==================== block 1
Fig. 1: block 1, layout detail
Window x 293 to 323, y 293 to 323 um. Cells in gray, sequential cells in the stronger gray; small squares are vias.
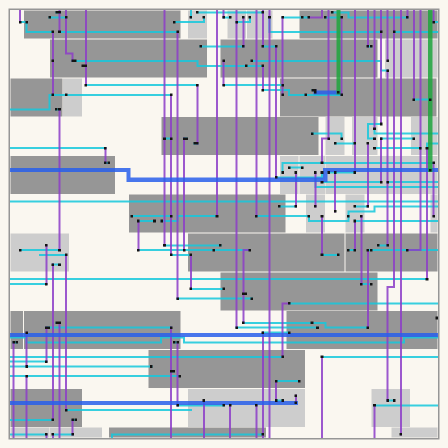

==> src/rtl/micro_sequencer.sv <==
// Writable-control-store microprogram sequencer: loadable microcode and opcode dispatch map,
// conditional branches, micro-call/return stack, memory-wait stall and IDLE/RUN/HALTED control.
module micro_sequencer #(
    parameter int IR_W        = 16,
    parameter int OPC_W       = 8,
    parameter int UADDR_W     = 5,
    parameter int CTRL_W      = 35,
    parameter int NFLAGS      = 2,
    parameter int STACK_DEPTH = 2,
    parameter int RESET_UADDR = 0,
    localparam int CSEL_W     = ($clog2(NFLAGS) > 1) ? $clog2(NFLAGS) : 1,
    localparam int UW         = CTRL_W + UADDR_W + 3 + CSEL_W + 2
) (
    input  logic               clk,
    input  logic               rst,
    input  logic               start,
    input  logic [IR_W-1:0]    ir,
    input  logic [NFLAGS-1:0]  flags,
    input  logic               mem_ready,
    input  logic               cs_we,
    input  logic [UADDR_W-1:0] cs_addr,
    input  logic [UW-1:0]      cs_wdata,
    input  logic               map_we,
    input  logic [OPC_W-1:0]   map_addr,
    input  logic [UADDR_W-1:0] map_wdata,
    output logic [CTRL_W-1:0]  ctrl,
    output logic [UADDR_W-1:0] upc,
    output logic               br,
    output logic               running,
    output logic               halted,
    output logic               err
);

    localparam int SP_W = $clog2(STACK_DEPTH + 1);
    localparam logic [UADDR_W-1:0] RESET_ADDR = UADDR_W'(RESET_UADDR);

    typedef enum logic [1:0] {
        ST_IDLE,
        ST_RUN,
        ST_HALTED
    } state_e;

    typedef enum logic [2:0] {
        OP_NEXT,
        OP_JUMP,
        OP_BRANCH,
        OP_DISPATCH,
        OP_CALL,
        OP_RET,
        OP_HALT,
        OP_RSVD
    } seq_op_e;

    // Field order mirrors the microword layout, MSB first.
    typedef struct packed {
        logic                wait_mem;
        logic                cond_pol;
        logic [CSEL_W-1:0]   cond_sel;
        seq_op_e             seq_op;
        logic [UADDR_W-1:0]  nxt;
        logic [CTRL_W-1:0]   ctrl;
    } uword_t;

    logic [UW-1:0]      cs_mem  [2**UADDR_W];
    logic [UADDR_W-1:0] map_mem [2**OPC_W];
    logic [UADDR_W-1:0] stack_q [STACK_DEPTH];
    logic [UADDR_W-1:0] stack_d [STACK_DEPTH];

    state_e             state_q, state_d;
    logic [UADDR_W-1:0] upc_q, upc_d;
    uword_t             uir_q, uir_d;
    logic [SP_W-1:0]    sp_q, sp_d;
    logic               err_q, err_d;

    logic [OPC_W-1:0]   opcode;
    logic               loads_ok;
    logic               cond_flag;
    logic               cond_taken;
    logic [UADDR_W-1:0] stack_top;
    logic [UADDR_W-1:0] upc_inc;
    logic               stall;
    logic               advance;
    logic [UADDR_W-1:0] next_addr;
    logic               fetch;

    assign opcode   = ir[IR_W-1 -: OPC_W];
    assign loads_ok = (state_q != ST_RUN);
    assign upc_inc  = upc_q + UADDR_W'(1);

    generate
        if (IR_W > OPC_W) begin : g_ir_lsbs
            logic unused_ir_lsbs;
            assign unused_ir_lsbs = ^ir[IR_W-OPC_W-1:0];
        end
    endgenerate

    // NOTE: storage arrays (control store, map, return stack) carry no reset; only the
    // sequencing state is reset, and sp=0 makes stale stack entries unreachable.
    always_ff @(posedge clk) begin
        if (cs_we && loads_ok) begin
            cs_mem[cs_addr] <= cs_wdata;
        end
        if (map_we && loads_ok) begin
            map_mem[map_addr] <= map_wdata;
        end
        stack_q <= stack_d;
    end

    // Out-of-range cond_sel values read as a zero flag.
    always_comb begin
        cond_flag = 1'b0;
        for (int i = 0; i < NFLAGS; i++) begin
            if (uir_q.cond_sel == CSEL_W'(i)) begin
                cond_flag = flags[i];
            end
        end
        cond_taken = cond_flag ^ uir_q.cond_pol;
    end

    always_comb begin
        stack_top = '0;
        for (int i = 0; i < STACK_DEPTH; i++) begin
            if (sp_q == SP_W'(i + 1)) begin
                stack_top = stack_q[i];
            end
        end
    end

    assign stall   = (state_q == ST_RUN) && uir_q.wait_mem && !mem_ready;
    assign advance = (state_q == ST_RUN) && !stall;

    // NOTE: combinational next-state logic uses blocking assignments with every target
    // defaulted first, so no latches are inferred; the state registers below use <= only.
    always_comb begin
        state_d   = state_q;
        upc_d     = upc_q;
        uir_d     = uir_q;
        sp_d      = sp_q;
        err_d     = err_q;
        stack_d   = stack_q;
        next_addr = upc_inc;
        fetch     = 1'b0;

        case (state_q)
            ST_IDLE, ST_HALTED: begin
                if (start) begin
                    state_d = ST_RUN;
                    upc_d   = RESET_ADDR;
                    uir_d   = uword_t'(cs_mem[RESET_ADDR]);
                    sp_d    = '0;
                    err_d   = 1'b0;
                end
            end
            ST_RUN: begin
                if (advance) begin
                    fetch = 1'b1;
                    case (uir_q.seq_op)
                        OP_JUMP:     next_addr = uir_q.nxt;
                        OP_BRANCH:   if (cond_taken) next_addr = uir_q.nxt;
                        OP_DISPATCH: next_addr = map_mem[opcode];
                        OP_CALL: begin
                            if (sp_q == SP_W'(STACK_DEPTH)) begin
                                state_d = ST_HALTED;
                                err_d   = 1'b1;
                                fetch   = 1'b0;
                            end else begin
                                for (int i = 0; i < STACK_DEPTH; i++) begin
                                    if (sp_q == SP_W'(i)) begin
                                        stack_d[i] = upc_inc;
                                    end
                                end
                                sp_d      = sp_q + SP_W'(1);
                                next_addr = uir_q.nxt;
                            end
                        end
                        OP_RET: begin
                            if (sp_q == '0) begin
                                state_d = ST_HALTED;
                                err_d   = 1'b1;
                                fetch   = 1'b0;
                            end else begin
                                sp_d      = sp_q - SP_W'(1);
                                next_addr = stack_top;
                            end
                        end
                        OP_HALT: begin
                            state_d = ST_HALTED;
                            fetch   = 1'b0;
                        end
                        default: next_addr = upc_inc;
                    endcase
                    if (fetch) begin
                        upc_d = next_addr;
                        uir_d = uword_t'(cs_mem[next_addr]);
                    end
                end
            end
            default: state_d = ST_IDLE;
        endcase
    end

    always_ff @(posedge clk or posedge rst) begin
        if (rst) begin
            state_q <= ST_IDLE;
            upc_q   <= RESET_ADDR;
            uir_q   <= '0;
            sp_q    <= '0;
            err_q   <= 1'b0;
        end else begin
            state_q <= state_d;
            upc_q   <= upc_d;
            uir_q   <= uir_d;
            sp_q    <= sp_d;
            err_q   <= err_d;
        end
    end

    assign ctrl    = (state_q == ST_RUN) ? uir_q.ctrl : '0;
    assign upc     = upc_q;
    assign running = (state_q == ST_RUN);
    assign halted  = (state_q == ST_HALTED);
    assign err     = err_q;

    always_comb begin
        br = 1'b0;
        if (advance) begin
            case (uir_q.seq_op)
                OP_JUMP, OP_DISPATCH, OP_CALL, OP_RET: br = 1'b1;
                OP_BRANCH:                             br = cond_taken;
                default:                               br = 1'b0;
            endcase
        end
    end

endmodule

==> config.mk <==
export PLATFORM = sky130hd
export DESIGN_NAME = micro_sequencer
export DESIGN_NICKNAME = d
export VERILOG_FILES = /design/src/rtl/micro_sequencer.sv
export SDC_FILE = /design/constraint.sdc
export NUM_CORES = 2
export LEC_CHECK = 0
export ABC_AREA = 0
export CORE_UTILIZATION = 30
export DETAILED_ROUTE_END_ITERATION = 10
export SETUP_SLACK_MARGIN = 0.2
export SKIP_LAST_GASP = 1
export SYNTH_ARGS = -nofsm -noshare
export SYNTH_HDL_FRONTEND = slang
export SYNTH_SLANG_ARGS = --single-unit
==> constraint.sdc <==
create_clock -name clk -period 9.7 [get_ports clk]
set_input_delay 0.97 -clock clk [delete_from_list [all_inputs] [get_ports clk]]
set_output_delay 0.97 -clock clk [all_outputs]
set_load 0.05 [all_outputs]
==================== block 2
## config.mk

```make
export PLATFORM = sky130hd
export DESIGN_NAME = dmem_arbiter_flat
export DESIGN_NICKNAME = d
export VERILOG_FILES = /design/src/rtl/dmem_arbiter_if.sv /design/src/rtl/dmem_arbiter.sv /design/src/flat_wrapper.sv
export SDC_FILE = /design/constraint.sdc
export NUM_CORES = 1
export LEC_CHECK = 0
export CORE_UTILIZATION = 33
export CTS_CLUSTER_SIZE = 14
export DETAILED_ROUTE_END_ITERATION = 8
export HOLD_SLACK_MARGIN = 0.15
export PLACE_DENSITY = 0.8
export SYNTH_ARGS = -nofsm -noshare
export SYNTH_HDL_FRONTEND = slang
export SYNTH_SLANG_ARGS = --single-unit
```

## constraint.sdc

```tcl
create_clock -name clk -period 2.7 [get_ports clk]
set_input_delay 0.81 -clock clk [delete_from_list [all_inputs] [get_ports clk]]
set_output_delay 0.81 -clock clk [all_outputs]
set_load 0.05 [all_outputs]
```

## src/rtl/dmem_arbiter_if.sv

```systemverilog
// Requester-side bus of the data-memory arbiter: one instance per requester.
// The requester drives the request fields through the master modport.
// The arbiter returns grant and read data through the slave modport.
interface dmem_arbiter_if #(
    parameter int ADDR_W = 7,
    parameter int DATA_W = 32
);
    logic              req;
    logic              we;
    logic [ADDR_W-1:0] addr;
    logic [DATA_W-1:0] wdata;
    logic              lock;
    logic              gnt;
    logic              rvalid;
    logic [DATA_W-1:0] rdata;

    modport master (
        output req, we, addr, wdata, lock,
        input  gnt, rvalid, rdata
    );

    modport slave (
        input  req, we, addr, wdata, lock,
        output gnt, rvalid, rdata
    );
endinterface

```

## src/rtl/dmem_arbiter.sv

```systemverilog
// Two-requester arbiter for the single-port 128x32 data memory.
// r0 is the CPU load/store path and r1 is the debug/DMA loader.
// Arbitration is round-robin. A requester may hold a lock for atomic
// read-modify-write sequences, but the lock is bounded to LOCK_MAX cycles.
// Optional grant/stall statistics counters are built when DMEM_ARB_STATS_EN
// is defined; without it those ports do not exist.
module dmem_arbiter #(
    parameter int ADDR_W   = 7,
    parameter int DATA_W   = 32,
    parameter int LOCK_MAX = 4
) (
    input  logic              clk,
    input  logic              reset,
    dmem_arbiter_if.slave     r0,
    dmem_arbiter_if.slave     r1,
    output logic [ADDR_W-1:0] mem_address,
    output logic [DATA_W-1:0] mem_write_data,
    output logic              mem_we2,
    input  logic [DATA_W-1:0] mem_read_data
`ifdef DMEM_ARB_STATS_EN
    ,
    output logic [15:0]       stat_gnt0,
    output logic [15:0]       stat_gnt1,
    output logic [15:0]       stat_stall
`endif
);

    localparam int CNT_W = $clog2(LOCK_MAX + 1);
    localparam logic [CNT_W-1:0] LOCK_LAST = CNT_W'(LOCK_MAX);

    typedef enum logic [1:0] {
        IDLE,
        OWN0,
        OWN1
    } state_t;

    state_t            state_q;
    logic              rrPtr_q;
    logic [CNT_W-1:0]  lockCnt_q;
    logic [CNT_W-1:0]  lockCnt_d;
    logic              rvalid0_q;
    logic              rvalid1_q;
    logic [DATA_W-1:0] rdata0_q;
    logic [DATA_W-1:0] rdata1_q;
    logic              gnt0;
    logic              gnt1;
    logic              ownerLock;

    // lockCnt_q counts cycles of ownership including the cycle that took the
    // lock; the forced release happens on the edge where that count reaches
    // LOCK_MAX, so the owner gets at most LOCK_MAX consecutive grants.
    assign lockCnt_d = lockCnt_q + CNT_W'(1);
    assign ownerLock = (state_q == OWN0) ? r0.lock : r1.lock;

    // Grant decision: owner-only while locked, otherwise the lone requester or rr_ptr on conflict.
    always_comb begin
        gnt0 = 1'b0;
        gnt1 = 1'b0;
        if (!reset) begin
            case (state_q)
                OWN0: gnt0 = r0.req;
                OWN1: gnt1 = r1.req;
                default: begin
                    if (r0.req && r1.req) begin
                        gnt0 = ~rrPtr_q;
                        gnt1 = rrPtr_q;
                    end else begin
                        gnt0 = r0.req;
                        gnt1 = r1.req;
                    end
                end
            endcase
        end
    end

    // Memory port mux: the granted requester's fields, or all zero with no grant.
    always_comb begin
        mem_address    = '0;
        mem_write_data = '0;
        mem_we2        = 1'b0;
        if (gnt0) begin
            mem_address    = r0.addr;
            mem_write_data = r0.wdata;
            mem_we2        = r0.we;
        end else if (gnt1) begin
            mem_address    = r1.addr;
            mem_write_data = r1.wdata;
            mem_we2        = r1.we;
        end
    end

    // Arbitration FSM with round-robin pointer, lock counter and registered read return.
    always_ff @(posedge clk) begin
        if (reset) begin
            state_q   <= IDLE;
            rrPtr_q   <= 1'b0;
            lockCnt_q <= '0;
            rvalid0_q <= 1'b0;
            rvalid1_q <= 1'b0;
            rdata0_q  <= '0;
            rdata1_q  <= '0;
        end else begin
            rvalid0_q <= gnt0 & ~r0.we;
            rvalid1_q <= gnt1 & ~r1.we;
            if (gnt0 && !r0.we) begin
                rdata0_q <= mem_read_data;
            end
            if (gnt1 && !r1.we) begin
                rdata1_q <= mem_read_data;
            end

            case (state_q)
                OWN0, OWN1: begin
                    lockCnt_q <= lockCnt_d;
                    if (lockCnt_d == LOCK_LAST) begin
                        state_q   <= IDLE;
                        lockCnt_q <= '0;
                        rrPtr_q   <= (state_q == OWN0);
                    end else if (!ownerLock) begin
                        state_q   <= IDLE;
                        lockCnt_q <= '0;
                    end
                end
                default: begin
                    if (gnt0 || gnt1) begin
                        rrPtr_q <= gnt0;
                        if ((gnt0 && r0.lock) || (gnt1 && r1.lock)) begin
                            // With LOCK_MAX of 1 the taking cycle already uses the whole budget.
                            if (LOCK_LAST != CNT_W'(1)) begin
                                state_q   <= gnt0 ? OWN0 : OWN1;
                                lockCnt_q <= CNT_W'(1);
                            end
                        end
                    end
                end
            endcase
        end
    end

    assign r0.gnt    = gnt0;
    assign r1.gnt    = gnt1;
    assign r0.rvalid = rvalid0_q;
    assign r1.rvalid = rvalid1_q;
    assign r0.rdata  = rdata0_q;
    assign r1.rdata  = rdata1_q;

`ifdef DMEM_ARB_STATS_EN
    logic [15:0] statGnt0_q;
    logic [15:0] statGnt1_q;
    logic [15:0] statStall_q;
    logic        stall;

    assign stall = (r0.req && !gnt0) || (r1.req && !gnt1);

    // Saturating grant and stall counters.
    always_ff @(posedge clk) begin
        if (reset) begin
            statGnt0_q  <= '0;
            statGnt1_q  <= '0;
            statStall_q <= '0;
        end else begin
            if (gnt0 && statGnt0_q != 16'hFFFF) begin
                statGnt0_q <= statGnt0_q + 16'd1;
            end
            if (gnt1 && statGnt1_q != 16'hFFFF) begin
                statGnt1_q <= statGnt1_q + 16'd1;
            end
            if (stall && statStall_q != 16'hFFFF) begin
                statStall_q <= statStall_q + 16'd1;
            end
        end
    end

    assign stat_gnt0  = statGnt0_q;
    assign stat_gnt1  = statGnt1_q;
    assign stat_stall = statStall_q;
`endif

endmodule

```

## src/flat_wrapper.sv

```systemverilog
// flat-port wrapper written by rule: the top's interface ports become plain ports
module dmem_arbiter_flat 
#(
    parameter int ADDR_W   = 7,
    parameter int DATA_W   = 32,
    parameter int LOCK_MAX = 4
)
  (clk, reset, mem_address, mem_write_data, mem_we2, mem_read_data, r0_req, r0_we, r0_addr, r0_wdata, r0_lock, r0_gnt, r0_rvalid, r0_rdata, r1_req, r1_we, r1_addr, r1_wdata, r1_lock, r1_gnt, r1_rvalid, r1_rdata);
  dmem_arbiter_if #(.ADDR_W(ADDR_W), .DATA_W(DATA_W)) r0_i ();
  dmem_arbiter_if #(.ADDR_W(ADDR_W), .DATA_W(DATA_W)) r1_i ();
  input  logic clk;
  input  logic reset;
  output logic [ADDR_W-1:0] mem_address;
  output logic [DATA_W-1:0] mem_write_data;
  output logic mem_we2;
  input  logic [DATA_W-1:0] mem_read_data;
  input wire logic [$bits(r0_i.req)-1:0] r0_req;
  input wire logic [$bits(r0_i.we)-1:0] r0_we;
  input wire logic [$bits(r0_i.addr)-1:0] r0_addr;
  input wire logic [$bits(r0_i.wdata)-1:0] r0_wdata;
  input wire logic [$bits(r0_i.lock)-1:0] r0_lock;
  output wire logic [$bits(r0_i.gnt)-1:0] r0_gnt;
  output wire logic [$bits(r0_i.rvalid)-1:0] r0_rvalid;
  output wire logic [$bits(r0_i.rdata)-1:0] r0_rdata;
  input wire logic [$bits(r1_i.req)-1:0] r1_req;
  input wire logic [$bits(r1_i.we)-1:0] r1_we;
  input wire logic [$bits(r1_i.addr)-1:0] r1_addr;
  input wire logic [$bits(r1_i.wdata)-1:0] r1_wdata;
  input wire logic [$bits(r1_i.lock)-1:0] r1_lock;
  output wire logic [$bits(r1_i.gnt)-1:0] r1_gnt;
  output wire logic [$bits(r1_i.rvalid)-1:0] r1_rvalid;
  output wire logic [$bits(r1_i.rdata)-1:0] r1_rdata;
  assign r0_i.req = r0_req;
  assign r0_i.we = r0_we;
  assign r0_i.addr = r0_addr;
  assign r0_i.wdata = r0_wdata;
  assign r0_i.lock = r0_lock;
  assign r0_gnt = r0_i.gnt;
  assign r0_rvalid = r0_i.rvalid;
  assign r0_rdata = r0_i.rdata;
  assign r1_i.req = r1_req;
  assign r1_i.we = r1_we;
  assign r1_i.addr = r1_addr;
  assign r1_i.wdata = r1_wdata;
  assign r1_i.lock = r1_lock;
  assign r1_gnt = r1_i.gnt;
  assign r1_rvalid = r1_i.rvalid;
  assign r1_rdata = r1_i.rdata;
  dmem_arbiter #(.ADDR_W(ADDR_W), .DATA_W(DATA_W), .LOCK_MAX(LOCK_MAX)) u_core (.clk(clk), .reset(reset), .r0(r0_i), .r1(r1_i), .mem_address(mem_address), .mem_write_data(mem_write_data), .mem_we2(mem_we2), .mem_read_data(mem_read_data));
endmodule
```

==================== block 3
$ cat src/rtl/uc_seq_if.sv
// Control bus between the sequencer (uc_seq) and the single-cycle datapath.
// master: the sequencer side (decodes, drives strobes); slave: the datapath side.
interface uc_seq_if;
    logic        run;
    logic [15:0] opcode;
    logic        z;
    logic [3:0]  in_valid;
    logic [3:0]  in_ack;
    logic        pc_en;
    logic        s_inc;
    logic        s_pila;
    logic        push;
    logic        pop;
    logic        we3;
    logic        wez;
    logic        we4;
    logic        we5;
    logic        s_out;
    logic [1:0]  s_inm;
    logic [1:0]  s_port;
    logic [2:0]  op_alu;
    logic        halted;
    logic        fault;

    modport master (
        input  run, opcode, z, in_valid,
        output in_ack, pc_en, s_inc, s_pila, push, pop, we3, wez, we4, we5, s_out,
        output s_inm, s_port, op_alu, halted, fault
    );

    modport slave (
        output run, opcode, z, in_valid,
        input  in_ack, pc_en, s_inc, s_pila, push, pop, we3, wez, we4, we5, s_out,
        input  s_inm, s_port, op_alu, halted, fault
    );
endinterface

$ cat src/rtl/uc_seq.sv
// Sequencing control unit for the single-cycle CPU datapath.
// Decodes opcode[15:12] into datapath strobes, owns run/stall/halt/fault state and
// tracks return-stack depth so CALL overflow / RET underflow trap to FAULT.
// Optional feature macro: UC_IN_HANDSHAKE_EN (IN waits on in_valid, in_ack driven).
module uc_seq #(
    parameter int unsigned STACK_DEPTH = 8
) (
    input  logic     clk,
    input  logic     reset,
    uc_seq_if.master bus
);
    localparam int unsigned DepthW = $clog2(STACK_DEPTH + 1);

`ifdef UC_IN_HANDSHAKE_EN
    typedef enum logic [2:0] {StIdle, StRun, StWaitIn, StHalt, StFault} state_e;
`else
    typedef enum logic [2:0] {StIdle, StRun, StHalt, StFault} state_e;
`endif

    state_e              state_q, state_d;
    logic [DepthW-1:0]   depth_q, depth_d;

    logic [3:0] opc;
    logic [1:0] sel;
    logic [1:0] port;
    logic       port_rdy;
    logic       is_in, is_call, is_ret, is_halt;
    logic       stack_full, stack_empty;
    logic       taken;

    assign opc     = bus.opcode[15:12];
    assign sel     = bus.opcode[11:10];
    assign port    = bus.opcode[5:4];
    assign is_in   = (opc == 4'hB);
    assign is_call = (opc == 4'hE) && (sel == 2'b11);
    assign is_ret  = (opc == 4'hF) && (sel == 2'b00);
    assign is_halt = (opc == 4'hF) && (sel == 2'b11);

    assign stack_full  = (depth_q == DepthW'(STACK_DEPTH));
    assign stack_empty = (depth_q == '0);

`ifdef UC_IN_HANDSHAKE_EN
    assign port_rdy = bus.in_valid[port];
    logic unused_bits;
    assign unused_bits = ^{bus.opcode[9:6], bus.opcode[3:0]};
`else
    // Without the handshake every IN completes in its own cycle.
    assign port_rdy = 1'b1;
    logic unused_bits;
    assign unused_bits = ^{bus.opcode[9:6], bus.opcode[3:0], bus.in_valid};
`endif

    // Branch condition: J and CALL always taken, JZ on z=1, JNZ on z=0.
    always_comb begin
        taken = 1'b1;
        unique case (sel)
            2'b01:   taken = bus.z;
            2'b10:   taken = ~bus.z;
            default: taken = 1'b1;
        endcase
    end

    // State and stack-depth registers.
    always_ff @(posedge clk or negedge reset) begin
        if (!reset) begin
            state_q <= StIdle;
            depth_q <= '0;
        end else begin
            state_q <= state_d;
            depth_q <= depth_d;
        end
    end

    // Next state and depth; depth never wraps because overflow/underflow trap instead.
    always_comb begin
        state_d = state_q;
        depth_d = depth_q;
        unique case (state_q)
            StIdle: if (bus.run) state_d = StRun;
            StRun: begin
                if (!bus.run) begin
                    state_d = StIdle;
`ifdef UC_IN_HANDSHAKE_EN
                end else if (is_in && !port_rdy) begin
                    state_d = StWaitIn;
`endif
                end else if (is_halt) begin
                    state_d = StHalt;
                end else if (is_call) begin
                    if (stack_full) state_d = StFault;
                    else            depth_d = depth_q + DepthW'(1);
                end else if (is_ret) begin
                    if (stack_empty) state_d = StFault;
                    else             depth_d = depth_q - DepthW'(1);
                end
            end
`ifdef UC_IN_HANDSHAKE_EN
            StWaitIn: begin
                if (!bus.run)     state_d = StIdle;
                else if (port_rdy) state_d = StRun;
            end
`endif
            default: ;
        endcase
    end

    // Strobe decode from state, opcode, z and in_valid.
    always_comb begin
        bus.pc_en  = 1'b0;
        bus.s_inc  = 1'b0;
        bus.s_pila = 1'b0;
        bus.push   = 1'b0;
        bus.pop    = 1'b0;
        bus.we3    = 1'b0;
        bus.wez    = 1'b0;
        bus.we4    = 1'b0;
        bus.we5    = 1'b0;
        bus.s_out  = 1'b0;
        bus.s_inm  = 2'b00;
        bus.s_port = 2'b00;
        bus.op_alu = 3'b000;
        bus.in_ack = 4'b0000;
        bus.halted = 1'b0;
        bus.fault  = 1'b0;
        unique case (state_q)
            StRun: begin
                if (bus.run) begin
                    bus.pc_en = 1'b1;
                    bus.s_inc = 1'b1;
                    if (!opc[3]) begin
                        bus.op_alu = opc[2:0];
                        bus.we3    = 1'b1;
                        bus.wez    = 1'b1;
                    end else begin
                        unique case (opc[2:0])
                            3'b000: begin bus.we3 = 1'b1; bus.s_inm = 2'b01; end
                            3'b001: begin bus.we3 = 1'b1; bus.s_inm = 2'b10; end
                            3'b010: bus.we4 = 1'b1;
                            3'b011: begin
                                bus.s_inm  = 2'b11;
                                bus.s_port = port;
                                if (port_rdy) begin
                                    bus.we3 = 1'b1;
`ifdef UC_IN_HANDSHAKE_EN
                                    bus.in_ack[port] = 1'b1;
`endif
                                end else begin
                                    bus.pc_en = 1'b0;
                                end
                            end
                            3'b100: bus.we5 = 1'b1;
                            3'b101: begin bus.we5 = 1'b1; bus.s_out = 1'b1; end
                            3'b110: begin
                                bus.s_inc = ~taken;
                                if (sel == 2'b11) begin
                                    // Overflowing CALL: no push, PC frozen.
                                    bus.push  = ~stack_full;
                                    bus.pc_en = ~stack_full;
                                end
                            end
                            default: begin
                                if (sel == 2'b00) begin
                                    bus.s_pila = 1'b1;
                                    bus.pop    = ~stack_empty;
                                    bus.pc_en  = ~stack_empty;
                                end else if (sel == 2'b11) begin
                                    bus.pc_en = 1'b0;
                                end
                            end
                        endcase
                    end
                end
            end
`ifdef UC_IN_HANDSHAKE_EN
            StWaitIn: begin
                if (bus.run && port_rdy) begin
                    bus.pc_en        = 1'b1;
                    bus.s_inc        = 1'b1;
                    bus.s_inm        = 2'b11;
                    bus.s_port       = port;
                    bus.we3          = 1'b1;
                    bus.in_ack[port] = 1'b1;
                end
            end
`endif
            StHalt:  bus.halted = 1'b1;
            StFault: bus.fault  = 1'b1;
            default: ;
        endcase
    end
endmodule

$ cat src/flat_wrapper.sv
// flat-port wrapper written by rule: the top's interface ports become plain ports
module uc_seq_flat 
#(
    parameter int unsigned STACK_DEPTH = 8
)
  (clk, reset, bus_run, bus_opcode, bus_z, bus_in_valid, bus_in_ack, bus_pc_en, bus_s_inc, bus_s_pila, bus_push, bus_pop, bus_we3, bus_wez, bus_we4, bus_we5, bus_s_out, bus_s_inm, bus_s_port, bus_op_alu, bus_halted, bus_fault);
  uc_seq_if bus_i ();
  input  logic clk;
  input  logic reset;
  input wire logic [$bits(bus_i.run)-1:0] bus_run;
  input wire logic [$bits(bus_i.opcode)-1:0] bus_opcode;
  input wire logic [$bits(bus_i.z)-1:0] bus_z;
  input wire logic [$bits(bus_i.in_valid)-1:0] bus_in_valid;
  output wire logic [$bits(bus_i.in_ack)-1:0] bus_in_ack;
  output wire logic [$bits(bus_i.pc_en)-1:0] bus_pc_en;
  output wire logic [$bits(bus_i.s_inc)-1:0] bus_s_inc;
  output wire logic [$bits(bus_i.s_pila)-1:0] bus_s_pila;
  output wire logic [$bits(bus_i.push)-1:0] bus_push;
  output wire logic [$bits(bus_i.pop)-1:0] bus_pop;
  output wire logic [$bits(bus_i.we3)-1:0] bus_we3;
  output wire logic [$bits(bus_i.wez)-1:0] bus_wez;
  output wire logic [$bits(bus_i.we4)-1:0] bus_we4;
  output wire logic [$bits(bus_i.we5)-1:0] bus_we5;
  output wire logic [$bits(bus_i.s_out)-1:0] bus_s_out;
  output wire logic [$bits(bus_i.s_inm)-1:0] bus_s_inm;
  output wire logic [$bits(bus_i.s_port)-1:0] bus_s_port;
  output wire logic [$bits(bus_i.op_alu)-1:0] bus_op_alu;
  output wire logic [$bits(bus_i.halted)-1:0] bus_halted;
  output wire logic [$bits(bus_i.fault)-1:0] bus_fault;
  assign bus_i.run = bus_run;
  assign bus_i.opcode = bus_opcode;
  assign bus_i.z = bus_z;
  assign bus_i.in_valid = bus_in_valid;
  assign bus_in_ack = bus_i.in_ack;
  assign bus_pc_en = bus_i.pc_en;
  assign bus_s_inc = bus_i.s_inc;
  assign bus_s_pila = bus_i.s_pila;
  assign bus_push = bus_i.push;
  assign bus_pop = bus_i.pop;
  assign bus_we3 = bus_i.we3;
  assign bus_wez = bus_i.wez;
  assign bus_we4 = bus_i.we4;
  assign bus_we5 = bus_i.we5;
  assign bus_s_out = bus_i.s_out;
  assign bus_s_inm = bus_i.s_inm;
  assign bus_s_port = bus_i.s_port;
  assign bus_op_alu = bus_i.op_alu;
  assign bus_halted = bus_i.halted;
  assign bus_fault = bus_i.fault;
  uc_seq #(.STACK_DEPTH(STACK_DEPTH)) u_core (.clk(clk), .reset(reset), .bus(bus_i));
endmodule
$ cat config.mk
export PLATFORM = sky130hd
export DESIGN_NAME = uc_seq_flat
export DESIGN_NICKNAME = d
export VERILOG_FILES = /design/src/rtl/uc_seq_if.sv /design/src/rtl/uc_seq.sv /design/src/flat_wrapper.sv
export SDC_FILE = /design/constraint.sdc
export NUM_CORES = 1
export LEC_CHECK = 0
export CAP_MARGIN = 20
export CORE_MARGIN = 3
export CORE_UTILIZATION = 39
export DETAILED_ROUTE_END_ITERATION = 6
export HOLD_SLACK_MARGIN = 0.1
export PLACE_DENSITY = 0.94
export SLEW_MARGIN = 20
export SYNTH_ARGS = -nofsm -noshare
export SYNTH_HDL_FRONTEND = slang
export SYNTH_SLANG_ARGS = --single-unit
$ cat constraint.sdc
create_clock -name clk -period 2.8 [get_ports clk]
set_clock_uncertainty 0.2 [all_clocks]
set_input_delay 0.56 -clock clk [delete_from_list [all_inputs] [get_ports clk]]
set_output_delay 0.56 -clock clk [all_outputs]
set_load 0.005 [all_outputs]

==> screenshots <==
Wiring heat map.
picture 1
Scale: 0.5 px per um. 31 x 31 tiles, from dark purple (low) to yellow (high), scaled to the fullest tile. Values are wire area over tile area, all layers added.
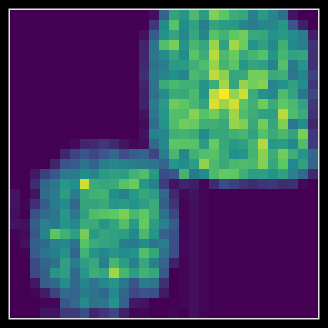
picture 2
Scale: 6 px per um. 10 x 10 tiles, from dark purple (low) to yellow (high), scaled to the fullest tile. Values are wire area over tile area, all layers added.
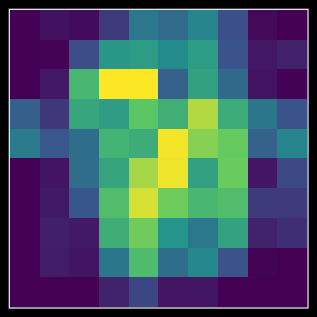
picture 3
Scale: 2 px per um. 21 x 21 tiles, from dark purple (low) to yellow (high), scaled to the fullest tile. Values are wire area over tile area, all layers added.
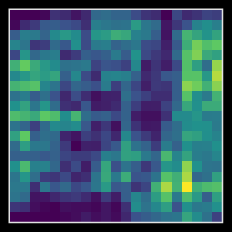
Picture 2 is block 3.
Picture 1 is block 1.
Picture 3 is block 2.

Fig. 2: block 1, routed metal, one color a layer
Scale: 1 px per um. Only two layers are drawn.
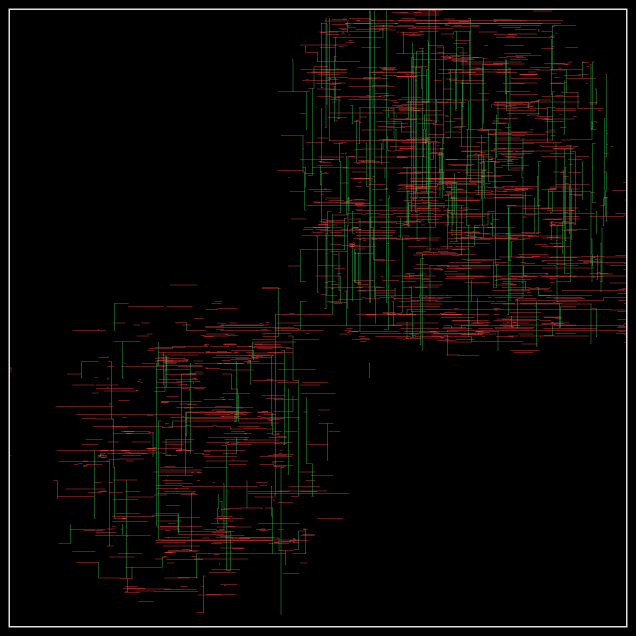
met3 -> red  # wire length 29.4 mm
met4 -> green  # wire length 14200 um
final WL: 332 mm
GRT Overall Usage: 0.170
Avg WL per Cell: 27.1 um

About Fig. 1:
met2 -> purple
met3 -> blue
met1 -> cyan
met4 -> green
most frequent = edfxtp_1 (14), nand2_1 (6), nand3_1 (3)
sequential cells in the window = 14
netlist names of flops here include = cs_mem (11), map_mem (3)
cells with their middle in the window = 29

==> impl_metrics.tcl, block 1 <==
# flow metrics
set metrics [dict create \
    status "finished clean" \
    hold_depth 1 \
    num-nonclk-buffers 266 \
    ys_seq_share 0.746 \
    n_clock_buffer 384 \
    routabilityCongestion 0.805 \
    path_delay_family "buffers and inverters" \
    fillers 35100 \
    setup_tns_ps 0 \
    critPathLaunch "ir[8]" \
    nonClkBufAreaFrac 0.0200 \
    portBuffers 123 \
    ff_count 2818 \
    post-place-ws_ps 2070 \
    critPathMaxFanout 59 \
    antenna_found_initial 29 \
    r2r_end "uir_q[12]" \
    rr_startpoint "uir_q[43]" \
    post-cts-setup-buffers 0 \
    holdBufCountCts 0 \
    cp.arrival_ps 7440 \
    wl_met3_mm 29.4 \
    cp.depth 15 \
    async_flop_share 0.0199 \
    p_leak_nw 40.2 \
    grt_start_max_net_pins 174 \
    power.density_mw_per_mm2 300 \
    ys_types 77 \
    place_inst 11700 \
    final-setup-viol-count 0 \
    cpMostUsedCell "buf_4" \
]
==> block 1: Yosys cell counts, types with 56 or more instances <==
cell	n	share of area
buf_2	125	0.0055
edfxtp_1	2762	0.73
o21ai_0	337	0.015
nor2_1	421	0.014
clkbuf_1	329	0.011
a311oi_1	88	0.0068
nand2_1	386	0.013
mux2_2	96	0.0096
a21oi_1	297	0.013
nand3_1	742	0.033
dfrtp_1	56	0.012
mux2i_1	189	0.017
a22oi_1	92	0.0061
mux4_2	318	0.063
==> block 1: where the power goes <==
group | internal, mW | switching (mW)
clock | 6.58 | 4.80
combinational | 4.35 | 9.47
sequential | 13.6 | 0.173
==> block 1: logic make-up (layout without fill, tap and decap cells) <==
family | count (synthesis) | after routing | synth area share
AND/OR/NAND/NOR | 1791 | 1791 | 0.0734
flip-flops | 2818 | 2818 | 0.746
adder cells (fa/ha/maj) | 4 | 4 | 0.000443
XOR/XNOR | 6 | 6 | 0.000465
other | 0 | 15 | 0
buffers and inverters | 553 | 821 | 0.0216
multiplexers | 603 | 603 | 0.0896
AND-OR/OR-AND | 1178 | 1178 | 0.0687
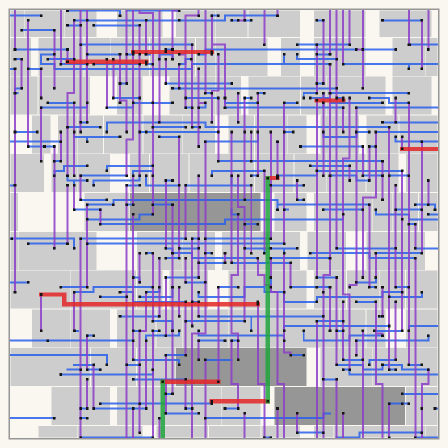
Fig. 3. Layout detail (block 3).
Window x 10 to 40, y 10 to 40 um. Cells in gray, sequential cells in the stronger gray; small squares are vias.
met4 -> green
met2 -> purple
met1 -> blue
met3 -> red
most frequent = buf_4 (18), clkdlybuf4s50_1 (6)
netlist names of flops here include = u_core.depth_q (2), u_core.state_q (1)
cells with their middle in the window = 92
sequential cells in the window = 3

Fig. 4: block 3, placed standard cells
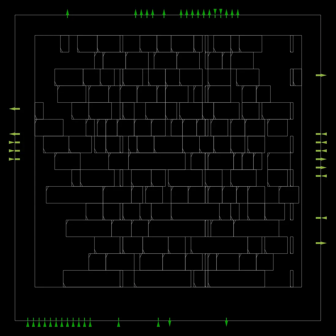
Seq/total area: 0.118
Row Count: 15

==> impl_metrics.tcl, block 3 <==
# flow metrics
set metrics [dict create \
    grt.overflow.total 0 \
    drv_slew 0 \
    post-place-ws_ps -360 \
    wl_per_cell_um 13.6 \
    cts.sinks 6 \
    top_power_group "combinational cells" \
    holdBufCountCts 0 \
    layout_setup_ws_ps 39.9 \
    hold_viol 0 \
    via_per_inst 5.12 \
    mostFrequentLayoutCell "buf_4" \
    routabilityCongestion 0.808 \
    coreArea_mm2 0.00176 \
    synth_flops 6 \
    p_seq_uw 162 \
    crit_end "bus_push" \
    cts_tree "yes" \
    yosys.area_share.simple 0.343 \
    final-setup-viol-count 0 \
    cp_slowest_stage_delay_ps 490 \
    fa_ha_area_frac 0.129 \
    clk_latency_ps 250 \
    crit_buf_inv 3 \
    use_met3 0.0544 \
    most-common-layout-cells "buf_4, clkdlybuf4s50_1, dlygate4sd2_1, nor2_1, dfrtp_1" \
    status "finished clean" \
    vdd_drop_max_mv 0.347 \
    portBuffers 30 \
    place_inst 155 \
    die_h_um 49.5 \
    drive_gt1_frac 0.271 \
    top_area_cell "dfrtp_1" \
    netlist_instances 88 \
]
==> block 3: metrics by stage <==
stage,util,instance area (um2),hold WS (ps)
after floorplan,-,751,64.4
after global placement,0.660,1160,307
after detailed placement,0.660,1160,318
after CTS,0.714,1260,328
after global routing,0.721,1270,338
final,0.721,1270,324
==> block 3: Yosys cell counts, types with 2 or more instances <==
cell type,instances
ha_1,6
nor4_1,2
a21o_1,2
inv_1,4
nor3_1,4
dfrtp_1,6
and4_1,2
nor2_1,6
nand2_1,3
o21ai_1,2
nor4_2,2
and3_1,3
buf_4,5
nand4_1,3
and2_1,3
mux2_1,2
mux2i_1,2
a21oi_1,4
xnor2_1,3
nand3_1,3
clkbuf_1,3
==> block 3: layout make-up <==
class	count	area, um2	area share
repair buffers	54	487	0.382
well taps	25	31.3	0.0246
flip-flops and latches	6	150	0.118
clock buffers	3	22.5	0.0177
multi-input cells	72	563	0.442
inverters	5	18.8	0.0147
==> block 3: sequential cells by signal, indices dropped and copies added, names as in the netlist <==
| register | cells |
|---|---|
| u_core.depth_q | 4 |
| u_core.state_q | 2 |
Fig. 5: block 2, routed metal, one color a layer
Scale: 4 px per um. Only two layers are drawn.
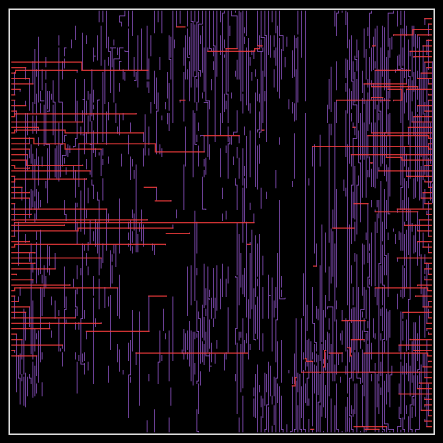
met3 -> red  # wire length 1280 um
met2 -> purple  # wire length 7240 um
GRT Overall Usage: 0.236
vias: 4161
final WL: 14.2 mm

==> impl_metrics.tcl, block 2 <==
# flow metrics
set metrics [dict create \
    status "complete, but fails checks" \
    layout_setup_ws_ps -421 \
    place_inst 813 \
    final-setup-viol-count 42 \
    crit_buf_inv 4 \
    p_sw_frac 0.377 \
    end_kind "output port" \
    ys_types 39 \
    pg_comb_mw 1.51 \
    p_leak_nw 2.62 \
    grt_first_pass_wirelength_mm 20.9 \
    routabilityCongestion 0.838 \
    slowest_stage "or3_4" \
    top_power_group "combinational cells" \
    clk_latency_ps 340 \
    vdd_drop_max_mv 0.387 \
    critPathMaxFanout 8 \
    antenna_found_initial 2 \
    wl_met3_mm 1.28 \
    top_area_cell "dfxtp_1" \
    p_seq_mw 1.16 \
    violations "negative setup slack" \
]
[block 2: logic make-up after synthesis]
family / Yosys count / synth area share
AND-OR/OR-AND: 118 / 0.207
AND/OR/NAND/NOR: 226 / 0.298
adder cells (fa/ha/maj): 4 / 0.0141
buffers and inverters: 41 / 0.0678
XOR/XNOR: 1 / 0.00246
flip-flops: 72 / 0.405
multiplexers: 2 / 0.00562
[block 2: area by class of cell]
type | instances | area (um2)
Tap cell | 136 | 170
Clock buffer | 10 | 128
Clock inverter | 6 | 67.6
Timing Repair inverter | 1 | 16.3
Sequential cell | 72 | 1440
Fill cell | 757 | 3280
Multi-Input combinational cell | 352 | 2400
Antenna cell | 2 | 5.00
Inverter | 5 | 40.0
Timing Repair Buffer | 260 | 2830
[block 2: metrics by stage]
step	util	cell area [um2]	hold WS, ps	TNS [ps]
finish	0.684	7090	458	-15550
global route	0.684	7090	485	-19290
CTS	0.654	6780	461	-17410
detailed placement	0.617	6390	448	-29830
global placement	0.617	6390	442	-26930
floorplan	-	4160	462	-4900
[block 2: what timing repair did]
action	in CTS	in global routing
buffers inserted	2	0
cloned	4	7
pin swaps	2	2
resized	29	52
endpoints found under the setup margin	42	42

==================== block 4
Fig. 6: block 4, selected gate families
Scale: 4 px per um.
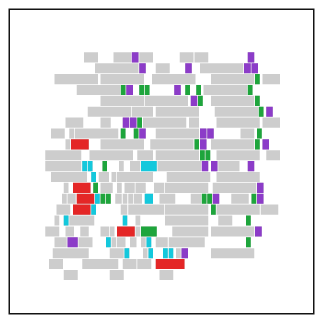

**src/rtl/leaf_stream_fifo.sv**
```systemverilog
// Single-clock stream FIFO with occupancy output and a sticky overflow flag.
// The head word is read combinationally from storage, so a push into an empty FIFO is visible after one edge.
module leaf_stream_fifo #(
    parameter int DATA_W = 8,
    parameter int DEPTH  = 4
) (
    input  logic                       clk,
    input  logic                       rst_n,
    input  logic                       in_valid,
    input  logic [DATA_W-1:0]          in_data,
    output logic                       in_ready,
    output logic                       out_valid,
    output logic [DATA_W-1:0]          out_data,
    input  logic                       out_ready,
    output logic [$clog2(DEPTH):0]     level,
    output logic                       drop_seen
);
    localparam int PTR_W = $clog2(DEPTH);
    localparam int LVL_W = PTR_W + 1;

    logic [DATA_W-1:0] mem [DEPTH];
    logic [PTR_W-1:0]  wr_ptr, rd_ptr;
    logic [LVL_W-1:0]  cnt;
    logic              armed;
    logic              full, push, pop;

    // armed holds in_ready low until the first edge after reset release
    assign full      = (cnt == LVL_W'(DEPTH));
    assign in_ready  = armed && !full;
    assign out_valid = (cnt != '0);
    assign out_data  = mem[rd_ptr];
    assign level     = cnt;
    assign push      = in_valid && in_ready;
    assign pop       = out_valid && out_ready;

    always_ff @(posedge clk or negedge rst_n) begin
        if (!rst_n) begin
            wr_ptr    <= '0;
            rd_ptr    <= '0;
            cnt       <= '0;
            armed     <= 1'b0;
            drop_seen <= 1'b0;
        end else begin
            armed <= 1'b1;
            if (push) wr_ptr <= wr_ptr + PTR_W'(1);
            if (pop)  rd_ptr <= rd_ptr + PTR_W'(1);
            case ({push, pop})
                2'b10:   cnt <= cnt + LVL_W'(1);
                2'b01:   cnt <= cnt - LVL_W'(1);
                default: cnt <= cnt;
            endcase
            if (in_valid && full) drop_seen <= 1'b1;
        end
    end

    // Storage is deliberately left out of reset
    always_ff @(posedge clk) begin
        if (push) mem[wr_ptr] <= in_data;
    end

endmodule

```
**config.mk**
```make
export PLATFORM = sky130hd
export DESIGN_NAME = leaf_stream_fifo
export DESIGN_NICKNAME = d
export VERILOG_FILES = /design/src/rtl/leaf_stream_fifo.sv
export SDC_FILE = /design/constraint.sdc
export NUM_CORES = 1
export LEC_CHECK = 0
export ABC_AREA = 1
export CAP_MARGIN = 20
export CORE_MARGIN = 8
export CORE_UTILIZATION = 50
export DETAILED_ROUTE_END_ITERATION = 12
export GPL_TIMING_DRIVEN = 0
export MAX_ROUTING_LAYER = met4
export PLACE_DENSITY = 0.74
export SETUP_SLACK_MARGIN = 0.3
export SLEW_MARGIN = 20
export SYNTH_ARGS = -nofsm -noshare
export SYNTH_HDL_FRONTEND = slang
export SYNTH_SLANG_ARGS = --single-unit
export TNS_END_PERCENT = 100
```
**constraint.sdc**
```tcl
create_clock -name clk -period 2.7 [get_ports clk]
set_input_delay 0.54 -clock clk [delete_from_list [all_inputs] [get_ports clk]]
set_output_delay 0.54 -clock clk [all_outputs]
set_load 0.005 [all_outputs]
```
==================== block 5
===== config.mk =====
export PLATFORM = sky130hd
export DESIGN_NAME = change_dispense_ctrl
export DESIGN_NICKNAME = d
export VERILOG_FILES = /design/src/rtl/change_dispense_ctrl.sv
export SDC_FILE = /design/constraint.sdc
export NUM_CORES = 1
export LEC_CHECK = 0
export ABC_CLOCK_PERIOD_IN_PS = 2000
export CAP_MARGIN = 15
export CORE_MARGIN = 2
export CORE_UTILIZATION = 43
export CTS_CLUSTER_SIZE = 28
export DETAILED_ROUTE_END_ITERATION = 8
export PLACE_DENSITY_LB_ADDON = 0.08
export SLEW_MARGIN = 20
export SYNTH_ARGS = -nofsm -noshare
export SYNTH_HDL_FRONTEND = slang
export SYNTH_SLANG_ARGS = --single-unit

===== constraint.sdc =====
create_clock -name clk -period 2 [get_ports clk]
set_input_delay 0.3 -clock clk [delete_from_list [all_inputs] [get_ports clk]]
set_output_delay 0.3 -clock clk [all_outputs]
set_load 0.01 [all_outputs]

===== src/rtl/change_dispense_ctrl.sv =====
// change_dispense_ctrl
//   Returns a credit as coins by repeatedly picking the largest coin that
//   fits the remaining credit and whose hopper tube is not empty, then
//   offering that coin to the hopper until it is accepted.
//
// Ports
//   clk           rising-edge clock
//   rst_n         synchronous active-low reset
//   refund_req    start a refund (sampled only while idle)
//   credit[7:0]   credit to return, captured with refund_req
//   coin_empty[4:0] bit i set: tube for denomination code i is empty
//   dispense_ack  hopper accepted the offered coin
//   dispense_valid coin offer to hopper
//   dispense_sel[2:0] denomination code of the offered coin
//   busy          controller not idle
//   done          one-cycle completion pulse
//   short         credit could not be fully returned
//   remaining[7:0] credit not yet returned
//   coin_count[4:0] coins dispensed in current/last refund (saturates at 31)
//
// Denomination codes: 0=5, 1=10, 2=20, 3=50, 4=100. Codes 5-7 are never driven.
//
// Hopper handshake: dispense_valid is high for the whole ISSUE state and
// dispense_sel is held constant while it is high. A coin is transferred on
// every rising edge where dispense_valid and dispense_ack are both high;
// dispense_valid then drops for at least one cycle before the next offer.
// dispense_ack is ignored whenever dispense_valid is low.
module change_dispense_ctrl (
  input  logic       clk,
  input  logic       rst_n,
  input  logic       refund_req,
  input  logic [7:0] credit,
  input  logic [4:0] coin_empty,
  input  logic       dispense_ack,
  output logic       dispense_valid,
  output logic [2:0] dispense_sel,
  output logic       busy,
  output logic       done,
  output logic       short,
  output logic [7:0] remaining,
  output logic [4:0] coin_count
);

  localparam logic [1:0] ST_IDLE   = 2'd0;
  localparam logic [1:0] ST_SELECT = 2'd1;
  localparam logic [1:0] ST_ISSUE  = 2'd2;
  localparam logic [1:0] ST_DONE   = 2'd3;

  logic [1:0] state;
  logic       pick_found;
  logic [2:0] pick_code;

  function automatic logic [7:0] coin_value(input logic [2:0] code);
    case (code)
      3'd0:    coin_value = 8'd5;
      3'd1:    coin_value = 8'd10;
      3'd2:    coin_value = 8'd20;
      3'd3:    coin_value = 8'd50;
      3'd4:    coin_value = 8'd100;
      default: coin_value = 8'd0;
    endcase
  endfunction

  // Ascending scan: the last eligible code wins, which is the largest coin
  // that still fits. Only used in SELECT, so coin_empty changes during ISSUE
  // cannot disturb the coin already on offer.
  always_comb begin
    pick_found = 1'b0;
    pick_code  = 3'd0;
    for (int i = 0; i < 5; i++) begin
      if (!coin_empty[i] && (coin_value(3'(i)) <= remaining)) begin
        pick_found = 1'b1;
        pick_code  = 3'(i);
      end
    end
  end

  always_ff @(posedge clk) begin
    if (!rst_n) begin
      state        <= ST_IDLE;
      dispense_sel <= 3'd0;
      short        <= 1'b0;
      remaining    <= 8'd0;
      coin_count   <= 5'd0;
    end else begin
      case (state)
        ST_IDLE: begin
          if (refund_req) begin
            remaining  <= credit;
            coin_count <= 5'd0;
            short      <= 1'b0;
            state      <= ST_SELECT;
          end
        end
        ST_SELECT: begin
          if (remaining == 8'd0) begin
            state <= ST_DONE;
          end else if (pick_found) begin
            dispense_sel <= pick_code;
            state        <= ST_ISSUE;
          end else begin
            short <= 1'b1;
            state <= ST_DONE;
          end
        end
        ST_ISSUE: begin
          if (dispense_ack) begin
            // Cannot underflow: SELECT only offers coins no larger than remaining.
            remaining <= remaining - coin_value(dispense_sel);
            if (coin_count != 5'd31) begin
              coin_count <= coin_count + 5'd1;
            end
            state <= ST_SELECT;
          end
        end
        default: begin
          state <= ST_IDLE;
        end
      endcase
    end
  end

  assign dispense_valid = (state == ST_ISSUE);
  assign busy           = (state != ST_IDLE);
  assign done           = (state == ST_DONE);

endmodule


==================== block 6
<file path="src/rtl/mac_window_feeder.sv">
// Raster pixel stream to 3x3 valid-padding windows for the 9-tap SD4 MAC,
// with a tag pipe that matches MAC latency and collects results in window order.
module mac_window_feeder #(
    parameter int IMG_W   = 8,
    parameter int IMG_H   = 8,
    parameter int MAC_LAT = 5
) (
    input  logic        clk,
    input  logic        rst,
    input  logic        wt_load,
    input  logic [35:0] wt_in,
    input  logic [4:0]  bias_in,
    input  logic        start,
    input  logic        pix_valid,
    output logic        pix_ready,
    input  logic [7:0]  pix_in,
    output logic [71:0] image,
    output logic [35:0] weight,
    output logic [4:0]  exp_bias,
    output logic        mac_in_valid,
    input  logic [15:0] mac_out,
    output logic        res_valid,
    output logic [15:0] res_data,
    output logic        res_last,
    output logic        busy
);

    localparam int CW = $clog2(IMG_W);
    localparam int RW = $clog2(IMG_H);
    localparam logic [CW-1:0] COL_MAX = CW'(IMG_W - 1);
    localparam logic [RW-1:0] ROW_MAX = RW'(IMG_H - 1);

    typedef enum logic [1:0] {IDLE, RUN, DRAIN} state_t;

    state_t state_reg, state_next;

    logic [CW-1:0] col_reg, col_next;
    logic [RW-1:0] row_reg, row_next;

    logic          pix_ready_reg;
    logic          busy_reg;
    logic [35:0]   weight_reg;
    logic [4:0]    exp_bias_reg;
    logic [71:0]   image_reg;
    logic          mac_in_valid_reg;
    logic          mac_in_last_reg;
    logic [MAC_LAT-1:0] tag_reg;
    logic [MAC_LAT-1:0] last_pipe_reg;
    logic          res_valid_reg;
    logic [15:0]   res_data_reg;
    logic          res_last_reg;

    logic [7:0]    lb0_mem [IMG_W];
    logic [7:0]    lb1_mem [IMG_W];
    logic [7:0]    lb0_rd_reg;
    logic [7:0]    lb1_rd_reg;

    logic [71:0]   window_next;
    logic          accept;
    logic          at_last_col;
    logic          at_last_row;
    logic          frame_end;
    logic          emit;
    logic          drain_done;

    assign accept      = pix_valid & pix_ready_reg;
    assign at_last_col = (col_reg == COL_MAX);
    assign at_last_row = (row_reg == ROW_MAX);
    assign frame_end   = accept & at_last_col & at_last_row;
    assign emit        = accept && (row_reg >= RW'(2)) && (col_reg >= CW'(2));
    assign drain_done  = tag_reg[MAC_LAT-1] & last_pipe_reg[MAC_LAT-1];

    always_comb begin
        state_next = state_reg;
        case (state_reg)
            IDLE:    if (start) state_next = RUN;
            RUN:     if (frame_end) state_next = DRAIN;
            DRAIN:   if (drain_done) state_next = IDLE;
            default: state_next = IDLE;
        endcase
    end

    always_comb begin
        col_next = col_reg;
        row_next = row_reg;
        if (state_reg == IDLE && start) begin
            col_next = '0;
            row_next = '0;
        end else if (accept) begin
            if (at_last_col) begin
                col_next = '0;
                if (!at_last_row) row_next = row_reg + 1'b1;
            end else begin
                col_next = col_reg + 1'b1;
            end
        end
    end

    // Read address runs one pixel ahead so the two older rows of the incoming
    // column are already registered when that pixel is accepted.
    always_ff @(posedge clk) begin
        if (accept) begin
            lb0_mem[col_reg] <= lb1_rd_reg;
            lb1_mem[col_reg] <= pix_in;
        end
        lb0_rd_reg <= lb0_mem[col_next];
        lb1_rd_reg <= lb1_mem[col_next];
    end

    // Each window row keeps its two older columns; the newest column is live.
    generate
        for (genvar gi = 0; gi < 3; gi++) begin : g_row
            logic [7:0] c1_reg;
            logic [7:0] c2_reg;
            logic [7:0] new_pix;

            assign new_pix = (gi == 0) ? lb0_rd_reg :
                             (gi == 1) ? lb1_rd_reg : pix_in;

            assign window_next[71-24*gi -: 8] = c1_reg;
            assign window_next[63-24*gi -: 8] = c2_reg;
            assign window_next[55-24*gi -: 8] = new_pix;

            always_ff @(posedge clk or negedge rst) begin
                if (!rst) begin
                    c1_reg <= '0;
                    c2_reg <= '0;
                end else if (accept) begin
                    c1_reg <= c2_reg;
                    c2_reg <= new_pix;
                end
            end
        end
    endgenerate

    always_ff @(posedge clk or negedge rst) begin
        if (!rst) begin
            state_reg        <= IDLE;
            col_reg          <= '0;
            row_reg          <= '0;
            pix_ready_reg    <= 1'b0;
            busy_reg         <= 1'b0;
            weight_reg       <= '0;
            exp_bias_reg     <= '0;
            image_reg        <= '0;
            mac_in_valid_reg <= 1'b0;
            mac_in_last_reg  <= 1'b0;
            tag_reg          <= '0;
            last_pipe_reg    <= '0;
            res_valid_reg    <= 1'b0;
            res_data_reg     <= '0;
            res_last_reg     <= 1'b0;
        end else begin
            state_reg     <= state_next;
            col_reg       <= col_next;
            row_reg       <= row_next;
            pix_ready_reg <= (state_next == RUN);
            busy_reg      <= (state_reg != IDLE);

            if (state_reg == IDLE && wt_load) begin
                weight_reg   <= wt_in;
                exp_bias_reg <= bias_in;
            end

            mac_in_valid_reg <= emit;
            mac_in_last_reg  <= emit & frame_end;
            if (emit) image_reg <= window_next;

            tag_reg[0]       <= mac_in_valid_reg;
            last_pipe_reg[0] <= mac_in_last_reg;
            for (int i = 1; i < MAC_LAT; i++) begin
                tag_reg[i]       <= tag_reg[i-1];
                last_pipe_reg[i] <= last_pipe_reg[i-1];
            end

            res_valid_reg <= tag_reg[MAC_LAT-1];
            res_last_reg  <= drain_done;
            if (tag_reg[MAC_LAT-1]) res_data_reg <= mac_out;
        end
    end

    assign pix_ready    = pix_ready_reg;
    assign busy         = busy_reg;
    assign weight       = weight_reg;
    assign exp_bias     = exp_bias_reg;
    assign image        = image_reg;
    assign mac_in_valid = mac_in_valid_reg;
    assign res_valid    = res_valid_reg;
    assign res_data     = res_data_reg;
    assign res_last     = res_last_reg;

endmodule

</file>
<file path="config.mk">
export PLATFORM = sky130hd
export DESIGN_NAME = mac_window_feeder
export DESIGN_NICKNAME = d
export VERILOG_FILES = /design/src/rtl/mac_window_feeder.sv
export SDC_FILE = /design/constraint.sdc
export NUM_CORES = 1
export LEC_CHECK = 0
export CELL_PAD_IN_SITES_DETAIL_PLACEMENT = 0
export CELL_PAD_IN_SITES_GLOBAL_PLACEMENT = 1
export CORE_AREA = 2 2 149 297
export CTS_CLUSTER_SIZE = 30
export DETAILED_ROUTE_END_ITERATION = 10
export DIE_AREA = 0 0 151 299
export HOLD_SLACK_MARGIN = 0.15
export PLACE_DENSITY_LB_ADDON = 0.15
export SLEW_MARGIN = 20
export SYNTH_ARGS = -nofsm -noshare
export SYNTH_HDL_FRONTEND = slang
export SYNTH_SLANG_ARGS = --single-unit
export TNS_END_PERCENT = 10
</file>
<file path="constraint.sdc">
create_clock -name clk -period 2.42 [get_ports clk]
set_input_delay 0.242 -clock clk [delete_from_list [all_inputs] [get_ports clk]]
set_output_delay 0.242 -clock clk [all_outputs]
set_load 0.01 [all_outputs]
</file>
==================== block 7
`src/rtl/instr_fetch_unit.sv`:
```
// Instruction fetch/sequencer.
// Owns the PC and the return-address stack and walks each instruction through
// FETCH -> LOAD -> EXEC. The opcode and immediate are presented to the decoder
// for exactly one EXEC cycle; in every other state NOP and a zero immediate are
// presented, so the decoder leaves the datapath idle.
module instr_fetch_unit #(
   parameter int PC_WIDTH    = 8,
   parameter int INSTR_WIDTH = 5,
   parameter int IMM_WIDTH   = 8,
   parameter int STACK_DEPTH = 8
) (
   input  logic                             CLK,
   input  logic                             RESET,
   input  logic                             HOLD,
   output logic [PC_WIDTH-1:0]              ROM_ADDR,
   input  logic [INSTR_WIDTH+IMM_WIDTH-1:0] ROM_DATA,
   output logic [INSTR_WIDTH-1:0]           INSTRUCTION,
   output logic [IMM_WIDTH-1:0]             IMM,
   output logic                             INSTR_VALID,
   input  logic                             CE_PC,
   input  logic                             PC_SEL,
   input  logic                             STACK_SEL,
   input  logic                             CE_STACK,
   input  logic                             nRW_STACK,
   output logic                             HALTED,
   output logic                             STACK_ERR
);

   localparam int AW   = $clog2(STACK_DEPTH);
   localparam int SP_W = AW + 1;

   localparam logic [INSTR_WIDTH-1:0] OP_NOP   = INSTR_WIDTH'(5'h0C);
   localparam logic [INSTR_WIDTH-1:0] OP_RST   = INSTR_WIDTH'(5'h1F);
   localparam logic [PC_WIDTH-1:0]    PC_ONE   = PC_WIDTH'(1);
   localparam logic [SP_W-1:0]        SP_ONE   = SP_W'(1);
   localparam logic [SP_W-1:0]        SP_FULL  = SP_W'(STACK_DEPTH);

   typedef enum logic [1:0] {
      S_FETCH = 2'd0,
      S_LOAD  = 2'd1,
      S_EXEC  = 2'd2,
      S_HALT  = 2'd3
   } state_t;

   state_t                 state_r;
   logic [PC_WIDTH-1:0]    pc_r;
   logic [SP_W-1:0]        sp_r;
   logic [INSTR_WIDTH-1:0] ir_op_r;
   logic [IMM_WIDTH-1:0]   ir_imm_r;
   logic                   valid_r;
   logic                   halted_r;
   logic                   stack_err_r;
   logic [PC_WIDTH-1:0]    stack_r [STACK_DEPTH];

   logic                   push_s;
   logic                   pop_s;
   logic                   sp_empty_s;
   logic                   sp_full_s;
   logic                   exec_live_s;
   logic [PC_WIDTH-1:0]    pc_inc_s;
   logic [PC_WIDTH-1:0]    jmp_tgt_s;
   logic [AW-1:0]          wr_idx_s;
   logic [AW-1:0]          top_idx_s;
   logic [PC_WIDTH-1:0]    nxt_pc_s;
   logic [SP_W-1:0]        nxt_sp_s;
   logic                   err_s;
   logic                   wr_en_s;

   // The IR doubles as the output register: it only holds a real opcode in EXEC.
   assign ROM_ADDR    = pc_r;
   assign INSTRUCTION = ir_op_r;
   assign IMM         = ir_imm_r;
   assign INSTR_VALID = valid_r;
   assign HALTED      = halted_r;
   assign STACK_ERR   = stack_err_r;

   assign push_s      = STACK_SEL & CE_STACK & nRW_STACK;
   assign pop_s       = STACK_SEL & CE_STACK & ~nRW_STACK;
   assign sp_empty_s  = (sp_r == '0);
   assign sp_full_s   = (sp_r == SP_FULL);
   assign pc_inc_s    = pc_r + PC_ONE;
   assign jmp_tgt_s   = ir_imm_r[PC_WIDTH-1:0];
   assign wr_idx_s    = sp_r[AW-1:0];
   assign top_idx_s   = AW'(sp_r - SP_ONE);
   // Stack writes only from a live EXEC cycle that reset does not override.
   assign exec_live_s = (state_r == S_EXEC) && (ir_op_r != OP_RST) && !RESET;

   // Next PC / SP and stack-error decision from the decoder controls in EXEC.
   always_comb begin
      nxt_pc_s = pc_r;
      nxt_sp_s = sp_r;
      err_s    = 1'b0;
      wr_en_s  = 1'b0;
      if (!CE_PC) begin
         if (pop_s && sp_empty_s) begin
            err_s = 1'b1;
         end else if (pop_s) begin
            nxt_sp_s = sp_r - SP_ONE;
            nxt_pc_s = pc_inc_s;
         end else begin
            nxt_pc_s = pc_inc_s;
         end
      end else if (!PC_SEL) begin
         if (push_s && sp_full_s) begin
            err_s = 1'b1;
         end else if (push_s) begin
            nxt_pc_s = jmp_tgt_s;
            nxt_sp_s = sp_r + SP_ONE;
            wr_en_s  = exec_live_s;
         end else begin
            nxt_pc_s = jmp_tgt_s;
         end
      end else begin
         if (pop_s && sp_empty_s) begin
            err_s = 1'b1;
         end else if (pop_s) begin
            nxt_sp_s = sp_r - SP_ONE;
            nxt_pc_s = stack_r[top_idx_s];
         end else begin
            nxt_pc_s = pc_r;
         end
      end
   end

   // Return-address storage; the contents need no reset because SP gates every read.
   always_ff @(posedge CLK) begin
      if (wr_en_s) begin
         stack_r[wr_idx_s] <= pc_inc_s;
      end
   end

   // Sequencer FSM with PC, SP, IR/output and sticky status registers.
   always_ff @(posedge CLK) begin
      if (RESET) begin
         state_r     <= S_FETCH;
         pc_r        <= '0;
         sp_r        <= '0;
         ir_op_r     <= OP_NOP;
         ir_imm_r    <= '0;
         valid_r     <= 1'b0;
         halted_r    <= 1'b0;
         stack_err_r <= 1'b0;
      end else begin
         case (state_r)
            S_FETCH: begin
               if (HOLD) begin
                  state_r <= S_FETCH;
               end else begin
                  state_r <= S_LOAD;
               end
            end
            S_LOAD: begin
               ir_op_r  <= ROM_DATA[INSTR_WIDTH+IMM_WIDTH-1:IMM_WIDTH];
               ir_imm_r <= ROM_DATA[IMM_WIDTH-1:0];
               valid_r  <= 1'b1;
               state_r  <= S_EXEC;
            end
            S_EXEC: begin
               ir_op_r  <= OP_NOP;
               ir_imm_r <= '0;
               valid_r  <= 1'b0;
               if (ir_op_r == OP_RST) begin
                  state_r  <= S_HALT;
                  halted_r <= 1'b1;
               end else if (err_s) begin
                  state_r     <= S_HALT;
                  halted_r    <= 1'b1;
                  stack_err_r <= 1'b1;
               end else begin
                  pc_r    <= nxt_pc_s;
                  sp_r    <= nxt_sp_s;
                  state_r <= S_FETCH;
               end
            end
            S_HALT: begin
               state_r <= S_HALT;
            end
            default: begin
               state_r  <= S_FETCH;
               ir_op_r  <= OP_NOP;
               ir_imm_r <= '0;
               valid_r  <= 1'b0;
            end
         endcase
      end
   end

endmodule

```
`config.mk`:
```
export PLATFORM = sky130hd
export DESIGN_NAME = instr_fetch_unit
export DESIGN_NICKNAME = d
export VERILOG_FILES = /design/src/rtl/instr_fetch_unit.sv
export SDC_FILE = /design/constraint.sdc
export NUM_CORES = 1
export LEC_CHECK = 0
export ABC_AREA = 1
export CAP_MARGIN = 20
export CORE_AREA = 2 2 111 113
export DETAILED_ROUTE_END_ITERATION = 10
export DIE_AREA = 0 0 113 115
export PLACE_DENSITY = 0.68
export SLEW_MARGIN = 20
export SYNTH_ARGS = -nofsm -noshare
export SYNTH_HDL_FRONTEND = slang
export SYNTH_SLANG_ARGS = --single-unit
```
`constraint.sdc`:
```
create_clock -name CLK -period 2.61 [get_ports CLK]
set_input_delay 0.261 -clock CLK [delete_from_list [all_inputs] [get_ports CLK]]
set_output_delay 0.261 -clock CLK [all_outputs]
set_load 0.02 [all_outputs]
```
==================== block 8
<file path="src/rtl/ssd_scan_driver.sv">
// ssd_scan_driver: time-multiplexed driver for a common-anode 7-segment bank.
// Each digit owns a slot of REFRESH_DIV cycles. The first BLANK_CYCLES of a
// slot keep every anode off while the cathodes settle on the next pattern.
// Inputs are snapshotted once per frame, on the first edge of slot 0.
// All pins come straight from flops.
// Timing: the flops driving the pins load at edge E from the pre-edge
// cnt/idx. The anode therefore falls at E(BLANK_CYCLES) and rises at the
// next slot's E0. On a snapshot edge the incoming inputs are used directly,
// so the new values appear on the pins from that edge onward.
module ssd_scan_driver #(
  parameter int N_DIGITS     = 8,
  parameter int REFRESH_DIV  = 100_000,
  parameter int BLANK_CYCLES = 1_000
) (
  input  logic                   clk,
  input  logic                   rstn,
  input  logic [4*N_DIGITS-1:0]  digits_i,
  input  logic [N_DIGITS-1:0]    dp_i,
  input  logic [N_DIGITS-1:0]    en_i,
  input  logic                   lz_blank_i,
  output logic [N_DIGITS-1:0]    an_o,
  output logic [6:0]             seg_o,
  output logic                   dp_o,
  output logic [((N_DIGITS > 1) ? $clog2(N_DIGITS) : 1)-1:0] scan_idx_o
);

  localparam int IDX_W = (N_DIGITS > 1) ? $clog2(N_DIGITS) : 1;
  localparam int CNT_W = (REFRESH_DIV > 1) ? $clog2(REFRESH_DIV) : 1;
  localparam logic [CNT_W-1:0] CNT_MAX = CNT_W'(REFRESH_DIV - 1);
  localparam logic [CNT_W-1:0] BLANK_C = CNT_W'(BLANK_CYCLES);
  localparam logic [IDX_W-1:0] IDX_MAX = IDX_W'(N_DIGITS - 1);

  typedef enum logic {ST_BLANK, ST_ON} state_t;

  state_t                r_state;
  logic [CNT_W-1:0]      r_cnt;
  logic [IDX_W-1:0]      r_idx;
  logic [4*N_DIGITS-1:0] r_dig;
  logic [N_DIGITS-1:0]   r_dp_snap;
  logic [N_DIGITS-1:0]   r_en_snap;
  logic                  r_lz_snap;
  logic [N_DIGITS-1:0]   r_an;
  logic [6:0]            r_seg;
  logic                  r_dp;
  logic [IDX_W-1:0]      r_scan;

  logic                  w_load;
  logic [4*N_DIGITS-1:0] w_dig;
  logic [N_DIGITS-1:0]   w_dp;
  logic [N_DIGITS-1:0]   w_en;
  logic                  w_lz;
  logic [N_DIGITS-1:0]   w_zero_tail;
  logic [N_DIGITS-1:0]   w_supp;
  logic                  w_acc;
  logic [3:0]            w_nib;
  logic                  w_cur_dp;
  logic [N_DIGITS-1:0]   w_an_lit;
  logic [CNT_W-1:0]      w_cnt_inc;

  // Hex nibble to active-low segment pattern {G,F,E,D,C,B,A}.
  function automatic logic [6:0] hex7(input logic [3:0] n);
    case (n)
      4'h0: hex7 = 7'h40;  4'h1: hex7 = 7'h79;  4'h2: hex7 = 7'h24;  4'h3: hex7 = 7'h30;
      4'h4: hex7 = 7'h19;  4'h5: hex7 = 7'h12;  4'h6: hex7 = 7'h02;  4'h7: hex7 = 7'h78;
      4'h8: hex7 = 7'h00;  4'h9: hex7 = 7'h10;  4'hA: hex7 = 7'h08;  4'hB: hex7 = 7'h03;
      4'hC: hex7 = 7'h46;  4'hD: hex7 = 7'h21;  4'hE: hex7 = 7'h06;  default: hex7 = 7'h0E;
    endcase
  endfunction

  // Frame-start detection, and the view of the snapshot this edge decodes from.
  always_comb begin
    w_load    = (r_state == ST_BLANK) && (r_idx == '0) && (r_cnt == '0);
    w_dig     = w_load ? digits_i   : r_dig;
    w_dp      = w_load ? dp_i       : r_dp_snap;
    w_en      = w_load ? en_i       : r_en_snap;
    w_lz      = w_load ? lz_blank_i : r_lz_snap;
    w_cnt_inc = r_cnt + 1'b1;
  end

  // Per-digit suppression: disabled, or a leading zero (never digit 0).
  always_comb begin
    w_acc       = 1'b1;
    w_zero_tail = '0;
    w_supp      = '0;
    for (int k = N_DIGITS - 1; k >= 0; k--) begin
      w_acc          = w_acc & (w_dig[4*k +: 4] == 4'h0);
      w_zero_tail[k] = w_acc;
    end
    for (int k = 0; k < N_DIGITS; k++) begin
      w_supp[k] = !w_en[k] || (w_lz && (k > 0) && w_zero_tail[k]);
    end
  end

  // Pick the current digit's nibble, dp request and lit anode pattern.
  always_comb begin
    w_nib    = 4'h0;
    w_cur_dp = 1'b0;
    w_an_lit = '1;
    for (int k = 0; k < N_DIGITS; k++) begin
      if (IDX_W'(k) == r_idx) begin
        w_nib    = w_dig[4*k +: 4];
        w_cur_dp = w_dp[k];
        if (!w_supp[k]) w_an_lit[k] = 1'b0;
      end
    end
  end

  // Slot FSM, frame snapshot and registered pin drivers.
  always_ff @(posedge clk or negedge rstn) begin
    if (!rstn) begin
      r_state   <= ST_BLANK;
      r_cnt     <= '0;
      r_idx     <= '0;
      r_dig     <= '0;
      r_dp_snap <= '0;
      r_en_snap <= '0;
      r_lz_snap <= 1'b0;
      r_an      <= '1;
      r_seg     <= 7'h7F;
      r_dp      <= 1'b1;
      r_scan    <= '0;
    end else begin
      if (w_load) begin
        r_dig     <= digits_i;
        r_dp_snap <= dp_i;
        r_en_snap <= en_i;
        r_lz_snap <= lz_blank_i;
      end
      if (r_cnt == CNT_MAX) begin
        r_cnt   <= '0;
        r_state <= ST_BLANK;
        r_idx   <= (r_idx == IDX_MAX) ? '0 : r_idx + 1'b1;
      end else begin
        r_cnt   <= w_cnt_inc;
        r_state <= (w_cnt_inc >= BLANK_C) ? ST_ON : ST_BLANK;
      end
      r_an   <= (r_state == ST_ON) ? w_an_lit : '1;
      r_seg  <= hex7(w_nib);
      r_dp   <= ~w_cur_dp;
      r_scan <= r_idx;
    end
  end

  assign an_o       = r_an;
  assign seg_o      = r_seg;
  assign dp_o       = r_dp;
  assign scan_idx_o = r_scan;

endmodule

</file>
<file path="config.mk">
export PLATFORM = sky130hd
export DESIGN_NAME = ssd_scan_driver
export DESIGN_NICKNAME = d
export VERILOG_FILES = /design/src/rtl/ssd_scan_driver.sv
export SDC_FILE = /design/constraint.sdc
export NUM_CORES = 1
export LEC_CHECK = 0
export CORE_MARGIN = 2
export CORE_UTILIZATION = 54
export CTS_CLUSTER_DIAMETER = 80
export CTS_CLUSTER_SIZE = 20
export DETAILED_ROUTE_END_ITERATION = 8
export PLACE_DENSITY_LB_ADDON = 0.25
export SLEW_MARGIN = 25
export SYNTH_ARGS = -nofsm -noshare
export SYNTH_HDL_FRONTEND = slang
export SYNTH_SLANG_ARGS = --single-unit
export TNS_END_PERCENT = 10
</file>
<file path="constraint.sdc">
create_clock -name clk -period 4 [get_ports clk]
set_input_delay 0.8 -clock clk [delete_from_list [all_inputs] [get_ports clk]]
set_output_delay 0.8 -clock clk [all_outputs]
set_load 0.005 [all_outputs]
</file>

==> layout pictures side by side <==
Placed standard cells.
Plate I
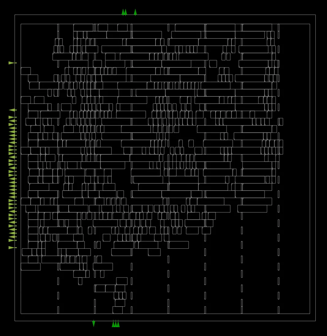
Plate II
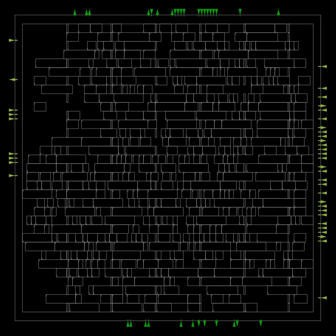
Plate III
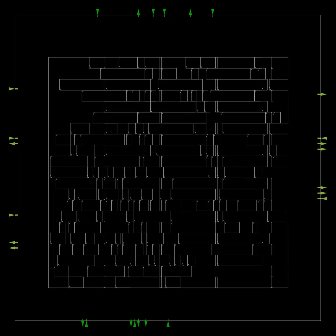
Plate IV
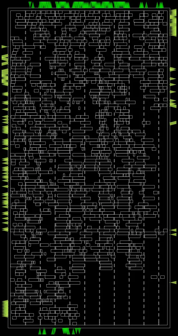
Plate V
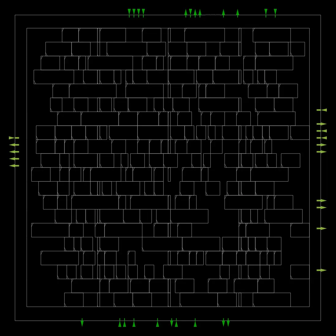
Plate V -> block 5
Plate III -> block 4
Plate IV -> block 6
Plate II -> block 8
Plate I -> block 7

Fig. 7: block 5, layout detail
Window x 15 to 45, y 15 to 45 um. Cells in gray, sequential cells in the stronger gray; small squares are vias.
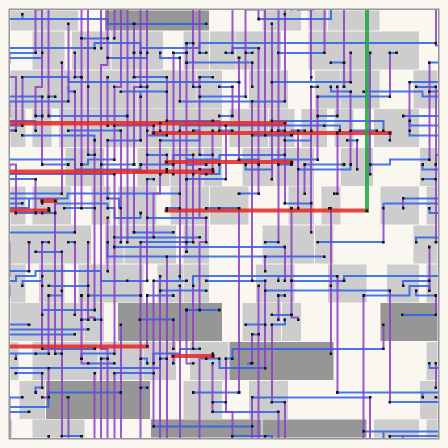
met2 -> purple
met3 -> red
met1 -> blue
met4 -> green
most frequent = buf_4 (10), dfxtp_1 (5)
netlist names of flops here include = remaining (4), coin_count (1)
sequential cells in the window = 5
cells with their middle in the window = 75

==> impl_metrics.tcl, block 5 <==
# flow metrics
set metrics [dict create \
    crit_buf_inv 2 \
    synthXorXnorAreaFrac 0.0197 \
    drc 0 \
    cp_slowest_stage_delay_ps 340 \
    fin_skew_ps 5.91 \
    h-tree-depth 1 \
    inverters 8 \
    tightest_slew_ps 398 \
    ys_top_logic_family "simple AND/OR/NAND/NOR gates" \
    mostFrequentLayoutCell "clkdlybuf4s50_1" \
    placed_cell_area_mm2 0.00186 \
    maxSlewHeadroom 0.734 \
    coreArea_mm2 0.00300 \
    num-multi-input-gates 135 \
    crit_chain "buf_6, nor3_2, ha_2, nor2b_4, o21a_1, o31a_1, buf_4, or3_1, nand3_1, a21oi_1" \
    antenna_found_initial 0 \
    cp.required_ps 2200 \
    critPathMaxFanout 4 \
    violations "negative setup slack" \
    fin_total_pwr_mw 1.25 \
    path_delay_family "simple AND/OR/NAND/NOR gates" \
    most-common-layout-cells "clkdlybuf4s50_1, buf_4, nand2_1, dfxtp_1" \
    post-place-ws_ps -97.8 \
    status "complete, but fails checks" \
    p_seq_frac 0.370 \
    cts_tree "yes" \
    layout_setup_ws_ps -106 \
    p_leak_nw 0.814 \
    grt_first_pass_wirelength_mm 6.32 \
    async_flop_share 0 \
    power.density_mw_per_mm2 617 \
    wl_per_cell_um 15.6 \
    ant_nets 0 \
    final-setup-viol-count 4 \
    io_pins 37 \
    dieWidth_um 59.7 \
    switchingPower_uw 443 \
    dieArea_mm2 0.00356 \
    largestClassByArea "combinational gates" \
    power_clock_uw 203 \
    syn_area_mm2 0.00133 \
    yosysWarnings 0 \
    warnings 29 \
    ys_cells 169 \
]
## block 5: path summary, 6_finish.rpt
| path | from | endpoint | slack (ps) | cells after the start |
|---|---|---|---|---|
| max | dispense_sel[0] | remaining[5] | -110 | 10 |
| min | short | short | 490 | 2 |
| max reg2reg | dispense_sel[0] | remaining[5] | -110 | 10 |
| min reg2reg | short | short | 490 | 2 |
## block 5: cell usage after synthesis (all sizes together), types with 2 or more instances
library cell	count	area [um2]
clkbuf	7	26.3
a31o	2	17.5
nor2b	8	50.1
nand3	4	20.0
a31oi	3	18.8
a22oi	3	22.5
o211ai	4	30.0
nand2b	5	33.8
o311ai	2	17.5
nor4	3	33.8
or2	3	21.3
o21a	3	22.5
a21boi	2	15.0
mux2i	3	30.0
o211a	2	20.0
nor3	6	30.0
nor2	12	45.0
inv	8	30.0
a311oi	2	17.5
and2	3	18.8
a21oi	13	65.1
nand2	14	52.6
ha	9	113
xor2	3	26.3
or3	3	18.8
and3	3	18.8
o21ai	12	60.1
dfxtp	19	380
## block 5: metal layers
metal  wire [um]  track usage
met2        2120        0.391
met1        1670        0.289
met4          27       0.0889
met3         212       0.0455
met5           0            0
Fig. 8: block 4, routed metal, one color a layer
Scale: 4 px per um. Only two layers are drawn.
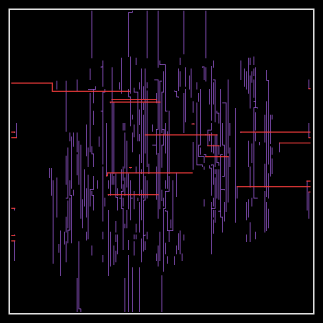
met3 -> red  # wire length 164 um
met2 -> purple  # wire length 1850 um
final WL: 3.50 mm
GRT Overall Usage: 0.134
Avg WL per Cell: 15.1 um
vias: 1195

Notes on Fig. 6 above:
NOR gates -> green  # cells 29, most used nor2_1
adder and majority cells -> red  # cells 6, most used ha_1
inverters -> cyan  # cells 15, most used inv_1
inverting AOI/OAI gates -> purple  # cells 26, most used o21ai_1

==> impl_metrics.tcl, block 4 <==
# flow metrics
set metrics [dict create \
    p_seq_uw 875 \
    grt_pass1_vias 1248 \
    rr_startpoint "level[0]" \
    cp.arrival_ps 1770 \
    status "finished clean" \
    syn_area_mm2 0.00179 \
    cp_slowest_stage_delay_ps 510 \
    nonClkBufAreaFrac 0.152 \
    place_inst 221 \
    ys_cells 150 \
    top_power_group "combinational cells" \
    min_period_over_period 0.857 \
    n_tap_cell 46 \
    most_common_cell "edfxtp_1" \
    start_kind "flop" \
    mostFrequentLayoutCell "edfxtp_1" \
    cts.sinks 41 \
    timing.fmax_ghz 0.432 \
    fp_util 0.527 \
    ys_top_logic_family "simple AND/OR/NAND/NOR gates" \
    cts_tree "yes" \
    grt_start_max_net_pins 15 \
    crit_chain "buf_6, inv_8, buf_8, o21ai_1, o21ai_1, clkdlybuf4s50_1" \
    most-common-layout-cells "edfxtp_1, nor2_1, clkdlybuf4s50_1, nand2_1, o21ai_1" \
    critPathMaxFanout 10 \
    critPathLaunch "rd_ptr[0]" \
    fin_area_mm2 0.00224 \
    slowest_stage "clkdlybuf4s50_1" \
    power_clock_uw 490 \
    via_per_inst 5.15 \
    power.density_mw_per_mm2 1050 \
    synthFlopType "edfxtp_1" \
    h-tree-depth 2 \
    ys_seq_share 0.664 \
    syn_area_per_cell_um2 11.9 \
    diodes 0 \
    ys_sh_mux 0 \
    comb_share 0.216 \
]
## block 4: through the flow
stage / hold WS, ps / utilization / setup slack [ps] / power, mW
after floorplan: 244 / - / 992 / 1.43
after global placement: 452 / 0.618 / 407 / 1.82
after detailed placement: 463 / 0.618 / 409 / 1.86
after CTS: 493 / 0.650 / 311 / 2.36
after global routing: 507 / 0.661 / 294 / 2.51
final: 490 / 0.661 / 387 / 2.35
## block 4: metal layers
metal,global-route usage,up-vias,part of all wire
li1,-,574,-
met2,0.221,31,0.53
met5,-,-,0
met4,0.0597,0,0.0089
met1,0.151,586,0.41
met3,0.0303,4,0.047
## block 4: path summary, 6_finish.rpt
check                               to  slack [ps]  cells after the start
max                        out_data[7]         390                      6
min                          drop_seen         490                      1
max reg2reg                   level[2]         850                     10
min reg2reg                  drop_seen         490                      1
max in group asynchronous     level[0]        1910                      1
min in group clk             drop_seen         490                      1
## block 4: flip-flops by register name, indices dropped and copies added, names as in the netlist
name,count
mem,32
level,3
rd_ptr,2
wr_ptr,2
armed,1
drop_seen,1
## block 4: critical path: cells and delay by family (launching register included)
family | cells | cell delay, ps
buffers and inverters | 4 | 900
DFF | 1 | 390
AOI/OAI and AO/OA | 2 | 150
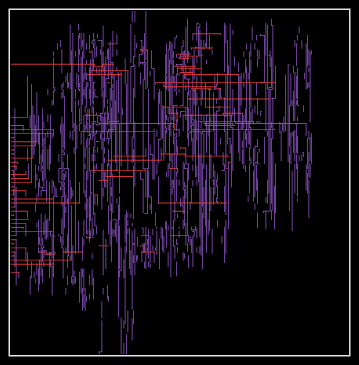
Fig. 9. Routed metal, one color a layer (block 7).
Scale: 3 px per um. Only two layers are drawn.
met2 -> purple  # wire length 5610 um
met3 -> red  # wire length 780 um
GRT Overall Usage: 0.183
Avg WL per Cell: 15.2 um
vias: 3733
final WL: 11.3 mm

==> impl_metrics.tcl, block 7 <==
# flow metrics
set metrics [dict create \
    status "finished clean" \
    tightest_slew_ps 783 \
    p_leak_nw 2.30 \
    vdd_drop_max_mv 0.327 \
    wl_met3_um 779 \
    crit_buf_inv 2 \
    path_clk_slew_ps 70 \
    clk_share 0.0511 \
    slowest_stage "dfxtp_1" \
    top_power_group "sequential cells" \
    intPower_mw 2.59 \
    rsz0062_at_grt "false" \
    cts_buffers 9 \
    seq-cell-share 0.456 \
    fin_area_mm2 0.00553 \
    holdBufCountCts 0 \
    rrSetupSlack_ps 410 \
    cp.depth 8 \
    placed_cell_area_mm2 0.00525 \
]
[block 7: Yosys cell counts]
| cell type | count |
|---|---|
| a21oi_1 | 21 |
| a21oi_2 | 1 |
| and2_1 | 2 |
| buf_1 | 1 |
| buf_2 | 10 |
| buf_4 | 1 |
| buf_6 | 2 |
| clkbuf_1 | 5 |
| dfxtp_1 | 30 |
| edfxtp_1 | 64 |
| ha_1 | 7 |
| inv_1 | 57 |
| inv_2 | 4 |
| inv_4 | 2 |
| nand2_1 | 167 |
| nand2_2 | 3 |
| nand2_4 | 1 |
| nand3_1 | 56 |
| nand3_2 | 4 |
| nand3_4 | 2 |
| nand3b_1 | 1 |
| nand4_1 | 5 |
| nor2_1 | 65 |
| nor2_2 | 2 |
| nor2_4 | 2 |
| nor2_8 | 2 |
| nor4_2 | 1 |
| o21ai_0 | 14 |
| o21ai_1 | 3 |
| o22ai_1 | 2 |
| xnor2_1 | 1 |
| xor2_1 | 2 |
| xor2_4 | 1 |
[block 7: cells by family after synthesis]
group,share of synthesized area
and+or+nand+nor,0.302
DFF,0.547
buffers and inverters,0.0746
AOI/OAI and AO/OA,0.0458
adders and majority gates,0.0190
xor gates and xnor gates,0.0117
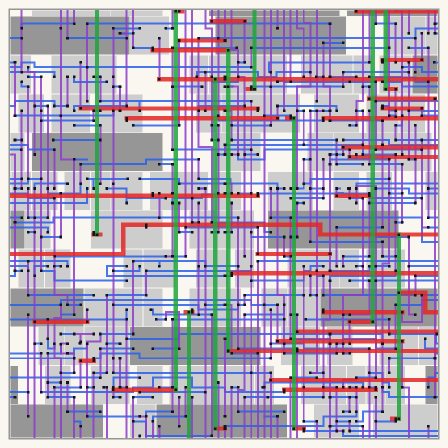
Fig. 10. Layout detail (block 8).
Window x 33 to 63, y 33 to 63 um. Cells in gray, sequential cells in the stronger gray; small squares are vias.
met3 -> red
met2 -> purple
met1 -> blue
met4 -> green
cells with their middle in the window = 82
most frequent = nand3_1 (11), nand2_1 (10)
netlist names of flops here include = r_dig (9)
sequential cells in the window = 9

==> impl_metrics.tcl, block 8 <==
# flow metrics
set metrics [dict create \
    wl_per_cell_um 17.7 \
    r2r_end "seg_o[1]" \
    hold_depth 0 \
    n_clock_buffer 11 \
    ys_cells 459 \
    cts_tree "yes" \
    wl_met3_um 786 \
    ys_sh_aoi 0.109 \
    vias 3754 \
    fa_ha_area_frac 0.0362 \
    clk_share 0.0347 \
    crit_chain "inv_1, ha_1, nor2b_1, and4_1, nand3_1, a311oi_1, o31ai_1, a2111oi_1, nor2_1, ha_1, inv_1, or3b_2, o211ai_1" \
    fp_util 0.553 \
    dpl.hpwl_mm 8.13 \
    hold_class "reg2reg" \
    rrSetupSlack_ps 300 \
    yosysWarnings 0 \
    fin_total_pwr_mw 1.70 \
    wl_met1_mm 4.65 \
    io_pins 70 \
    holdWs_ps 440 \
    critPathLaunch "r_idx[0]" \
    status "finished clean" \
]
[block 8: flip-flops by register name (all words and copies together) (netlist names)]
name and cells:
dp_o 1, r_state 1, r_lz_snap 1, an_o 8
scan_idx_o 3, r_cnt 17, r_idx 3, r_dig 32
r_en_snap 8, seg_o 7, r_dp_snap 8
[block 8: cells in the final DEF (no fill, tap or decap), types with 8 or more instances in the layout]
| cell | Yosys | layout |
|---|---|---|
| ha_1 | 13 | 13 |
| nand2_1 | 93 | 93 |
| nand3_1 | 28 | 28 |
| nand4_1 | 11 | 11 |
| xor2_1 | 8 | 8 |
| nor2_1 | 23 | 23 |
| buf_4 | 2 | 9 |
| dfstp_2 | 16 | 16 |
| a21oi_1 | 11 | 11 |
| nor4_1 | 11 | 10 |
| dfrtp_1 | 73 | 73 |
| mux2i_1 | 9 | 9 |
| o21ai_0 | 22 | 22 |
| xnor2_1 | 9 | 9 |
| mux2_2 | 14 | 14 |
| clkdlybuf4s50_1 | 0 | 68 |
| inv_1 | 16 | 16 |
| clkbuf_8 | 0 | 11 |
[block 8: per-stage QoR]
step	setup WS, ps	cells
after floorplan	651	459
after global placement	492	618
after detailed placement	303	618
after CTS	275	634
after global routing	23.3	635
final	299	635
Fig. 11: block 6, selected gate families
Scale: 1.5 px per um.
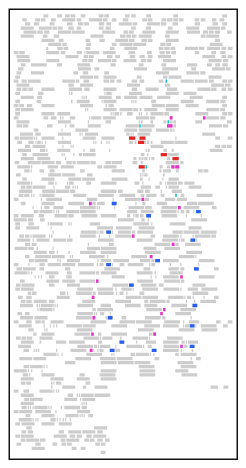
adder and majority cells -> red  # cells 6, most used ha_1
inverters -> cyan  # cells 5, most used inv_1
AND and OR gates -> magenta  # cells 21, most used and2_1
AND-OR and OR-AND gates -> blue  # cells 16, most used a32o_1
Post-Layout Cell Count: 1685
Comb area share: 0.197
Commonest Layout Cell: nand2_1

==> impl_metrics.tcl, block 6 <==
# flow metrics
set metrics [dict create \
    cts.repair.resized 0 \
    syn_area_mm2 0.0128 \
    std_cell_rows 108 \
    status "finished clean" \
    p_leak_nw 6.88 \
    grt_start_max_net_pins 63 \
    drc 0 \
    synth-edff-count 128 \
    fillers 4035 \
    path_clk_slew_ps 70 \
    final-setup-viol-count 0 \
    p_seq_mw 9.15 \
    p_sw_frac 0.291 \
    yosysTopAreaCellShare 0.394 \
    end_kind "flop" \
    ys_seq_share 0.721 \
    via_per_inst 4.48 \
    power.density_mw_per_mm2 1290 \
    area_growth_pct 34.3 \
    dieArea_mm2 0.0451 \
    tightest_slew_ps 717 \
    cp.arrival_ps 2640 \
    drt-initial-drc-count 293 \
    async_flop_share 0.583 \
    ant_nets 0 \
]
-- block 6: cell families after synthesis --
logic type | Yosys count
compound gates | 60
xor+xnor | 1
fa+ha+maj | 6
buf+inv | 49
flops | 345
mux | 145
simple gates | 269
-- block 6: path summary, 6_finish.rpt --
| check | endpoint | slack, ps | cells after the start |
|---|---|---|---|
| worst max-delay path | g_row[0].new_pix[0] | 200 | 9 |
| min in group clk | weight[2] | 330 | 2 |
| max in group asynchronous | exp_bias[2] | 1440 | 3 |
| worst max register to register | g_row[0].new_pix[0] | 200 | 9 |
| worst min-delay path | image[7] | 240 | 2 |
| worst min register to register | last_pipe_reg[1] | 350 | 0 |
-- block 6: cell type report --
cell class	instances	area share
multi-input combinational	481	0.197
tap	550	0.0402
inverter	5	0.00110
sequential	345	0.537
clock inverter	16	0.0180
clock buffer	45	0.0569
timing repair buffer	243	0.150
-- block 6: routing by layer --
metal,vias up,share of wire,GRT usage
li1,3553,-,-
met1,3794,0.41,0.176
met2,163,0.52,0.242
met3,39,0.050,0.0301
met4,0,0.020,0.0409
met5,-,0,0

==================== block 9
Fig. 12: block 9, selected gate families
Scale: 4 px per um.
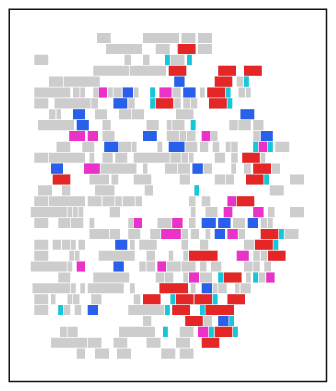

$ cat config.mk
export PLATFORM = sky130hd
export DESIGN_NAME = sign_mag_accum
export DESIGN_NICKNAME = d
export VERILOG_FILES = /design/src/rtl/sign_mag_accum.sv
export SDC_FILE = /design/constraint.sdc
export NUM_CORES = 1
export LEC_CHECK = 0
export CORE_ASPECT_RATIO = 1.2
export CORE_MARGIN = 5
export CORE_UTILIZATION = 40
export DETAILED_ROUTE_END_ITERATION = 12
export PLACE_DENSITY = 0.58
export SYNTH_ARGS = -nofsm -noshare
export SYNTH_HDL_FRONTEND = slang
export SYNTH_SLANG_ARGS = --single-unit
$ cat constraint.sdc
create_clock -name clk -period 5.2 [get_ports clk]
set_input_delay 0.78 -clock clk [delete_from_list [all_inputs] [get_ports clk]]
set_output_delay 0.78 -clock clk [all_outputs]
set_load 0.05 [all_outputs]
$ cat src/rtl/sign_mag_accum.sv
// Frame accumulator for sign-magnitude samples: sums FRAME_LEN samples and
// presents the sign-magnitude total under a valid/ready handshake.
module sign_mag_accum #(
  parameter int FRAME_LEN = 8
) (
  input  logic        clk,
  input  logic        rst_n,
  input  logic        clr,
  input  logic        in_valid,
  output logic        in_ready,
  input  logic [8:0]  in_sum,
  output logic        out_valid,
  input  logic        out_ready,
  output logic [12:0] out_sum,
  output logic [4:0]  frame_cnt
);

  typedef enum logic {
    ACCUM = 1'b0,
    HOLD  = 1'b1
  } state_t;

  localparam logic [4:0] LAST_CNT = 5'(FRAME_LEN - 1);

  state_t      state;
  logic        acc_sign;
  logic [11:0] acc_mag;

  logic        in_sign_n;
  logic [11:0] in_mag_x;
  logic        sum_sign;
  logic [11:0] sum_mag;
  logic        accept;
  logic        last_sample;

  // 16 x 255 fits in 12 bits, so the magnitude never needs saturation.
  assign out_sum     = {acc_sign, acc_mag};
  assign accept      = in_valid && in_ready;
  assign last_sample = (frame_cnt == LAST_CNT);

  // NOTE: every output of always_comb gets a default first so no path
  // leaves it unassigned, which would infer a latch.
  always_comb begin
    in_mag_x  = {4'd0, in_sum[7:0]};
    in_sign_n = in_sum[8] && (in_sum[7:0] != 8'd0);
    sum_mag   = '0;
    sum_sign  = 1'b0;
    if (acc_sign == in_sign_n) begin
      sum_mag  = acc_mag + in_mag_x;
      sum_sign = acc_sign;
    end else if (acc_mag >= in_mag_x) begin
      sum_mag  = acc_mag - in_mag_x;
      sum_sign = acc_sign;
    end else begin
      sum_mag  = in_mag_x - acc_mag;
      sum_sign = in_sign_n;
    end
    // A zero result is always +0, whatever the operand signs were.
    if (sum_mag == 12'd0) begin
      sum_sign = 1'b0;
    end
  end

  // NOTE: sequential state uses non-blocking assignments so every register
  // samples pre-edge values, independent of statement order.
  always_ff @(posedge clk or negedge rst_n) begin
    if (!rst_n) begin
      state     <= ACCUM;
      acc_sign  <= 1'b0;
      acc_mag   <= '0;
      frame_cnt <= '0;
      in_ready  <= 1'b1;
      out_valid <= 1'b0;
    end else if (clr) begin
      state     <= ACCUM;
      acc_sign  <= 1'b0;
      acc_mag   <= '0;
      frame_cnt <= '0;
      in_ready  <= 1'b1;
      out_valid <= 1'b0;
    end else begin
      case (state)
        ACCUM: begin
          if (accept) begin
            acc_sign  <= sum_sign;
            acc_mag   <= sum_mag;
            frame_cnt <= frame_cnt + 5'd1;
            if (last_sample) begin
              state     <= HOLD;
              in_ready  <= 1'b0;
              out_valid <= 1'b1;
            end
          end
        end
        HOLD: begin
          // Handoff cycle is the per-frame bubble: in_ready is still low here.
          if (out_ready) begin
            state     <= ACCUM;
            acc_sign  <= 1'b0;
            acc_mag   <= '0;
            frame_cnt <= '0;
            in_ready  <= 1'b1;
            out_valid <= 1'b0;
          end
        end
        default: begin
          state     <= ACCUM;
          in_ready  <= 1'b1;
          out_valid <= 1'b0;
        end
      endcase
    end
  end

endmodule

==================== block 10
===== src/rtl/digit_serial_adder_sub.sv =====
// Digit-serial add/subtract unit: a WIDTH-bit operation is processed DIGIT bits per
// clock through one ripple slice with a registered carry, taking NDIG = WIDTH/DIGIT cycles.
module digit_serial_adder_sub #(
  parameter int WIDTH = 16,
  parameter int DIGIT = 4
) (
  input  logic             clk,
  input  logic             rst_n,
  input  logic             in_valid,
  output logic             in_ready,
  input  logic [WIDTH-1:0] A,
  input  logic [WIDTH-1:0] B,
  input  logic             Cin,
  input  logic             sub,
  output logic             out_valid,
  input  logic             out_ready,
  output logic [WIDTH-1:0] S,
  output logic             Cout,
  output logic             ovf
);

  localparam int NDIG = WIDTH / DIGIT;
  localparam int CW   = (NDIG > 1) ? $clog2(NDIG) : 1;

  typedef enum logic [1:0] {
    IDLE = 2'd0,
    RUN  = 2'd1,
    DONE = 2'd2
  } state_t;

  state_t           state;
  logic [CW-1:0]    cnt;
  logic             carry;
  logic [WIDTH-1:0] a_sh;
  logic [WIDTH-1:0] b_sh;
  logic [WIDTH-1:0] res_sh;

  logic [DIGIT:0]   slice;
  logic [WIDTH-1:0] dig_ext;
  logic [WIDTH-1:0] res_next;
  logic             msb_cin;
  logic             last;

  // One DIGIT-bit ripple slice; the result digit enters at the MSB end so that after
  // NDIG shifts the first (least significant) digit has reached bit 0.
  always_comb begin
    slice    = {1'b0, a_sh[DIGIT-1:0]} + {1'b0, b_sh[DIGIT-1:0]} + {{DIGIT{1'b0}}, carry};
    dig_ext  = '0;
    dig_ext[DIGIT-1:0] = slice[DIGIT-1:0];
    res_next = (res_sh >> DIGIT) | (dig_ext << (WIDTH - DIGIT));
    msb_cin  = a_sh[DIGIT-1] ^ b_sh[DIGIT-1] ^ slice[DIGIT-1];
    last     = (cnt == CW'(NDIG - 1));
  end

  // Handshakes: a transfer happens on a rising edge where valid and ready are both high;
  // in_ready/out_valid are registers and never depend combinationally on the inputs.
  always_ff @(posedge clk or negedge rst_n) begin
    if (!rst_n) begin
      state     <= IDLE;
      cnt       <= '0;
      carry     <= 1'b0;
      a_sh      <= '0;
      b_sh      <= '0;
      res_sh    <= '0;
      in_ready  <= 1'b0;
      out_valid <= 1'b0;
      S         <= '0;
      Cout      <= 1'b0;
      ovf       <= 1'b0;
    end else begin
      case (state)
        IDLE: begin
          in_ready <= 1'b1;
          if (in_valid && in_ready) begin
            a_sh     <= A;
            b_sh     <= B ^ {WIDTH{sub}};
            carry    <= sub ? 1'b1 : Cin;
            cnt      <= '0;
            in_ready <= 1'b0;
            state    <= RUN;
          end
        end
        RUN: begin
          a_sh   <= a_sh >> DIGIT;
          b_sh   <= b_sh >> DIGIT;
          res_sh <= res_next;
          carry  <= slice[DIGIT];
          cnt    <= cnt + CW'(1);
          if (last) begin
            S         <= res_next;
            Cout      <= slice[DIGIT];
            ovf       <= msb_cin ^ slice[DIGIT];
            out_valid <= 1'b1;
            state     <= DONE;
          end
        end
        DONE: begin
          // Returning to IDLE costs one cycle, so no accept coincides with the handoff.
          if (out_ready) begin
            out_valid <= 1'b0;
            in_ready  <= 1'b1;
            state     <= IDLE;
          end
        end
        default: begin
          out_valid <= 1'b0;
          in_ready  <= 1'b0;
          state     <= IDLE;
        end
      endcase
    end
  end

endmodule


===== config.mk =====
export PLATFORM = sky130hd
export DESIGN_NAME = digit_serial_adder_sub
export DESIGN_NICKNAME = d
export VERILOG_FILES = /design/src/rtl/digit_serial_adder_sub.sv
export SDC_FILE = /design/constraint.sdc
export NUM_CORES = 1
export LEC_CHECK = 0
export ABC_AREA = 1
export CORE_MARGIN = 2
export CORE_UTILIZATION = 57
export DETAILED_ROUTE_END_ITERATION = 12
export PLACE_DENSITY = 0.85
export SKIP_CTS_REPAIR_TIMING = 1
export SLEW_MARGIN = 20
export SYNTH_ARGS = -nofsm -noshare
export SYNTH_HDL_FRONTEND = slang
export SYNTH_SLANG_ARGS = --single-unit

===== constraint.sdc =====
create_clock -name clk -period 4.3 [get_ports clk]
set_input_delay 0.86 -clock clk [delete_from_list [all_inputs] [get_ports clk]]
set_output_delay 0.86 -clock clk [all_outputs]
set_load 0.005 [all_outputs]

Fig. 13: block 9, layout detail
Window x 24 to 54, y 31 to 61 um. Cells in gray, sequential cells in the stronger gray; small squares are vias.
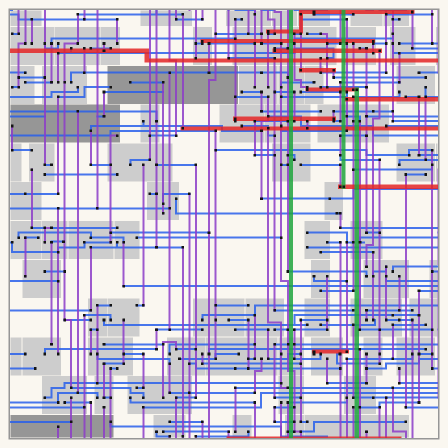
met3 -> red
met4 -> green
met1 -> blue
met2 -> purple
cells with their middle in the window = 61
most frequent = a21oi_1 (5), nor2_1 (5), nand2_1 (5)
sequential cells in the window = 3
netlist names of flops here include = acc_mag (2), acc_sign (1)

Notes on Fig. 12 above:
inverters -> cyan  # cells 25, most used inv_1
AND-OR and OR-AND gates -> blue  # cells 22, most used a21o_1
AND and OR gates -> magenta  # cells 20, most used or4_1
adder and majority cells -> red  # cells 28, most used ha_1
Comb area share: 0.594
Commonest Layout Cell: clkdlybuf4s50_1

==> impl_metrics.tcl, block 9 <==
# flow metrics
set metrics [dict create \
    grt_start_max_net_pins 22 \
    place_inst 363 \
    power.density_mw_per_mm2 579 \
    yosysWarnings 0 \
    drive_gt1_frac 0.0693 \
    wl_met3_um 409 \
    status "finished clean" \
    synth-edff-count 0 \
    top_cells_by_area "dfrtp_1, ha_1, inv_1, nor2_1, a21oi_1" \
    synthXorXnorAreaFrac 0.0384 \
    hold_class "reg2reg" \
    floorplan.nets 320 \
    fa_ha_area_frac 0.164 \
    cp.required_ps 5330 \
    placed_cell_area_mm2 0.00264 \
    portBuffers 33 \
    diodes 0 \
    cts-root-buf "clkbuf_8" \
    io_pins 34 \
    syn_area_per_cell_um2 8.20 \
    holdBufCountCts 0 \
    fin_nets 346 \
    ant_nets 0 \
    dieWidth_um 78.9 \
    setup_tns_ps 0 \
    highest_layer "met4" \
    post-place-ws_ps 953 \
    synthFlopType "dfrtp_1" \
    critPathMaxFanout 13 \
    max_cap_violations 0 \
    ys_area_mm2 0.00228 \
    synth_flops 21 \
    ys_cells 278 \
    clk_latency_ps 250 \
    rrSetupSlack_ps 1940 \
    die_h_um 92.7 \
    fin_util 0.480 \
    clockBufferDepth 2 \
    min_period_over_period 0.765 \
    via_per_inst 5.96 \
    end_kind "flop" \
    grt.overflow.total 0 \
    fin_total_pwr_mw 1.56 \
    antenna_found_initial 0 \
]
[block 9: power breakdown]
part | leakage [nW] | switching (mW) | internal [mW]
Clock | 0.0228 | 0.0503 | 0.0544
Sequential | 0.281 | 0.0656 | 0.203
Combinational | 0.870 | 0.723 | 0.460
[block 9: final cells by class]
type / instances / area [um2]
clock buffers: 4 / 45.0
well taps: 64 / 80.1
flip-flops and latches: 21 / 527
inverters: 25 / 93.8
fillers: 538 / 2910
repair buffers: 35 / 345
multi-input cells: 218 / 1590
[block 9: registers in the layout, indices dropped and copies added, names as in the netlist]
signal / flops
state: 1
acc_mag: 12
frame_cnt: 5
out_valid: 1
in_ready: 1
acc_sign: 1
[block 9: final timing paths]
kind                                  from          end  cells after the start
worst max-delay path             in_sum[5]     acc_sign                     11
worst max register to register  acc_mag[5]     acc_sign                      9
min in group asynchronous            rst_n  acc_mag[10]                      1
worst min-delay path              in_ready     in_ready                      2
max in group asynchronous            rst_n   acc_mag[1]                      1
worst min register to register    in_ready     in_ready                      2
[block 9: critical path: stages]
cell	delay (ps)
clkdlybuf4s50_1	590
inv_1	70
ha_1	550
a21oi_1	110
o21ai_0	680
o31ai_1	250
and4_1	240
nor3_1	380
nand4_1	200
nor4_2	180
a21oi_1	90
Fig. 14: block 10, placed standard cells
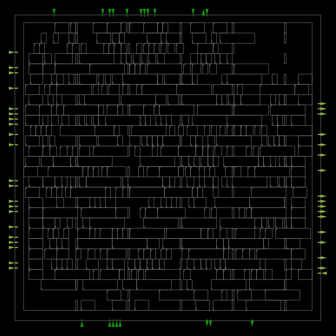
Fill cells: 498
Tap Cells: 75
Core ar.: 0.00582 mm2

==> impl_metrics.tcl, block 10 <==
# flow metrics
set metrics [dict create \
    ys_cells 398 \
    std_cell_rows 28 \
    diodes 0 \
    final-setup-viol-count 0 \
    ys_seq_share 0.512 \
    seq_area_mm2 0.00173 \
    most_common_cell "nand2_1" \
    cp.arrival_ps 2620 \
    num-nonclk-buffers 59 \
    ys_types 25 \
    die_h_um 80.9 \
    hold_depth 2 \
    p_seq_frac 0.392 \
    clk_share 0.0392 \
    grt_start_max_net_pins 76 \
    netlist_instances 398 \
    synthTopCellsByCount "nand2_1, dfrtp_1, inv_1" \
    first_pass_iters 4 \
    power_frac_comb 0.456 \
    warnings 26 \
    p_leak_nw 2.02 \
    min_from "res_sh[6]" \
    power.density_mw_per_mm2 708 \
    drt-initial-drc-count 138 \
    crit_end "b_sh[6]" \
    status "finished clean" \
    fin_skew_ps 4.81 \
    mostFrequentLayoutCell "nand2_1" \
    critPathLaunch "in_valid" \
]
## block 10: power groups by stage
stage | clock network, mW | logic (mW) | registers (mW)
after detailed placement | 0 | 1.32 | 1.13
after global routing | 0.471 | 1.52 | 1.16
final | 0.436 | 1.31 | 1.12
after floorplan | 0 | 1.05 | 1.10
after global placement | 0 | 1.28 | 1.12
after CTS | 0.447 | 1.33 | 1.13
## block 10: critical path, delay by kind of cell
| family | cells | cell delay [ps] |
|---|---|---|
| and+or+nand+nor | 4 | 850 |
| buffers and inverters | 2 | 910 |
## block 10: metrics by stage
step	setup slack, ps	util	power (mW)	area (um2)
after floorplan	2690	-	2.15	3370
after global placement	1560	0.669	2.40	3890
after detailed placement	1520	0.669	2.46	3890
after CTS	1890	0.697	2.90	4050
after global routing	1710	0.697	3.15	4050
final	1890	0.697	2.87	4050
## block 10: per-layer routing
metal,share of wire,track usage,vias to the layer above
met3,0.042,0.0400,15
li1,-,-,1356
met2,0.50,0.363,59
met5,0,0,-
met4,0.028,0.117,0
met1,0.43,0.265,1267
## block 10: sequential cells by signal, indices dropped and copies added (netlist names), 2 cells and up
register,count
a_sh,16
cnt,2
res_sh,12
b_sh,16
S,16
state,2

==================== block 11
==> config.mk <==
export PLATFORM = sky130hd
export DESIGN_NAME = shrimp_regfile_write_arbiter
export DESIGN_NICKNAME = d
export VERILOG_FILES = /design/src/rtl/shrimp_regfile_write_arbiter.sv
export SDC_FILE = /design/constraint.sdc
export NUM_CORES = 1
export LEC_CHECK = 0
export ABC_AREA = 1
export CAP_MARGIN = 10
export CELL_PAD_IN_SITES_DETAIL_PLACEMENT = 0
export CELL_PAD_IN_SITES_GLOBAL_PLACEMENT = 1
export CORE_AREA = 2 2 77 97
export CTS_CLUSTER_SIZE = 16
export DETAILED_ROUTE_END_ITERATION = 10
export DIE_AREA = 0 0 79 99
export PLACE_DENSITY = 0.9
export REMOVE_ABC_BUFFERS = 1
export SLEW_MARGIN = 20
export SYNTH_ARGS = -nofsm -noshare
export SYNTH_HDL_FRONTEND = slang
export SYNTH_SLANG_ARGS = --single-unit
==> constraint.sdc <==
create_clock -name clock -period 2.9 [get_ports clock]
set_clock_uncertainty 0.05 [all_clocks]
set_input_delay 0.58 -clock clock [delete_from_list [all_inputs] [get_ports clock]]
set_output_delay 0.58 -clock clock [all_outputs]
set_load 0.005 [all_outputs]
==> src/rtl/shrimp_regfile_write_arbiter.sv <==
// shrimp_regfile_write_arbiter
// Shares the single regfile write port between the ALU and the memory load
// unit. It uses a round-robin grant and a registered write port. A busy
// scoreboard tracks registers that have a pending load writeback.
//
// Handshake: a source holds valid (with addr/val stable) until it sees ready.
// A transfer happens at the rising edge where valid && ready are both high.
// Ready is a pure function of the valids, the registered arbitration/busy
// state and reset_n. It never rises without its valid.
module shrimp_regfile_write_arbiter #(
    parameter int DATA_WIDTH = 16,
    parameter int ADDR_WIDTH = 4,
    localparam int NUM_REGS  = 2 ** ADDR_WIDTH
) (
    input  logic                  clock,
    input  logic                  reset_n,
    input  logic                  alu_valid,
    input  logic [ADDR_WIDTH-1:0] alu_addr,
    input  logic [DATA_WIDTH-1:0] alu_val,
    output logic                  alu_ready,
    input  logic                  mem_valid,
    input  logic [ADDR_WIDTH-1:0] mem_addr,
    input  logic [DATA_WIDTH-1:0] mem_val,
    output logic                  mem_ready,
    input  logic                  rsv_valid,
    input  logic [ADDR_WIDTH-1:0] rsv_addr,
    output logic                  rsv_ready,
    output logic [ADDR_WIDTH-1:0] reg_w_addr,
    output logic [DATA_WIDTH-1:0] reg_w_val,
    output logic                  reg_w_enable,
    output logic [NUM_REGS-1:0]   busy
);

    typedef enum logic {
        SRC_ALU = 1'b0,
        SRC_MEM = 1'b1
    } src_t;

    // Source that won the most recent accepted handshake; breaks ties.
    src_t last_grant;

    logic                grant_alu;
    logic                grant_mem;
    logic                rsv_accept;
    logic [NUM_REGS-1:0] busy_next;

    // Round-robin grant. On a tie, the source not granted last wins. Reset masks all grants.
    always_comb begin
        grant_alu = 1'b0;
        grant_mem = 1'b0;
        if (reset_n) begin
            if (alu_valid && mem_valid) begin
                if (last_grant == SRC_MEM) begin
                    grant_alu = 1'b1;
                end else begin
                    grant_mem = 1'b1;
                end
            end else if (alu_valid) begin
                grant_alu = 1'b1;
            end else if (mem_valid) begin
                grant_mem = 1'b1;
            end
        end
    end

    assign alu_ready = grant_alu;
    assign mem_ready = grant_mem;

    // A reservation only looks at registered busy. A bit being cleared this cycle still blocks.
    assign rsv_ready  = reset_n && !busy[rsv_addr];
    assign rsv_accept = rsv_valid && rsv_ready;

    // Scoreboard next state: commit clears, reservation sets; set applied last so it wins.
    always_comb begin
        busy_next = busy;
        if (reg_w_enable) begin
            busy_next[reg_w_addr] = 1'b0;
        end
        if (rsv_accept) begin
            busy_next[rsv_addr] = 1'b1;
        end
    end

    // Registered write port and arbitration history; reset drops any in-flight write.
    always_ff @(posedge clock) begin
        if (!reset_n) begin
            reg_w_enable <= 1'b0;
            reg_w_addr   <= '0;
            reg_w_val    <= '0;
            last_grant   <= SRC_MEM;
        end else if (grant_alu) begin
            reg_w_enable <= 1'b1;
            reg_w_addr   <= alu_addr;
            reg_w_val    <= alu_val;
            last_grant   <= SRC_ALU;
        end else if (grant_mem) begin
            reg_w_enable <= 1'b1;
            reg_w_addr   <= mem_addr;
            reg_w_val    <= mem_val;
            last_grant   <= SRC_MEM;
        end else begin
            reg_w_enable <= 1'b0;
        end
    end

    // Busy scoreboard register.
    always_ff @(posedge clock) begin
        if (!reset_n) begin
            busy <= '0;
        end else begin
            busy <= busy_next;
        end
    end

endmodule

==================== block 12
**src/rtl/campfire_bank.sv**
```systemverilog
// Bank of NUM_FIRES checkpoint campfires: proximity-driven ignition FSM per channel,
// looping flame animation once lit, and tracking of the most recently lit fire as respawn point.
module campfire_bank #(
   parameter int          NUM_FIRES    = 4,
   parameter logic [9:0]  HIT_W        = 10'd16,
   parameter logic [9:0]  HIT_H        = 10'd16,
   parameter int          IGNITE_TICKS = 8,
   parameter int          NUM_FRAMES   = 4
) (
   input  logic                      sim_clk,
   input  logic                      reset,
   input  logic                      tick,
   input  logic [32*NUM_FIRES-1:0]   initCampfireState,
   input  logic [31:0]               playerState,
   output logic [32*NUM_FIRES-1:0]   campfireState,
   output logic [31:0]               respawnState,
   output logic [3:0]                activeIdx,
   output logic                      litPulse
);

   typedef enum logic [1:0] {
      UNLIT    = 2'b00,
      IGNITING = 2'b01,
      LIT      = 2'b10,
      BAD      = 2'b11
   } st_t;

   logic [9:0] x_q     [NUM_FIRES];
   logic [9:0] y_q     [NUM_FIRES];
   st_t        st_q    [NUM_FIRES];
   st_t        st_d    [NUM_FIRES];
   logic [7:0] cnt_q   [NUM_FIRES];
   logic [7:0] cnt_d   [NUM_FIRES];
   logic [2:0] frame_q [NUM_FIRES];
   logic [2:0] frame_d [NUM_FIRES];
   logic       near    [NUM_FIRES];
   logic       enter_lit [NUM_FIRES];

   logic [31:0] respawn_q, respawn_d;
   logic [3:0]  active_q, active_d;
   logic        lit_pulse_q, lit_pulse_d;
   logic        unused_bits;

   // Distances are taken at 11 bits so that e.g. 5-1020 does not wrap into a small value.
   always_comb begin
      logic [10:0] dx, dy, adx, ady;
      for (int i = 0; i < NUM_FIRES; i++) begin
         dx  = {1'b0, playerState[31:22]} - {1'b0, x_q[i]};
         dy  = {1'b0, playerState[21:12]} - {1'b0, y_q[i]};
         adx = dx[10] ? (~dx + 11'd1) : dx;
         ady = dy[10] ? (~dy + 11'd1) : dy;
         near[i] = (adx[9:0] < HIT_W) && (ady[9:0] < HIT_H);
      end
   end

   always_comb begin
      for (int i = 0; i < NUM_FIRES; i++) begin
         st_d[i]      = st_q[i];
         cnt_d[i]     = cnt_q[i];
         frame_d[i]   = frame_q[i];
         enter_lit[i] = 1'b0;
         case (st_q[i])
            UNLIT: begin
               frame_d[i] = 3'd0;
               if (near[i]) begin
                  st_d[i]  = IGNITING;
                  cnt_d[i] = 8'd0;
               end
            end
            IGNITING: begin
               frame_d[i] = 3'd0;
               if (!near[i]) begin
                  st_d[i]  = UNLIT;
                  cnt_d[i] = 8'd0;
               end else if (tick) begin
                  if (cnt_q[i] == 8'(IGNITE_TICKS - 1)) begin
                     st_d[i]      = LIT;
                     enter_lit[i] = 1'b1;
                  end else begin
                     cnt_d[i] = cnt_q[i] + 8'd1;
                  end
               end
            end
            LIT: begin
               if (tick)
                  frame_d[i] = (frame_q[i] == 3'(NUM_FRAMES - 1)) ? 3'd0 : frame_q[i] + 3'd1;
            end
            default: begin
               st_d[i]    = UNLIT;
               cnt_d[i]   = 8'd0;
               frame_d[i] = 3'd0;
            end
         endcase
      end
   end

   // Descending scan so the lowest newly lit index is the one that sticks.
   always_comb begin
      respawn_d   = respawn_q;
      active_d    = active_q;
      lit_pulse_d = 1'b0;
      for (int i = NUM_FIRES - 1; i >= 0; i--) begin
         if (enter_lit[i]) begin
            respawn_d   = {x_q[i], y_q[i], 12'b0};
            active_d    = 4'(i);
            lit_pulse_d = 1'b1;
         end
      end
   end

   always_ff @(posedge sim_clk) begin
      if (reset) begin
         for (int i = 0; i < NUM_FIRES; i++) begin
            x_q[i]     <= initCampfireState[32*i+22 +: 10];
            y_q[i]     <= initCampfireState[32*i+12 +: 10];
            st_q[i]    <= UNLIT;
            cnt_q[i]   <= 8'd0;
            frame_q[i] <= 3'd0;
         end
         respawn_q   <= {initCampfireState[31:12], 12'b0};
         active_q    <= 4'd0;
         lit_pulse_q <= 1'b0;
      end else begin
         for (int i = 0; i < NUM_FIRES; i++) begin
            st_q[i]    <= st_d[i];
            cnt_q[i]   <= cnt_d[i];
            frame_q[i] <= frame_d[i];
         end
         respawn_q   <= respawn_d;
         active_q    <= active_d;
         lit_pulse_q <= lit_pulse_d;
      end
   end

   always_comb begin
      unused_bits = ^playerState[11:0];
      for (int i = 0; i < NUM_FIRES; i++) begin
         campfireState[32*i +: 32] = {x_q[i], y_q[i], st_q[i], frame_q[i], 7'b0};
         unused_bits = unused_bits ^ (^initCampfireState[32*i +: 12]);
      end
   end

   assign respawnState = respawn_q;
   assign activeIdx    = active_q;
   assign litPulse     = lit_pulse_q;

endmodule

```
**config.mk**
```make
export PLATFORM = sky130hd
export DESIGN_NAME = campfire_bank
export DESIGN_NICKNAME = d
export VERILOG_FILES = /design/src/rtl/campfire_bank.sv
export SDC_FILE = /design/constraint.sdc
export NUM_CORES = 1
export LEC_CHECK = 0
export CAP_MARGIN = 20
export CORE_MARGIN = 5
export CORE_UTILIZATION = 50
export CTS_CLUSTER_SIZE = 10
export DETAILED_ROUTE_END_ITERATION = 6
export PLACE_DENSITY = 0.87
export REMOVE_ABC_BUFFERS = 1
export SYNTH_ARGS = -nofsm -noshare
export SYNTH_HDL_FRONTEND = slang
export SYNTH_SLANG_ARGS = --single-unit
```
**constraint.sdc**
```tcl
create_clock -name sim_clk -period 5.7 [get_ports sim_clk]
set_input_delay 1.14 -clock sim_clk [delete_from_list [all_inputs] [get_ports sim_clk]]
set_output_delay 1.14 -clock sim_clk [all_outputs]
set_load 0.05 [all_outputs]
```
==================== block 13
$ cat src/rtl/fb_pkg.sv
// Shared types for the frame-buffer access arbiter: FSM states, pixel type and coordinate widths.
package fb_pkg;

  localparam int unsigned FB_X_W   = 10;
  localparam int unsigned FB_Y_W   = 10;
  localparam int unsigned FB_PIX_W = 24;

  typedef logic [FB_PIX_W-1:0] pixel_t;

  typedef enum logic [0:0] {
    IDLE  = 1'b0,
    CLEAR = 1'b1
  } fba_state_e;

endpackage

$ cat src/rtl/fb_wr_fifo.sv
// Synchronous write-request queue holding {addr, data}; push is ignored when full, pop when empty.
module fb_wr_fifo #(
  parameter int unsigned AW    = 32,
  parameter int unsigned DW    = 32,
  parameter int unsigned DEPTH = 4
) (
  input  logic          clk,
  input  logic          n_rst,
  input  logic          i_push,
  input  logic [AW-1:0] i_addr,
  input  logic [DW-1:0] i_data,
  input  logic          i_pop,
  output logic [AW-1:0] o_head_addr,
  output logic [DW-1:0] o_head_data,
  output logic          o_full,
  output logic          o_empty
);

  localparam int unsigned PTR_W = (DEPTH > 1) ? $clog2(DEPTH) : 1;
  localparam int unsigned CNT_W = $clog2(DEPTH + 1);

  logic [AW-1:0]    r_addr [DEPTH];
  logic [DW-1:0]    r_data [DEPTH];
  logic [PTR_W-1:0] r_wptr;
  logic [PTR_W-1:0] r_rptr;
  logic [CNT_W-1:0] r_count;
  logic             w_do_push;
  logic             w_do_pop;

  assign o_full      = (r_count == CNT_W'(DEPTH));
  assign o_empty     = (r_count == '0);
  assign w_do_push   = i_push && !o_full;
  assign w_do_pop    = i_pop && !o_empty;
  assign o_head_addr = r_addr[r_rptr];
  assign o_head_data = r_data[r_rptr];

  // Storage needs no reset; validity is tracked by r_count.
  always_ff @(posedge clk) begin
    if (w_do_push) begin
      r_addr[r_wptr] <= i_addr;
      r_data[r_wptr] <= i_data;
    end
  end

  always_ff @(posedge clk or negedge n_rst) begin
    if (!n_rst) begin
      r_wptr  <= '0;
      r_rptr  <= '0;
      r_count <= '0;
    end else begin
      if (w_do_push) r_wptr <= (r_wptr == PTR_W'(DEPTH - 1)) ? '0 : r_wptr + PTR_W'(1);
      if (w_do_pop)  r_rptr <= (r_rptr == PTR_W'(DEPTH - 1)) ? '0 : r_rptr + PTR_W'(1);
      case ({w_do_push, w_do_pop})
        2'b10:   r_count <= r_count + CNT_W'(1);
        2'b01:   r_count <= r_count - CNT_W'(1);
        default: r_count <= r_count;
      endcase
    end
  end

endmodule

$ cat src/rtl/fb_access_arbiter.sv
// Single-port frame-buffer arbiter: VGA reads first, then hardware clear, then queued AHB writes.
// Optional FBA_PERF_EN adds saturating write-stall and out-of-range-read counters.
module fb_access_arbiter
  import fb_pkg::*;
#(
  parameter int unsigned ADDR_WIDTH   = 32,
  parameter int unsigned DATA_WIDTH   = 32,
  parameter int unsigned FRAME_WIDTH  = 320,
  parameter int unsigned FRAME_HEIGHT = 240,
  parameter int unsigned MEM_DEPTH    = 153600,
  parameter int unsigned WFIFO_DEPTH  = 4
) (
  input  logic                  clk,
  input  logic                  n_rst,
  input  logic                  wr_valid,
  output logic                  wr_ready,
  input  logic [ADDR_WIDTH-1:0] wr_addr,
  input  logic [DATA_WIDTH-1:0] wr_data,
  output logic                  wr_err,
  input  logic                  rd_req,
  input  logic [FB_X_W-1:0]     x_coord,
  input  logic [FB_Y_W-1:0]     y_coord,
  output logic                  rd_valid,
  output pixel_t                rd_data,
  input  logic                  clr_req,
  input  pixel_t                clr_color,
  output logic                  clr_busy,
  output logic                  mem_en,
  output logic                  mem_we,
  output logic [ADDR_WIDTH-1:0] mem_addr,
  output logic [DATA_WIDTH-1:0] mem_wdata,
`ifdef FBA_PERF_EN
  output logic [31:0]           perf_wr_stall,
  output logic [31:0]           perf_rd_oob,
`endif
  input  logic [DATA_WIDTH-1:0] mem_rdata
);

  localparam int unsigned CNT_W = $clog2(MEM_DEPTH);

  fba_state_e            r_state;
  logic [CNT_W-1:0]      r_clr_cnt;
  pixel_t                r_clr_color;
  logic                  r_clr_busy;
  logic                  r_rd_valid;
  logic                  r_rd_hit;
  logic                  r_wr_err;

  logic                  w_rd_in_range;
  logic                  w_rd_grant;
  logic                  w_clr_grant;
  logic                  w_pop;
  logic                  w_push;
  logic                  w_push_try;
  logic                  w_wr_illegal;
  logic                  w_fifo_full;
  logic                  w_fifo_empty;
  logic [ADDR_WIDTH-1:0] w_rd_addr;
  logic [ADDR_WIDTH-1:0] w_head_addr;
  logic [DATA_WIDTH-1:0] w_head_data;
  logic                  w_unused_rdata;

  assign w_rd_in_range = (32'(x_coord) < FRAME_WIDTH) && (32'(y_coord) < FRAME_HEIGHT);
  assign w_rd_addr     = ADDR_WIDTH'(y_coord) * ADDR_WIDTH'(FRAME_WIDTH) + ADDR_WIDTH'(x_coord);
  assign w_rd_grant    = rd_req && w_rd_in_range;
  assign w_clr_grant   = !w_rd_grant && (r_state == CLEAR);
  // Queue is frozen during a clear so older clear data never lands on top of newer writes.
  assign w_pop         = !w_rd_grant && (r_state == IDLE) && !w_fifo_empty;

  assign wr_ready      = !w_fifo_full;
  assign w_push_try    = wr_valid && wr_ready;
  assign w_wr_illegal  = (wr_addr >= ADDR_WIDTH'(MEM_DEPTH));
  assign w_push        = w_push_try && !w_wr_illegal;

  assign rd_valid       = r_rd_valid;
  assign rd_data        = r_rd_hit ? mem_rdata[FB_PIX_W-1:0] : '0;
  assign wr_err         = r_wr_err;
  assign clr_busy       = r_clr_busy;
  assign w_unused_rdata = ^mem_rdata[DATA_WIDTH-1:FB_PIX_W];

  fb_wr_fifo #(
    .AW    (ADDR_WIDTH),
    .DW    (DATA_WIDTH),
    .DEPTH (WFIFO_DEPTH)
  ) u_wr_fifo (
    .clk         (clk),
    .n_rst       (n_rst),
    .i_push      (w_push),
    .i_addr      (wr_addr),
    .i_data      (wr_data),
    .i_pop       (w_pop),
    .o_head_addr (w_head_addr),
    .o_head_data (w_head_data),
    .o_full      (w_fifo_full),
    .o_empty     (w_fifo_empty)
  );

  // One RAM access per cycle, fixed priority read > clear > queued write.
  always_comb begin
    mem_en    = 1'b0;
    mem_we    = 1'b0;
    mem_addr  = '0;
    mem_wdata = '0;
    if (w_rd_grant) begin
      mem_en   = 1'b1;
      mem_addr = w_rd_addr;
    end else if (w_clr_grant) begin
      mem_en    = 1'b1;
      mem_we    = 1'b1;
      mem_addr  = ADDR_WIDTH'(r_clr_cnt);
      mem_wdata = DATA_WIDTH'(r_clr_color);
    end else if (w_pop) begin
      mem_en    = 1'b1;
      mem_we    = 1'b1;
      mem_addr  = w_head_addr;
      mem_wdata = w_head_data;
    end
  end

  always_ff @(posedge clk or negedge n_rst) begin
    if (!n_rst) begin
      r_state     <= IDLE;
      r_clr_cnt   <= '0;
      r_clr_color <= '0;
      r_clr_busy  <= 1'b0;
    end else begin
      case (r_state)
        IDLE: begin
          if (clr_req) begin
            r_state     <= CLEAR;
            r_clr_cnt   <= '0;
            r_clr_color <= clr_color;
            r_clr_busy  <= 1'b1;
          end
        end
        CLEAR: begin
          if (w_clr_grant) begin
            if (r_clr_cnt == CNT_W'(MEM_DEPTH - 1)) begin
              r_state    <= IDLE;
              r_clr_cnt  <= '0;
              r_clr_busy <= 1'b0;
            end else begin
              r_clr_cnt <= r_clr_cnt + CNT_W'(1);
            end
          end
        end
        default: r_state <= IDLE;
      endcase
    end
  end

  // Read pipe follows the RAM's one-cycle latency; out-of-range reads return zero.
  always_ff @(posedge clk or negedge n_rst) begin
    if (!n_rst) begin
      r_rd_valid <= 1'b0;
      r_rd_hit   <= 1'b0;
      r_wr_err   <= 1'b0;
    end else begin
      r_rd_valid <= rd_req;
      r_rd_hit   <= w_rd_grant;
      r_wr_err   <= w_push_try && w_wr_illegal;
    end
  end

`ifdef FBA_PERF_EN
  logic [31:0] r_perf_wr_stall;
  logic [31:0] r_perf_rd_oob;

  assign perf_wr_stall = r_perf_wr_stall;
  assign perf_rd_oob   = r_perf_rd_oob;

  always_ff @(posedge clk or negedge n_rst) begin
    if (!n_rst) begin
      r_perf_wr_stall <= '0;
      r_perf_rd_oob   <= '0;
    end else begin
      if (!w_fifo_empty && !w_pop && (r_perf_wr_stall != '1))
        r_perf_wr_stall <= r_perf_wr_stall + 32'd1;
      if (rd_req && !w_rd_in_range && (r_perf_rd_oob != '1))
        r_perf_rd_oob <= r_perf_rd_oob + 32'd1;
    end
  end
`endif

endmodule

$ cat config.mk
export PLATFORM = sky130hd
export DESIGN_NAME = fb_access_arbiter
export DESIGN_NICKNAME = d
export VERILOG_FILES = /design/src/rtl/fb_pkg.sv /design/src/rtl/fb_wr_fifo.sv /design/src/rtl/fb_access_arbiter.sv
export SDC_FILE = /design/constraint.sdc
export NUM_CORES = 1
export LEC_CHECK = 0
export CORE_ASPECT_RATIO = 1.1
export CORE_MARGIN = 3
export CORE_UTILIZATION = 40
export CTS_CLUSTER_SIZE = 10
export DETAILED_ROUTE_END_ITERATION = 10
export DONT_BUFFER_PORTS = 1
export HOLD_SLACK_MARGIN = 0.03
export PLACE_DENSITY_LB_ADDON = 0.25
export SLEW_MARGIN = 10
export SYNTH_ARGS = -nofsm -noshare
export SYNTH_HDL_FRONTEND = slang
export SYNTH_SLANG_ARGS = --single-unit
$ cat constraint.sdc
create_clock -name clk -period 7.8 [get_ports clk]
set_input_delay 2.34 -clock clk [delete_from_list [all_inputs] [get_ports clk]]
set_output_delay 2.34 -clock clk [all_outputs]
set_load 0.005 [all_outputs]

==> layout pictures side by side <==
Selected gate families.
image #1
Scale: 2 px per um.
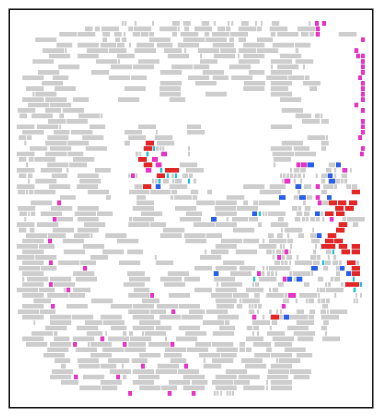
image #2
Scale: 2 px per um.
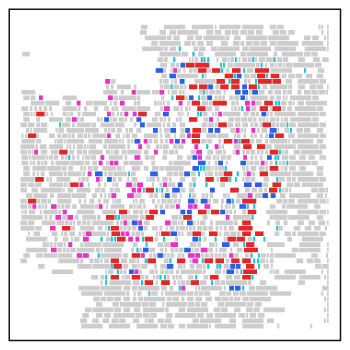
image #3
Scale: 4 px per um.
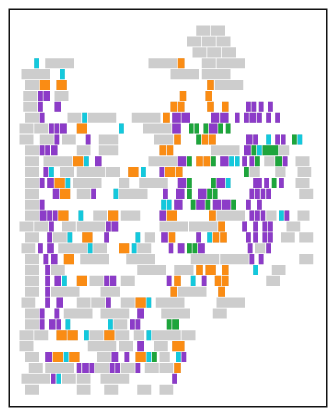
The one with the fewest cells is image #3.
The one with the largest die is image #1.
- block 12 = image #2
- block 11 = image #3
- block 13 = image #1

Key to image #2:
AND and OR gates -> magenta  # cells 88, most used and3_1
adder and majority cells -> red  # cells 96, most used ha_1
inverters -> cyan  # cells 103, most used inv_1
AND-OR and OR-AND gates -> blue  # cells 69, most used a21o_1

Fig. 15: block 12, placed standard cells
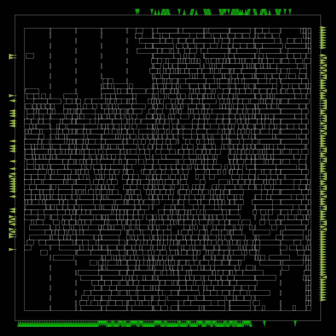
Core Util, Final: 0.643
Seq/total area: 0.271
Tap Cells: 319
Post-Layout Cell Count: 1910
flop count: 155

==> impl_metrics.tcl, block 12 <==
# flow metrics
set metrics [dict create \
    power_frac_comb 0.353 \
    syn_area_per_cell_um2 8.89 \
    ys_area_mm2 0.0120 \
    vdd_drop_max_mv 0.156 \
    wl_mm 35.4 \
    drv_slew 0 \
    grt.busiest_layer "met2" \
    pg_comb_mw 1.33 \
    vias 11500 \
    synth-edff-count 100 \
    p_seq_frac 0.349 \
    gr-usage-met1 0.324 \
    grt_start_max_net_pins 56 \
    power_clock_mw 1.12 \
    ys_seq_share 0.342 \
    ys_cells 1350 \
    yosysTopAreaCellShare 0.250 \
    ys_sh_mux 0.0121 \
    die_h_um 165 \
    cp.required_ps 6030 \
    grt.overflow.total 0 \
    inverters 103 \
    diodes 0 \
    criticalPathCategory "in2reg" \
    io_pins 328 \
    placed_cell_area_mm2 0.0146 \
    area_growth_pct 26.2 \
    cts.repair.resized 0 \
    crit_chain "clkdlybuf4s50_1, inv_1, buf_4, ha_1, inv_1, fa_1, a21o_1, a21oi_1, xor2_1, o2111ai_1, o311a_1, a211o_1, a221oi_4, buf_4, mux2i_1, nor3_1, xnor2_1, nor2_1" \
    top_cells_by_area "edfxtp_1, dfxtp_1, ha_1, a21oi_1, nand2_1" \
    drive_gt1_frac 0.0635 \
    status "finished clean" \
    reg2reg_depth 15 \
    cp.arrival_ps 5600 \
    wl_met1_mm 14.5 \
    fa_ha_area_frac 0.105 \
    r2r_end "cnt_q[1][5]" \
    start_kind "input pin" \
    rrSetupSlack_ps 1330 \
    rsz0062_at_grt "false" \
    place_inst 1878 \
    syn_area_mm2 0.0120 \
    cts_buffers 17 \
    setup_tns_ps 0 \
]
-- block 12: placed cells by master (no fill, tap or decap), types with 15 or more instances in the layout --
cell	n
xnor2_1	34
clkbuf_16	19
dfxtp_1	55
xor2_1	26
and2_1	15
nor2b_1	19
nor3_1	45
a31oi_1	31
buf_4	26
o31ai_1	31
ha_1	88
a21o_1	24
a21oi_1	90
nand2_1	104
nand3_1	38
and3_1	17
nor2_1	71
a221oi_1	22
clkdlybuf4s50_1	224
inv_1	103
o21ai_0	48
nand2b_1	43
conb_1	42
edfxtp_1	100
-- block 12: registers in the layout, indices dropped and copies added (netlist names) --
signal        count
cnt_q            32
st_q              8
y_q              40
litPulse          1
respawnState     20
activeIdx         2
frame_q          12
x_q              40
-- block 12: synth_stat cells, types with 22 or more instances --
library cell / n
nand2_1: 104
inv_1: 103
edfxtp_1: 100
a21oi_1: 90
ha_1: 88
nor2_1: 71
dfxtp_1: 55
o21ai_0: 48
nor3_1: 45
nand2b_1: 43
buf_4: 42
nand3_1: 38
clkbuf_1: 37
xnor2_1: 34
a31oi_1: 32
o31ai_1: 31
xor2_1: 26
a21o_1: 24
a221oi_1: 22
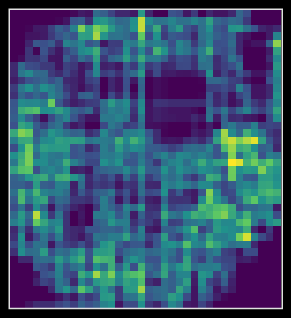
Fig. 16. Wiring heat map (block 13).
Scale: 1.5 px per um. 36 x 40 tiles, from dark purple (low) to yellow (high), scaled to the fullest tile. Values are wire area over tile area, all layers added.
fullest tile = 0.46
densest ninth of the die = middle right
nearly empty tiles = 11%
final WL: 30.4 mm
vias: 7232
GRT Overall Usage: 0.168
Avg WL per Cell: 23.7 um

Fig. 17: block 13, placed standard cells
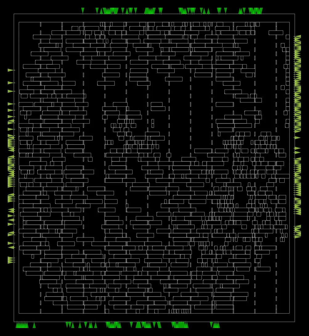
Post-Layout Cell Count: 1278
Core Util, Final: 0.459
flop count: 310

==> impl_metrics.tcl, block 13 <==
# flow metrics
set metrics [dict create \
    nonClkBufAreaFrac 0.00350 \
    cp.required_ps 5460 \
    top_cells_by_area "edfxtp_1, mux4_2, dfrtp_1, ha_1, mux2_2" \
    wl_met1_mm 12.7 \
    combGateArea_mm2 0.00419 \
    maxSlewHeadroom 0.283 \
    switchingPower_uw 940 \
    coreArea_mm2 0.0327 \
    largest_registers "u_wr_fifo.r_addr x128, u_wr_fifo.r_data x128, r_clr_color x24" \
    holdBufCountCts 0 \
    floorplan.nets 996 \
    tightest_slew_ps 1070 \
    grt_start_max_net_pins 67 \
    mostFrequentLayoutCell "edfxtp_1" \
    fp_util 0.412 \
    p_seq_frac 0.486 \
    crit_end "mem_addr[14]" \
    netlist_instances 821 \
    cp.arrival_ps 4770 \
    status "finished clean" \
    clk_latency_ps 520 \
    power_frac_comb 0.111 \
    min_to "r_clr_color[4]" \
    clockBufferDepth 3 \
    p_sw_frac 0.234 \
    synthFlopType "edfxtp_1" \
    setup_tns_ps 0 \
    synthTopCellsByCount "edfxtp_1, nor2_1, mux4_2" \
    synth_flops 310 \
    inverters 14 \
    globalRouteMet2Util 0.275 \
    min_from "r_clr_color[4]" \
    min_period_over_period 0.912 \
    via_per_inst 5.66 \
    timing.fmax_ghz 0.141 \
    most_common_cell "edfxtp_1" \
    die_h_um 198 \
    fin_nets 997 \
    vdd_drop_max_mv 0.203 \
    n_tap_cell 426 \
    r2r_end "u_wr_fifo.r_count[2]" \
    cts_buffers 38 \
    top_area_cell "edfxtp_1" \
    cts.sinks 310 \
    grt_first_pass_wirelength_mm 46.5 \
]
==> block 13: worst max-delay path, cell delays in order <==
cell,delay [ps]
ha_1,270
ha_1,240
fa_1,410
xor2_1,240
nand2_1,170
a21oi_2,310
a41oi_1,190
and4_1,230
nor3_1,360
==> block 13: cells by family (layout without fill, tap and decap cells) <==
logic type | Yosys count | count (layout) | synth area share
multiplexers | 91 | 91 | 0.129
adder cells (fa/ha/maj) | 30 | 30 | 0.0295
flip-flops | 310 | 310 | 0.671
XOR/XNOR | 31 | 31 | 0.0202
AND-OR/OR-AND | 94 | 94 | 0.0525
buffers and inverters | 60 | 91 | 0.0202
AND/OR/NAND/NOR | 205 | 205 | 0.0771
==> block 13: per-stage QoR <==
step | setup slack (ps) | area, um2 | hold slack (ps) | total power [mW] | util
floorplan | 909 | 13500 | 470 | 2.32 | -
global placement | 728 | 13900 | 491 | 2.43 | 0.424
detailed placement | 707 | 13900 | 497 | 2.43 | 0.424
CTS | 710 | 15000 | 509 | 4.07 | 0.459
global route | 527 | 15000 | 524 | 4.19 | 0.459
finish | 690 | 15000 | 506 | 4.01 | 0.459
Fig. 18: block 11, routed metal, one color a layer
Scale: 4 px per um. Only two layers are drawn.
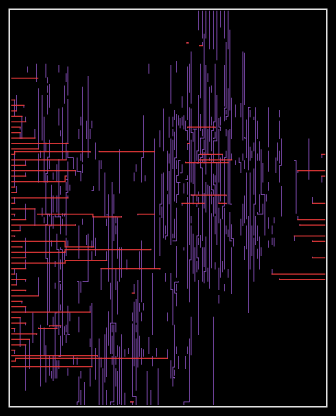
met3 -> red  # wire length 571 um
met2 -> purple  # wire length 2870 um
final WL: 6.11 mm
Avg WL per Cell: 12.7 um
GRT Overall Usage: 0.164
vias: 2240

==> impl_metrics.tcl, block 11 <==
# flow metrics
set metrics [dict create \
    final-setup-viol-count 0 \
    holdBufCountCts 0 \
    post-place-ws_ps -54.4 \
    place_inst 476 \
    intPower_uw 897 \
    status "finished clean" \
    ys_cells 306 \
    die_h_um 99 \
    comb_share 0.329 \
    fin_total_pwr_mw 1.22 \
    synth_flops 38 \
    hold_viol 0 \
    drv_slew 0 \
    async_flop_share 0 \
    cts-root-buf "clkbuf_8" \
    tightest_slew_ps 543 \
    ys_top_logic_family "simple AND/OR/NAND/NOR gates" \
    grt_pass1_vias 2197 \
    top_cells_by_area "dfxtp_1, nand2_1, o211ai_1, nand3_1, inv_1" \
    vdd_drop_max_mv 0.233 \
]
==> block 11: layer usage <==
| layer | global-route usage | vias up | wire (um) | part of all wire |
|---|---|---|---|---|
| li1 | - | 1182 | - | - |
| met2 | 0.273 | 93 | 2870 | 0.47 |
| met3 | 0.0632 | 8 | 571 | 0.093 |
| met5 | 0 | - | 0 | 0 |
| met4 | 0.0610 | 0 | 114 | 0.019 |
| met1 | 0.188 | 957 | 2560 | 0.42 |
==> block 11: cell usage in the layout, fill, tap and decap left out <==
cell	instances
nor2_4	1
clkdlybuf4s15_1	1
clkbuf_8	6
clkinv_1	1
dfxtp_1	38
o211ai_1	20
a21oi_1	17
o21ai_0	13
clkdlybuf4s50_1	86
inv_1	30
inv_2	5
a21oi_2	1
o31ai_1	3
nand2_1	87
nand3_1	27
buf_12	1
nor2_1	25
dlygate4sd2_1	1
nand4_1	16
nand2_2	1
nor3_1	2
buf_4	10
==> block 11: worst paths after layout <==
| check | from | endpoint | cells past startpoint |
|---|---|---|---|
| worst min register to register | busy[13] | busy[13] | 2 |
| worst max register to register | busy[3] | busy[2] | 10 |
| worst min-delay path | busy[13] | busy[13] | 2 |
| worst max-delay path | rsv_addr[2] | rsv_ready | 6 |

==================== block 14
Fig. 19: block 14, routed metal, one color a layer
Scale: 3 px per um. Only two layers are drawn.
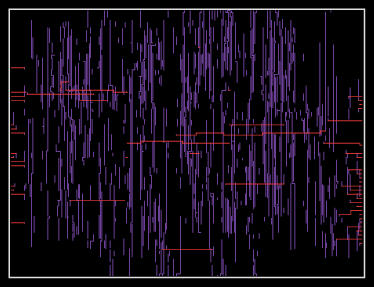

## src/rtl/vram_arb_pkg.sv

```systemverilog
// Shared constants and types for the VRAM arbiter.
// Holds the VRAM geometry, host queue depth, display slot numbers,
// the host request entry layout and the read-return pipeline stage indices.
package vram_arb_pkg;

    localparam int VRAM_AW  = 12;
    localparam int VRAM_DW  = 8;
    localparam int HQ_DEPTH = 4;
    localparam int HQ_PW    = 2;   // pointer width, wraps 3->0
    localparam int HQ_LW    = 3;   // occupancy width, 0..4

    localparam logic [2:0] DISP_CHAR_SLOT = 3'd2;
    localparam logic [2:0] DISP_ATTR_SLOT = 3'd6;

    // Host request entry as stored in the queue.
    typedef struct packed {
        logic               we;
        logic [VRAM_AW-1:0] addr;
        logic [VRAM_DW-1:0] data;
    } hreq_t;

    localparam int REQ_W = $bits(hreq_t);

    // Read-return flag pipeline: a read moves RD_NONE -> RD_WAIT -> RD_DONE.
    // RD_NONE is the absence of a flag; the other two index the flag vector.
    localparam int RD_WAIT = 0;
    localparam int RD_DONE = 1;

endpackage

```

## src/rtl/vram_arbiter_hostq_fifo.sv

```systemverilog
// hostq_fifo: 4-entry host request queue.
// Ports:
//   clk, rst         - clock, async active-high reset (empties the queue)
//   push, push_data  - write an entry (ignored when full)
//   pop              - drop the head entry (ignored when empty)
//   head_data        - current head entry (valid when !empty)
//   full, empty      - registered-occupancy status
//   level            - occupancy 0..4
module hostq_fifo
    import vram_arb_pkg::*;
(
    input  logic             clk,
    input  logic             rst,
    input  logic             push,
    input  logic [REQ_W-1:0] push_data,
    input  logic             pop,
    output logic [REQ_W-1:0] head_data,
    output logic             full,
    output logic             empty,
    output logic [HQ_LW-1:0] level
);

    localparam logic [HQ_PW-1:0] PTR_ONE  = 1;
    localparam logic [HQ_LW-1:0] LVL_ONE  = 1;
    localparam logic [HQ_LW-1:0] LVL_FULL = HQ_LW'(HQ_DEPTH);

    logic [REQ_W-1:0] mem_q [HQ_DEPTH];
    logic [REQ_W-1:0] mem_d [HQ_DEPTH];
    logic [HQ_PW-1:0] wr_ptr_q, wr_ptr_d;
    logic [HQ_PW-1:0] rd_ptr_q, rd_ptr_d;
    logic [HQ_LW-1:0] level_q, level_d;
    logic             push_ok, pop_ok;

    assign full      = (level_q == LVL_FULL);
    assign empty     = (level_q == '0);
    assign level     = level_q;
    assign head_data = mem_q[rd_ptr_q];

    // Full refuses a push even if a pop happens in the same cycle.
    assign push_ok = push & ~full;
    assign pop_ok  = pop & ~empty;

    always_comb begin
        mem_d    = mem_q;
        wr_ptr_d = wr_ptr_q;
        rd_ptr_d = rd_ptr_q;
        level_d  = level_q;
        if (push_ok) begin
            mem_d[wr_ptr_q] = push_data;
            wr_ptr_d        = wr_ptr_q + PTR_ONE;
        end
        if (pop_ok) begin
            rd_ptr_d = rd_ptr_q + PTR_ONE;
        end
        case ({push_ok, pop_ok})
            2'b10:   level_d = level_q + LVL_ONE;
            2'b01:   level_d = level_q - LVL_ONE;
            default: level_d = level_q;
        endcase
    end

    always_ff @(posedge clk or posedge rst) begin
        if (rst) begin
            for (int i = 0; i < HQ_DEPTH; i++) mem_q[i] <= '0;
            wr_ptr_q <= '0;
            rd_ptr_q <= '0;
            level_q  <= '0;
        end else begin
            mem_q    <= mem_d;
            wr_ptr_q <= wr_ptr_d;
            rd_ptr_q <= rd_ptr_d;
            level_q  <= level_d;
        end
    end

endmodule

```

## src/rtl/vram_arbiter.sv

```systemverilog
// vram_arbiter: shares one VRAM port between display readout and a host.
// Display slots (active and readoutCount 2 or 6) always read dispAddr;
// every other cycle is a host slot that issues the queued head request.
// Ports:
//   clk, rst                          - clock, async active-high reset
//   active, readoutCount, dispAddr    - readout side slot timing and address
//   hostReq/We/Addr/WrData, hostReady - host request handshake
//   hostRdData, hostRdValid           - host read return (one-cycle pulse)
//   vramRdEn/WrEn/Addr/WrData         - VRAM command (combinational)
//   vramRdData                        - VRAM read data, one cycle after RdEn
//   qLevel                            - host queue occupancy
module vram_arbiter
    import vram_arb_pkg::*;
(
    input  logic               clk,
    input  logic               rst,
    input  logic               active,
    input  logic [2:0]         readoutCount,
    input  logic [VRAM_AW-1:0] dispAddr,
    input  logic               hostReq,
    input  logic               hostWe,
    input  logic [VRAM_AW-1:0] hostAddr,
    input  logic [VRAM_DW-1:0] hostWrData,
    output logic               hostReady,
    output logic [VRAM_DW-1:0] hostRdData,
    output logic               hostRdValid,
    output logic               vramRdEn,
    output logic               vramWrEn,
    output logic [VRAM_AW-1:0] vramAddr,
    output logic [VRAM_DW-1:0] vramWrData,
    input  logic [VRAM_DW-1:0] vramRdData,
    output logic [2:0]         qLevel
);

    hreq_t            push_req;
    hreq_t            head;
    logic [REQ_W-1:0] head_bits;
    logic             q_full, q_empty;
    logic             disp_slot, push, pop;

    logic [RD_DONE:RD_WAIT] rd_pipe_q, rd_pipe_d;
    logic [VRAM_DW-1:0]     host_rd_data_q, host_rd_data_d;

    assign disp_slot = active & ((readoutCount == DISP_CHAR_SLOT) |
                                 (readoutCount == DISP_ATTR_SLOT));

    assign push_req  = '{we: hostWe, addr: hostAddr, data: hostWrData};
    assign hostReady = ~q_full;
    assign push      = hostReq & ~q_full;
    // No host access is issued while reset is held.
    assign pop       = ~disp_slot & ~q_empty & ~rst;
    assign head      = hreq_t'(head_bits);

    hostq_fifo u_hostq (
        .clk       (clk),
        .rst       (rst),
        .push      (push),
        .push_data (push_req),
        .pop       (pop),
        .head_data (head_bits),
        .full      (q_full),
        .empty     (q_empty),
        .level     (qLevel)
    );

    always_comb begin
        vramRdEn   = 1'b0;
        vramWrEn   = 1'b0;
        vramAddr   = '0;
        vramWrData = '0;
        if (disp_slot) begin
            vramRdEn = 1'b1;
            vramAddr = dispAddr;
        end else if (pop) begin
            vramAddr = head.addr;
            if (head.we) begin
                vramWrEn   = 1'b1;
                vramWrData = head.data;
            end else begin
                vramRdEn = 1'b1;
            end
        end
    end

    // Only host reads enter the return pipeline, so display returns never
    // touch hostRdData. RD_WAIT marks the cycle the VRAM data is on the bus.
    always_comb begin
        rd_pipe_d          = '0;
        rd_pipe_d[RD_WAIT] = pop & ~head.we;
        rd_pipe_d[RD_DONE] = rd_pipe_q[RD_WAIT];
        host_rd_data_d     = rd_pipe_q[RD_WAIT] ? vramRdData : host_rd_data_q;
    end

    always_ff @(posedge clk or posedge rst) begin
        if (rst) begin
            rd_pipe_q      <= '0;
            host_rd_data_q <= '0;
        end else begin
            rd_pipe_q      <= rd_pipe_d;
            host_rd_data_q <= host_rd_data_d;
        end
    end

    assign hostRdValid = rd_pipe_q[RD_DONE];
    assign hostRdData  = host_rd_data_q;

endmodule

```

## config.mk

```make
export PLATFORM = sky130hd
export DESIGN_NAME = vram_arbiter
export DESIGN_NICKNAME = d
export VERILOG_FILES = /design/src/rtl/vram_arb_pkg.sv /design/src/rtl/vram_arbiter_hostq_fifo.sv /design/src/rtl/vram_arbiter.sv
export SDC_FILE = /design/constraint.sdc
export NUM_CORES = 1
export LEC_CHECK = 0
export CORE_ASPECT_RATIO = 0.75
export CORE_UTILIZATION = 50
export DETAILED_ROUTE_END_ITERATION = 8
export PLACE_DENSITY = 0.77
export SETUP_SLACK_MARGIN = 0.2
export SLEW_MARGIN = 10
export SYNTH_ARGS = -nofsm -noshare
export SYNTH_HDL_FRONTEND = slang
export SYNTH_SLANG_ARGS = --single-unit
```

## constraint.sdc

```tcl
create_clock -name clk -period 7.5 [get_ports clk]
set_clock_uncertainty 0.1 [all_clocks]
set_input_delay 1.5 -clock clk [delete_from_list [all_inputs] [get_ports clk]]
set_output_delay 1.5 -clock clk [all_outputs]
set_load 0.02 [all_outputs]
```

==================== block 15
===== src/rtl/dmem_access_ctrl.sv =====
// dmem_access_ctrl: sequencer and round-robin arbiter in front of a single-port,
// byte-wide synchronous data RAM shared by the CPU load/store stage and the loader.
//
// Ports:
//   clk, reset_n             clock, asynchronous active-low reset
//   cpu_* / ldr_*            requester ports: req, we, byte, addr, wdata in;
//                            rdata, ack (one-cycle pulse) out
//   mem_en, mem_we           RAM cycle enable / write enable (we only with en)
//   mem_addr, mem_wdata      RAM byte address / write byte
//   mem_rdata                RAM read byte, valid the cycle after a read cycle
//   busy                     high whenever the sequencer is not idle
//
// A word access (16-bit, little-endian) runs LO then HI byte cycles; a byte
// access runs LO only. Read data is assembled in DONE from the byte arriving
// in that cycle and the low byte captured during HI.
module dmem_access_ctrl #(
  parameter int unsigned ADDR_W = 16,
  parameter int unsigned DATA_W = 16
) (
  input  logic              clk,
  input  logic              reset_n,
  // CPU requester
  input  logic              cpu_req,
  input  logic              cpu_we,
  input  logic              cpu_byte,
  input  logic [ADDR_W-1:0] cpu_addr,
  input  logic [DATA_W-1:0] cpu_wdata,
  output logic [DATA_W-1:0] cpu_rdata,
  output logic              cpu_ack,
  // Loader requester
  input  logic              ldr_req,
  input  logic              ldr_we,
  input  logic              ldr_byte,
  input  logic [ADDR_W-1:0] ldr_addr,
  input  logic [DATA_W-1:0] ldr_wdata,
  output logic [DATA_W-1:0] ldr_rdata,
  output logic              ldr_ack,
  // RAM side
  output logic              mem_en,
  output logic              mem_we,
  output logic [ADDR_W-1:0] mem_addr,
  output logic [7:0]        mem_wdata,
  input  logic [7:0]        mem_rdata,
  output logic              busy
);

  typedef enum logic [1:0] {StIdle, StLo, StHi, StDone} state_e;

  state_e              state_q, state_d;
  logic                last_ldr_q, last_ldr_d;  // 1: loader held the most recent grant
  logic                gnt_ldr_q, gnt_ldr_d;    // owner of the current transaction
  logic                we_q, we_d;
  logic                byte_q, byte_d;
  logic [ADDR_W-1:0]   addr_q, addr_d;
  logic [DATA_W-1:0]   wdata_q, wdata_d;
  logic [7:0]          lo_q, lo_d;
  logic [DATA_W-1:0]   cpu_hold_q, cpu_hold_d;
  logic [DATA_W-1:0]   ldr_hold_q, ldr_hold_d;
  logic                mem_en_q, mem_en_d;
  logic                mem_we_q, mem_we_d;
  logic [ADDR_W-1:0]   mem_addr_q, mem_addr_d;
  logic [7:0]          mem_wdata_q, mem_wdata_d;
  logic                cpu_ack_q, cpu_ack_d;
  logic                ldr_ack_q, ldr_ack_d;

  logic                pick_ldr;
  logic                sel_we;
  logic                sel_byte;
  logic [ADDR_W-1:0]   sel_addr;
  logic [DATA_W-1:0]   sel_wdata;
  logic [DATA_W-1:0]   rd_word;
  logic                rd_done;

  // On a tie the requester that did not win last time is granted.
  assign pick_ldr  = ldr_req && (!cpu_req || !last_ldr_q);
  assign sel_we    = pick_ldr ? ldr_we    : cpu_we;
  assign sel_byte  = pick_ldr ? ldr_byte  : cpu_byte;
  assign sel_addr  = pick_ldr ? ldr_addr  : cpu_addr;
  assign sel_wdata = pick_ldr ? ldr_wdata : cpu_wdata;

  // Only meaningful in DONE of a read: mem_rdata carries the last byte read.
  assign rd_word = byte_q ? {8'h00, mem_rdata} : {mem_rdata, lo_q};
  assign rd_done = (state_q == StDone) && !we_q;

  always_comb begin
    state_d     = state_q;
    last_ldr_d  = last_ldr_q;
    gnt_ldr_d   = gnt_ldr_q;
    we_d        = we_q;
    byte_d      = byte_q;
    addr_d      = addr_q;
    wdata_d     = wdata_q;
    lo_d        = lo_q;
    cpu_hold_d  = cpu_hold_q;
    ldr_hold_d  = ldr_hold_q;
    mem_en_d    = 1'b0;
    mem_we_d    = 1'b0;
    mem_addr_d  = mem_addr_q;
    mem_wdata_d = mem_wdata_q;
    cpu_ack_d   = 1'b0;
    ldr_ack_d   = 1'b0;

    unique case (state_q)
      StIdle: begin
        if (cpu_req || ldr_req) begin
          gnt_ldr_d   = pick_ldr;
          last_ldr_d  = pick_ldr;
          we_d        = sel_we;
          byte_d      = sel_byte;
          addr_d      = sel_addr;
          wdata_d     = sel_wdata;
          // RAM outputs are registered, so the LO cycle is set up here.
          mem_en_d    = 1'b1;
          mem_we_d    = sel_we;
          mem_addr_d  = sel_addr;
          mem_wdata_d = sel_wdata[7:0];
          state_d     = StLo;
        end
      end
      StLo: begin
        if (byte_q) begin
          cpu_ack_d = !gnt_ldr_q;
          ldr_ack_d = gnt_ldr_q;
          state_d   = StDone;
        end else begin
          mem_en_d    = 1'b1;
          mem_we_d    = we_q;
          mem_addr_d  = addr_q + ADDR_W'(1);
          mem_wdata_d = wdata_q[15:8];
          state_d     = StHi;
        end
      end
      StHi: begin
        // The low byte read in LO arrives during HI.
        if (!we_q) lo_d = mem_rdata;
        cpu_ack_d = !gnt_ldr_q;
        ldr_ack_d = gnt_ldr_q;
        state_d   = StDone;
      end
      StDone: begin
        if (!we_q) begin
          if (gnt_ldr_q) ldr_hold_d = rd_word;
          else           cpu_hold_d = rd_word;
        end
        state_d = StIdle;
      end
      default: state_d = StIdle;
    endcase
  end

  always_ff @(posedge clk or negedge reset_n) begin
    if (!reset_n) begin
      state_q     <= StIdle;
      last_ldr_q  <= 1'b1;
      gnt_ldr_q   <= 1'b0;
      we_q        <= 1'b0;
      byte_q      <= 1'b0;
      addr_q      <= '0;
      wdata_q     <= '0;
      lo_q        <= '0;
      cpu_hold_q  <= '0;
      ldr_hold_q  <= '0;
      mem_en_q    <= 1'b0;
      mem_we_q    <= 1'b0;
      mem_addr_q  <= '0;
      mem_wdata_q <= '0;
      cpu_ack_q   <= 1'b0;
      ldr_ack_q   <= 1'b0;
    end else begin
      state_q     <= state_d;
      last_ldr_q  <= last_ldr_d;
      gnt_ldr_q   <= gnt_ldr_d;
      we_q        <= we_d;
      byte_q      <= byte_d;
      addr_q      <= addr_d;
      wdata_q     <= wdata_d;
      lo_q        <= lo_d;
      cpu_hold_q  <= cpu_hold_d;
      ldr_hold_q  <= ldr_hold_d;
      mem_en_q    <= mem_en_d;
      mem_we_q    <= mem_we_d;
      mem_addr_q  <= mem_addr_d;
      mem_wdata_q <= mem_wdata_d;
      cpu_ack_q   <= cpu_ack_d;
      ldr_ack_q   <= ldr_ack_d;
    end
  end

  assign mem_en    = mem_en_q;
  assign mem_we    = mem_we_q;
  assign mem_addr  = mem_addr_q;
  assign mem_wdata = mem_wdata_q;
  assign cpu_ack   = cpu_ack_q;
  assign ldr_ack   = ldr_ack_q;
  assign busy      = (state_q != StIdle);

  assign cpu_rdata = (rd_done && !gnt_ldr_q) ? rd_word : cpu_hold_q;
  assign ldr_rdata = (rd_done && gnt_ldr_q)  ? rd_word : ldr_hold_q;

endmodule


===== config.mk =====
export PLATFORM = sky130hd
export DESIGN_NAME = dmem_access_ctrl
export DESIGN_NICKNAME = d
export VERILOG_FILES = /design/src/rtl/dmem_access_ctrl.sv
export SDC_FILE = /design/constraint.sdc
export NUM_CORES = 1
export LEC_CHECK = 0
export ABC_AREA = 1
export CORE_MARGIN = 3
export CORE_UTILIZATION = 25
export DETAILED_ROUTE_END_ITERATION = 8
export GPL_TIMING_DRIVEN = 0
export PLACE_DENSITY_LB_ADDON = 0.3
export REMOVE_ABC_BUFFERS = 1
export SLEW_MARGIN = 20
export SYNTH_ARGS = -nofsm -noshare
export SYNTH_HDL_FRONTEND = slang
export SYNTH_SLANG_ARGS = --single-unit

===== constraint.sdc =====
create_clock -name clk -period 3.3 [get_ports clk]
set_clock_uncertainty 0.15 [all_clocks]
set_input_delay 0.495 -clock clk [delete_from_list [all_inputs] [get_ports clk]]
set_output_delay 0.495 -clock clk [all_outputs]
set_load 0.01 [all_outputs]

==================== block 16
`src/rtl/bus_copy_master_if.sv`:
```
// Simple request/grant bus with a single-beat response phase.
// Handshake: the master holds req with stable addr/we/wdata until the cycle
// gnt=1 (acceptance); the response is the first rvalid=1 after acceptance,
// and rdata/err are meaningful only in that rvalid cycle.
interface bus_if;
   logic        req;
   logic        we;
   logic [31:0] addr;
   logic [31:0] wdata;
   logic        gnt;
   logic        rvalid;
   logic [31:0] rdata;
   logic        err;

   modport master (
      output req, we, addr, wdata,
      input  gnt, rvalid, rdata, err
   );

   modport slave (
      input  req, we, addr, wdata,
      output gnt, rvalid, rdata, err
   );
endinterface

```
`src/rtl/bus_copy_master.sv`:
```
// Word-by-word memory copy engine acting as a bus initiator.
// Each word is one read then one write, never more than one transaction in
// flight. All bus outputs come straight from registers.
module bus_copy_master #(
   parameter int LEN_W   = 16,
   parameter int TIMEOUT = 256
) (
   input  logic             clk_i,
   input  logic             rst_i,
   input  logic             start_i,
   input  logic [31:0]      src_addr_i,
   input  logic [31:0]      dst_addr_i,
   input  logic [LEN_W-1:0] len_i,
   output logic             busy_o,
   output logic             done_o,
   output logic             err_o,
   output logic [LEN_W-1:0] words_done_o,
   output logic [2:0]       dbg_state_o,
   bus_if.master            bus
);

   localparam int TMR_W = $clog2(TIMEOUT + 1);

   typedef enum logic [2:0] {
      IDLE    = 3'd0,
      RD_REQ  = 3'd1,
      RD_WAIT = 3'd2,
      WR_REQ  = 3'd3,
      WR_WAIT = 3'd4,
      DONE    = 3'd5
   } state_t;

   state_t             state_q, state_d;
   logic               req_q, req_d;
   logic               we_q, we_d;
   logic [31:0]        addr_q, addr_d;
   logic [31:0]        wdata_q, wdata_d;
   logic [31:0]        src_q, src_d;
   logic [31:0]        dst_q, dst_d;
   logic [31:0]        data_q, data_d;
   logic [LEN_W-1:0]   rem_q, rem_d;
   logic [LEN_W-1:0]   words_q, words_d;
   logic               err_q, err_d;
   logic [TMR_W-1:0]   timer_q, timer_d;
   logic               timed_out;

   // Next-state, datapath and registered-bus-output computation.
   always_comb begin
      state_d   = state_q;
      req_d     = req_q;
      we_d      = we_q;
      addr_d    = addr_q;
      wdata_d   = wdata_q;
      src_d     = src_q;
      dst_d     = dst_q;
      data_d    = data_q;
      rem_d     = rem_q;
      words_d   = words_q;
      err_d     = err_q;
      timed_out = (timer_q == TMR_W'(TIMEOUT - 1));

      case (state_q)
         IDLE: begin
            if (start_i) begin
               src_d   = {src_addr_i[31:2], 2'b00};
               dst_d   = {dst_addr_i[31:2], 2'b00};
               rem_d   = len_i;
               words_d = '0;
               err_d   = 1'b0;
               if (len_i == '0) begin
                  state_d = DONE;
               end else begin
                  state_d = RD_REQ;
                  req_d   = 1'b1;
                  we_d    = 1'b0;
                  addr_d  = {src_addr_i[31:2], 2'b00};
               end
            end
         end
         RD_REQ: begin
            // A grant in the timeout cycle still counts as acceptance.
            if (bus.gnt) begin
               state_d = RD_WAIT;
               req_d   = 1'b0;
            end else if (timed_out) begin
               state_d = DONE;
               req_d   = 1'b0;
               err_d   = 1'b1;
            end
         end
         RD_WAIT: begin
            if (bus.rvalid) begin
               data_d = bus.rdata;
               if (bus.err) begin
                  state_d = DONE;
                  err_d   = 1'b1;
               end else begin
                  state_d = WR_REQ;
                  req_d   = 1'b1;
                  we_d    = 1'b1;
                  addr_d  = dst_q;
                  wdata_d = bus.rdata;
               end
            end else if (timed_out) begin
               state_d = DONE;
               err_d   = 1'b1;
            end
         end
         WR_REQ: begin
            if (bus.gnt) begin
               state_d = WR_WAIT;
               req_d   = 1'b0;
            end else if (timed_out) begin
               state_d = DONE;
               req_d   = 1'b0;
               err_d   = 1'b1;
            end
         end
         WR_WAIT: begin
            if (bus.rvalid) begin
               if (bus.err) begin
                  state_d = DONE;
                  err_d   = 1'b1;
               end else begin
                  words_d = words_q + LEN_W'(1);
                  src_d   = src_q + 32'd4;
                  dst_d   = dst_q + 32'd4;
                  rem_d   = rem_q - LEN_W'(1);
                  if (rem_q == LEN_W'(1)) begin
                     state_d = DONE;
                  end else begin
                     state_d = RD_REQ;
                     req_d   = 1'b1;
                     we_d    = 1'b0;
                     addr_d  = src_q + 32'd4;
                  end
               end
            end else if (timed_out) begin
               state_d = DONE;
               err_d   = 1'b1;
            end
         end
         DONE: begin
            state_d = IDLE;
         end
         default: begin
            state_d = IDLE;
            req_d   = 1'b0;
         end
      endcase

      // Timer restarts on every state entry and only runs in bus states.
      if ((state_d != state_q) || (state_q == IDLE) || (state_q == DONE)) begin
         timer_d = '0;
      end else begin
         timer_d = timer_q + TMR_W'(1);
      end
   end

   // State and datapath registers with synchronous reset.
   always_ff @(posedge clk_i) begin
      if (rst_i) begin
         state_q <= IDLE;
         req_q   <= 1'b0;
         we_q    <= 1'b0;
         addr_q  <= '0;
         wdata_q <= '0;
         src_q   <= '0;
         dst_q   <= '0;
         data_q  <= '0;
         rem_q   <= '0;
         words_q <= '0;
         err_q   <= 1'b0;
         timer_q <= '0;
      end else begin
         state_q <= state_d;
         req_q   <= req_d;
         we_q    <= we_d;
         addr_q  <= addr_d;
         wdata_q <= wdata_d;
         src_q   <= src_d;
         dst_q   <= dst_d;
         data_q  <= data_d;
         rem_q   <= rem_d;
         words_q <= words_d;
         err_q   <= err_d;
         timer_q <= timer_d;
      end
   end

   assign bus.req      = req_q;
   assign bus.we       = we_q;
   assign bus.addr     = addr_q;
   assign bus.wdata    = wdata_q;
   assign busy_o       = (state_q == RD_REQ) || (state_q == RD_WAIT) ||
                         (state_q == WR_REQ) || (state_q == WR_WAIT);
   assign done_o       = (state_q == DONE);
   assign err_o        = err_q;
   assign words_done_o = words_q;
   assign dbg_state_o  = state_q;

endmodule

```
`src/flat_wrapper.sv`:
```
// flat-port wrapper written by rule: the top's interface ports become plain ports
module bus_copy_master_flat 
#(
   parameter int LEN_W   = 16,
   parameter int TIMEOUT = 256
)
  (clk_i, rst_i, start_i, src_addr_i, dst_addr_i, len_i, busy_o, done_o, err_o, words_done_o, dbg_state_o, bus_req, bus_we, bus_addr, bus_wdata, bus_gnt, bus_rvalid, bus_rdata, bus_err);
  bus_if bus_i ();
  input  logic clk_i;
  input  logic rst_i;
  input  logic start_i;
  input  logic [31:0] src_addr_i;
  input  logic [31:0] dst_addr_i;
  input  logic [LEN_W-1:0] len_i;
  output logic busy_o;
  output logic done_o;
  output logic err_o;
  output logic [LEN_W-1:0] words_done_o;
  output logic [2:0] dbg_state_o;
  output wire logic [$bits(bus_i.req)-1:0] bus_req;
  output wire logic [$bits(bus_i.we)-1:0] bus_we;
  output wire logic [$bits(bus_i.addr)-1:0] bus_addr;
  output wire logic [$bits(bus_i.wdata)-1:0] bus_wdata;
  input wire logic [$bits(bus_i.gnt)-1:0] bus_gnt;
  input wire logic [$bits(bus_i.rvalid)-1:0] bus_rvalid;
  input wire logic [$bits(bus_i.rdata)-1:0] bus_rdata;
  input wire logic [$bits(bus_i.err)-1:0] bus_err;
  assign bus_req = bus_i.req;
  assign bus_we = bus_i.we;
  assign bus_addr = bus_i.addr;
  assign bus_wdata = bus_i.wdata;
  assign bus_i.gnt = bus_gnt;
  assign bus_i.rvalid = bus_rvalid;
  assign bus_i.rdata = bus_rdata;
  assign bus_i.err = bus_err;
  bus_copy_master #(.LEN_W(LEN_W), .TIMEOUT(TIMEOUT)) u_core (.clk_i(clk_i), .rst_i(rst_i), .start_i(start_i), .src_addr_i(src_addr_i), .dst_addr_i(dst_addr_i), .len_i(len_i), .busy_o(busy_o), .done_o(done_o), .err_o(err_o), .words_done_o(words_done_o), .dbg_state_o(dbg_state_o), .bus(bus_i));
endmodule
```
`config.mk`:
```
export PLATFORM = sky130hd
export DESIGN_NAME = bus_copy_master_flat
export DESIGN_NICKNAME = d
export VERILOG_FILES = /design/src/rtl/bus_copy_master_if.sv /design/src/rtl/bus_copy_master.sv /design/src/flat_wrapper.sv
export SDC_FILE = /design/constraint.sdc
export NUM_CORES = 1
export LEC_CHECK = 0
export ABC_AREA = 0
export CAP_MARGIN = 20
export CELL_PAD_IN_SITES_DETAIL_PLACEMENT = 1
export CELL_PAD_IN_SITES_GLOBAL_PLACEMENT = 1
export CORE_MARGIN = 3
export CORE_UTILIZATION = 40
export CTS_CLUSTER_DIAMETER = 150
export DETAILED_ROUTE_END_ITERATION = 7
export GPL_TIMING_DRIVEN = 0
export PLACE_DENSITY_LB_ADDON = 0.15
export SYNTH_ARGS = -nofsm -noshare
export SYNTH_HDL_FRONTEND = slang
export SYNTH_SLANG_ARGS = --single-unit
export TNS_END_PERCENT = 1
```
`constraint.sdc`:
```
create_clock -name clk_i -period 4.4 [get_ports clk_i]
set_input_delay 0.66 -clock clk_i [delete_from_list [all_inputs] [get_ports clk_i]]
set_output_delay 0.66 -clock clk_i [all_outputs]
set_load 0.005 [all_outputs]
```

==> gallery <==
Selected gate families.
(a)
Scale: 2 px per um.
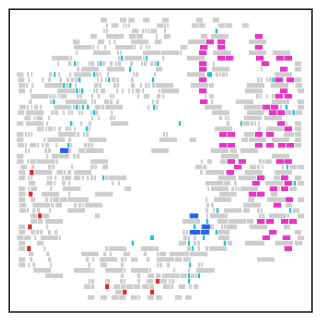
(b)
Scale: 2 px per um.
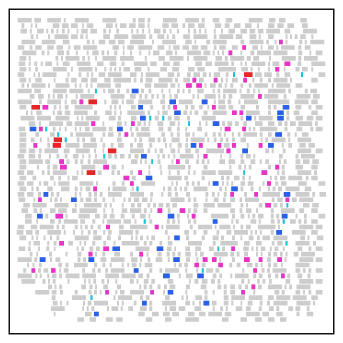
(c)
Scale: 3 px per um.
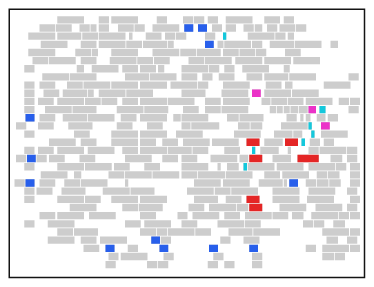
| from | picture |
|---|---|
| block 14 | (c) |
| block 16 | (b) |
| block 15 | (a) |
Of these, most cells: (b)
Of these, smallest die: (c)

Fig. 20: block 16, routed metal, one color a layer
Scale: 2 px per um. Only two layers are drawn.
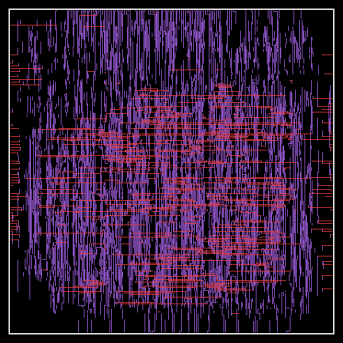
met2 -> purple  # wire length 21.9 mm
met3 -> red  # wire length 5010 um
GRT Overall Usage: 0.359
vias: 11900
final WL: 48.2 mm

==> impl_metrics.tcl, block 16 <==
# flow metrics
set metrics [dict create \
    nonClkBufAreaFrac 0.195 \
    ys_top_logic_family "simple AND/OR/NAND/NOR gates" \
    yosysWarnings 0 \
    holdWs_ps 459 \
    clk_latency_ps 460 \
    switchingPower_mw 1.46 \
    top_area_cell "dfxtp_1" \
    grt.overflow.total 0 \
    final-setup-viol-count 0 \
    status "finished clean" \
    drive_gt1_frac 0.0526 \
    period_needed_ps 3840 \
    crit_buf_inv 5 \
    ys_sh_mux 0.0128 \
    holdBufCountCts 0 \
    syn_area_mm2 0.00968 \
    warnings 31 \
    min_period_over_period 0.874 \
    rsz0062_at_grt "false" \
    largestClassByArea "combinational gates" \
    yosysTopAreaCellShare 0.352 \
    cts.repair.resized 0 \
    std_cell_rows 56 \
    crit_chain "buf_2, or3b_2, buf_2, clkbuf_1, clkbuf_1, clkbuf_1, o21ai_0, mux2i_1" \
    netlist_instances 1301 \
]
## block 16: path summary, 6_finish.rpt
path                         start  slack (ps)                   end
max reg2reg  u_core.dbg_state_o[1]         560    u_core.bus.addr[6]
min reg2reg   u_core.bus.wdata[29]         460  u_core.bus.wdata[29]
max          u_core.dbg_state_o[1]         560    u_core.bus.addr[6]
min           u_core.bus.wdata[29]         460  u_core.bus.wdata[29]
## block 16: per-layer routing
layer | GRT usage | vias to the layer above | share of wire | wire length, um
met5 | 0 | - | 0 | 0
met4 | 0.189 | 0 | 0.055 | 2640
met2 | 0.577 | 724 | 0.45 | 21900
met1 | 0.458 | 5775 | 0.39 | 18600
li1 | - | 5259 | - | -
met3 | 0.0690 | 187 | 0.10 | 5010
## block 16: power groups by stage
stage | registers, mW | logic [mW] | clock network [mW]
3_5_place_dp | 1.78 | 0.861 | 0
6_report | 1.75 | 0.895 | 1.64
3_3_place_gp | 1.77 | 0.843 | 0
5_1_grt | 1.76 | 0.945 | 1.71
4_1_cts | 1.74 | 0.868 | 1.64
2_1_floorplan | 1.75 | 0.437 | 0
## block 16: worst min-delay path, cell delays in order (launching register included)
cell     delay (ps)
dfxtp_1         320
nand2_1          50
a21oi_1          50
Fig. 21: block 15, wiring heat map
Scale: 2 px per um. 30 x 30 tiles, from dark purple (low) to yellow (high), scaled to the fullest tile. Values are wire area over tile area, all layers added.
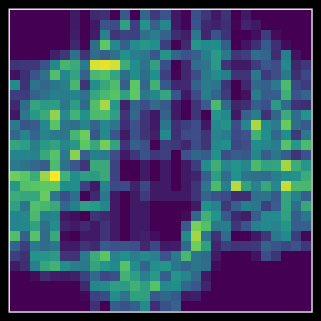
nearly empty tiles = 20%
fullest tile = 0.36
tiles over half the peak = 18%
mean over tiles = 0.10

Fig. 22: block 15, routed metal, one color a layer
Scale: 2 px per um. Only two layers are drawn.
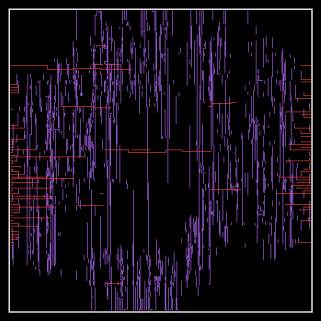
met3 -> red  # wire length 774 um
met2 -> purple  # wire length 6890 um

==> impl_metrics.tcl, block 15 <==
# flow metrics
set metrics [dict create \
    antenna_found_initial 0 \
    fin_nets 820 \
    reg2reg_depth 7 \
    fin_util 0.357 \
    track_usage 0.131 \
    n_tap_cell 270 \
    switchingPower_mw 2.68 \
    first_pass_iters 4 \
    async_flop_share 1.00 \
    ff_count 98 \
    comb_share 0.333 \
    min_from "last_ldr_q" \
    clk_latency_ps 350 \
    start_kind "flop" \
    seq-cell-share 0.338 \
    power_clock_mw 1.13 \
    num-nonclk-buffers 151 \
    status "finished clean" \
    portBuffers 140 \
    seq_area_mm2 0.00245 \
    synth-edff-count 0 \
]
[block 15: flip-flops by register name (all words and copies together), names as in the netlist]
| signal | cells |
|---|---|
| cpu_ack | 1 |
| mem_we | 1 |
| cpu_hold_q | 16 |
| lo_q | 8 |
| mem_wdata | 8 |
| wdata_q | 8 |
| state_q | 2 |
| ldr_hold_q | 16 |
| mem_en | 1 |
| last_ldr_q | 1 |
| mem_addr | 16 |
| gnt_ldr_q | 1 |
| addr_q | 16 |
| ldr_ack | 1 |
| byte_q | 1 |
| we_q | 1 |
[block 15: worst max-delay path, cell delays in order (launching register included)]
cell,delay (ps)
dfrtp_1,400
ha_1,160
inv_1,80
nor3_4,140
buf_8,200
buf_8,190
mux2_2,360
clkdlybuf4s50_1,480
[block 15: logic make-up (layout without fill, tap and decap cells)]
family          count (synthesis)  in the layout  synth area share
fa+ha+maj                       5              5            0.0120
compound gates                106            106             0.108
flops                          98             98             0.470
simple gates                  247            247             0.196
xor+xnor                        4              4           0.00670
mux                            64             64             0.138
buf+inv                        78            215            0.0692
[block 15: routing by layer]
layer  GRT usage  wire [um]
met5           0          0
met4      0.0286        131
met3      0.0346        773
met2       0.222       6890
met1       0.167       6700
Fig. 23: block 14, wiring heat map
Scale: 2 px per um. 24 x 18 tiles, from dark purple (low) to yellow (high), scaled to the fullest tile. Values are wire area over tile area, all layers added.
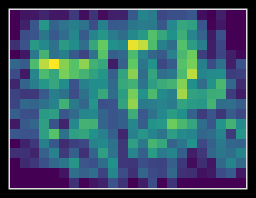
fullest tile = 0.41
mean over tiles = 0.14
emptiest ninth of the die = lower left
tiles over half the peak = 24%
nearly empty tiles = 8.6%
Avg WL per Cell: 19.5 um
final WL: 9.78 mm
vias: 2701

Fig. 24: block 14, layout detail
Window x 44 to 74, y 29 to 59 um. Cells in gray, sequential cells in the stronger gray; small squares are vias.
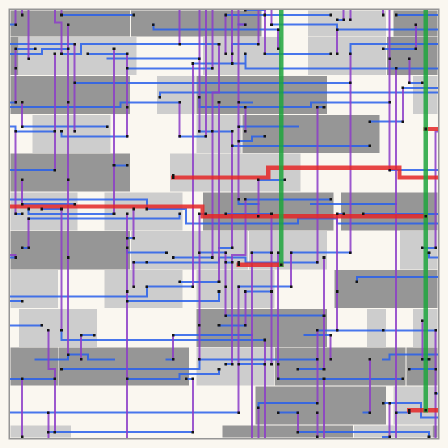
met4 -> green
met2 -> purple
met1 -> blue
met3 -> red
sequential cells in the window = 14
cells with their middle in the window = 31
most frequent = dfrtp_1 (13), mux2_4 (11), mux4_2 (2)
netlist names of flops here include = u_hostq.mem_q (12)

About Fig. 19:
met2 -> purple  # wire length 4840 um
met3 -> red  # wire length 364 um

==> impl_metrics.tcl, block 14 <==
# flow metrics
set metrics [dict create \
    p_seq_frac 0.384 \
    p_sw_frac 0.314 \
    nonClkBufAreaFrac 0.136 \
    largestClassByArea "sequential cells" \
    p_clk_frac 0.150 \
    async_flop_share 1.00 \
    portBuffers 81 \
    n_tap_cell 132 \
    fin_util 0.625 \
    min_to "u_hostq.mem_q[41]" \
    drt-initial-drc-count 94 \
    path_clk_slew_ps 70 \
    power_frac_comb 0.466 \
    start_kind "input pin" \
    top_power_group "combinational cells" \
    fillers 718 \
    setup_tns_ps 0 \
    instances_no_fill 502 \
    synth-edff-count 0 \
    top_register "u_hostq.mem_q" \
    drive_gt1_frac 0.368 \
    wl_met1_mm 4.48 \
    drc 0 \
    cp.arrival_ps 4130 \
    yosysWarnings 0 \
    cts-root-buf "clkbuf_16" \
    highest_layer "met4" \
    cts.repair.resized 0 \
    h-tree-depth 3 \
    io_pins 83 \
    seq-cell-share 0.416 \
    num-multi-input-gates 163 \
    hold_depth 1 \
    ys_top_logic_family "multiplexers" \
    intPower_mw 1.89 \
    ys_cells 289 \
    top_cells_by_area "dfrtp_1, mux2_4, mux4_2, buf_12, mux2_2" \
    status "finished clean" \
    tightest_slew_ps 1130 \
]
block 14: cells in the mapped netlist, drive strengths merged, types with 2 or more instances:
library cell,n
nor3,2
xnor2,3
a22o,12
nor2b,8
nand3,4
dfrtp,101
mux4,21
ha,5
buf,14
mux2,93
inv,7
clkbuf,4
xor2,3
nand4,2
block 14: cell usage in the layout (no fill, tap or decap):
cell,count
mux2i_1,1
clkinvlp_4,3
mux2_4,80
nand2_1,1
nor3_2,1
clkbuf_1,4
and3b_1,1
inv_4,1
nor4_1,1
clkbuf_16,9
nand3b_1,1
nand3_4,4
mux4_2,21
nand4_1,2
xnor2_1,3
nor2_1,1
clkdlybuf4s50_1,81
dfrtp_1,100
nor3_1,1
o31ai_1,1
buf_4,2
ha_1,5
xor2_1,3
dfrtp_2,1
nor2b_1,8
a22o_1,12
or3b_1,1
or3_2,1
inv_1,6
mux2_2,13
fa_1,1
block 14: worst max-delay path: stages:
cell             delay, ps
clkdlybuf4s50_1        480
and3b_1                410
nor3_2                 670
buf_4                  300
a22o_1                 150
clkdlybuf4s50_1        620

==================== block 17
<file path="config.mk">
export PLATFORM = sky130hd
export DESIGN_NAME = mem_arbiter
export DESIGN_NICKNAME = d
export VERILOG_FILES = /design/src/rtl/mem_arbiter.sv
export SDC_FILE = /design/constraint.sdc
export NUM_CORES = 1
export LEC_CHECK = 0
export ABC_AREA = 1
export CORE_UTILIZATION = 40
export DETAILED_ROUTE_END_ITERATION = 10
export PLACE_DENSITY = 0.88
export SETUP_SLACK_MARGIN = 0.3
export SYNTH_ARGS = -nofsm -noshare
export SYNTH_HDL_FRONTEND = slang
export SYNTH_SLANG_ARGS = --single-unit
</file>
<file path="constraint.sdc">
create_clock -name clk -period 1.9 [get_ports clk]
set_clock_uncertainty 0.1 [all_clocks]
set_input_delay 0.38 -clock clk [delete_from_list [all_inputs] [get_ports clk]]
set_output_delay 0.38 -clock clk [all_outputs]
set_load 0.1 [all_outputs]
</file>
<file path="src/rtl/mem_arbiter.sv">
// Round-robin arbiter sharing one memory port between instruction fetch and load/store.
// One transaction in flight at a time, with a per-transaction timeout watchdog.
module mem_arbiter #(
    parameter int TIMEOUT = 64,
    parameter int CNT_W   = $clog2(TIMEOUT + 1)
) (
    input  logic        clk,
    input  logic        reset,
    input  logic        i_req,
    input  logic [31:0] i_addr,
    output logic [31:0] i_rdata,
    output logic        i_valid,
    input  logic        d_req,
    input  logic [31:0] d_addr,
    input  logic [3:0]  d_we,
    input  logic [31:0] d_wdata,
    output logic [31:0] d_rdata,
    output logic        d_valid,
    output logic [31:0] mem_addr,
    output logic [3:0]  mem_we,
    output logic [31:0] mem_data_write,
    input  logic [31:0] mem_data_read,
    input  logic        mem_data_valid,
    output logic        err
);

    // Handshake: a requester raises req with stable address/data and holds it until
    // its one-cycle valid pulse; the arbiter completes a granted transaction even if
    // req drops meanwhile. Memory side: mem_* are held for the whole BUSY phase and
    // mem_data_valid is only honoured while BUSY.

    typedef enum logic [1:0] {
        ST_IDLE = 2'd0,
        ST_BUSY = 2'd1,
        ST_RESP = 2'd2
    } state_t;

    typedef enum logic {
        OWN_FETCH = 1'b0,
        OWN_DATA  = 1'b1
    } owner_t;

    localparam logic [31:0]      ABORT_WORD = 32'hDEADBEEF;
    localparam logic [CNT_W-1:0] CNT_LAST   = CNT_W'(TIMEOUT - 1);

    state_t           state_q, state_d;
    owner_t           owner_q, owner_d;
    owner_t           last_q, last_d;
    logic [CNT_W-1:0] cnt_q, cnt_d;

    logic [31:0] mem_addr_d;
    logic [3:0]  mem_we_d;
    logic [31:0] mem_wdata_d;
    logic [31:0] i_rdata_d;
    logic [31:0] d_rdata_d;
    logic        i_valid_d;
    logic        d_valid_d;
    logic        err_d;

    logic any_req;
    logic pick_data;
    logic timeout_hit;

    // Data wins only when fetch is absent or fetch was the previous owner.
    always_comb begin
        any_req     = i_req | d_req;
        pick_data   = d_req & (~i_req | (last_q == OWN_FETCH));
        timeout_hit = (cnt_q == CNT_LAST);
    end

    always_comb begin
        state_d     = state_q;
        owner_d     = owner_q;
        last_d      = last_q;
        cnt_d       = cnt_q;
        mem_addr_d  = mem_addr;
        mem_we_d    = mem_we;
        mem_wdata_d = mem_data_write;
        i_rdata_d   = i_rdata;
        d_rdata_d   = d_rdata;
        i_valid_d   = 1'b0;
        d_valid_d   = 1'b0;
        err_d       = 1'b0;

        case (state_q)
            ST_IDLE: begin
                mem_we_d = 4'h0;
                if (any_req) begin
                    cnt_d   = '0;
                    state_d = ST_BUSY;
                    if (pick_data) begin
                        owner_d     = OWN_DATA;
                        last_d      = OWN_DATA;
                        mem_addr_d  = d_addr;
                        mem_we_d    = d_we;
                        mem_wdata_d = d_wdata;
                    end else begin
                        owner_d     = OWN_FETCH;
                        last_d      = OWN_FETCH;
                        mem_addr_d  = i_addr;
                        mem_we_d    = 4'h0;
                        mem_wdata_d = 32'h0;
                    end
                end
            end

            ST_BUSY: begin
                cnt_d = cnt_q + CNT_W'(1);
                // Completion takes priority over an abort landing in the same cycle.
                if (mem_data_valid) begin
                    mem_we_d = 4'h0;
                    state_d  = ST_RESP;
                    if (owner_q == OWN_DATA) begin
                        d_rdata_d = mem_data_read;
                        d_valid_d = 1'b1;
                    end else begin
                        i_rdata_d = mem_data_read;
                        i_valid_d = 1'b1;
                    end
                end else if (timeout_hit) begin
                    mem_we_d = 4'h0;
                    state_d  = ST_RESP;
                    err_d    = 1'b1;
                    if (owner_q == OWN_DATA) begin
                        d_rdata_d = ABORT_WORD;
                        d_valid_d = 1'b1;
                    end else begin
                        i_rdata_d = ABORT_WORD;
                        i_valid_d = 1'b1;
                    end
                end
            end

            ST_RESP: begin
                state_d = ST_IDLE;
            end

            default: begin
                state_d  = ST_IDLE;
                mem_we_d = 4'h0;
            end
        endcase
    end

    always_ff @(posedge clk) begin
        if (!reset) begin
            state_q        <= ST_IDLE;
            owner_q        <= OWN_FETCH;
            last_q         <= OWN_DATA;
            cnt_q          <= '0;
            mem_addr       <= 32'h0;
            mem_we         <= 4'h0;
            mem_data_write <= 32'h0;
            i_rdata        <= 32'h0;
            d_rdata        <= 32'h0;
            i_valid        <= 1'b0;
            d_valid        <= 1'b0;
            err            <= 1'b0;
        end else begin
            state_q        <= state_d;
            owner_q        <= owner_d;
            last_q         <= last_d;
            cnt_q          <= cnt_d;
            mem_addr       <= mem_addr_d;
            mem_we         <= mem_we_d;
            mem_data_write <= mem_wdata_d;
            i_rdata        <= i_rdata_d;
            d_rdata        <= d_rdata_d;
            i_valid        <= i_valid_d;
            d_valid        <= d_valid_d;
            err            <= err_d;
        end
    end

endmodule
</file>
==================== block 18
File: config.mk
export PLATFORM = sky130hd
export DESIGN_NAME = gamma_seq_ctrl_flat
export DESIGN_NICKNAME = d
export VERILOG_FILES = /design/src/rtl/gamma_seq_ctrl_pkg.sv /design/src/rtl/gamma_seq_ctrl_if.sv /design/src/rtl/gamma_seq_ctrl_counter.sv /design/src/rtl/gamma_seq_ctrl.sv /design/src/flat_wrapper.sv
export SDC_FILE = /design/constraint.sdc
export NUM_CORES = 1
export LEC_CHECK = 0
export ABC_AREA = 1
export CORE_MARGIN = 1.5
export CORE_UTILIZATION = 50
export CTS_CLUSTER_DIAMETER = 200
export DETAILED_ROUTE_END_ITERATION = 7
export PLACE_DENSITY = 0.88
export SLEW_MARGIN = 20
export SYNTH_ARGS = -nofsm -noshare
export SYNTH_HDL_FRONTEND = slang
export SYNTH_HIERARCHICAL = 1
export SYNTH_SLANG_ARGS = --single-unit
File: constraint.sdc
create_clock -name aclk -period 3.26 [get_ports aclk]
set_clock_uncertainty 0.1 [all_clocks]
set_input_delay 0.652 -clock aclk [delete_from_list [all_inputs] [get_ports aclk]]
set_output_delay 0.652 -clock aclk [all_outputs]
set_load 0.02 [all_outputs]
File: src/rtl/gamma_seq_ctrl_pkg.sv
// Shared types for the gamma-cycle sequencer and its command bus.
// Opcode and state encodings plus a phase-width helper.
package tnn_ctrl_pkg;

    typedef enum logic [1:0] {
        OP_NOP     = 2'd0,
        OP_CAPTURE = 2'd1,
        OP_REPLAY  = 2'd2,
        OP_CLEAR   = 2'd3
    } op_e;

    typedef enum logic [1:0] {
        S_IDLE   = 2'd0,
        S_ARMED  = 2'd1,
        S_ACTIVE = 2'd2
    } state_e;

    function automatic int phase_w(input int cycles);
        return (cycles > 1) ? $clog2(cycles) : 1;
    endfunction

endpackage

File: src/rtl/gamma_seq_ctrl_if.sv
// Command handshake bus between a host and the gamma sequencer.
// The host drives op/count under valid; the sequencer answers with ready.
interface gamma_seq_ctrl_if #(
    parameter int CNT_W = 8
);
    import tnn_ctrl_pkg::*;

    logic             cmd_valid;
    logic             cmd_ready;
    op_e              cmd_op;
    logic [CNT_W-1:0] cmd_count;

    modport master (
        output cmd_valid,
        output cmd_op,
        output cmd_count,
        input  cmd_ready
    );

    modport slave (
        input  cmd_valid,
        input  cmd_op,
        input  cmd_count,
        output cmd_ready
    );

endinterface

File: src/rtl/gamma_seq_ctrl_counter.sv
// Free-running gamma phase counter with boundary decodes.
// Reusable by any column controller that needs gamma alignment.
module gamma_counter
    import tnn_ctrl_pkg::*;
#(
    parameter  int GAMMA_CYCLE_WIDTH = 16,
    localparam int PW = phase_w(GAMMA_CYCLE_WIDTH)
) (
    input  logic          aclk,
    input  logic          rst,
    output logic [PW-1:0] phase,
    output logic          grst,
    output logic          last
);

    localparam logic [PW-1:0] LAST = PW'(GAMMA_CYCLE_WIDTH - 1);

    logic [PW-1:0] phase_q;

    always_ff @(posedge aclk) begin
        if (rst) begin
            phase_q <= '0;
        end else if (phase_q == LAST) begin
            phase_q <= '0;
        end else begin
            phase_q <= phase_q + PW'(1);
        end
    end

    assign phase = rst ? '0 : phase_q;
    assign grst  = !rst && (phase_q == '0);
    assign last  = !rst && (phase_q == LAST);

endmodule

File: src/rtl/gamma_seq_ctrl.sv
// Gamma-aligned command sequencer for mem_group: runs CAPTURE/REPLAY/
// CLEAR/NOP for whole gamma cycles and drives grst, mem_rst and enables.
module gamma_seq_ctrl
    import tnn_ctrl_pkg::*;
#(
    parameter  int GAMMA_CYCLE_WIDTH = 16,
    parameter  int PULSE_WIDTH       = 8,
    parameter  int CNT_W             = 8,
    localparam int PW = phase_w(GAMMA_CYCLE_WIDTH)
) (
    input  logic             aclk,
    input  logic             rst,
    gamma_seq_ctrl_if.slave  cmd,
    input  logic             abort,
    output logic [PW-1:0]    phase,
    output logic             grst,
    output logic             mem_rst,
    output logic             capture_en,
    output logic             replay_en,
    output logic             busy,
    output logic             done,
    output logic [CNT_W-1:0] gamma_idx
);

    localparam logic [1:0] IDLE    = S_IDLE;
    localparam logic [1:0] ARMED   = S_ARMED;
    localparam logic [1:0] ACTIVE  = S_ACTIVE;
    localparam int         CAP_END = GAMMA_CYCLE_WIDTH - PULSE_WIDTH;

    logic [1:0]       state;
    op_e              op;
    logic [CNT_W-1:0] rem;
    logic [CNT_W-1:0] gidx;
    logic [CNT_W-1:0] cnt_in;
    logic             done_q;
    logic             abort_q;
    logic             last;
    logic             accept;
    logic             active;
    logic             run;

    gamma_counter #(
        .GAMMA_CYCLE_WIDTH(GAMMA_CYCLE_WIDTH)
    ) u_gamma (
        .aclk  (aclk),
        .rst   (rst),
        .phase (phase),
        .grst  (grst),
        .last  (last)
    );

    assign run           = !rst;
    assign cmd.cmd_ready = run && (state == IDLE);
    assign accept        = cmd.cmd_ready && cmd.cmd_valid;
    assign cnt_in        = (cmd.cmd_count == '0) ? CNT_W'(1) : cmd.cmd_count;

    always_ff @(posedge aclk) begin
        if (rst) begin
            state   <= IDLE;
            op      <= OP_NOP;
            rem     <= '0;
            gidx    <= '0;
            done_q  <= 1'b0;
            abort_q <= 1'b0;
        end else begin
            done_q  <= 1'b0;
            abort_q <= 1'b0;
            unique case (1'b1)
                (state == IDLE): begin
                    if (accept) begin
                        op    <= cmd.cmd_op;
                        rem   <= cnt_in;
                        gidx  <= '0;
                        state <= last ? ACTIVE : ARMED;
                    end
                end
                (state == ARMED): begin
                    if (abort) begin
                        state   <= IDLE;
                        abort_q <= 1'b1;
                    end else if (last) begin
                        state <= ACTIVE;
                    end
                end
                (state == ACTIVE): begin
                    // abort wins over a coincident final boundary: no done
                    if (abort) begin
                        state   <= IDLE;
                        abort_q <= 1'b1;
                    end else if (last) begin
                        if (gidx != '1) begin
                            gidx <= gidx + CNT_W'(1);
                        end
                        if (rem == CNT_W'(1)) begin
                            state  <= IDLE;
                            done_q <= 1'b1;
                        end else begin
                            rem <= rem - CNT_W'(1);
                        end
                    end
                end
                default: state <= IDLE;
            endcase
        end
    end

    assign active     = run && (state == ACTIVE);
    assign busy       = run && (state != IDLE);
    assign done       = run && done_q;
    assign gamma_idx  = run ? gidx : '0;
    assign capture_en = active && (op == OP_CAPTURE) && (32'(phase) < CAP_END);
    assign replay_en  = active && (op == OP_REPLAY);
    assign mem_rst    = run && (abort_q ||
                        (active && (op == OP_CLEAR) && (phase == '0)));

endmodule

File: src/flat_wrapper.sv
// flat-port wrapper written by rule: the top's interface ports become plain ports
module gamma_seq_ctrl_flat import tnn_ctrl_pkg::*;
#(
    parameter  int GAMMA_CYCLE_WIDTH = 16,
    parameter  int PULSE_WIDTH       = 8,
    parameter  int CNT_W             = 8,
    localparam int PW = phase_w(GAMMA_CYCLE_WIDTH)
)
  (aclk, rst, abort, phase, grst, mem_rst, capture_en, replay_en, busy, done, gamma_idx, cmd_cmd_valid, cmd_cmd_op, cmd_cmd_count, cmd_cmd_ready);
  gamma_seq_ctrl_if #(.CNT_W(CNT_W)) cmd_i ();
  input  logic aclk;
  input  logic rst;
  input  logic abort;
  output logic [PW-1:0] phase;
  output logic grst;
  output logic mem_rst;
  output logic capture_en;
  output logic replay_en;
  output logic busy;
  output logic done;
  output logic [CNT_W-1:0] gamma_idx;
  input wire logic [$bits(cmd_i.cmd_valid)-1:0] cmd_cmd_valid;
  input wire logic [$bits(cmd_i.cmd_op)-1:0] cmd_cmd_op;
  input wire logic [$bits(cmd_i.cmd_count)-1:0] cmd_cmd_count;
  output wire logic [$bits(cmd_i.cmd_ready)-1:0] cmd_cmd_ready;
  assign cmd_i.cmd_valid = cmd_cmd_valid;
  assign cmd_i.cmd_op = cmd_cmd_op;
  assign cmd_i.cmd_count = cmd_cmd_count;
  assign cmd_cmd_ready = cmd_i.cmd_ready;
  gamma_seq_ctrl #(.GAMMA_CYCLE_WIDTH(GAMMA_CYCLE_WIDTH), .PULSE_WIDTH(PULSE_WIDTH), .CNT_W(CNT_W)) u_core (.aclk(aclk), .rst(rst), .cmd(cmd_i), .abort(abort), .phase(phase), .grst(grst), .mem_rst(mem_rst), .capture_en(capture_en), .replay_en(replay_en), .busy(busy), .done(done), .gamma_idx(gamma_idx));
endmodule
Fig. 25: block 18, layout detail
Window x 16 to 46, y 16 to 46 um. Cells in gray, sequential cells in the stronger gray; small squares are vias.
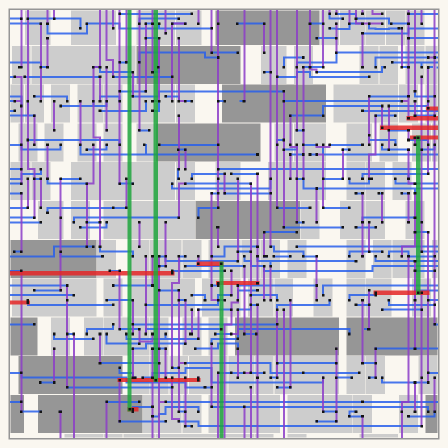
met3 -> red
met1 -> blue
met2 -> purple
met4 -> green
cells with their middle in the window = 109
sequential cells in the window = 10
most frequent = nand2_1 (38), nor2_1 (15), inv_1 (11)
netlist names of flops here include = u_core/gidx (3), u_core/rem (3), u_core/state (2)

==> impl_metrics.tcl, block 18 <==
# flow metrics
set metrics [dict create \
    criticalPathCategory "in2out" \
    start_kind "input pin" \
    place_inst 360 \
    end_kind "output port" \
    p_sw_frac 0.493 \
    holdWs_ps 409 \
    period_needed_ps 3100 \
    warnings 30 \
    final-setup-viol-count 0 \
    routabilityCongestion 0.935 \
    cp.required_ps 2510 \
    path_delay_family "buffers and inverters" \
    setup_tns_ps 0 \
    synthXorXnorAreaFrac 0.00494 \
    yosysTopAreaCellShare 0.294 \
    instances_no_fill 364 \
    wl_mm 4.11 \
    track_usage 0.216 \
    highest_layer "met4" \
    max_cap_violations 0 \
    fin_total_pwr_mw 1.52 \
    vdd_drop_max_mv 0.395 \
    via_per_inst 5.06 \
    slowest_stage "clkdlybuf4s50_1" \
    gr-usage-met1 0.267 \
    drv_slew 0 \
    status "finished clean" \
    fillers 344 \
    synth-edff-count 0 \
    grt_pass1_vias 1681 \
    pg_comb_uw 914 \
    diodes 0 \
    cp_slowest_stage_delay_ps 610 \
    rsz0062_at_grt "false" \
    timing.fmax_ghz 0.322 \
    h-tree-depth 1 \
]
[block 18: worst max path at each step]
stage	start	endpoint	slack, ps	cells past startpoint
final	rst	mem_rst	160	6
after global routing	rst	mem_rst	5	6
after CTS	rst	mem_rst	150	6
after detailed placement	rst	mem_rst	160	6
after global placement	rst	mem_rst	130	6
after floorplan	u_core/state[0]	capture_en	890	7
[block 18: cell usage in the layout (no fill, tap or decap), drive strengths merged]
| master | Yosys | routed |
|---|---|---|
| nor3 | 4 | 4 |
| dfxtp | 26 | 26 |
| a21oi | 15 | 15 |
| xor2 | 1 | 1 |
| inv | 43 | 43 |
| nand3 | 19 | 19 |
| nor4 | 2 | 2 |
| clkbuf | 1 | 4 |
| buf | 5 | 6 |
| o21bai | 1 | 1 |
| nand3b | 2 | 2 |
| nand2 | 77 | 77 |
| nor2 | 54 | 54 |
| clkdlybuf4s50 | 0 | 32 |
| ha | 8 | 8 |
| o22ai | 1 | 1 |
| nor3b | 1 | 1 |
| nand4 | 6 | 6 |
| o21ai | 16 | 16 |
[block 18: cell type report]
class	count	share of cell area
Multi-Input combinational cell	207	0.478
Sequential cell	26	0.238
Timing Repair Buffer	38	0.167
Inverter	43	0.0749
Tap cell	46	0.0263
Clock buffer	4	0.0166
Fig. 26: block 17, placed standard cells
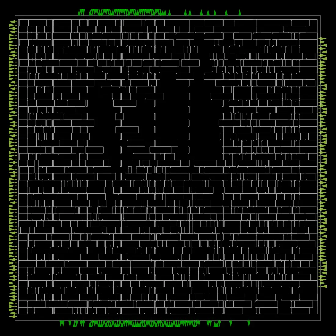
flop count: 146
Core Util, Final: 0.765
Fill cells: 856

==> impl_metrics.tcl, block 17 <==
# flow metrics
set metrics [dict create \
    status "finished clean" \
    ys_sh_aoi 0.151 \
    r2r_end "d_rdata[5]" \
    synthXorXnorAreaFrac 0 \
    antenna_found_initial 0 \
    tightest_slew_ps 403 \
    placed_cell_area_mm2 0.0103 \
    rsz0062_at_grt "true" \
    instances_no_fill 1275 \
    p_leak_nw 4.54 \
    rr_startpoint "state_q[1]" \
    cts.sinks 146 \
    floorplan.nets 949 \
    yosys.area_share.simple 0.244 \
    synthTopCellsByCount "nand2_1, dfxtp_1, a21oi_1" \
    netlist_instances 811 \
    cp.arrival_ps 1840 \
    power.density_mw_per_mm2 895 \
    gr-usage-met1 0.288 \
    ys_seq_share 0.490 \
    drc 0 \
    grt_first_pass_wirelength_mm 32.4 \
    criticalPathCategory "reg2reg" \
    fin_total_pwr_mw 9.94 \
    ys_sh_mux 0 \
    path_clk_slew_ps 60 \
    ant_nets 0 \
    top_area_cell "dfxtp_1" \
    combGateArea_mm2 0.00249 \
    dieArea_mm2 0.0154 \
    min_from "reset" \
    post-place-ws_ps -7.07 \
    ys_top_logic_family "simple AND/OR/NAND/NOR gates" \
    hold_viol 0 \
    end_kind "flop" \
    syn_area_per_cell_um2 7.35 \
    grt_pass1_vias 6557 \
]
## block 17: state kept, by name, summed over array words and instances, names as in the netlist
signal and flops:
d_rdata 32, last_q 1, err 1, i_rdata 32, cnt_q 7, owner_q 1
mem_data_write 32, mem_we 4, d_valid 1, i_valid 1, state_q 2, mem_addr 32
## block 17: what timing repair did
action / in CTS / in global routing
endpoints found under the setup margin: 61 / 66
gates cloned: 2 / 1
buffers inserted: 8 / 2
gates resized: 14 / 19
pin swaps: 2 / 5
## block 17: worst max-delay path: stages, from the launching register on
cell	delay, ps
dfxtp_1	360
inv_1	60
nand2_1	200
clkinv_4	200
buf_4	250
nand4_1	100
nand2_1	70
a21oi_1	170
## block 17: power breakdown
part | total, mW | switching, mW | leakage (nW) | internal (mW)
Combinational | 3.08 | 1.92 | 3.06 | 1.15
Sequential | 3.44 | 0.199 | 1.19 | 3.25
Clock | 3.42 | 1.40 | 0.287 | 2.02
Total | 9.94 | 3.52 | 4.54 | 6.42
## block 17: layout make-up
class,instances,area share
timing repair buffer,308,0.402
sequential,146,0.264
multi-input combinational,505,0.224
clock buffer,19,0.0408
inverter,100,0.0342
tap,184,0.0207
clock inverter,13,0.0134

==================== block 19
Fig. 27: block 19, wiring heat map
Scale: 1.5 px per um. 21 x 21 tiles, from dark purple (low) to yellow (high), scaled to the fullest tile. Values are wire area over tile area, all layers added.
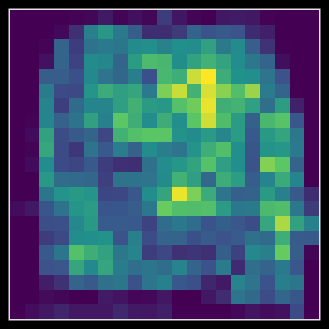

[src/rtl/rgb_wheel_pwm.sv]
`timescale 1ns/1ps
// Purpose: N-LED common-anode RGB hue-wheel PWM driver sharing one hue engine, with brightness scaling.
// Latency: pins are registered one cycle after pc/shadow; duty changes land at the next period start.
// Backpressure: none; free-running outputs straight to the LED pins.
module rgb_wheel_pwm #(
    parameter int PWM_INTERVAL = 1200,
    parameter int SECTOR_STEPS = 200,
    parameter int STEP_CYCLES  = 12000,
    parameter int N_LEDS       = 1,
    localparam int H  = 6 * SECTOR_STEPS,
    localparam int HW = $clog2(H)
) (
    input  logic              clk,
    input  logic              rst,
    input  logic [1:0]        mode,
    input  logic [HW-1:0]     hue_in,
    input  logic [7:0]        brightness,
    output logic [N_LEDS-1:0] RGB_R,
    output logic [N_LEDS-1:0] RGB_G,
    output logic [N_LEDS-1:0] RGB_B,
    output logic              frame,
    output logic [HW-1:0]     hue_out
);

    localparam int PW        = (PWM_INTERVAL > 1) ? $clog2(PWM_INTERVAL) : 1;
    localparam int DW        = $clog2(PWM_INTERVAL + 1);
    localparam int SW        = (STEP_CYCLES > 1) ? $clog2(STEP_CYCLES) : 1;
    localparam int STEP_DUTY = PWM_INTERVAL / SECTOR_STEPS;
    localparam int OFS       = H / N_LEDS;

    typedef enum logic [1:0] {
        MODE_OFF    = 2'd0,
        MODE_CYCLE  = 2'd1,
        MODE_HOLD   = 2'd2,
        MODE_STATIC = 2'd3
    } mode_e;

    logic [PW-1:0] pc;
    logic [SW-1:0] sc;
    logic [HW-1:0] h;
    logic          pc_last;
    logic          sc_last;
    logic          h_last;
    logic          off;
    logic [HW-1:0] hue_clamped;

    assign pc_last     = (pc == PW'(PWM_INTERVAL - 1));
    assign sc_last     = (sc == SW'(STEP_CYCLES - 1));
    assign h_last      = (h == HW'(H - 1));
    assign off         = (mode_e'(mode) == MODE_OFF);
    assign hue_clamped = (hue_in > HW'(H - 1)) ? HW'(H - 1) : hue_in;
    assign hue_out     = h;

    function automatic logic [DW-1:0] scale(input logic [DW-1:0] raw, input logic [7:0] b);
        return DW'(({8'd0, raw} * (DW+8)'({1'b0, b} + 9'd1)) >> 8);
    endfunction

    always_ff @(posedge clk) begin
        if (rst) begin
            pc    <= '0;
            sc    <= '0;
            h     <= '0;
            frame <= 1'b0;
        end else begin
            frame <= pc_last;
            pc    <= pc_last ? '0 : pc + 1'b1;
            case (mode_e'(mode))
                MODE_CYCLE: begin
                    if (sc_last) begin
                        sc <= '0;
                        h  <= h_last ? '0 : h + 1'b1;
                    end else begin
                        sc <= sc + 1'b1;
                    end
                end
                MODE_STATIC: begin
                    sc <= '0;
                    h  <= hue_clamped;
                end
                default: ;
            endcase
        end
    end

    for (genvar i = 0; i < N_LEDS; i++) begin : g_led
        logic [HW:0]   hsum;
        logic [HW-1:0] hi;
        logic [2:0]    sector;
        logic [DW-1:0] up;
        logic [DW-1:0] dn;
        logic [DW-1:0] raw_r, raw_g, raw_b;
        logic [DW-1:0] sh_r, sh_g, sh_b;
        logic          pin_r, pin_g, pin_b;

        always_comb begin
            hsum   = {1'b0, h} + (HW+1)'(i * OFS);
            hi     = (hsum >= (HW+1)'(H)) ? HW'(hsum - (HW+1)'(H)) : hsum[HW-1:0];
            sector = 3'(hi / SECTOR_STEPS);
            up     = DW'((hi % SECTOR_STEPS) * STEP_DUTY);
            dn     = DW'(PWM_INTERVAL) - up;
            raw_r  = '0;
            raw_g  = '0;
            raw_b  = '0;
            case (sector)
                3'd0: begin raw_r = DW'(PWM_INTERVAL); raw_g = up; end
                3'd1: begin raw_r = dn; raw_g = DW'(PWM_INTERVAL); end
                3'd2: begin raw_g = DW'(PWM_INTERVAL); raw_b = up; end
                3'd3: begin raw_g = dn; raw_b = DW'(PWM_INTERVAL); end
                3'd4: begin raw_r = up; raw_b = DW'(PWM_INTERVAL); end
                3'd5: begin raw_r = DW'(PWM_INTERVAL); raw_b = dn; end
                default: ;
            endcase
        end

        // Shadows only reload on the last cycle of a period so each period's duty is stable.
        always_ff @(posedge clk) begin
            if (rst) begin
                sh_r  <= '0;
                sh_g  <= '0;
                sh_b  <= '0;
                pin_r <= 1'b1;
                pin_g <= 1'b1;
                pin_b <= 1'b1;
            end else begin
                if (pc_last) begin
                    sh_r <= scale(raw_r, brightness);
                    sh_g <= scale(raw_g, brightness);
                    sh_b <= scale(raw_b, brightness);
                end
                pin_r <= off | (DW'(pc) >= sh_r);
                pin_g <= off | (DW'(pc) >= sh_g);
                pin_b <= off | (DW'(pc) >= sh_b);
            end
        end

        assign RGB_R[i] = pin_r;
        assign RGB_G[i] = pin_g;
        assign RGB_B[i] = pin_b;
    end

endmodule

[config.mk]
export PLATFORM = sky130hd
export DESIGN_NAME = rgb_wheel_pwm
export DESIGN_NICKNAME = d
export VERILOG_FILES = /design/src/rtl/rgb_wheel_pwm.sv
export SDC_FILE = /design/constraint.sdc
export NUM_CORES = 1
export LEC_CHECK = 0
export ABC_CLOCK_PERIOD_IN_PS = 17500
export CAP_MARGIN = 10
export CORE_MARGIN = 5
export CORE_UTILIZATION = 35
export CTS_BUF_LIST = sky130_fd_sc_hd__clkbuf_8
export CTS_CLUSTER_DIAMETER = 50
export DETAILED_ROUTE_END_ITERATION = 8
export MAX_ROUTING_LAYER = met4
export PLACE_DENSITY_LB_ADDON = 0.1
export SETUP_SLACK_MARGIN = 0.1
export SKIP_LAST_GASP = 1
export SLEW_MARGIN = 20
export SYNTH_ARGS = -nofsm -noshare
export SYNTH_HDL_FRONTEND = slang
export SYNTH_SLANG_ARGS = --single-unit
[constraint.sdc]
create_clock -name clk -period 17.5 [get_ports clk]
set_clock_uncertainty 0.1 [all_clocks]
set_input_delay 4.375 -clock clk [delete_from_list [all_inputs] [get_ports clk]]
set_output_delay 4.375 -clock clk [all_outputs]
set_load 0.05 [all_outputs]
==================== block 20
## config.mk

```make
export PLATFORM = sky130hd
export DESIGN_NAME = clock_step_controller
export DESIGN_NICKNAME = d
export VERILOG_FILES = /design/src/rtl/clock_step_controller_pkg.sv /design/src/rtl/input_debouncer.sv /design/src/rtl/clock_step_controller.sv
export SDC_FILE = /design/constraint.sdc
export NUM_CORES = 1
export LEC_CHECK = 0
export CAP_MARGIN = 40
export CORE_ASPECT_RATIO = 0.75
export CORE_MARGIN = 5
export CORE_UTILIZATION = 25
export DETAILED_ROUTE_END_ITERATION = 10
export SLEW_MARGIN = 20
export SYNTH_ARGS = -nofsm -noshare
export SYNTH_HDL_FRONTEND = slang
export SYNTH_SLANG_ARGS = --single-unit
```

## constraint.sdc

```tcl
create_clock -name input_clock -period 3.3 [get_ports input_clock]
set_input_delay 0.825 -clock input_clock [delete_from_list [all_inputs] [get_ports input_clock]]
set_output_delay 0.825 -clock input_clock [all_outputs]
set_load 0.005 [all_outputs]
```

## src/rtl/clock_step_controller_pkg.sv

```systemverilog
// clock_step_controller_pkg: shared FSM state encoding and step counter width
package clock_step_controller_pkg;
   localparam int STEP_COUNT_W = 16;
   typedef enum logic [1:0] {
      HALTED  = 2'd0,
      RUN     = 2'd1,
      STEP    = 2'd2,
      STOPPED = 2'd3
   } state_t;
endpackage

```

## src/rtl/input_debouncer.sv

```systemverilog
// input_debouncer: 2-FF synchronizer followed by a level debouncer
module input_debouncer #(
   parameter logic [27:0] DEBOUNCE_CYCLES = 28'd1_000_000
) (
   input  logic input_clock,
   input  logic reset,
   input  logic raw,
   output logic level
);
   logic [1:0]  sync;
   logic [27:0] count;
   // the new level is taken on the edge that completes DEBOUNCE_CYCLES differing samples
   always_ff @(posedge input_clock or posedge reset)
      if (reset) begin
         sync  <= 2'b00;
         count <= '0;
         level <= 1'b0;
      end else begin
         sync <= {sync[0], raw};
         if (sync[1] == level)
            count <= '0;
         else if (count == DEBOUNCE_CYCLES - 28'd1) begin
            level <= sync[1];
            count <= '0;
         end else
            count <= count + 28'd1;
      end
endmodule

```

## src/rtl/clock_step_controller.sv

```systemverilog
// clock_step_controller: run/single-step control of the CPU clock divider halt input
module clock_step_controller
   import clock_step_controller_pkg::*;
#(
   parameter logic [27:0] DEBOUNCE_CYCLES = 28'd1_000_000
) (
   input  logic                    input_clock,
   input  logic                    reset,
   input  logic                    run_switch,
   input  logic                    step_button,
   input  logic                    cpu_stop,
   input  logic                    divided_clock,
   output logic                    halt,
   output logic                    stopped,
   output logic [STEP_COUNT_W-1:0] step_count
);
   logic   run_level, step_level, step_prev, clock_prev, press, clk_rise;
   state_t state;
   input_debouncer #(.DEBOUNCE_CYCLES(DEBOUNCE_CYCLES)) run_debouncer (
      .input_clock(input_clock),
      .reset(reset),
      .raw(run_switch),
      .level(run_level)
   );
   input_debouncer #(.DEBOUNCE_CYCLES(DEBOUNCE_CYCLES)) step_debouncer (
      .input_clock(input_clock),
      .reset(reset),
      .raw(step_button),
      .level(step_level)
   );
   assign press    = step_level & ~step_prev;
   assign clk_rise = divided_clock & ~clock_prev;
   // a step still counts when cpu_stop coincides with its completing clock edge
   always_ff @(posedge input_clock or posedge reset)
      if (reset) begin
         state      <= HALTED;
         halt       <= 1'b1;
         stopped    <= 1'b0;
         step_count <= '0;
         step_prev  <= 1'b0;
         clock_prev <= 1'b0;
      end else begin
         step_prev  <= step_level;
         clock_prev <= divided_clock;
         case (state)
            HALTED:
               if (cpu_stop) begin
                  state   <= STOPPED;
                  stopped <= 1'b1;
               end else if (run_level) begin
                  state <= RUN;
                  halt  <= 1'b0;
               end else if (press) begin
                  state <= STEP;
                  halt  <= 1'b0;
               end
            RUN:
               if (cpu_stop) begin
                  state   <= STOPPED;
                  halt    <= 1'b1;
                  stopped <= 1'b1;
               end else if (!run_level) begin
                  state <= HALTED;
                  halt  <= 1'b1;
               end
            STEP: begin
               if (clk_rise)
                  step_count <= step_count + STEP_COUNT_W'(1);
               if (cpu_stop) begin
                  state   <= STOPPED;
                  halt    <= 1'b1;
                  stopped <= 1'b1;
               end else if (clk_rise) begin
                  state <= HALTED;
                  halt  <= 1'b1;
               end
            end
            STOPPED: ;
         endcase
      end
endmodule

```

==================== block 21
--- src/rtl/cmd_ram_burst_pkg.sv ---
// cmd_ram_pkg: command codes and read-FSM states shared by the command RAM block.
package cmd_ram_pkg;

    localparam logic [1:0] CMD_WR_ADDR = 2'b00;
    localparam logic [1:0] CMD_WR_DATA = 2'b01;
    localparam logic [1:0] CMD_RD_ADDR = 2'b10;
    localparam logic [1:0] CMD_RD_DATA = 2'b11;

    typedef enum logic [1:0] {
        IDLE    = 2'b00,
        RD_MEM  = 2'b01,
        RD_RESP = 2'b10
    } state_t;

endpackage

--- src/rtl/cmd_ram_burst_if.sv ---
// cmd_ram_burst_if: frame input from the SPI deserialiser and read response to the serialiser.
// par_err exists only when CMD_RAM_PARITY_EN is defined.
interface cmd_ram_burst_if #(
    parameter int DATA_W = 8
) ();

    logic              rx_valid;
    logic [DATA_W+1:0] din;
    logic [DATA_W-1:0] dout;
    logic              tx_valid;
    logic              busy;
    logic              err;
`ifdef CMD_RAM_PARITY_EN
    logic              par_err;
`endif

`ifdef CMD_RAM_PARITY_EN
    modport slave  (input rx_valid, din, output dout, tx_valid, busy, err, par_err);
    modport master (output rx_valid, din, input dout, tx_valid, busy, err, par_err);
`else
    modport slave  (input rx_valid, din, output dout, tx_valid, busy, err);
    modport master (output rx_valid, din, input dout, tx_valid, busy, err);
`endif

endinterface

--- src/rtl/cmd_ram_burst_sp_ram.sv ---
// sp_ram: single-port RAM with synchronous (registered) read, written to map onto block RAM.
// Contents are deliberately not reset.
module sp_ram #(
    parameter int DATA_W = 8,
    parameter int ADDR_W = 8
) (
    input  logic              clk,
    input  logic              we,
    input  logic [ADDR_W-1:0] addr,
    input  logic [DATA_W-1:0] wdata,
    output logic [DATA_W-1:0] rdata
);

    logic [DATA_W-1:0] mem_r [2**ADDR_W];
    logic [DATA_W-1:0] rdata_r;

    // Single shared address: write when enabled, always register the addressed word.
    always_ff @(posedge clk) begin
        if (we) begin
            mem_r[addr] <= wdata;
        end
        rdata_r <= mem_r[addr];
    end

    assign rdata = rdata_r;

endmodule

--- src/rtl/cmd_ram_burst.sv ---
// cmd_ram_burst: command-decoded RAM behind an SPI slave, with a registered read path
// (tx_valid pulse), optional auto-increment addressing and a sticky protocol-error flag.
// Optional feature macro: CMD_RAM_PARITY_EN adds a stored even-parity bit per word and
// a sticky par_err output raised together with tx_valid on a parity mismatch.
module cmd_ram_burst
    import cmd_ram_pkg::*;
#(
    parameter int DATA_W   = 8,
    parameter int ADDR_W   = 8,
    parameter int AUTO_INC = 1
) (
    input  logic           clk,
    input  logic           rst,
    cmd_ram_burst_if.slave bus
);

    // The write address is taken from the payload, so it must fit in a word.
    generate
        if (ADDR_W > DATA_W) begin : g_width_chk
            $error("cmd_ram_burst: ADDR_W must not exceed DATA_W");
        end
    endgenerate

`ifdef CMD_RAM_PARITY_EN
    localparam int PAR_W = 1;

    function automatic logic parity_bit(input logic [DATA_W-1:0] d);
        return ^d;
    endfunction
`else
    localparam int PAR_W = 0;
`endif
    localparam int RAM_W = DATA_W + PAR_W;

    state_t              state_r;
    state_t              state_next_s;
    logic [ADDR_W-1:0]   wr_addr_r;
    logic [ADDR_W-1:0]   rd_addr_r;
    logic                rd_addr_set_r;
    logic [DATA_W-1:0]   dout_r;
    logic                tx_valid_r;
    logic                busy_r;
    logic                err_r;
    logic                accept_s;
    logic [1:0]          cmd_s;
    logic [DATA_W-1:0]   payload_s;
    logic                ram_we_s;
    logic [ADDR_W-1:0]   ram_addr_s;
    logic [RAM_W-1:0]    ram_wdata_s;
    logic [RAM_W-1:0]    ram_rdata_s;
`ifdef CMD_RAM_PARITY_EN
    logic                par_err_r;
`endif

    assign cmd_s     = bus.din[DATA_W+1:DATA_W];
    assign payload_s = bus.din[DATA_W-1:0];

    // Frame decode, RAM port steering and next-state selection.
    always_comb begin
        accept_s     = 1'b0;
        ram_we_s     = 1'b0;
        ram_addr_s   = rd_addr_r;
        state_next_s = state_r;
        if (bus.rx_valid && (state_r == IDLE) && !busy_r) begin
            accept_s = 1'b1;
        end else begin
            accept_s = 1'b0;
        end
        // Writes only happen in IDLE and reads only in RD_MEM, so the one port never conflicts.
        if (state_r == IDLE) begin
            ram_addr_s = wr_addr_r;
            ram_we_s   = accept_s && (cmd_s == CMD_WR_DATA);
        end else begin
            ram_addr_s = rd_addr_r;
            ram_we_s   = 1'b0;
        end
        case (state_r)
            IDLE: begin
                if (accept_s && (cmd_s == CMD_RD_DATA)) begin
                    state_next_s = RD_MEM;
                end else begin
                    state_next_s = IDLE;
                end
            end
            RD_MEM:  state_next_s = RD_RESP;
            RD_RESP: state_next_s = IDLE;
            default: state_next_s = IDLE;
        endcase
    end

`ifdef CMD_RAM_PARITY_EN
    assign ram_wdata_s = {parity_bit(payload_s), payload_s};
`else
    assign ram_wdata_s = payload_s;
`endif

    sp_ram #(
        .DATA_W (RAM_W),
        .ADDR_W (ADDR_W)
    ) u_ram (
        .clk   (clk),
        .we    (ram_we_s),
        .addr  (ram_addr_s),
        .wdata (ram_wdata_s),
        .rdata (ram_rdata_s)
    );

    // State register, address counters, registered outputs and sticky flags.
    always_ff @(posedge clk) begin
        if (rst) begin
            state_r       <= IDLE;
            wr_addr_r     <= {ADDR_W{1'b0}};
            rd_addr_r     <= {ADDR_W{1'b0}};
            rd_addr_set_r <= 1'b0;
            dout_r        <= {DATA_W{1'b0}};
            tx_valid_r    <= 1'b0;
            busy_r        <= 1'b0;
            err_r         <= 1'b0;
`ifdef CMD_RAM_PARITY_EN
            par_err_r     <= 1'b0;
`endif
        end else begin
            state_r    <= state_next_s;
            busy_r     <= (state_next_s != IDLE);
            tx_valid_r <= (state_r == RD_RESP);
            // A frame arriving during a read is dropped and flagged.
            if (bus.rx_valid && busy_r) begin
                err_r <= 1'b1;
            end
            if (accept_s) begin
                case (cmd_s)
                    CMD_WR_ADDR: wr_addr_r <= payload_s[ADDR_W-1:0];
                    CMD_WR_DATA: begin
                        if (AUTO_INC != 0) begin
                            wr_addr_r <= wr_addr_r + ADDR_W'(1);
                        end
                    end
                    CMD_RD_ADDR: begin
                        rd_addr_r     <= payload_s[ADDR_W-1:0];
                        rd_addr_set_r <= 1'b1;
                    end
                    CMD_RD_DATA: begin
                        // Reading before any RD_ADDR is allowed (from address 0) but flagged.
                        if (!rd_addr_set_r) begin
                            err_r <= 1'b1;
                        end
                    end
                    default: ;
                endcase
            end
            if (state_r == RD_RESP) begin
                dout_r <= ram_rdata_s[DATA_W-1:0];
                if (AUTO_INC != 0) begin
                    rd_addr_r <= rd_addr_r + ADDR_W'(1);
                end
`ifdef CMD_RAM_PARITY_EN
                if (ram_rdata_s[DATA_W] != parity_bit(ram_rdata_s[DATA_W-1:0])) begin
                    par_err_r <= 1'b1;
                end
`endif
            end
        end
    end

    assign bus.dout     = dout_r;
    assign bus.tx_valid = tx_valid_r;
    assign bus.busy     = busy_r;
    assign bus.err      = err_r;
`ifdef CMD_RAM_PARITY_EN
    assign bus.par_err  = par_err_r;
`endif

endmodule

--- src/flat_wrapper.sv ---
// flat-port wrapper written by rule: the top's interface ports become plain ports
module cmd_ram_burst_flat import cmd_ram_pkg::*;
#(
    parameter int DATA_W   = 8,
    parameter int ADDR_W   = 8,
    parameter int AUTO_INC = 1
)
  (clk, rst, bus_rx_valid, bus_din, bus_dout, bus_tx_valid, bus_busy, bus_err);
  cmd_ram_burst_if #(.DATA_W(DATA_W)) bus_i ();
  input  logic clk;
  input  logic rst;
  input wire logic [$bits(bus_i.rx_valid)-1:0] bus_rx_valid;
  input wire logic [$bits(bus_i.din)-1:0] bus_din;
  output wire logic [$bits(bus_i.dout)-1:0] bus_dout;
  output wire logic [$bits(bus_i.tx_valid)-1:0] bus_tx_valid;
  output wire logic [$bits(bus_i.busy)-1:0] bus_busy;
  output wire logic [$bits(bus_i.err)-1:0] bus_err;
  assign bus_i.rx_valid = bus_rx_valid;
  assign bus_i.din = bus_din;
  assign bus_dout = bus_i.dout;
  assign bus_tx_valid = bus_i.tx_valid;
  assign bus_busy = bus_i.busy;
  assign bus_err = bus_i.err;
  cmd_ram_burst #(.DATA_W(DATA_W), .ADDR_W(ADDR_W), .AUTO_INC(AUTO_INC)) u_core (.clk(clk), .rst(rst), .bus(bus_i));
endmodule
--- config.mk ---
export PLATFORM = sky130hd
export DESIGN_NAME = cmd_ram_burst_flat
export DESIGN_NICKNAME = d
export VERILOG_FILES = /design/src/rtl/cmd_ram_burst_pkg.sv /design/src/rtl/cmd_ram_burst_if.sv /design/src/rtl/cmd_ram_burst_sp_ram.sv /design/src/rtl/cmd_ram_burst.sv /design/src/flat_wrapper.sv
export SDC_FILE = /design/constraint.sdc
export NUM_CORES = 2
export LEC_CHECK = 0
export ABC_AREA = 1
export CORE_MARGIN = 2
export CORE_UTILIZATION = 40
export DETAILED_ROUTE_END_ITERATION = 7
export HOLD_SLACK_MARGIN = 0.08
export PLACE_DENSITY = 0.6
export SKIP_CTS_REPAIR_TIMING = 1
export SYNTH_ARGS = -nofsm -noshare
export SYNTH_HDL_FRONTEND = slang
export SYNTH_HIERARCHICAL = 1
export SYNTH_SLANG_ARGS = --single-unit
--- constraint.sdc ---
create_clock -name clk -period 4.3 [get_ports clk]
set_input_delay 0.645 -clock clk [delete_from_list [all_inputs] [get_ports clk]]
set_output_delay 0.645 -clock clk [all_outputs]
set_load 0.01 [all_outputs]
==================== block 22
File: src/rtl/exception_sequencer.sv
// Exception sequencer: on a fault flag, saves EPC, fetches the handler byte from
// the vector table and steers the PC mux to the zero-extended handler address.
module exception_sequencer #(
    parameter int unsigned VEC_BASE = 253,
    parameter int unsigned MEM_LAT  = 1
) (
    input  logic        clk,
    input  logic        reset,
    input  logic        opcode_invalid,
    input  logic        ovf_flag,
    input  logic        div_zero,
    input  logic [31:0] pc_in,
    input  logic [7:0]  mem_data,
    output logic        mem_rd,
    output logic [31:0] mem_addr,
    output logic        epc_write,
    output logic [31:0] epc_out,
    output logic [1:0]  cause,
    output logic [31:0] handler_addr,
    output logic        EX_control,
    output logic        pc_write,
    output logic        busy
);

    localparam logic [1:0] S_IDLE     = 2'd0;
    localparam logic [1:0] S_READ     = 2'd1;
    localparam logic [1:0] S_LOAD     = 2'd2;
    localparam logic [1:0] S_REDIRECT = 2'd3;

    localparam logic [2:0]  LAST_CNT = 3'(MEM_LAT - 1);
    localparam logic [31:0] VEC_ADDR = 32'(VEC_BASE);

    logic [1:0] state;
    logic [2:0] cnt;
    logic       fault;
    logic [1:0] next_cause;

    // Fixed priority: opcode_invalid > ovf_flag > div_zero.
    always_comb begin
        fault      = opcode_invalid | ovf_flag | div_zero;
        next_cause = 2'd2;
        if (opcode_invalid)
            next_cause = 2'd0;
        else if (ovf_flag)
            next_cause = 2'd1;
    end

    // NOTE: state registers use non-blocking assignments so every register
    // samples the pre-edge values, independent of statement order.
    always_ff @(posedge clk or posedge reset) begin
        if (reset) begin
            state        <= S_IDLE;
            cnt          <= 3'd0;
            cause        <= 2'd0;
            epc_out      <= 32'd0;
            mem_addr     <= 32'd0;
            handler_addr <= 32'd0;
        end else begin
            case (state)
                S_IDLE: begin
                    if (fault) begin
                        cause    <= next_cause;
                        epc_out  <= pc_in - 32'd4;
                        mem_addr <= VEC_ADDR + {30'd0, next_cause};
                        cnt      <= 3'd0;
                        state    <= S_READ;
                    end
                end
                S_READ: begin
                    if (cnt == LAST_CNT) begin
                        cnt   <= 3'd0;
                        state <= S_LOAD;
                    end else begin
                        cnt <= cnt + 3'd1;
                    end
                end
                S_LOAD: begin
                    handler_addr <= {24'd0, mem_data};
                    state        <= S_REDIRECT;
                end
                default: state <= S_IDLE;
            endcase
        end
    end

    // Strobes decode from state only, so flag inputs never reach outputs combinationally.
    assign busy       = (state != S_IDLE);
    assign mem_rd     = (state == S_READ);
    assign epc_write  = (state == S_READ) && (cnt == 3'd0);
    assign EX_control = (state == S_REDIRECT);
    assign pc_write   = (state == S_REDIRECT);

endmodule

File: config.mk
export PLATFORM = sky130hd
export DESIGN_NAME = exception_sequencer
export DESIGN_NICKNAME = d
export VERILOG_FILES = /design/src/rtl/exception_sequencer.sv
export SDC_FILE = /design/constraint.sdc
export NUM_CORES = 1
export LEC_CHECK = 0
export ABC_CLOCK_PERIOD_IN_PS = 5040
export CAP_MARGIN = 20
export CORE_ASPECT_RATIO = 1.5
export CORE_UTILIZATION = 45
export DETAILED_ROUTE_END_ITERATION = 12
export GPL_TIMING_DRIVEN = 1
export PLACE_DENSITY = 0.87
export SLEW_MARGIN = 20
export SYNTH_ARGS = -nofsm -noshare
export SYNTH_HDL_FRONTEND = slang
export SYNTH_SLANG_ARGS = --single-unit
File: constraint.sdc
create_clock -name clk -period 5.04 [get_ports clk]
set_clock_uncertainty 0.1 [all_clocks]
set_input_delay 0.504 -clock clk [delete_from_list [all_inputs] [get_ports clk]]
set_output_delay 0.504 -clock clk [all_outputs]
set_load 0.01 [all_outputs]
==================== block 23
==> config.mk <==
export PLATFORM = sky130hd
export DESIGN_NAME = uart_tx_frame
export DESIGN_NICKNAME = d
export VERILOG_FILES = /design/src/rtl/uart_tx_frame.sv
export SDC_FILE = /design/constraint.sdc
export NUM_CORES = 1
export LEC_CHECK = 0
export CAP_MARGIN = 20
export CORE_ASPECT_RATIO = 0.75
export CORE_MARGIN = 2
export CORE_UTILIZATION = 28
export DETAILED_ROUTE_END_ITERATION = 10
export MAX_ROUTING_LAYER = met4
export SETUP_SLACK_MARGIN = 0.05
export SYNTH_ARGS = -nofsm -noshare
export SYNTH_HDL_FRONTEND = slang
export SYNTH_SLANG_ARGS = --single-unit
==> constraint.sdc <==
create_clock -name i_clk -period 2 [get_ports i_clk]
set_input_delay 0.2 -clock i_clk [delete_from_list [all_inputs] [get_ports i_clk]]
set_output_delay 0.2 -clock i_clk [all_outputs]
set_load 0.01 [all_outputs]
==> src/rtl/uart_tx_frame.sv <==
// Parametrised UART transmitter: start bit, DATA_BITS LSB-first, optional parity,
// one or two stop bits. Each bit is held for CLKS_PER_BIT clocks.
module uart_tx_frame #(
  parameter int DATA_BITS    = 8,
  parameter int CLKS_PER_BIT = 16,
  parameter int PARITY       = 0,
  parameter int STOP_BITS    = 1
) (
  input  logic                 i_clk,
  input  logic                 i_reset,
  input  logic [DATA_BITS-1:0] i_data,
  input  logic                 i_wr,
  output logic                 o_busy,
  output logic                 o_done,
  output logic                 o_uart_tx
);

  localparam int CW = (CLKS_PER_BIT > 1) ? $clog2(CLKS_PER_BIT) : 1;
  localparam int IW = (DATA_BITS > 1) ? $clog2(DATA_BITS) : 1;
  localparam logic [CW-1:0] BAUD_LAST = CW'(CLKS_PER_BIT - 1);
  localparam logic [IW-1:0] IDX_LAST  = IW'(DATA_BITS - 1);
  localparam logic          STOP_LAST = 1'(STOP_BITS - 1);

  typedef enum logic [2:0] {
    S_IDLE   = 3'd0,
    S_START  = 3'd1,
    S_DATA   = 3'd2,
    S_PARITY = 3'd3,
    S_STOP   = 3'd4
  } state_t;

  state_t               state, state_n;
  logic [CW-1:0]        baud_cnt, baud_cnt_n;
  logic [IW-1:0]        bit_idx, bit_idx_n;
  logic                 stop_idx, stop_idx_n;
  logic [DATA_BITS-1:0] data_q, data_n;
  logic [DATA_BITS-1:0] shreg, shreg_n;
  logic                 tx_q, tx_n;
  logic                 bit_end;
  logic                 parity_bit;

  assign bit_end    = (baud_cnt == BAUD_LAST);
  // data_q keeps the accepted word intact so parity never depends on live i_data
  assign parity_bit = (PARITY == 2) ? (^data_q) : ~(^data_q);

  always_ff @(posedge i_clk) begin
    if (i_reset) begin
      state    <= S_IDLE;
      baud_cnt <= '0;
      bit_idx  <= '0;
      stop_idx <= 1'b0;
      data_q   <= '0;
      shreg    <= '0;
      tx_q     <= 1'b1;
    end else begin
      state    <= state_n;
      baud_cnt <= baud_cnt_n;
      bit_idx  <= bit_idx_n;
      stop_idx <= stop_idx_n;
      data_q   <= data_n;
      shreg    <= shreg_n;
      tx_q     <= tx_n;
    end
  end

  always_comb begin
    state_n    = state;
    baud_cnt_n = baud_cnt;
    bit_idx_n  = bit_idx;
    stop_idx_n = stop_idx;
    data_n     = data_q;
    shreg_n    = shreg;
    tx_n       = tx_q;
    if (state != S_IDLE) begin
      baud_cnt_n = bit_end ? '0 : baud_cnt + 1'b1;
    end
    unique case (state)
      S_IDLE: begin
        tx_n = 1'b1;
        if (i_wr) begin
          data_n     = i_data;
          shreg_n    = i_data;
          baud_cnt_n = '0;
          state_n    = S_START;
          tx_n       = 1'b0;
        end
      end
      S_START: begin
        if (bit_end) begin
          state_n   = S_DATA;
          bit_idx_n = '0;
          tx_n      = shreg[0];
          shreg_n   = shreg >> 1;
        end
      end
      S_DATA: begin
        if (bit_end) begin
          if (bit_idx == IDX_LAST) begin
            bit_idx_n  = '0;
            stop_idx_n = 1'b0;
            if (PARITY != 0) begin
              state_n = S_PARITY;
              tx_n    = parity_bit;
            end else begin
              state_n = S_STOP;
              tx_n    = 1'b1;
            end
          end else begin
            bit_idx_n = bit_idx + 1'b1;
            tx_n      = shreg[0];
            shreg_n   = shreg >> 1;
          end
        end
      end
      S_PARITY: begin
        if (bit_end) begin
          state_n    = S_STOP;
          stop_idx_n = 1'b0;
          tx_n       = 1'b1;
        end
      end
      S_STOP: begin
        tx_n = 1'b1;
        if (bit_end) begin
          if (stop_idx == STOP_LAST) begin
            state_n    = S_IDLE;
            stop_idx_n = 1'b0;
          end else begin
            stop_idx_n = 1'b1;
          end
        end
      end
      default: begin
        state_n    = S_IDLE;
        baud_cnt_n = '0;
        bit_idx_n  = '0;
        stop_idx_n = 1'b0;
        tx_n       = 1'b1;
      end
    endcase
  end

  assign o_busy    = (state != S_IDLE);
  assign o_done    = (state == S_STOP) && bit_end && (stop_idx == STOP_LAST);
  assign o_uart_tx = tx_q;

`ifdef FORMAL
  always_ff @(posedge i_clk) begin
    if (!i_reset) begin
      assert (o_busy == (state != S_IDLE));
      assert ((state != S_IDLE) || o_uart_tx);
      assert (32'(baud_cnt) < CLKS_PER_BIT);
      assert (32'(bit_idx) < DATA_BITS);
    end
  end
`endif

endmodule


==> gallery <==
Selected gate families.
panel A
Scale: 4 px per um.
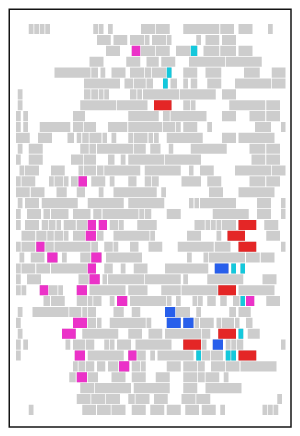
panel B
Scale: 2 px per um.
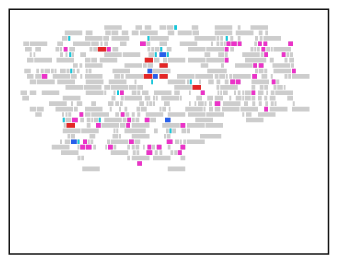
panel C
Scale: 4 px per um.
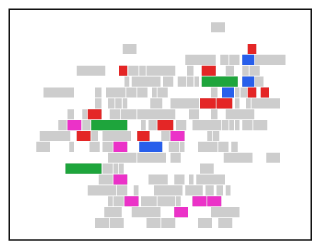
panel D
Scale: 2 px per um.
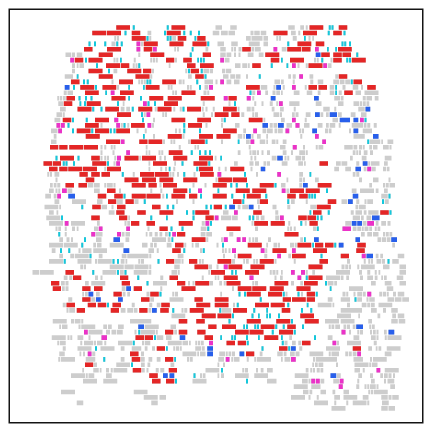
panel C: block 23
panel D: block 19
panel B: block 20
panel A: block 22

Fig. 28: block 19, placed standard cells
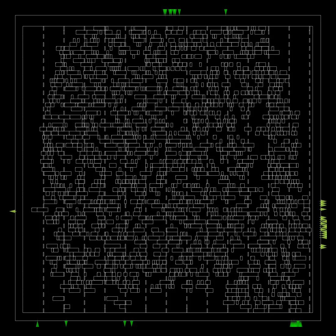
Core Util, Final: 0.389
Tap Cells: 511
flop count: 73
Core ar.: 0.0378 mm2
Seq/total area: 0.0996

Fig. 29: block 19, routed metal, one color a layer
Scale: 2 px per um. Only two layers are drawn.
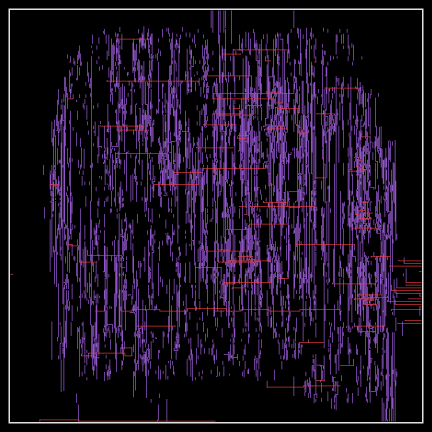
met3 -> red  # wire length 1430 um
met2 -> purple  # wire length 19400 um

Notes on Fig. 27 above:
nearly empty tiles = 19%
mean over tiles = 0.15
fullest tile = 0.46
densest ninth of the die = center
tiles over half the peak = 23%

==> impl_metrics.tcl, block 19 <==
# flow metrics
set metrics [dict create \
    status "finished clean" \
    via_per_inst 5.18 \
    synth_flops 73 \
    fp_util 0.356 \
    nonClkBufAreaFrac 0.0367 \
    top_area_cell "fa_1" \
    warnings 31 \
    portBuffers 37 \
    async_flop_share 0 \
    syn_area_mm2 0.0134 \
    first_pass_iters 5 \
    yosysTopAreaCellShare 0.247 \
    crit_buf_inv 5 \
    path_clk_slew_ps 80 \
    most_common_cell "inv_1" \
    mostFrequentLayoutCell "inv_1" \
]
[block 19: where the power goes]
group | switching (mW) | internal, mW
Sequential | 0.00418 | 0.168
Clock | 0.0705 | 0.114
Combinational | 0.351 | 0.233
[block 19: per-stage QoR]
step	instance area (um2)	instances	setup slack [ps]	hold slack (ps)
final	14700	2216	6400	354
after global routing	14700	2216	5680	380
after global placement	14400	2200	6140	341
after CTS	14700	2216	6430	359
after detailed placement	14400	2200	6020	345
after floorplan	13400	1690	7190	325
[block 19: registers in the layout, summed over array words and instances (netlist names), 11 cells and up]
name and cells:
g_led.sh_b 11, g_led.sh_g 11, g_led.sh_r 11, hue_out 11, pc 11, sc 14
[block 19: tightest hold or removal path, stage by stage, from the launching register on]
cell and delay [ps]:
dfxtp_1 320, nand2_1 50, a21oi_1 50
[block 19: metal layers]
| layer | routed length (um) | track usage | part of all wire | up-vias |
|---|---|---|---|---|
| li1 | - | - | - | 5576 |
| met1 | 17800 | 0.251 | 0.45 | 5628 |
| met2 | 19400 | 0.331 | 0.49 | 228 |
| met3 | 1430 | 0.0246 | 0.036 | 47 |
| met4 | 1010 | 0.0513 | 0.026 | 0 |
| met5 | 0 | - | 0 | - |
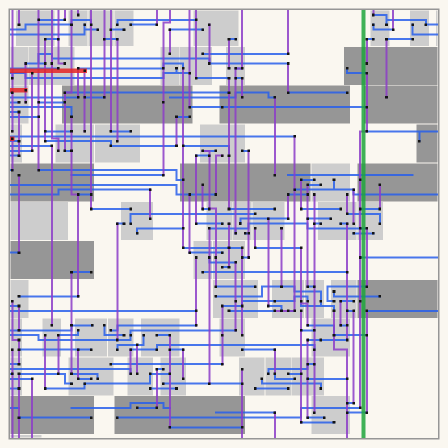
Fig. 30. Layout detail (block 20).
Window x 64 to 94, y 46 to 76 um. Cells in gray, sequential cells in the stronger gray; small squares are vias.
met4 -> green
met2 -> purple
met3 -> red
met1 -> blue
sequential cells in the window = 11
cells with their middle in the window = 53
most frequent = dfrtp_1 (11)
netlist names of flops here include = step_debouncer.count (9), run_debouncer.count (2)

==> impl_metrics.tcl, block 20 <==
# flow metrics
set metrics [dict create \
    status "finished clean" \
    ys_sh_aoi 0.0934 \
    critPathLaunch "run_debouncer.count[22]" \
    cts_buffers 9 \
    floorplan.nets 430 \
    cp.arrival_ps 2650 \
    wl_per_cell_um 13.2 \
    std_cell_rows 40 \
    path_clk_slew_ps 60 \
    rrSetupSlack_ps 850 \
    hold_viol 0 \
    highest_layer "met4" \
    cts.sinks 84 \
    post-cts-setup-buffers 0 \
    ys_cells 417 \
    grt.busiest_layer "met2" \
    cp.required_ps 3500 \
    layout_setup_ws_ps 854 \
    globalRouteMet2Util 0.140 \
    hold_depth 0 \
    dieArea_mm2 0.0193 \
    fin_util 0.308 \
    h-tree-depth 3 \
    vias 3223 \
    clockBufferDepth 2 \
    die_h_um 122 \
    fin_total_pwr_mw 2.34 \
    via_per_inst 4.93 \
    most-common-layout-cells "dfrtp_1, nor2_1, a21oi_1, nand4_1, clkdlybuf4s50_1" \
    grt.overflow.total 0 \
    ys_top_logic_family "simple AND/OR/NAND/NOR gates" \
]
[block 20: power by group]
part / total [mW] / switching (mW) / internal [mW]
sequential: 1.05 / 0.00917 / 1.04
clock: 1.23 / 0.407 / 0.819
combinational: 0.0609 / 0.0411 / 0.0198
total: 2.34 / 0.457 / 1.88
[block 20: layout make-up]
type / count / area [um2]
fill: 1635 / 11200
clock inverter: 6 / 136
sequential: 84 / 2100
inverter: 16 / 61.3
timing repair buffer: 27 / 273
multi-input combinational: 301 / 1920
tap: 210 / 263
clock buffer: 10 / 229
[block 20: critical path, cell delays in order (launching register included)]
cell	delay, ps
dfrtp_1	440
nor4_1	420
nand4_1	270
o41ai_4	750
buf_4	340
nor2_1	80
[block 20: synth_stat cells, drive strengths merged, types with 5 or more instances]
library cell	instances
a21oi	27
and3	6
and4	7
buf	5
clkbuf	11
dfrtp	83
ha	7
inv	16
nand2	20
nand3	22
nand4	27
nor2	40
nor3	8
nor4	11
o21ai	21
or3	19
or4	8
xnor2	21
xor2	22
[block 20: sequential cells by signal, indices dropped and copies added (netlist names), 2 cells and up]
signal,count
run_debouncer.sync,2
step_debouncer.sync,2
state,2
run_debouncer.count,28
step_debouncer.count,28
step_count,16
Fig. 31: block 23, placed standard cells
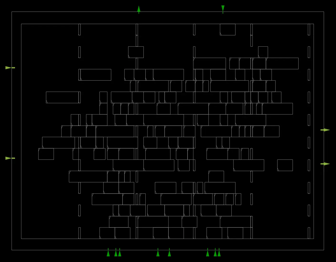
flop count: 19
Core ar.: 0.00364 mm2
Post-Layout Cell Count: 188
Seq/total area: 0.275

==> impl_metrics.tcl, block 23 <==
# flow metrics
set metrics [dict create \
    status "finished clean" \
    fp_util 0.292 \
    maxSlewHeadroom 0.704 \
    crit_chain "ha_4, and3_4, and3_1, clkdlybuf4s50_1" \
    std_cell_rows 19 \
    critPathLaunch "baud_cnt[0]" \
    clk_latency_ps 270 \
    ys_area_mm2 0.00106 \
    start_kind "flop" \
    cp.depth 4 \
    place_inst 179 \
    syn_area_mm2 0.00106 \
    fin_area_mm2 0.00140 \
    wl_per_cell_um 12.8 \
    yosysTopAreaCellShare 0.358 \
    ys_seq_share 0.358 \
    grt_first_pass_wirelength_mm 4.17 \
    most_common_cell "dfxtp_1" \
    fin_skew_ps 7.37 \
    holdBufCountCts 0 \
    min_period_over_period 0.962 \
    drive_gt1_frac 0.228 \
    crit_buf_inv 1 \
    area_growth_pct 32.0 \
    tightest_slew_ps 443 \
    synth_flops 19 \
    yosysWarnings 0 \
    grt.overflow.total 0 \
    path_clk_slew_ps 80 \
    drt-initial-drc-count 21 \
    wl_mm 2.40 \
    cts.sinks 19 \
    critPathMaxFanout 4 \
    syn_area_per_cell_um2 9.00 \
    clockBufferDepth 2 \
    ys_top_logic_family "simple AND/OR/NAND/NOR gates" \
    floorplan.nets 132 \
    ant_nets 0 \
    dieWidth_um 75.1 \
    via_per_inst 4.96 \
    hold_viol 0 \
    die_h_um 57.3 \
    dieArea_mm2 0.00431 \
]
[block 23: metal layers]
layer  track usage  vias up  wire length [um]
li1              -      463                 -
met1         0.154      458              1160
met2         0.204        7              1120
met3        0.0442        5                78
met4        0.0638        0                43
met5             -        -                 0
[block 23: area by class of cell]
class | count | area [um2] | area share
multi-input combinational | 88 | 669 | 0.477
clock buffer | 3 | 41.3 | 0.0294
timing repair buffer | 24 | 233 | 0.166
tap | 52 | 65.1 | 0.0464
clock inverter | 1 | 5.00 | 0.00357
sequential | 19 | 385 | 0.275
inverter | 1 | 3.75 | 0.00268
[block 23: timing repair]
item,4_1_cts,5_1_grt
setup endpoints to repair,5,10
pin swaps,3,3
gates resized,12,3
gates cloned,1,0
buffers inserted,5,0
[block 23: sequential cells by signal, summed over array words and instances, names as in the netlist]
| register | count |
|---|---|
| shreg | 8 |
| baud_cnt | 4 |
| bit_idx | 3 |
| state | 3 |
| o_uart_tx | 1 |
[block 23: power breakdown]
group          total [mW]  switching [mW]  internal [mW]
Clock               0.280           0.141          0.139
Combinational       0.156          0.0683         0.0878
Sequential          0.417          0.0174          0.400
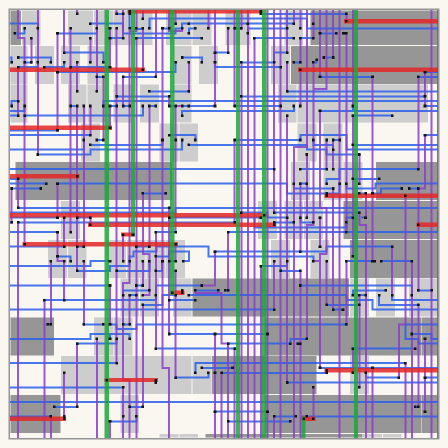
Fig. 32. Layout detail (block 21).
Window x 220 to 250, y 220 to 250 um. Cells in gray, sequential cells in the stronger gray; small squares are vias.
met3 -> red
met4 -> green
met2 -> purple
met1 -> blue
sequential cells in the window = 9
cells with their middle in the window = 65
most frequent = nand2_1 (39), nor2_1 (10), edfxtp_1 (7)
netlist names of flops here include = u_core/u_ram/mem_r (7), u_core/u_ram/rdata (2)

Fig. 33: block 21, routed metal, one color a layer
Scale: 1 px per um. Only two layers are drawn.
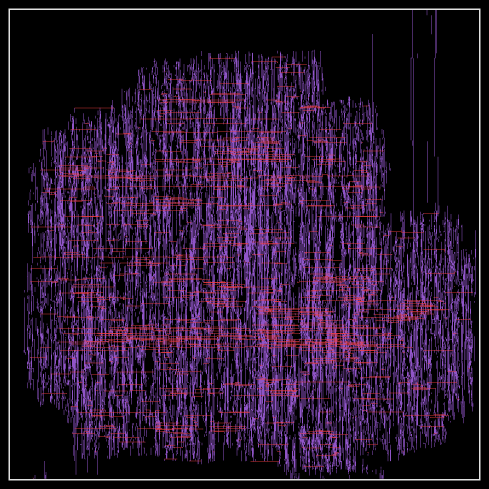
met2 -> purple  # wire length 112 mm
met3 -> red  # wire length 16600 um
final WL: 238 mm
Avg WL per Cell: 20.9 um
vias: 58100

==> impl_metrics.tcl, block 21 <==
# flow metrics
set metrics [dict create \
    syn_area_per_cell_um2 10.5 \
    io_pins 24 \
    ys_area_mm2 0.0865 \
    ys_cells 8272 \
    top_area_cell "edfxtp_1" \
    antenna_found_initial 6 \
    clockBufferDepth 3 \
    rsz0062_at_grt "false" \
    wl_met3_mm 16.6 \
    h-tree-depth 4 \
    cts-root-buf "clkbuf_16" \
    yosysTopAreaCellShare 0.711 \
    dieArea_mm2 0.220 \
    critPathMaxFanout 145 \
    synthFlopType "edfxtp_1" \
    status "finished clean" \
    fa_ha_area_frac 0.000289 \
]
[block 21: final cells by class]
cell class	count	area (um2)
diodes	3	7.51
clock buffers	251	5410
clock inverters	132	1240
fillers	19800	117000
inverters	63	273
multi-input cells	5700	22100
flip-flops and latches	2086	62300
well taps	2838	3550
repair buffers	335	3200
[block 21: critical path: stages, from the launching register on]
cell,delay [ps]
dfxtp_1,440
nor2_1,80
buf_4,200
o21ai_4,420
inv_8,320
buf_12,340
nand2_1,180
nand2_1,70
nand2_1,60
nand2_1,100
nand2_1,80
nand2_1,80
o21ai_1,130
nand2_1,230
nor2_1,190
nor2_1,70
nor2_1,340
nand2_1,110
[block 21: sequential cells by signal (all words and copies together), names as in the netlist]
register	flops
u_core/u_ram/rdata	8
u_core/bus.busy	1
u_core/bus.err	1
u_core/u_ram/mem_r	2048
u_core/state_r	2
u_core/wr_addr_r	8
u_core/bus.tx_valid	1
u_core/rd_addr_r	8
u_core/bus.dout	8
u_core/rd_addr_set_r	1
[block 21: where the power goes]
group          switching, mW  leakage (nW)  internal, mW
Combinational           2.49          16.6         0.783
Sequential            0.0733          18.7          22.4
Clock                   7.77          3.26          10.1
Fig. 34: block 22, wiring heat map
Scale: 3 px per um. 14 x 21 tiles, from dark purple (low) to yellow (high), scaled to the fullest tile. Values are wire area over tile area, all layers added.
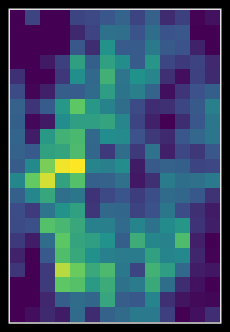
mean over tiles = 0.16
tiles over half the peak = 18%
nearly empty tiles = 11%

Fig. 35: block 22, layout detail
Window x 20 to 50, y 37 to 67 um. Cells in gray, sequential cells in the stronger gray; small squares are vias.
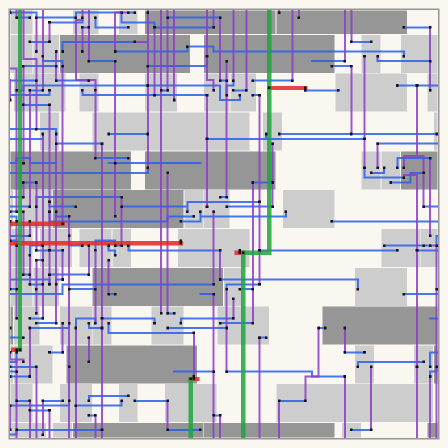
met4 -> green
met2 -> purple
met1 -> blue
met3 -> red
most frequent = nand2_1 (10), dfrtp_1 (10), o21ai_0 (6)
netlist names of flops here include = epc_out (9), mem_addr (1)
cells with their middle in the window = 56
sequential cells in the window = 10

==> impl_metrics.tcl, block 22 <==
# flow metrics
set metrics [dict create \
    status "finished clean" \
    drc 0 \
    p_seq_frac 0.343 \
    fillers 577 \
    rr_startpoint "state[0]" \
    ys_types 45 \
    n_clock_buffer 6 \
    vias 2600 \
    post-cts-setup-buffers 0 \
    start_kind "input pin" \
    top_cells_by_area "dfrtp_1, buf_4, nand2_1, mux2_2, a31oi_1" \
    cts.repair.resized 0 \
    power_clock_uw 332 \
    end_kind "flop" \
    rrSetupSlack_ps 2930 \
    cp_slowest_stage_delay_ps 850 \
    warnings 30 \
    synthFlopType "dfrtp_1" \
    layout_setup_ws_ps 2450 \
    via_per_inst 5.21 \
    grt_pass1_vias 2462 \
    routabilityCongestion 0.843 \
    most_common_cell "buf_4" \
    std_cell_rows 36 \
    clk_share 0.0325 \
    max_cap_violations 0 \
    yosysWarnings 0 \
    ys_seq_share 0.408 \
    num-multi-input-gates 253 \
    tightest_slew_ps 993 \
    h-tree-depth 2 \
    r2r_end "epc_out[3]" \
    dieArea_mm2 0.00729 \
    place_inst 491 \
    vdd_drop_max_mv 0.224 \
    n_tap_cell 76 \
    timing.fmax_ghz 0.386 \
    area_growth_pct 30.8 \
    period_needed_ps 2590 \
    mostFrequentLayoutCell "clkdlybuf4s50_1" \
    diodes 0 \
    inverters 10 \
    yosysTopAreaCellShare 0.408 \
]
## block 22: worst min path at each step
stage                     from         end  slack [ps]
finish              epc_out[6]  epc_out[6]         380
global route        epc_out[2]  epc_out[2]         410
CTS                 epc_out[6]  epc_out[6]         390
detailed placement  epc_out[6]  epc_out[6]         370
global placement    epc_out[6]  epc_out[6]         350
floorplan           epc_out[6]  epc_out[6]         410
## block 22: registers in the layout (all words and copies together) (netlist names)
register / cells
epc_out: 32
handler_addr: 8
mem_addr: 4
cause: 2
cnt: 3
state: 2
## block 22: metal layers
| metal | global-route usage | vias to the layer above | wire length [um] |
|---|---|---|---|
| li1 | - | 1238 | - |
| met1 | 0.221 | 1215 | 2700 |
| met2 | 0.356 | 125 | 3790 |
| met3 | 0.0223 | 22 | 317 |
| met4 | 0.0971 | 0 | 269 |
| met5 | 0 | - | 0 |
## block 22: through the flow
stage	area (um2)	power [mW]	util
4_1_cts	4080	2.13	0.617
5_1_grt	4090	2.24	0.617
3_3_place_gp	3950	1.75	0.597
6_report	4090	2.10	0.617
2_1_floorplan	3300	1.27	-
3_5_place_dp	3950	1.79	0.597

==================== block 24
### src/rtl/ulpb_tx_sched_pkg.sv
// Shared definitions for the ULPB member-node transmit scheduler:
// state encodings (visible on test_pt), timing defaults and sizing helpers.
package ulpb_tx_sched_pkg;

  localparam int IDLE_CYCLES_DEF = 12;

  typedef enum logic [2:0] {
    ST_IDLE      = 3'd0,
    ST_REQ_BUS   = 3'd1,
    ST_ARBI      = 3'd2,
    ST_TX        = 3'd3,
    ST_WAIT_END  = 3'd4,
    ST_WAIT_IDLE = 3'd5
  } state_t;

  // Bits on the wire per frame: address first, then data.
  function automatic int frame_len(input int addr_w, input int data_w);
    return addr_w + data_w;
  endfunction

  // Index width for v distinct values, never narrower than one bit.
  function automatic int ulpb_clog2(input int v);
    int r;
    r = 0;
    while ((1 << r) < v) r++;
    return (r == 0) ? 1 : r;
  endfunction

endpackage

### src/rtl/ulpb_tx_sched_rr_arbiter.sv
// Round-robin one-hot picker: grants the first set request at or after ptr,
// wrapping past NUM_REQ-1 back to 0.
module ulpb_rr_arbiter
  import ulpb_tx_sched_pkg::*;
#(
  parameter int NUM_REQ = 2,
  parameter int PTR_W   = ulpb_clog2(NUM_REQ)
) (
  input  logic [NUM_REQ-1:0] req,
  input  logic [PTR_W-1:0]   ptr,
  output logic [NUM_REQ-1:0] gnt,
  output logic [PTR_W-1:0]   gnt_idx,
  output logic               vld
);

  function automatic logic [PTR_W-1:0] wrap_idx(input logic [PTR_W-1:0] base,
                                                input int ofs);
    int s;
    s = (32'(base) + ofs) % NUM_REQ;
    return PTR_W'(s);
  endfunction

  logic [PTR_W-1:0] idx;

  always_comb begin
    gnt     = '0;
    gnt_idx = '0;
    vld     = 1'b0;
    idx     = '0;
    for (int k = 0; k < NUM_REQ; k++) begin
      idx = wrap_idx(ptr, k);
      if (!vld && req[idx]) begin
        vld      = 1'b1;
        gnt_idx  = idx;
        gnt[idx] = 1'b1;
      end
    end
  end

endmodule

### src/rtl/ulpb_tx_sched.sv
// ULPB member-node transmit scheduler: picks a local requester round-robin,
// requests the ring, resolves arbitration and shifts the frame out on DOUT.
module ulpb_tx_sched
  import ulpb_tx_sched_pkg::*;
#(
  parameter int NUM_REQ     = 2,
  parameter int ADDR_WIDTH  = 8,
  parameter int DATA_WIDTH  = 32,
  parameter int IDLE_CYCLES = IDLE_CYCLES_DEF
) (
  input  logic                             CLK,
  input  logic                             RESET,
  input  logic                             BUS_CLK,
  input  logic                             DIN,
  output logic                             DOUT,
  input  logic [NUM_REQ-1:0]               REQ,
  input  logic [NUM_REQ*ADDR_WIDTH-1:0]    ADDR,
  input  logic [NUM_REQ*DATA_WIDTH-1:0]    DATA,
  output logic [NUM_REQ-1:0]               GNT,
  output logic [NUM_REQ-1:0]               ACK,
  output logic [NUM_REQ-1:0]               FAIL,
  output logic                             BUSY,
  output logic [2:0]                       test_pt
);

  localparam int FRAME = frame_len(ADDR_WIDTH, DATA_WIDTH);
  localparam int BC_W  = ulpb_clog2(FRAME + 1);
  localparam int IC_W  = ulpb_clog2(IDLE_CYCLES + 1);
  localparam int PTR_W = ulpb_clog2(NUM_REQ);

  state_t               state, state_nx;
  logic                 drive, drive_nx;
  logic                 tx_bit;
  logic [FRAME-1:0]     shift_reg;
  logic [PTR_W-1:0]     rr_ptr, rr_ptr_nx, ptr_after;
  logic [NUM_REQ-1:0]   owner, owner_nx;
  logic [NUM_REQ-1:0]   gnt_nx, ack_nx, fail_nx;
  logic [BC_W-1:0]      bit_cnt, bit_cnt_nx;
  logic                 bus_clk_d;
  logic [IC_W-1:0]      idle_cnt;
  logic                 fall, rise, idle_done;
  logic                 load_frame, shift_bit;
  logic [NUM_REQ-1:0]   arb_gnt;
  logic [PTR_W-1:0]     arb_idx;
  logic                 arb_vld;
  logic [FRAME-1:0]     win_frame;

  function automatic logic [IC_W-1:0] sat_inc(input logic [IC_W-1:0] v);
    return (v == IC_W'(IDLE_CYCLES)) ? v : v + 1'b1;
  endfunction

  ulpb_rr_arbiter #(
    .NUM_REQ (NUM_REQ),
    .PTR_W   (PTR_W)
  ) u_arb (
    .req     (REQ),
    .ptr     (rr_ptr),
    .gnt     (arb_gnt),
    .gnt_idx (arb_idx),
    .vld     (arb_vld)
  );

  assign fall      = bus_clk_d & ~BUS_CLK;
  assign rise      = ~bus_clk_d & BUS_CLK;
  assign idle_done = (idle_cnt == IC_W'(IDLE_CYCLES));
  assign ptr_after = (arb_idx == PTR_W'(NUM_REQ - 1)) ? '0 : arb_idx + 1'b1;

  assign DOUT    = drive ? tx_bit : DIN;
  assign BUSY    = (state != ST_IDLE);
  assign test_pt = state;

  // Winner's address+data, only consumed in the grant cycle.
  always_comb begin
    win_frame = '0;
    for (int k = 0; k < NUM_REQ; k++) begin
      if (arb_gnt[k]) begin
        win_frame = {ADDR[k*ADDR_WIDTH +: ADDR_WIDTH], DATA[k*DATA_WIDTH +: DATA_WIDTH]};
      end
    end
  end

  always_comb begin
    state_nx   = state;
    drive_nx   = drive;
    rr_ptr_nx  = rr_ptr;
    owner_nx   = owner;
    bit_cnt_nx = bit_cnt;
    gnt_nx     = '0;
    ack_nx     = '0;
    fail_nx    = '0;
    load_frame = 1'b0;
    shift_bit  = 1'b0;
    unique case (state)
      ST_IDLE: begin
        // DIN low means another node already holds the ring request.
        if (arb_vld && DIN) begin
          load_frame = 1'b1;
          gnt_nx     = arb_gnt;
          owner_nx   = arb_gnt;
          drive_nx   = 1'b1;
          rr_ptr_nx  = ptr_after;
          bit_cnt_nx = '0;
          state_nx   = ST_REQ_BUS;
        end
      end
      ST_REQ_BUS: begin
        if (fall) begin
          state_nx = ST_ARBI;
        end else if (idle_done) begin
          drive_nx = 1'b0;
          fail_nx  = owner;
          state_nx = ST_WAIT_IDLE;
        end
      end
      ST_ARBI: begin
        if (rise) begin
          if (DIN) begin
            state_nx = ST_TX;
          end else begin
            drive_nx = 1'b0;
            fail_nx  = owner;
            state_nx = ST_WAIT_IDLE;
          end
        end
      end
      ST_TX: begin
        // A stalled bus clock mid-frame means the controller aborted.
        if (idle_done) begin
          drive_nx = 1'b0;
          fail_nx  = owner;
          state_nx = ST_WAIT_IDLE;
        end else if (fall && (bit_cnt != BC_W'(FRAME))) begin
          shift_bit  = 1'b1;
          bit_cnt_nx = bit_cnt + 1'b1;
        end else if (rise && (bit_cnt == BC_W'(FRAME))) begin
          drive_nx = 1'b0;
          state_nx = ST_WAIT_END;
        end
      end
      ST_WAIT_END: begin
        if (idle_done && DIN) begin
          ack_nx   = owner;
          state_nx = ST_IDLE;
        end
      end
      ST_WAIT_IDLE: begin
        if (idle_done && DIN) begin
          state_nx = ST_IDLE;
        end
      end
      default: begin
        drive_nx = 1'b0;
        state_nx = ST_IDLE;
      end
    endcase
  end

  always_ff @(posedge CLK or negedge RESET) begin
    if (!RESET) begin
      state     <= ST_IDLE;
      drive     <= 1'b0;
      rr_ptr    <= '0;
      owner     <= '0;
      bit_cnt   <= '0;
      bus_clk_d <= 1'b1;
      idle_cnt  <= '0;
      GNT       <= '0;
      ACK       <= '0;
      FAIL      <= '0;
    end else begin
      state     <= state_nx;
      drive     <= drive_nx;
      rr_ptr    <= rr_ptr_nx;
      owner     <= owner_nx;
      bit_cnt   <= bit_cnt_nx;
      bus_clk_d <= BUS_CLK;
      GNT       <= gnt_nx;
      ACK       <= ack_nx;
      FAIL      <= fail_nx;
      if (fall || rise) begin
        idle_cnt <= '0;
      end else if (BUS_CLK) begin
        idle_cnt <= sat_inc(idle_cnt);
      end
    end
  end

  always_ff @(posedge CLK) begin
    if (load_frame) begin
      shift_reg <= win_frame;
      tx_bit    <= 1'b0;
    end else if (shift_bit) begin
      tx_bit    <= shift_reg[FRAME-1];
      shift_reg <= {shift_reg[FRAME-2:0], 1'b0};
    end
  end

endmodule

### config.mk
export PLATFORM = sky130hd
export DESIGN_NAME = ulpb_tx_sched
export DESIGN_NICKNAME = d
export VERILOG_FILES = /design/src/rtl/ulpb_tx_sched_pkg.sv /design/src/rtl/ulpb_tx_sched_rr_arbiter.sv /design/src/rtl/ulpb_tx_sched.sv
export SDC_FILE = /design/constraint.sdc
export NUM_CORES = 1
export LEC_CHECK = 0
export CAP_MARGIN = 20
export CORE_ASPECT_RATIO = 1.2
export CORE_UTILIZATION = 48
export CTS_CLUSTER_DIAMETER = 50
export DETAILED_ROUTE_END_ITERATION = 6
export PLACE_DENSITY = 0.93
export RECOVER_POWER = 100
export SLEW_MARGIN = 20
export SYNTH_ARGS = -nofsm -noshare
export SYNTH_HDL_FRONTEND = slang
export SYNTH_SLANG_ARGS = --single-unit
### constraint.sdc
create_clock -name CLK -period 5.9 [get_ports CLK]
set_input_delay 1.18 -clock CLK [delete_from_list [all_inputs] [get_ports CLK]]
set_output_delay 1.18 -clock CLK [all_outputs]
set_load 0.01 [all_outputs]
Fig. 36: block 24, placed standard cells
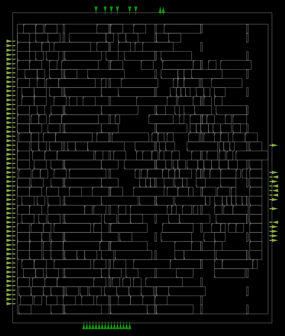
Core Util, Final: 0.685
flop count: 65

==> impl_metrics.tcl <==
# flow metrics
set metrics [dict create \
    num-nonclk-buffers 99 \
    post-place-ws_ps 2220 \
    ys_seq_share 0.548 \
    cts_tree "yes" \
    drive_gt1_frac 0.0559 \
    drv_slew 43 \
    async_flop_share 0.369 \
    p_leak_nw 1.74 \
    wl_met2_mm 3.56 \
    num-multi-input-gates 186 \
    maxSlewHeadroom -0.179 \
    die_h_um 93.2 \
    largestClassByArea "sequential cells" \
    netlist_instances 279 \
    grt_first_pass_wirelength_mm 12.0 \
    reg2reg_depth 6 \
    dieArea_mm2 0.00727 \
    status "complete, but fails checks" \
    rr_startpoint "test_pt[0]" \
    max_cap_violations 1 \
    first_pass_iters 4 \
    via_per_inst 5.85 \
    layout_setup_ws_ps 1580 \
    violations "max-capacitance violations, max-slew violations" \
    rrSetupSlack_ps 2270 \
    vdd_drop_max_mv 0.188 \
]
## placed cells by master, fill, tap and decap left out, drive strengths merged, types with 2 or more instances in the layout
master | synthesis | final
o22a | 2 | 2
a31oi | 5 | 5
o21ai | 6 | 6
nand4 | 3 | 3
inv | 10 | 10
xnor2 | 2 | 2
clkdlybuf4s50 | 0 | 83
o221ai | 2 | 2
nor2 | 12 | 12
nand2 | 9 | 9
and4 | 3 | 3
clkbuf | 13 | 15
dlygate4sd3 | 0 | 12
and2 | 41 | 41
ha | 7 | 7
a221o | 39 | 39
a21o | 2 | 2
and3 | 3 | 3
dfrtp | 23 | 23
o31ai | 2 | 2
nand3 | 7 | 7
or4 | 2 | 2
nor2b | 3 | 3
a2bb2oi | 2 | 2
nand3b | 2 | 2
clkinvlp | 0 | 3
a21oi | 11 | 11
edfxtp | 40 | 40
nand2b | 4 | 4
## cells by family after synthesis
family,synth area share
and+or+nand+nor,0.172
AOI/OAI and AO/OA,0.202
DFF,0.548
buffers and inverters,0.0429
adders and majority gates,0.0263
xor gates and xnor gates,0.00527
muxes,0.00338


==> gallery <==
Wiring heat map.
shot_01.png
Scale: 3 px per um. 19 x 19 tiles, from dark purple (low) to yellow (high), scaled to the fullest tile. Values are wire area over tile area, all layers added.
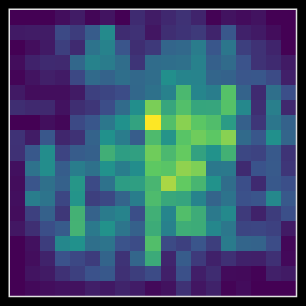
shot_02.png
Scale: 3 px per um. 16 x 19 tiles, from dark purple (low) to yellow (high), scaled to the fullest tile. Values are wire area over tile area, all layers added.
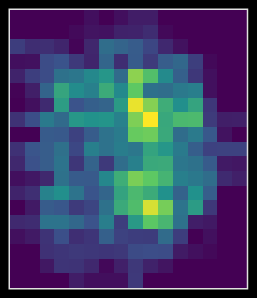
shot_03.png
Scale: 4 px per um. 13 x 13 tiles, from dark purple (low) to yellow (high), scaled to the fullest tile. Values are wire area over tile area, all layers added.
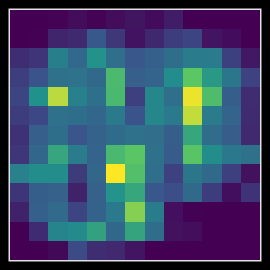
shot_04.png
Scale: 2 px per um. 23 x 23 tiles, from dark purple (low) to yellow (high), scaled to the fullest tile. Values are wire area over tile area, all layers added.
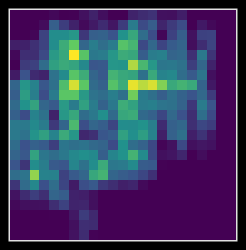
shot_05.png
Scale: 1 px per um. 15 x 30 tiles, from dark purple (low) to yellow (high), scaled to the fullest tile. Values are wire area over tile area, all layers added.
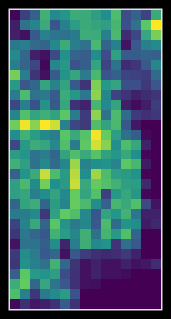
shot_06.png
Scale: 0.5 px per um. 23 x 23 tiles, from dark purple (low) to yellow (high), scaled to the fullest tile. Values are wire area over tile area, all layers added.
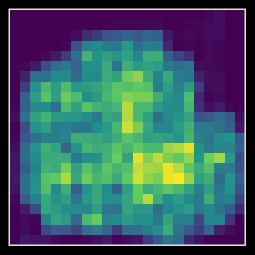
- shot_06.png = block 21
- shot_02.png = block 9
- shot_01.png = block 8
- shot_04.png = block 7
- shot_03.png = block 18
- shot_05.png = block 6
- smallest die: shot_03.png

Key to shot_02.png:
nearly empty tiles = 23%
densest ninth of the die = center
mean over tiles = 0.15
fullest tile = 0.62
tiles over half the peak = 14%


## Gallery

Layout detail.
image #1
Window x 88 to 118, y 88 to 118 um. Cells in gray, sequential cells in the stronger gray; small squares are vias.
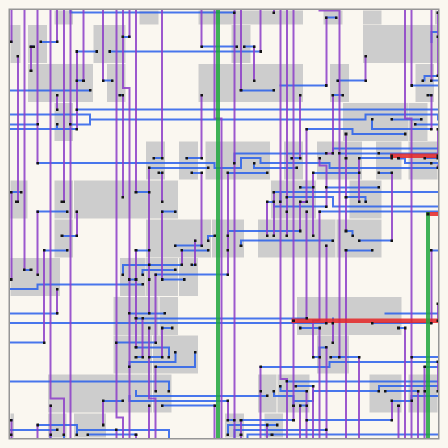
image #2
Window x 25 to 55, y 25 to 55 um. Cells in gray, sequential cells in the stronger gray; small squares are vias.
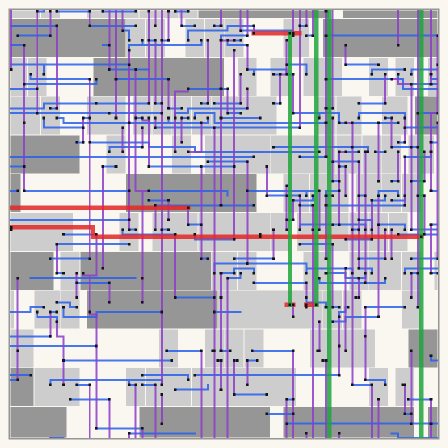
image #3
Window x 47 to 77, y 47 to 77 um. Cells in gray, sequential cells in the stronger gray; small squares are vias.
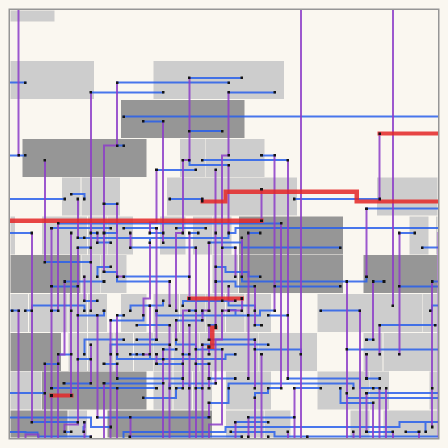
image #4
Window x 24 to 54, y 34 to 64 um. Cells in gray, sequential cells in the stronger gray; small squares are vias.
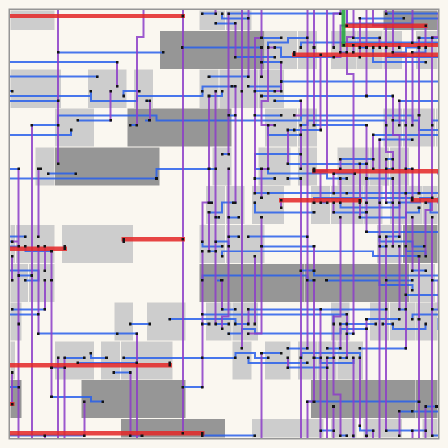
image #5
Window x 67 to 97, y 67 to 97 um. Cells in gray, sequential cells in the stronger gray; small squares are vias.
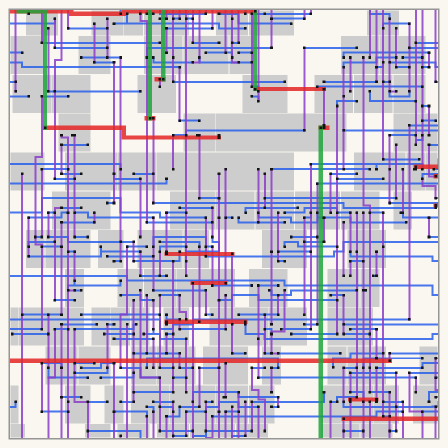
image #6
Window x 75 to 105, y 84 to 114 um. Cells in gray, sequential cells in the stronger gray; small squares are vias.
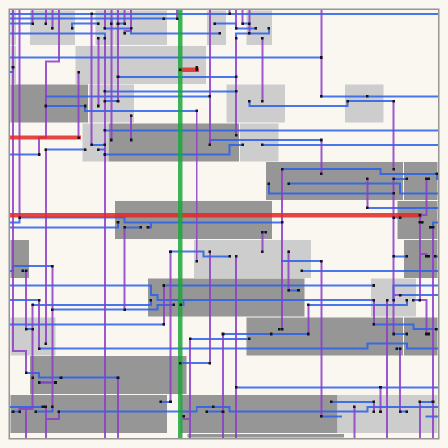
block 11: image #4
block 19: image #1
block 10: image #2
block 13: image #6
block 17: image #3
block 12: image #5

Key to image #1:
met1 -> blue
met2 -> purple
met4 -> green
met3 -> red
sequential cells in the window = 0
cells with their middle in the window = 48
most frequent = inv_1 (15), fa_1 (5), ha_1 (4)

Power and IR drop assume default switching activity.
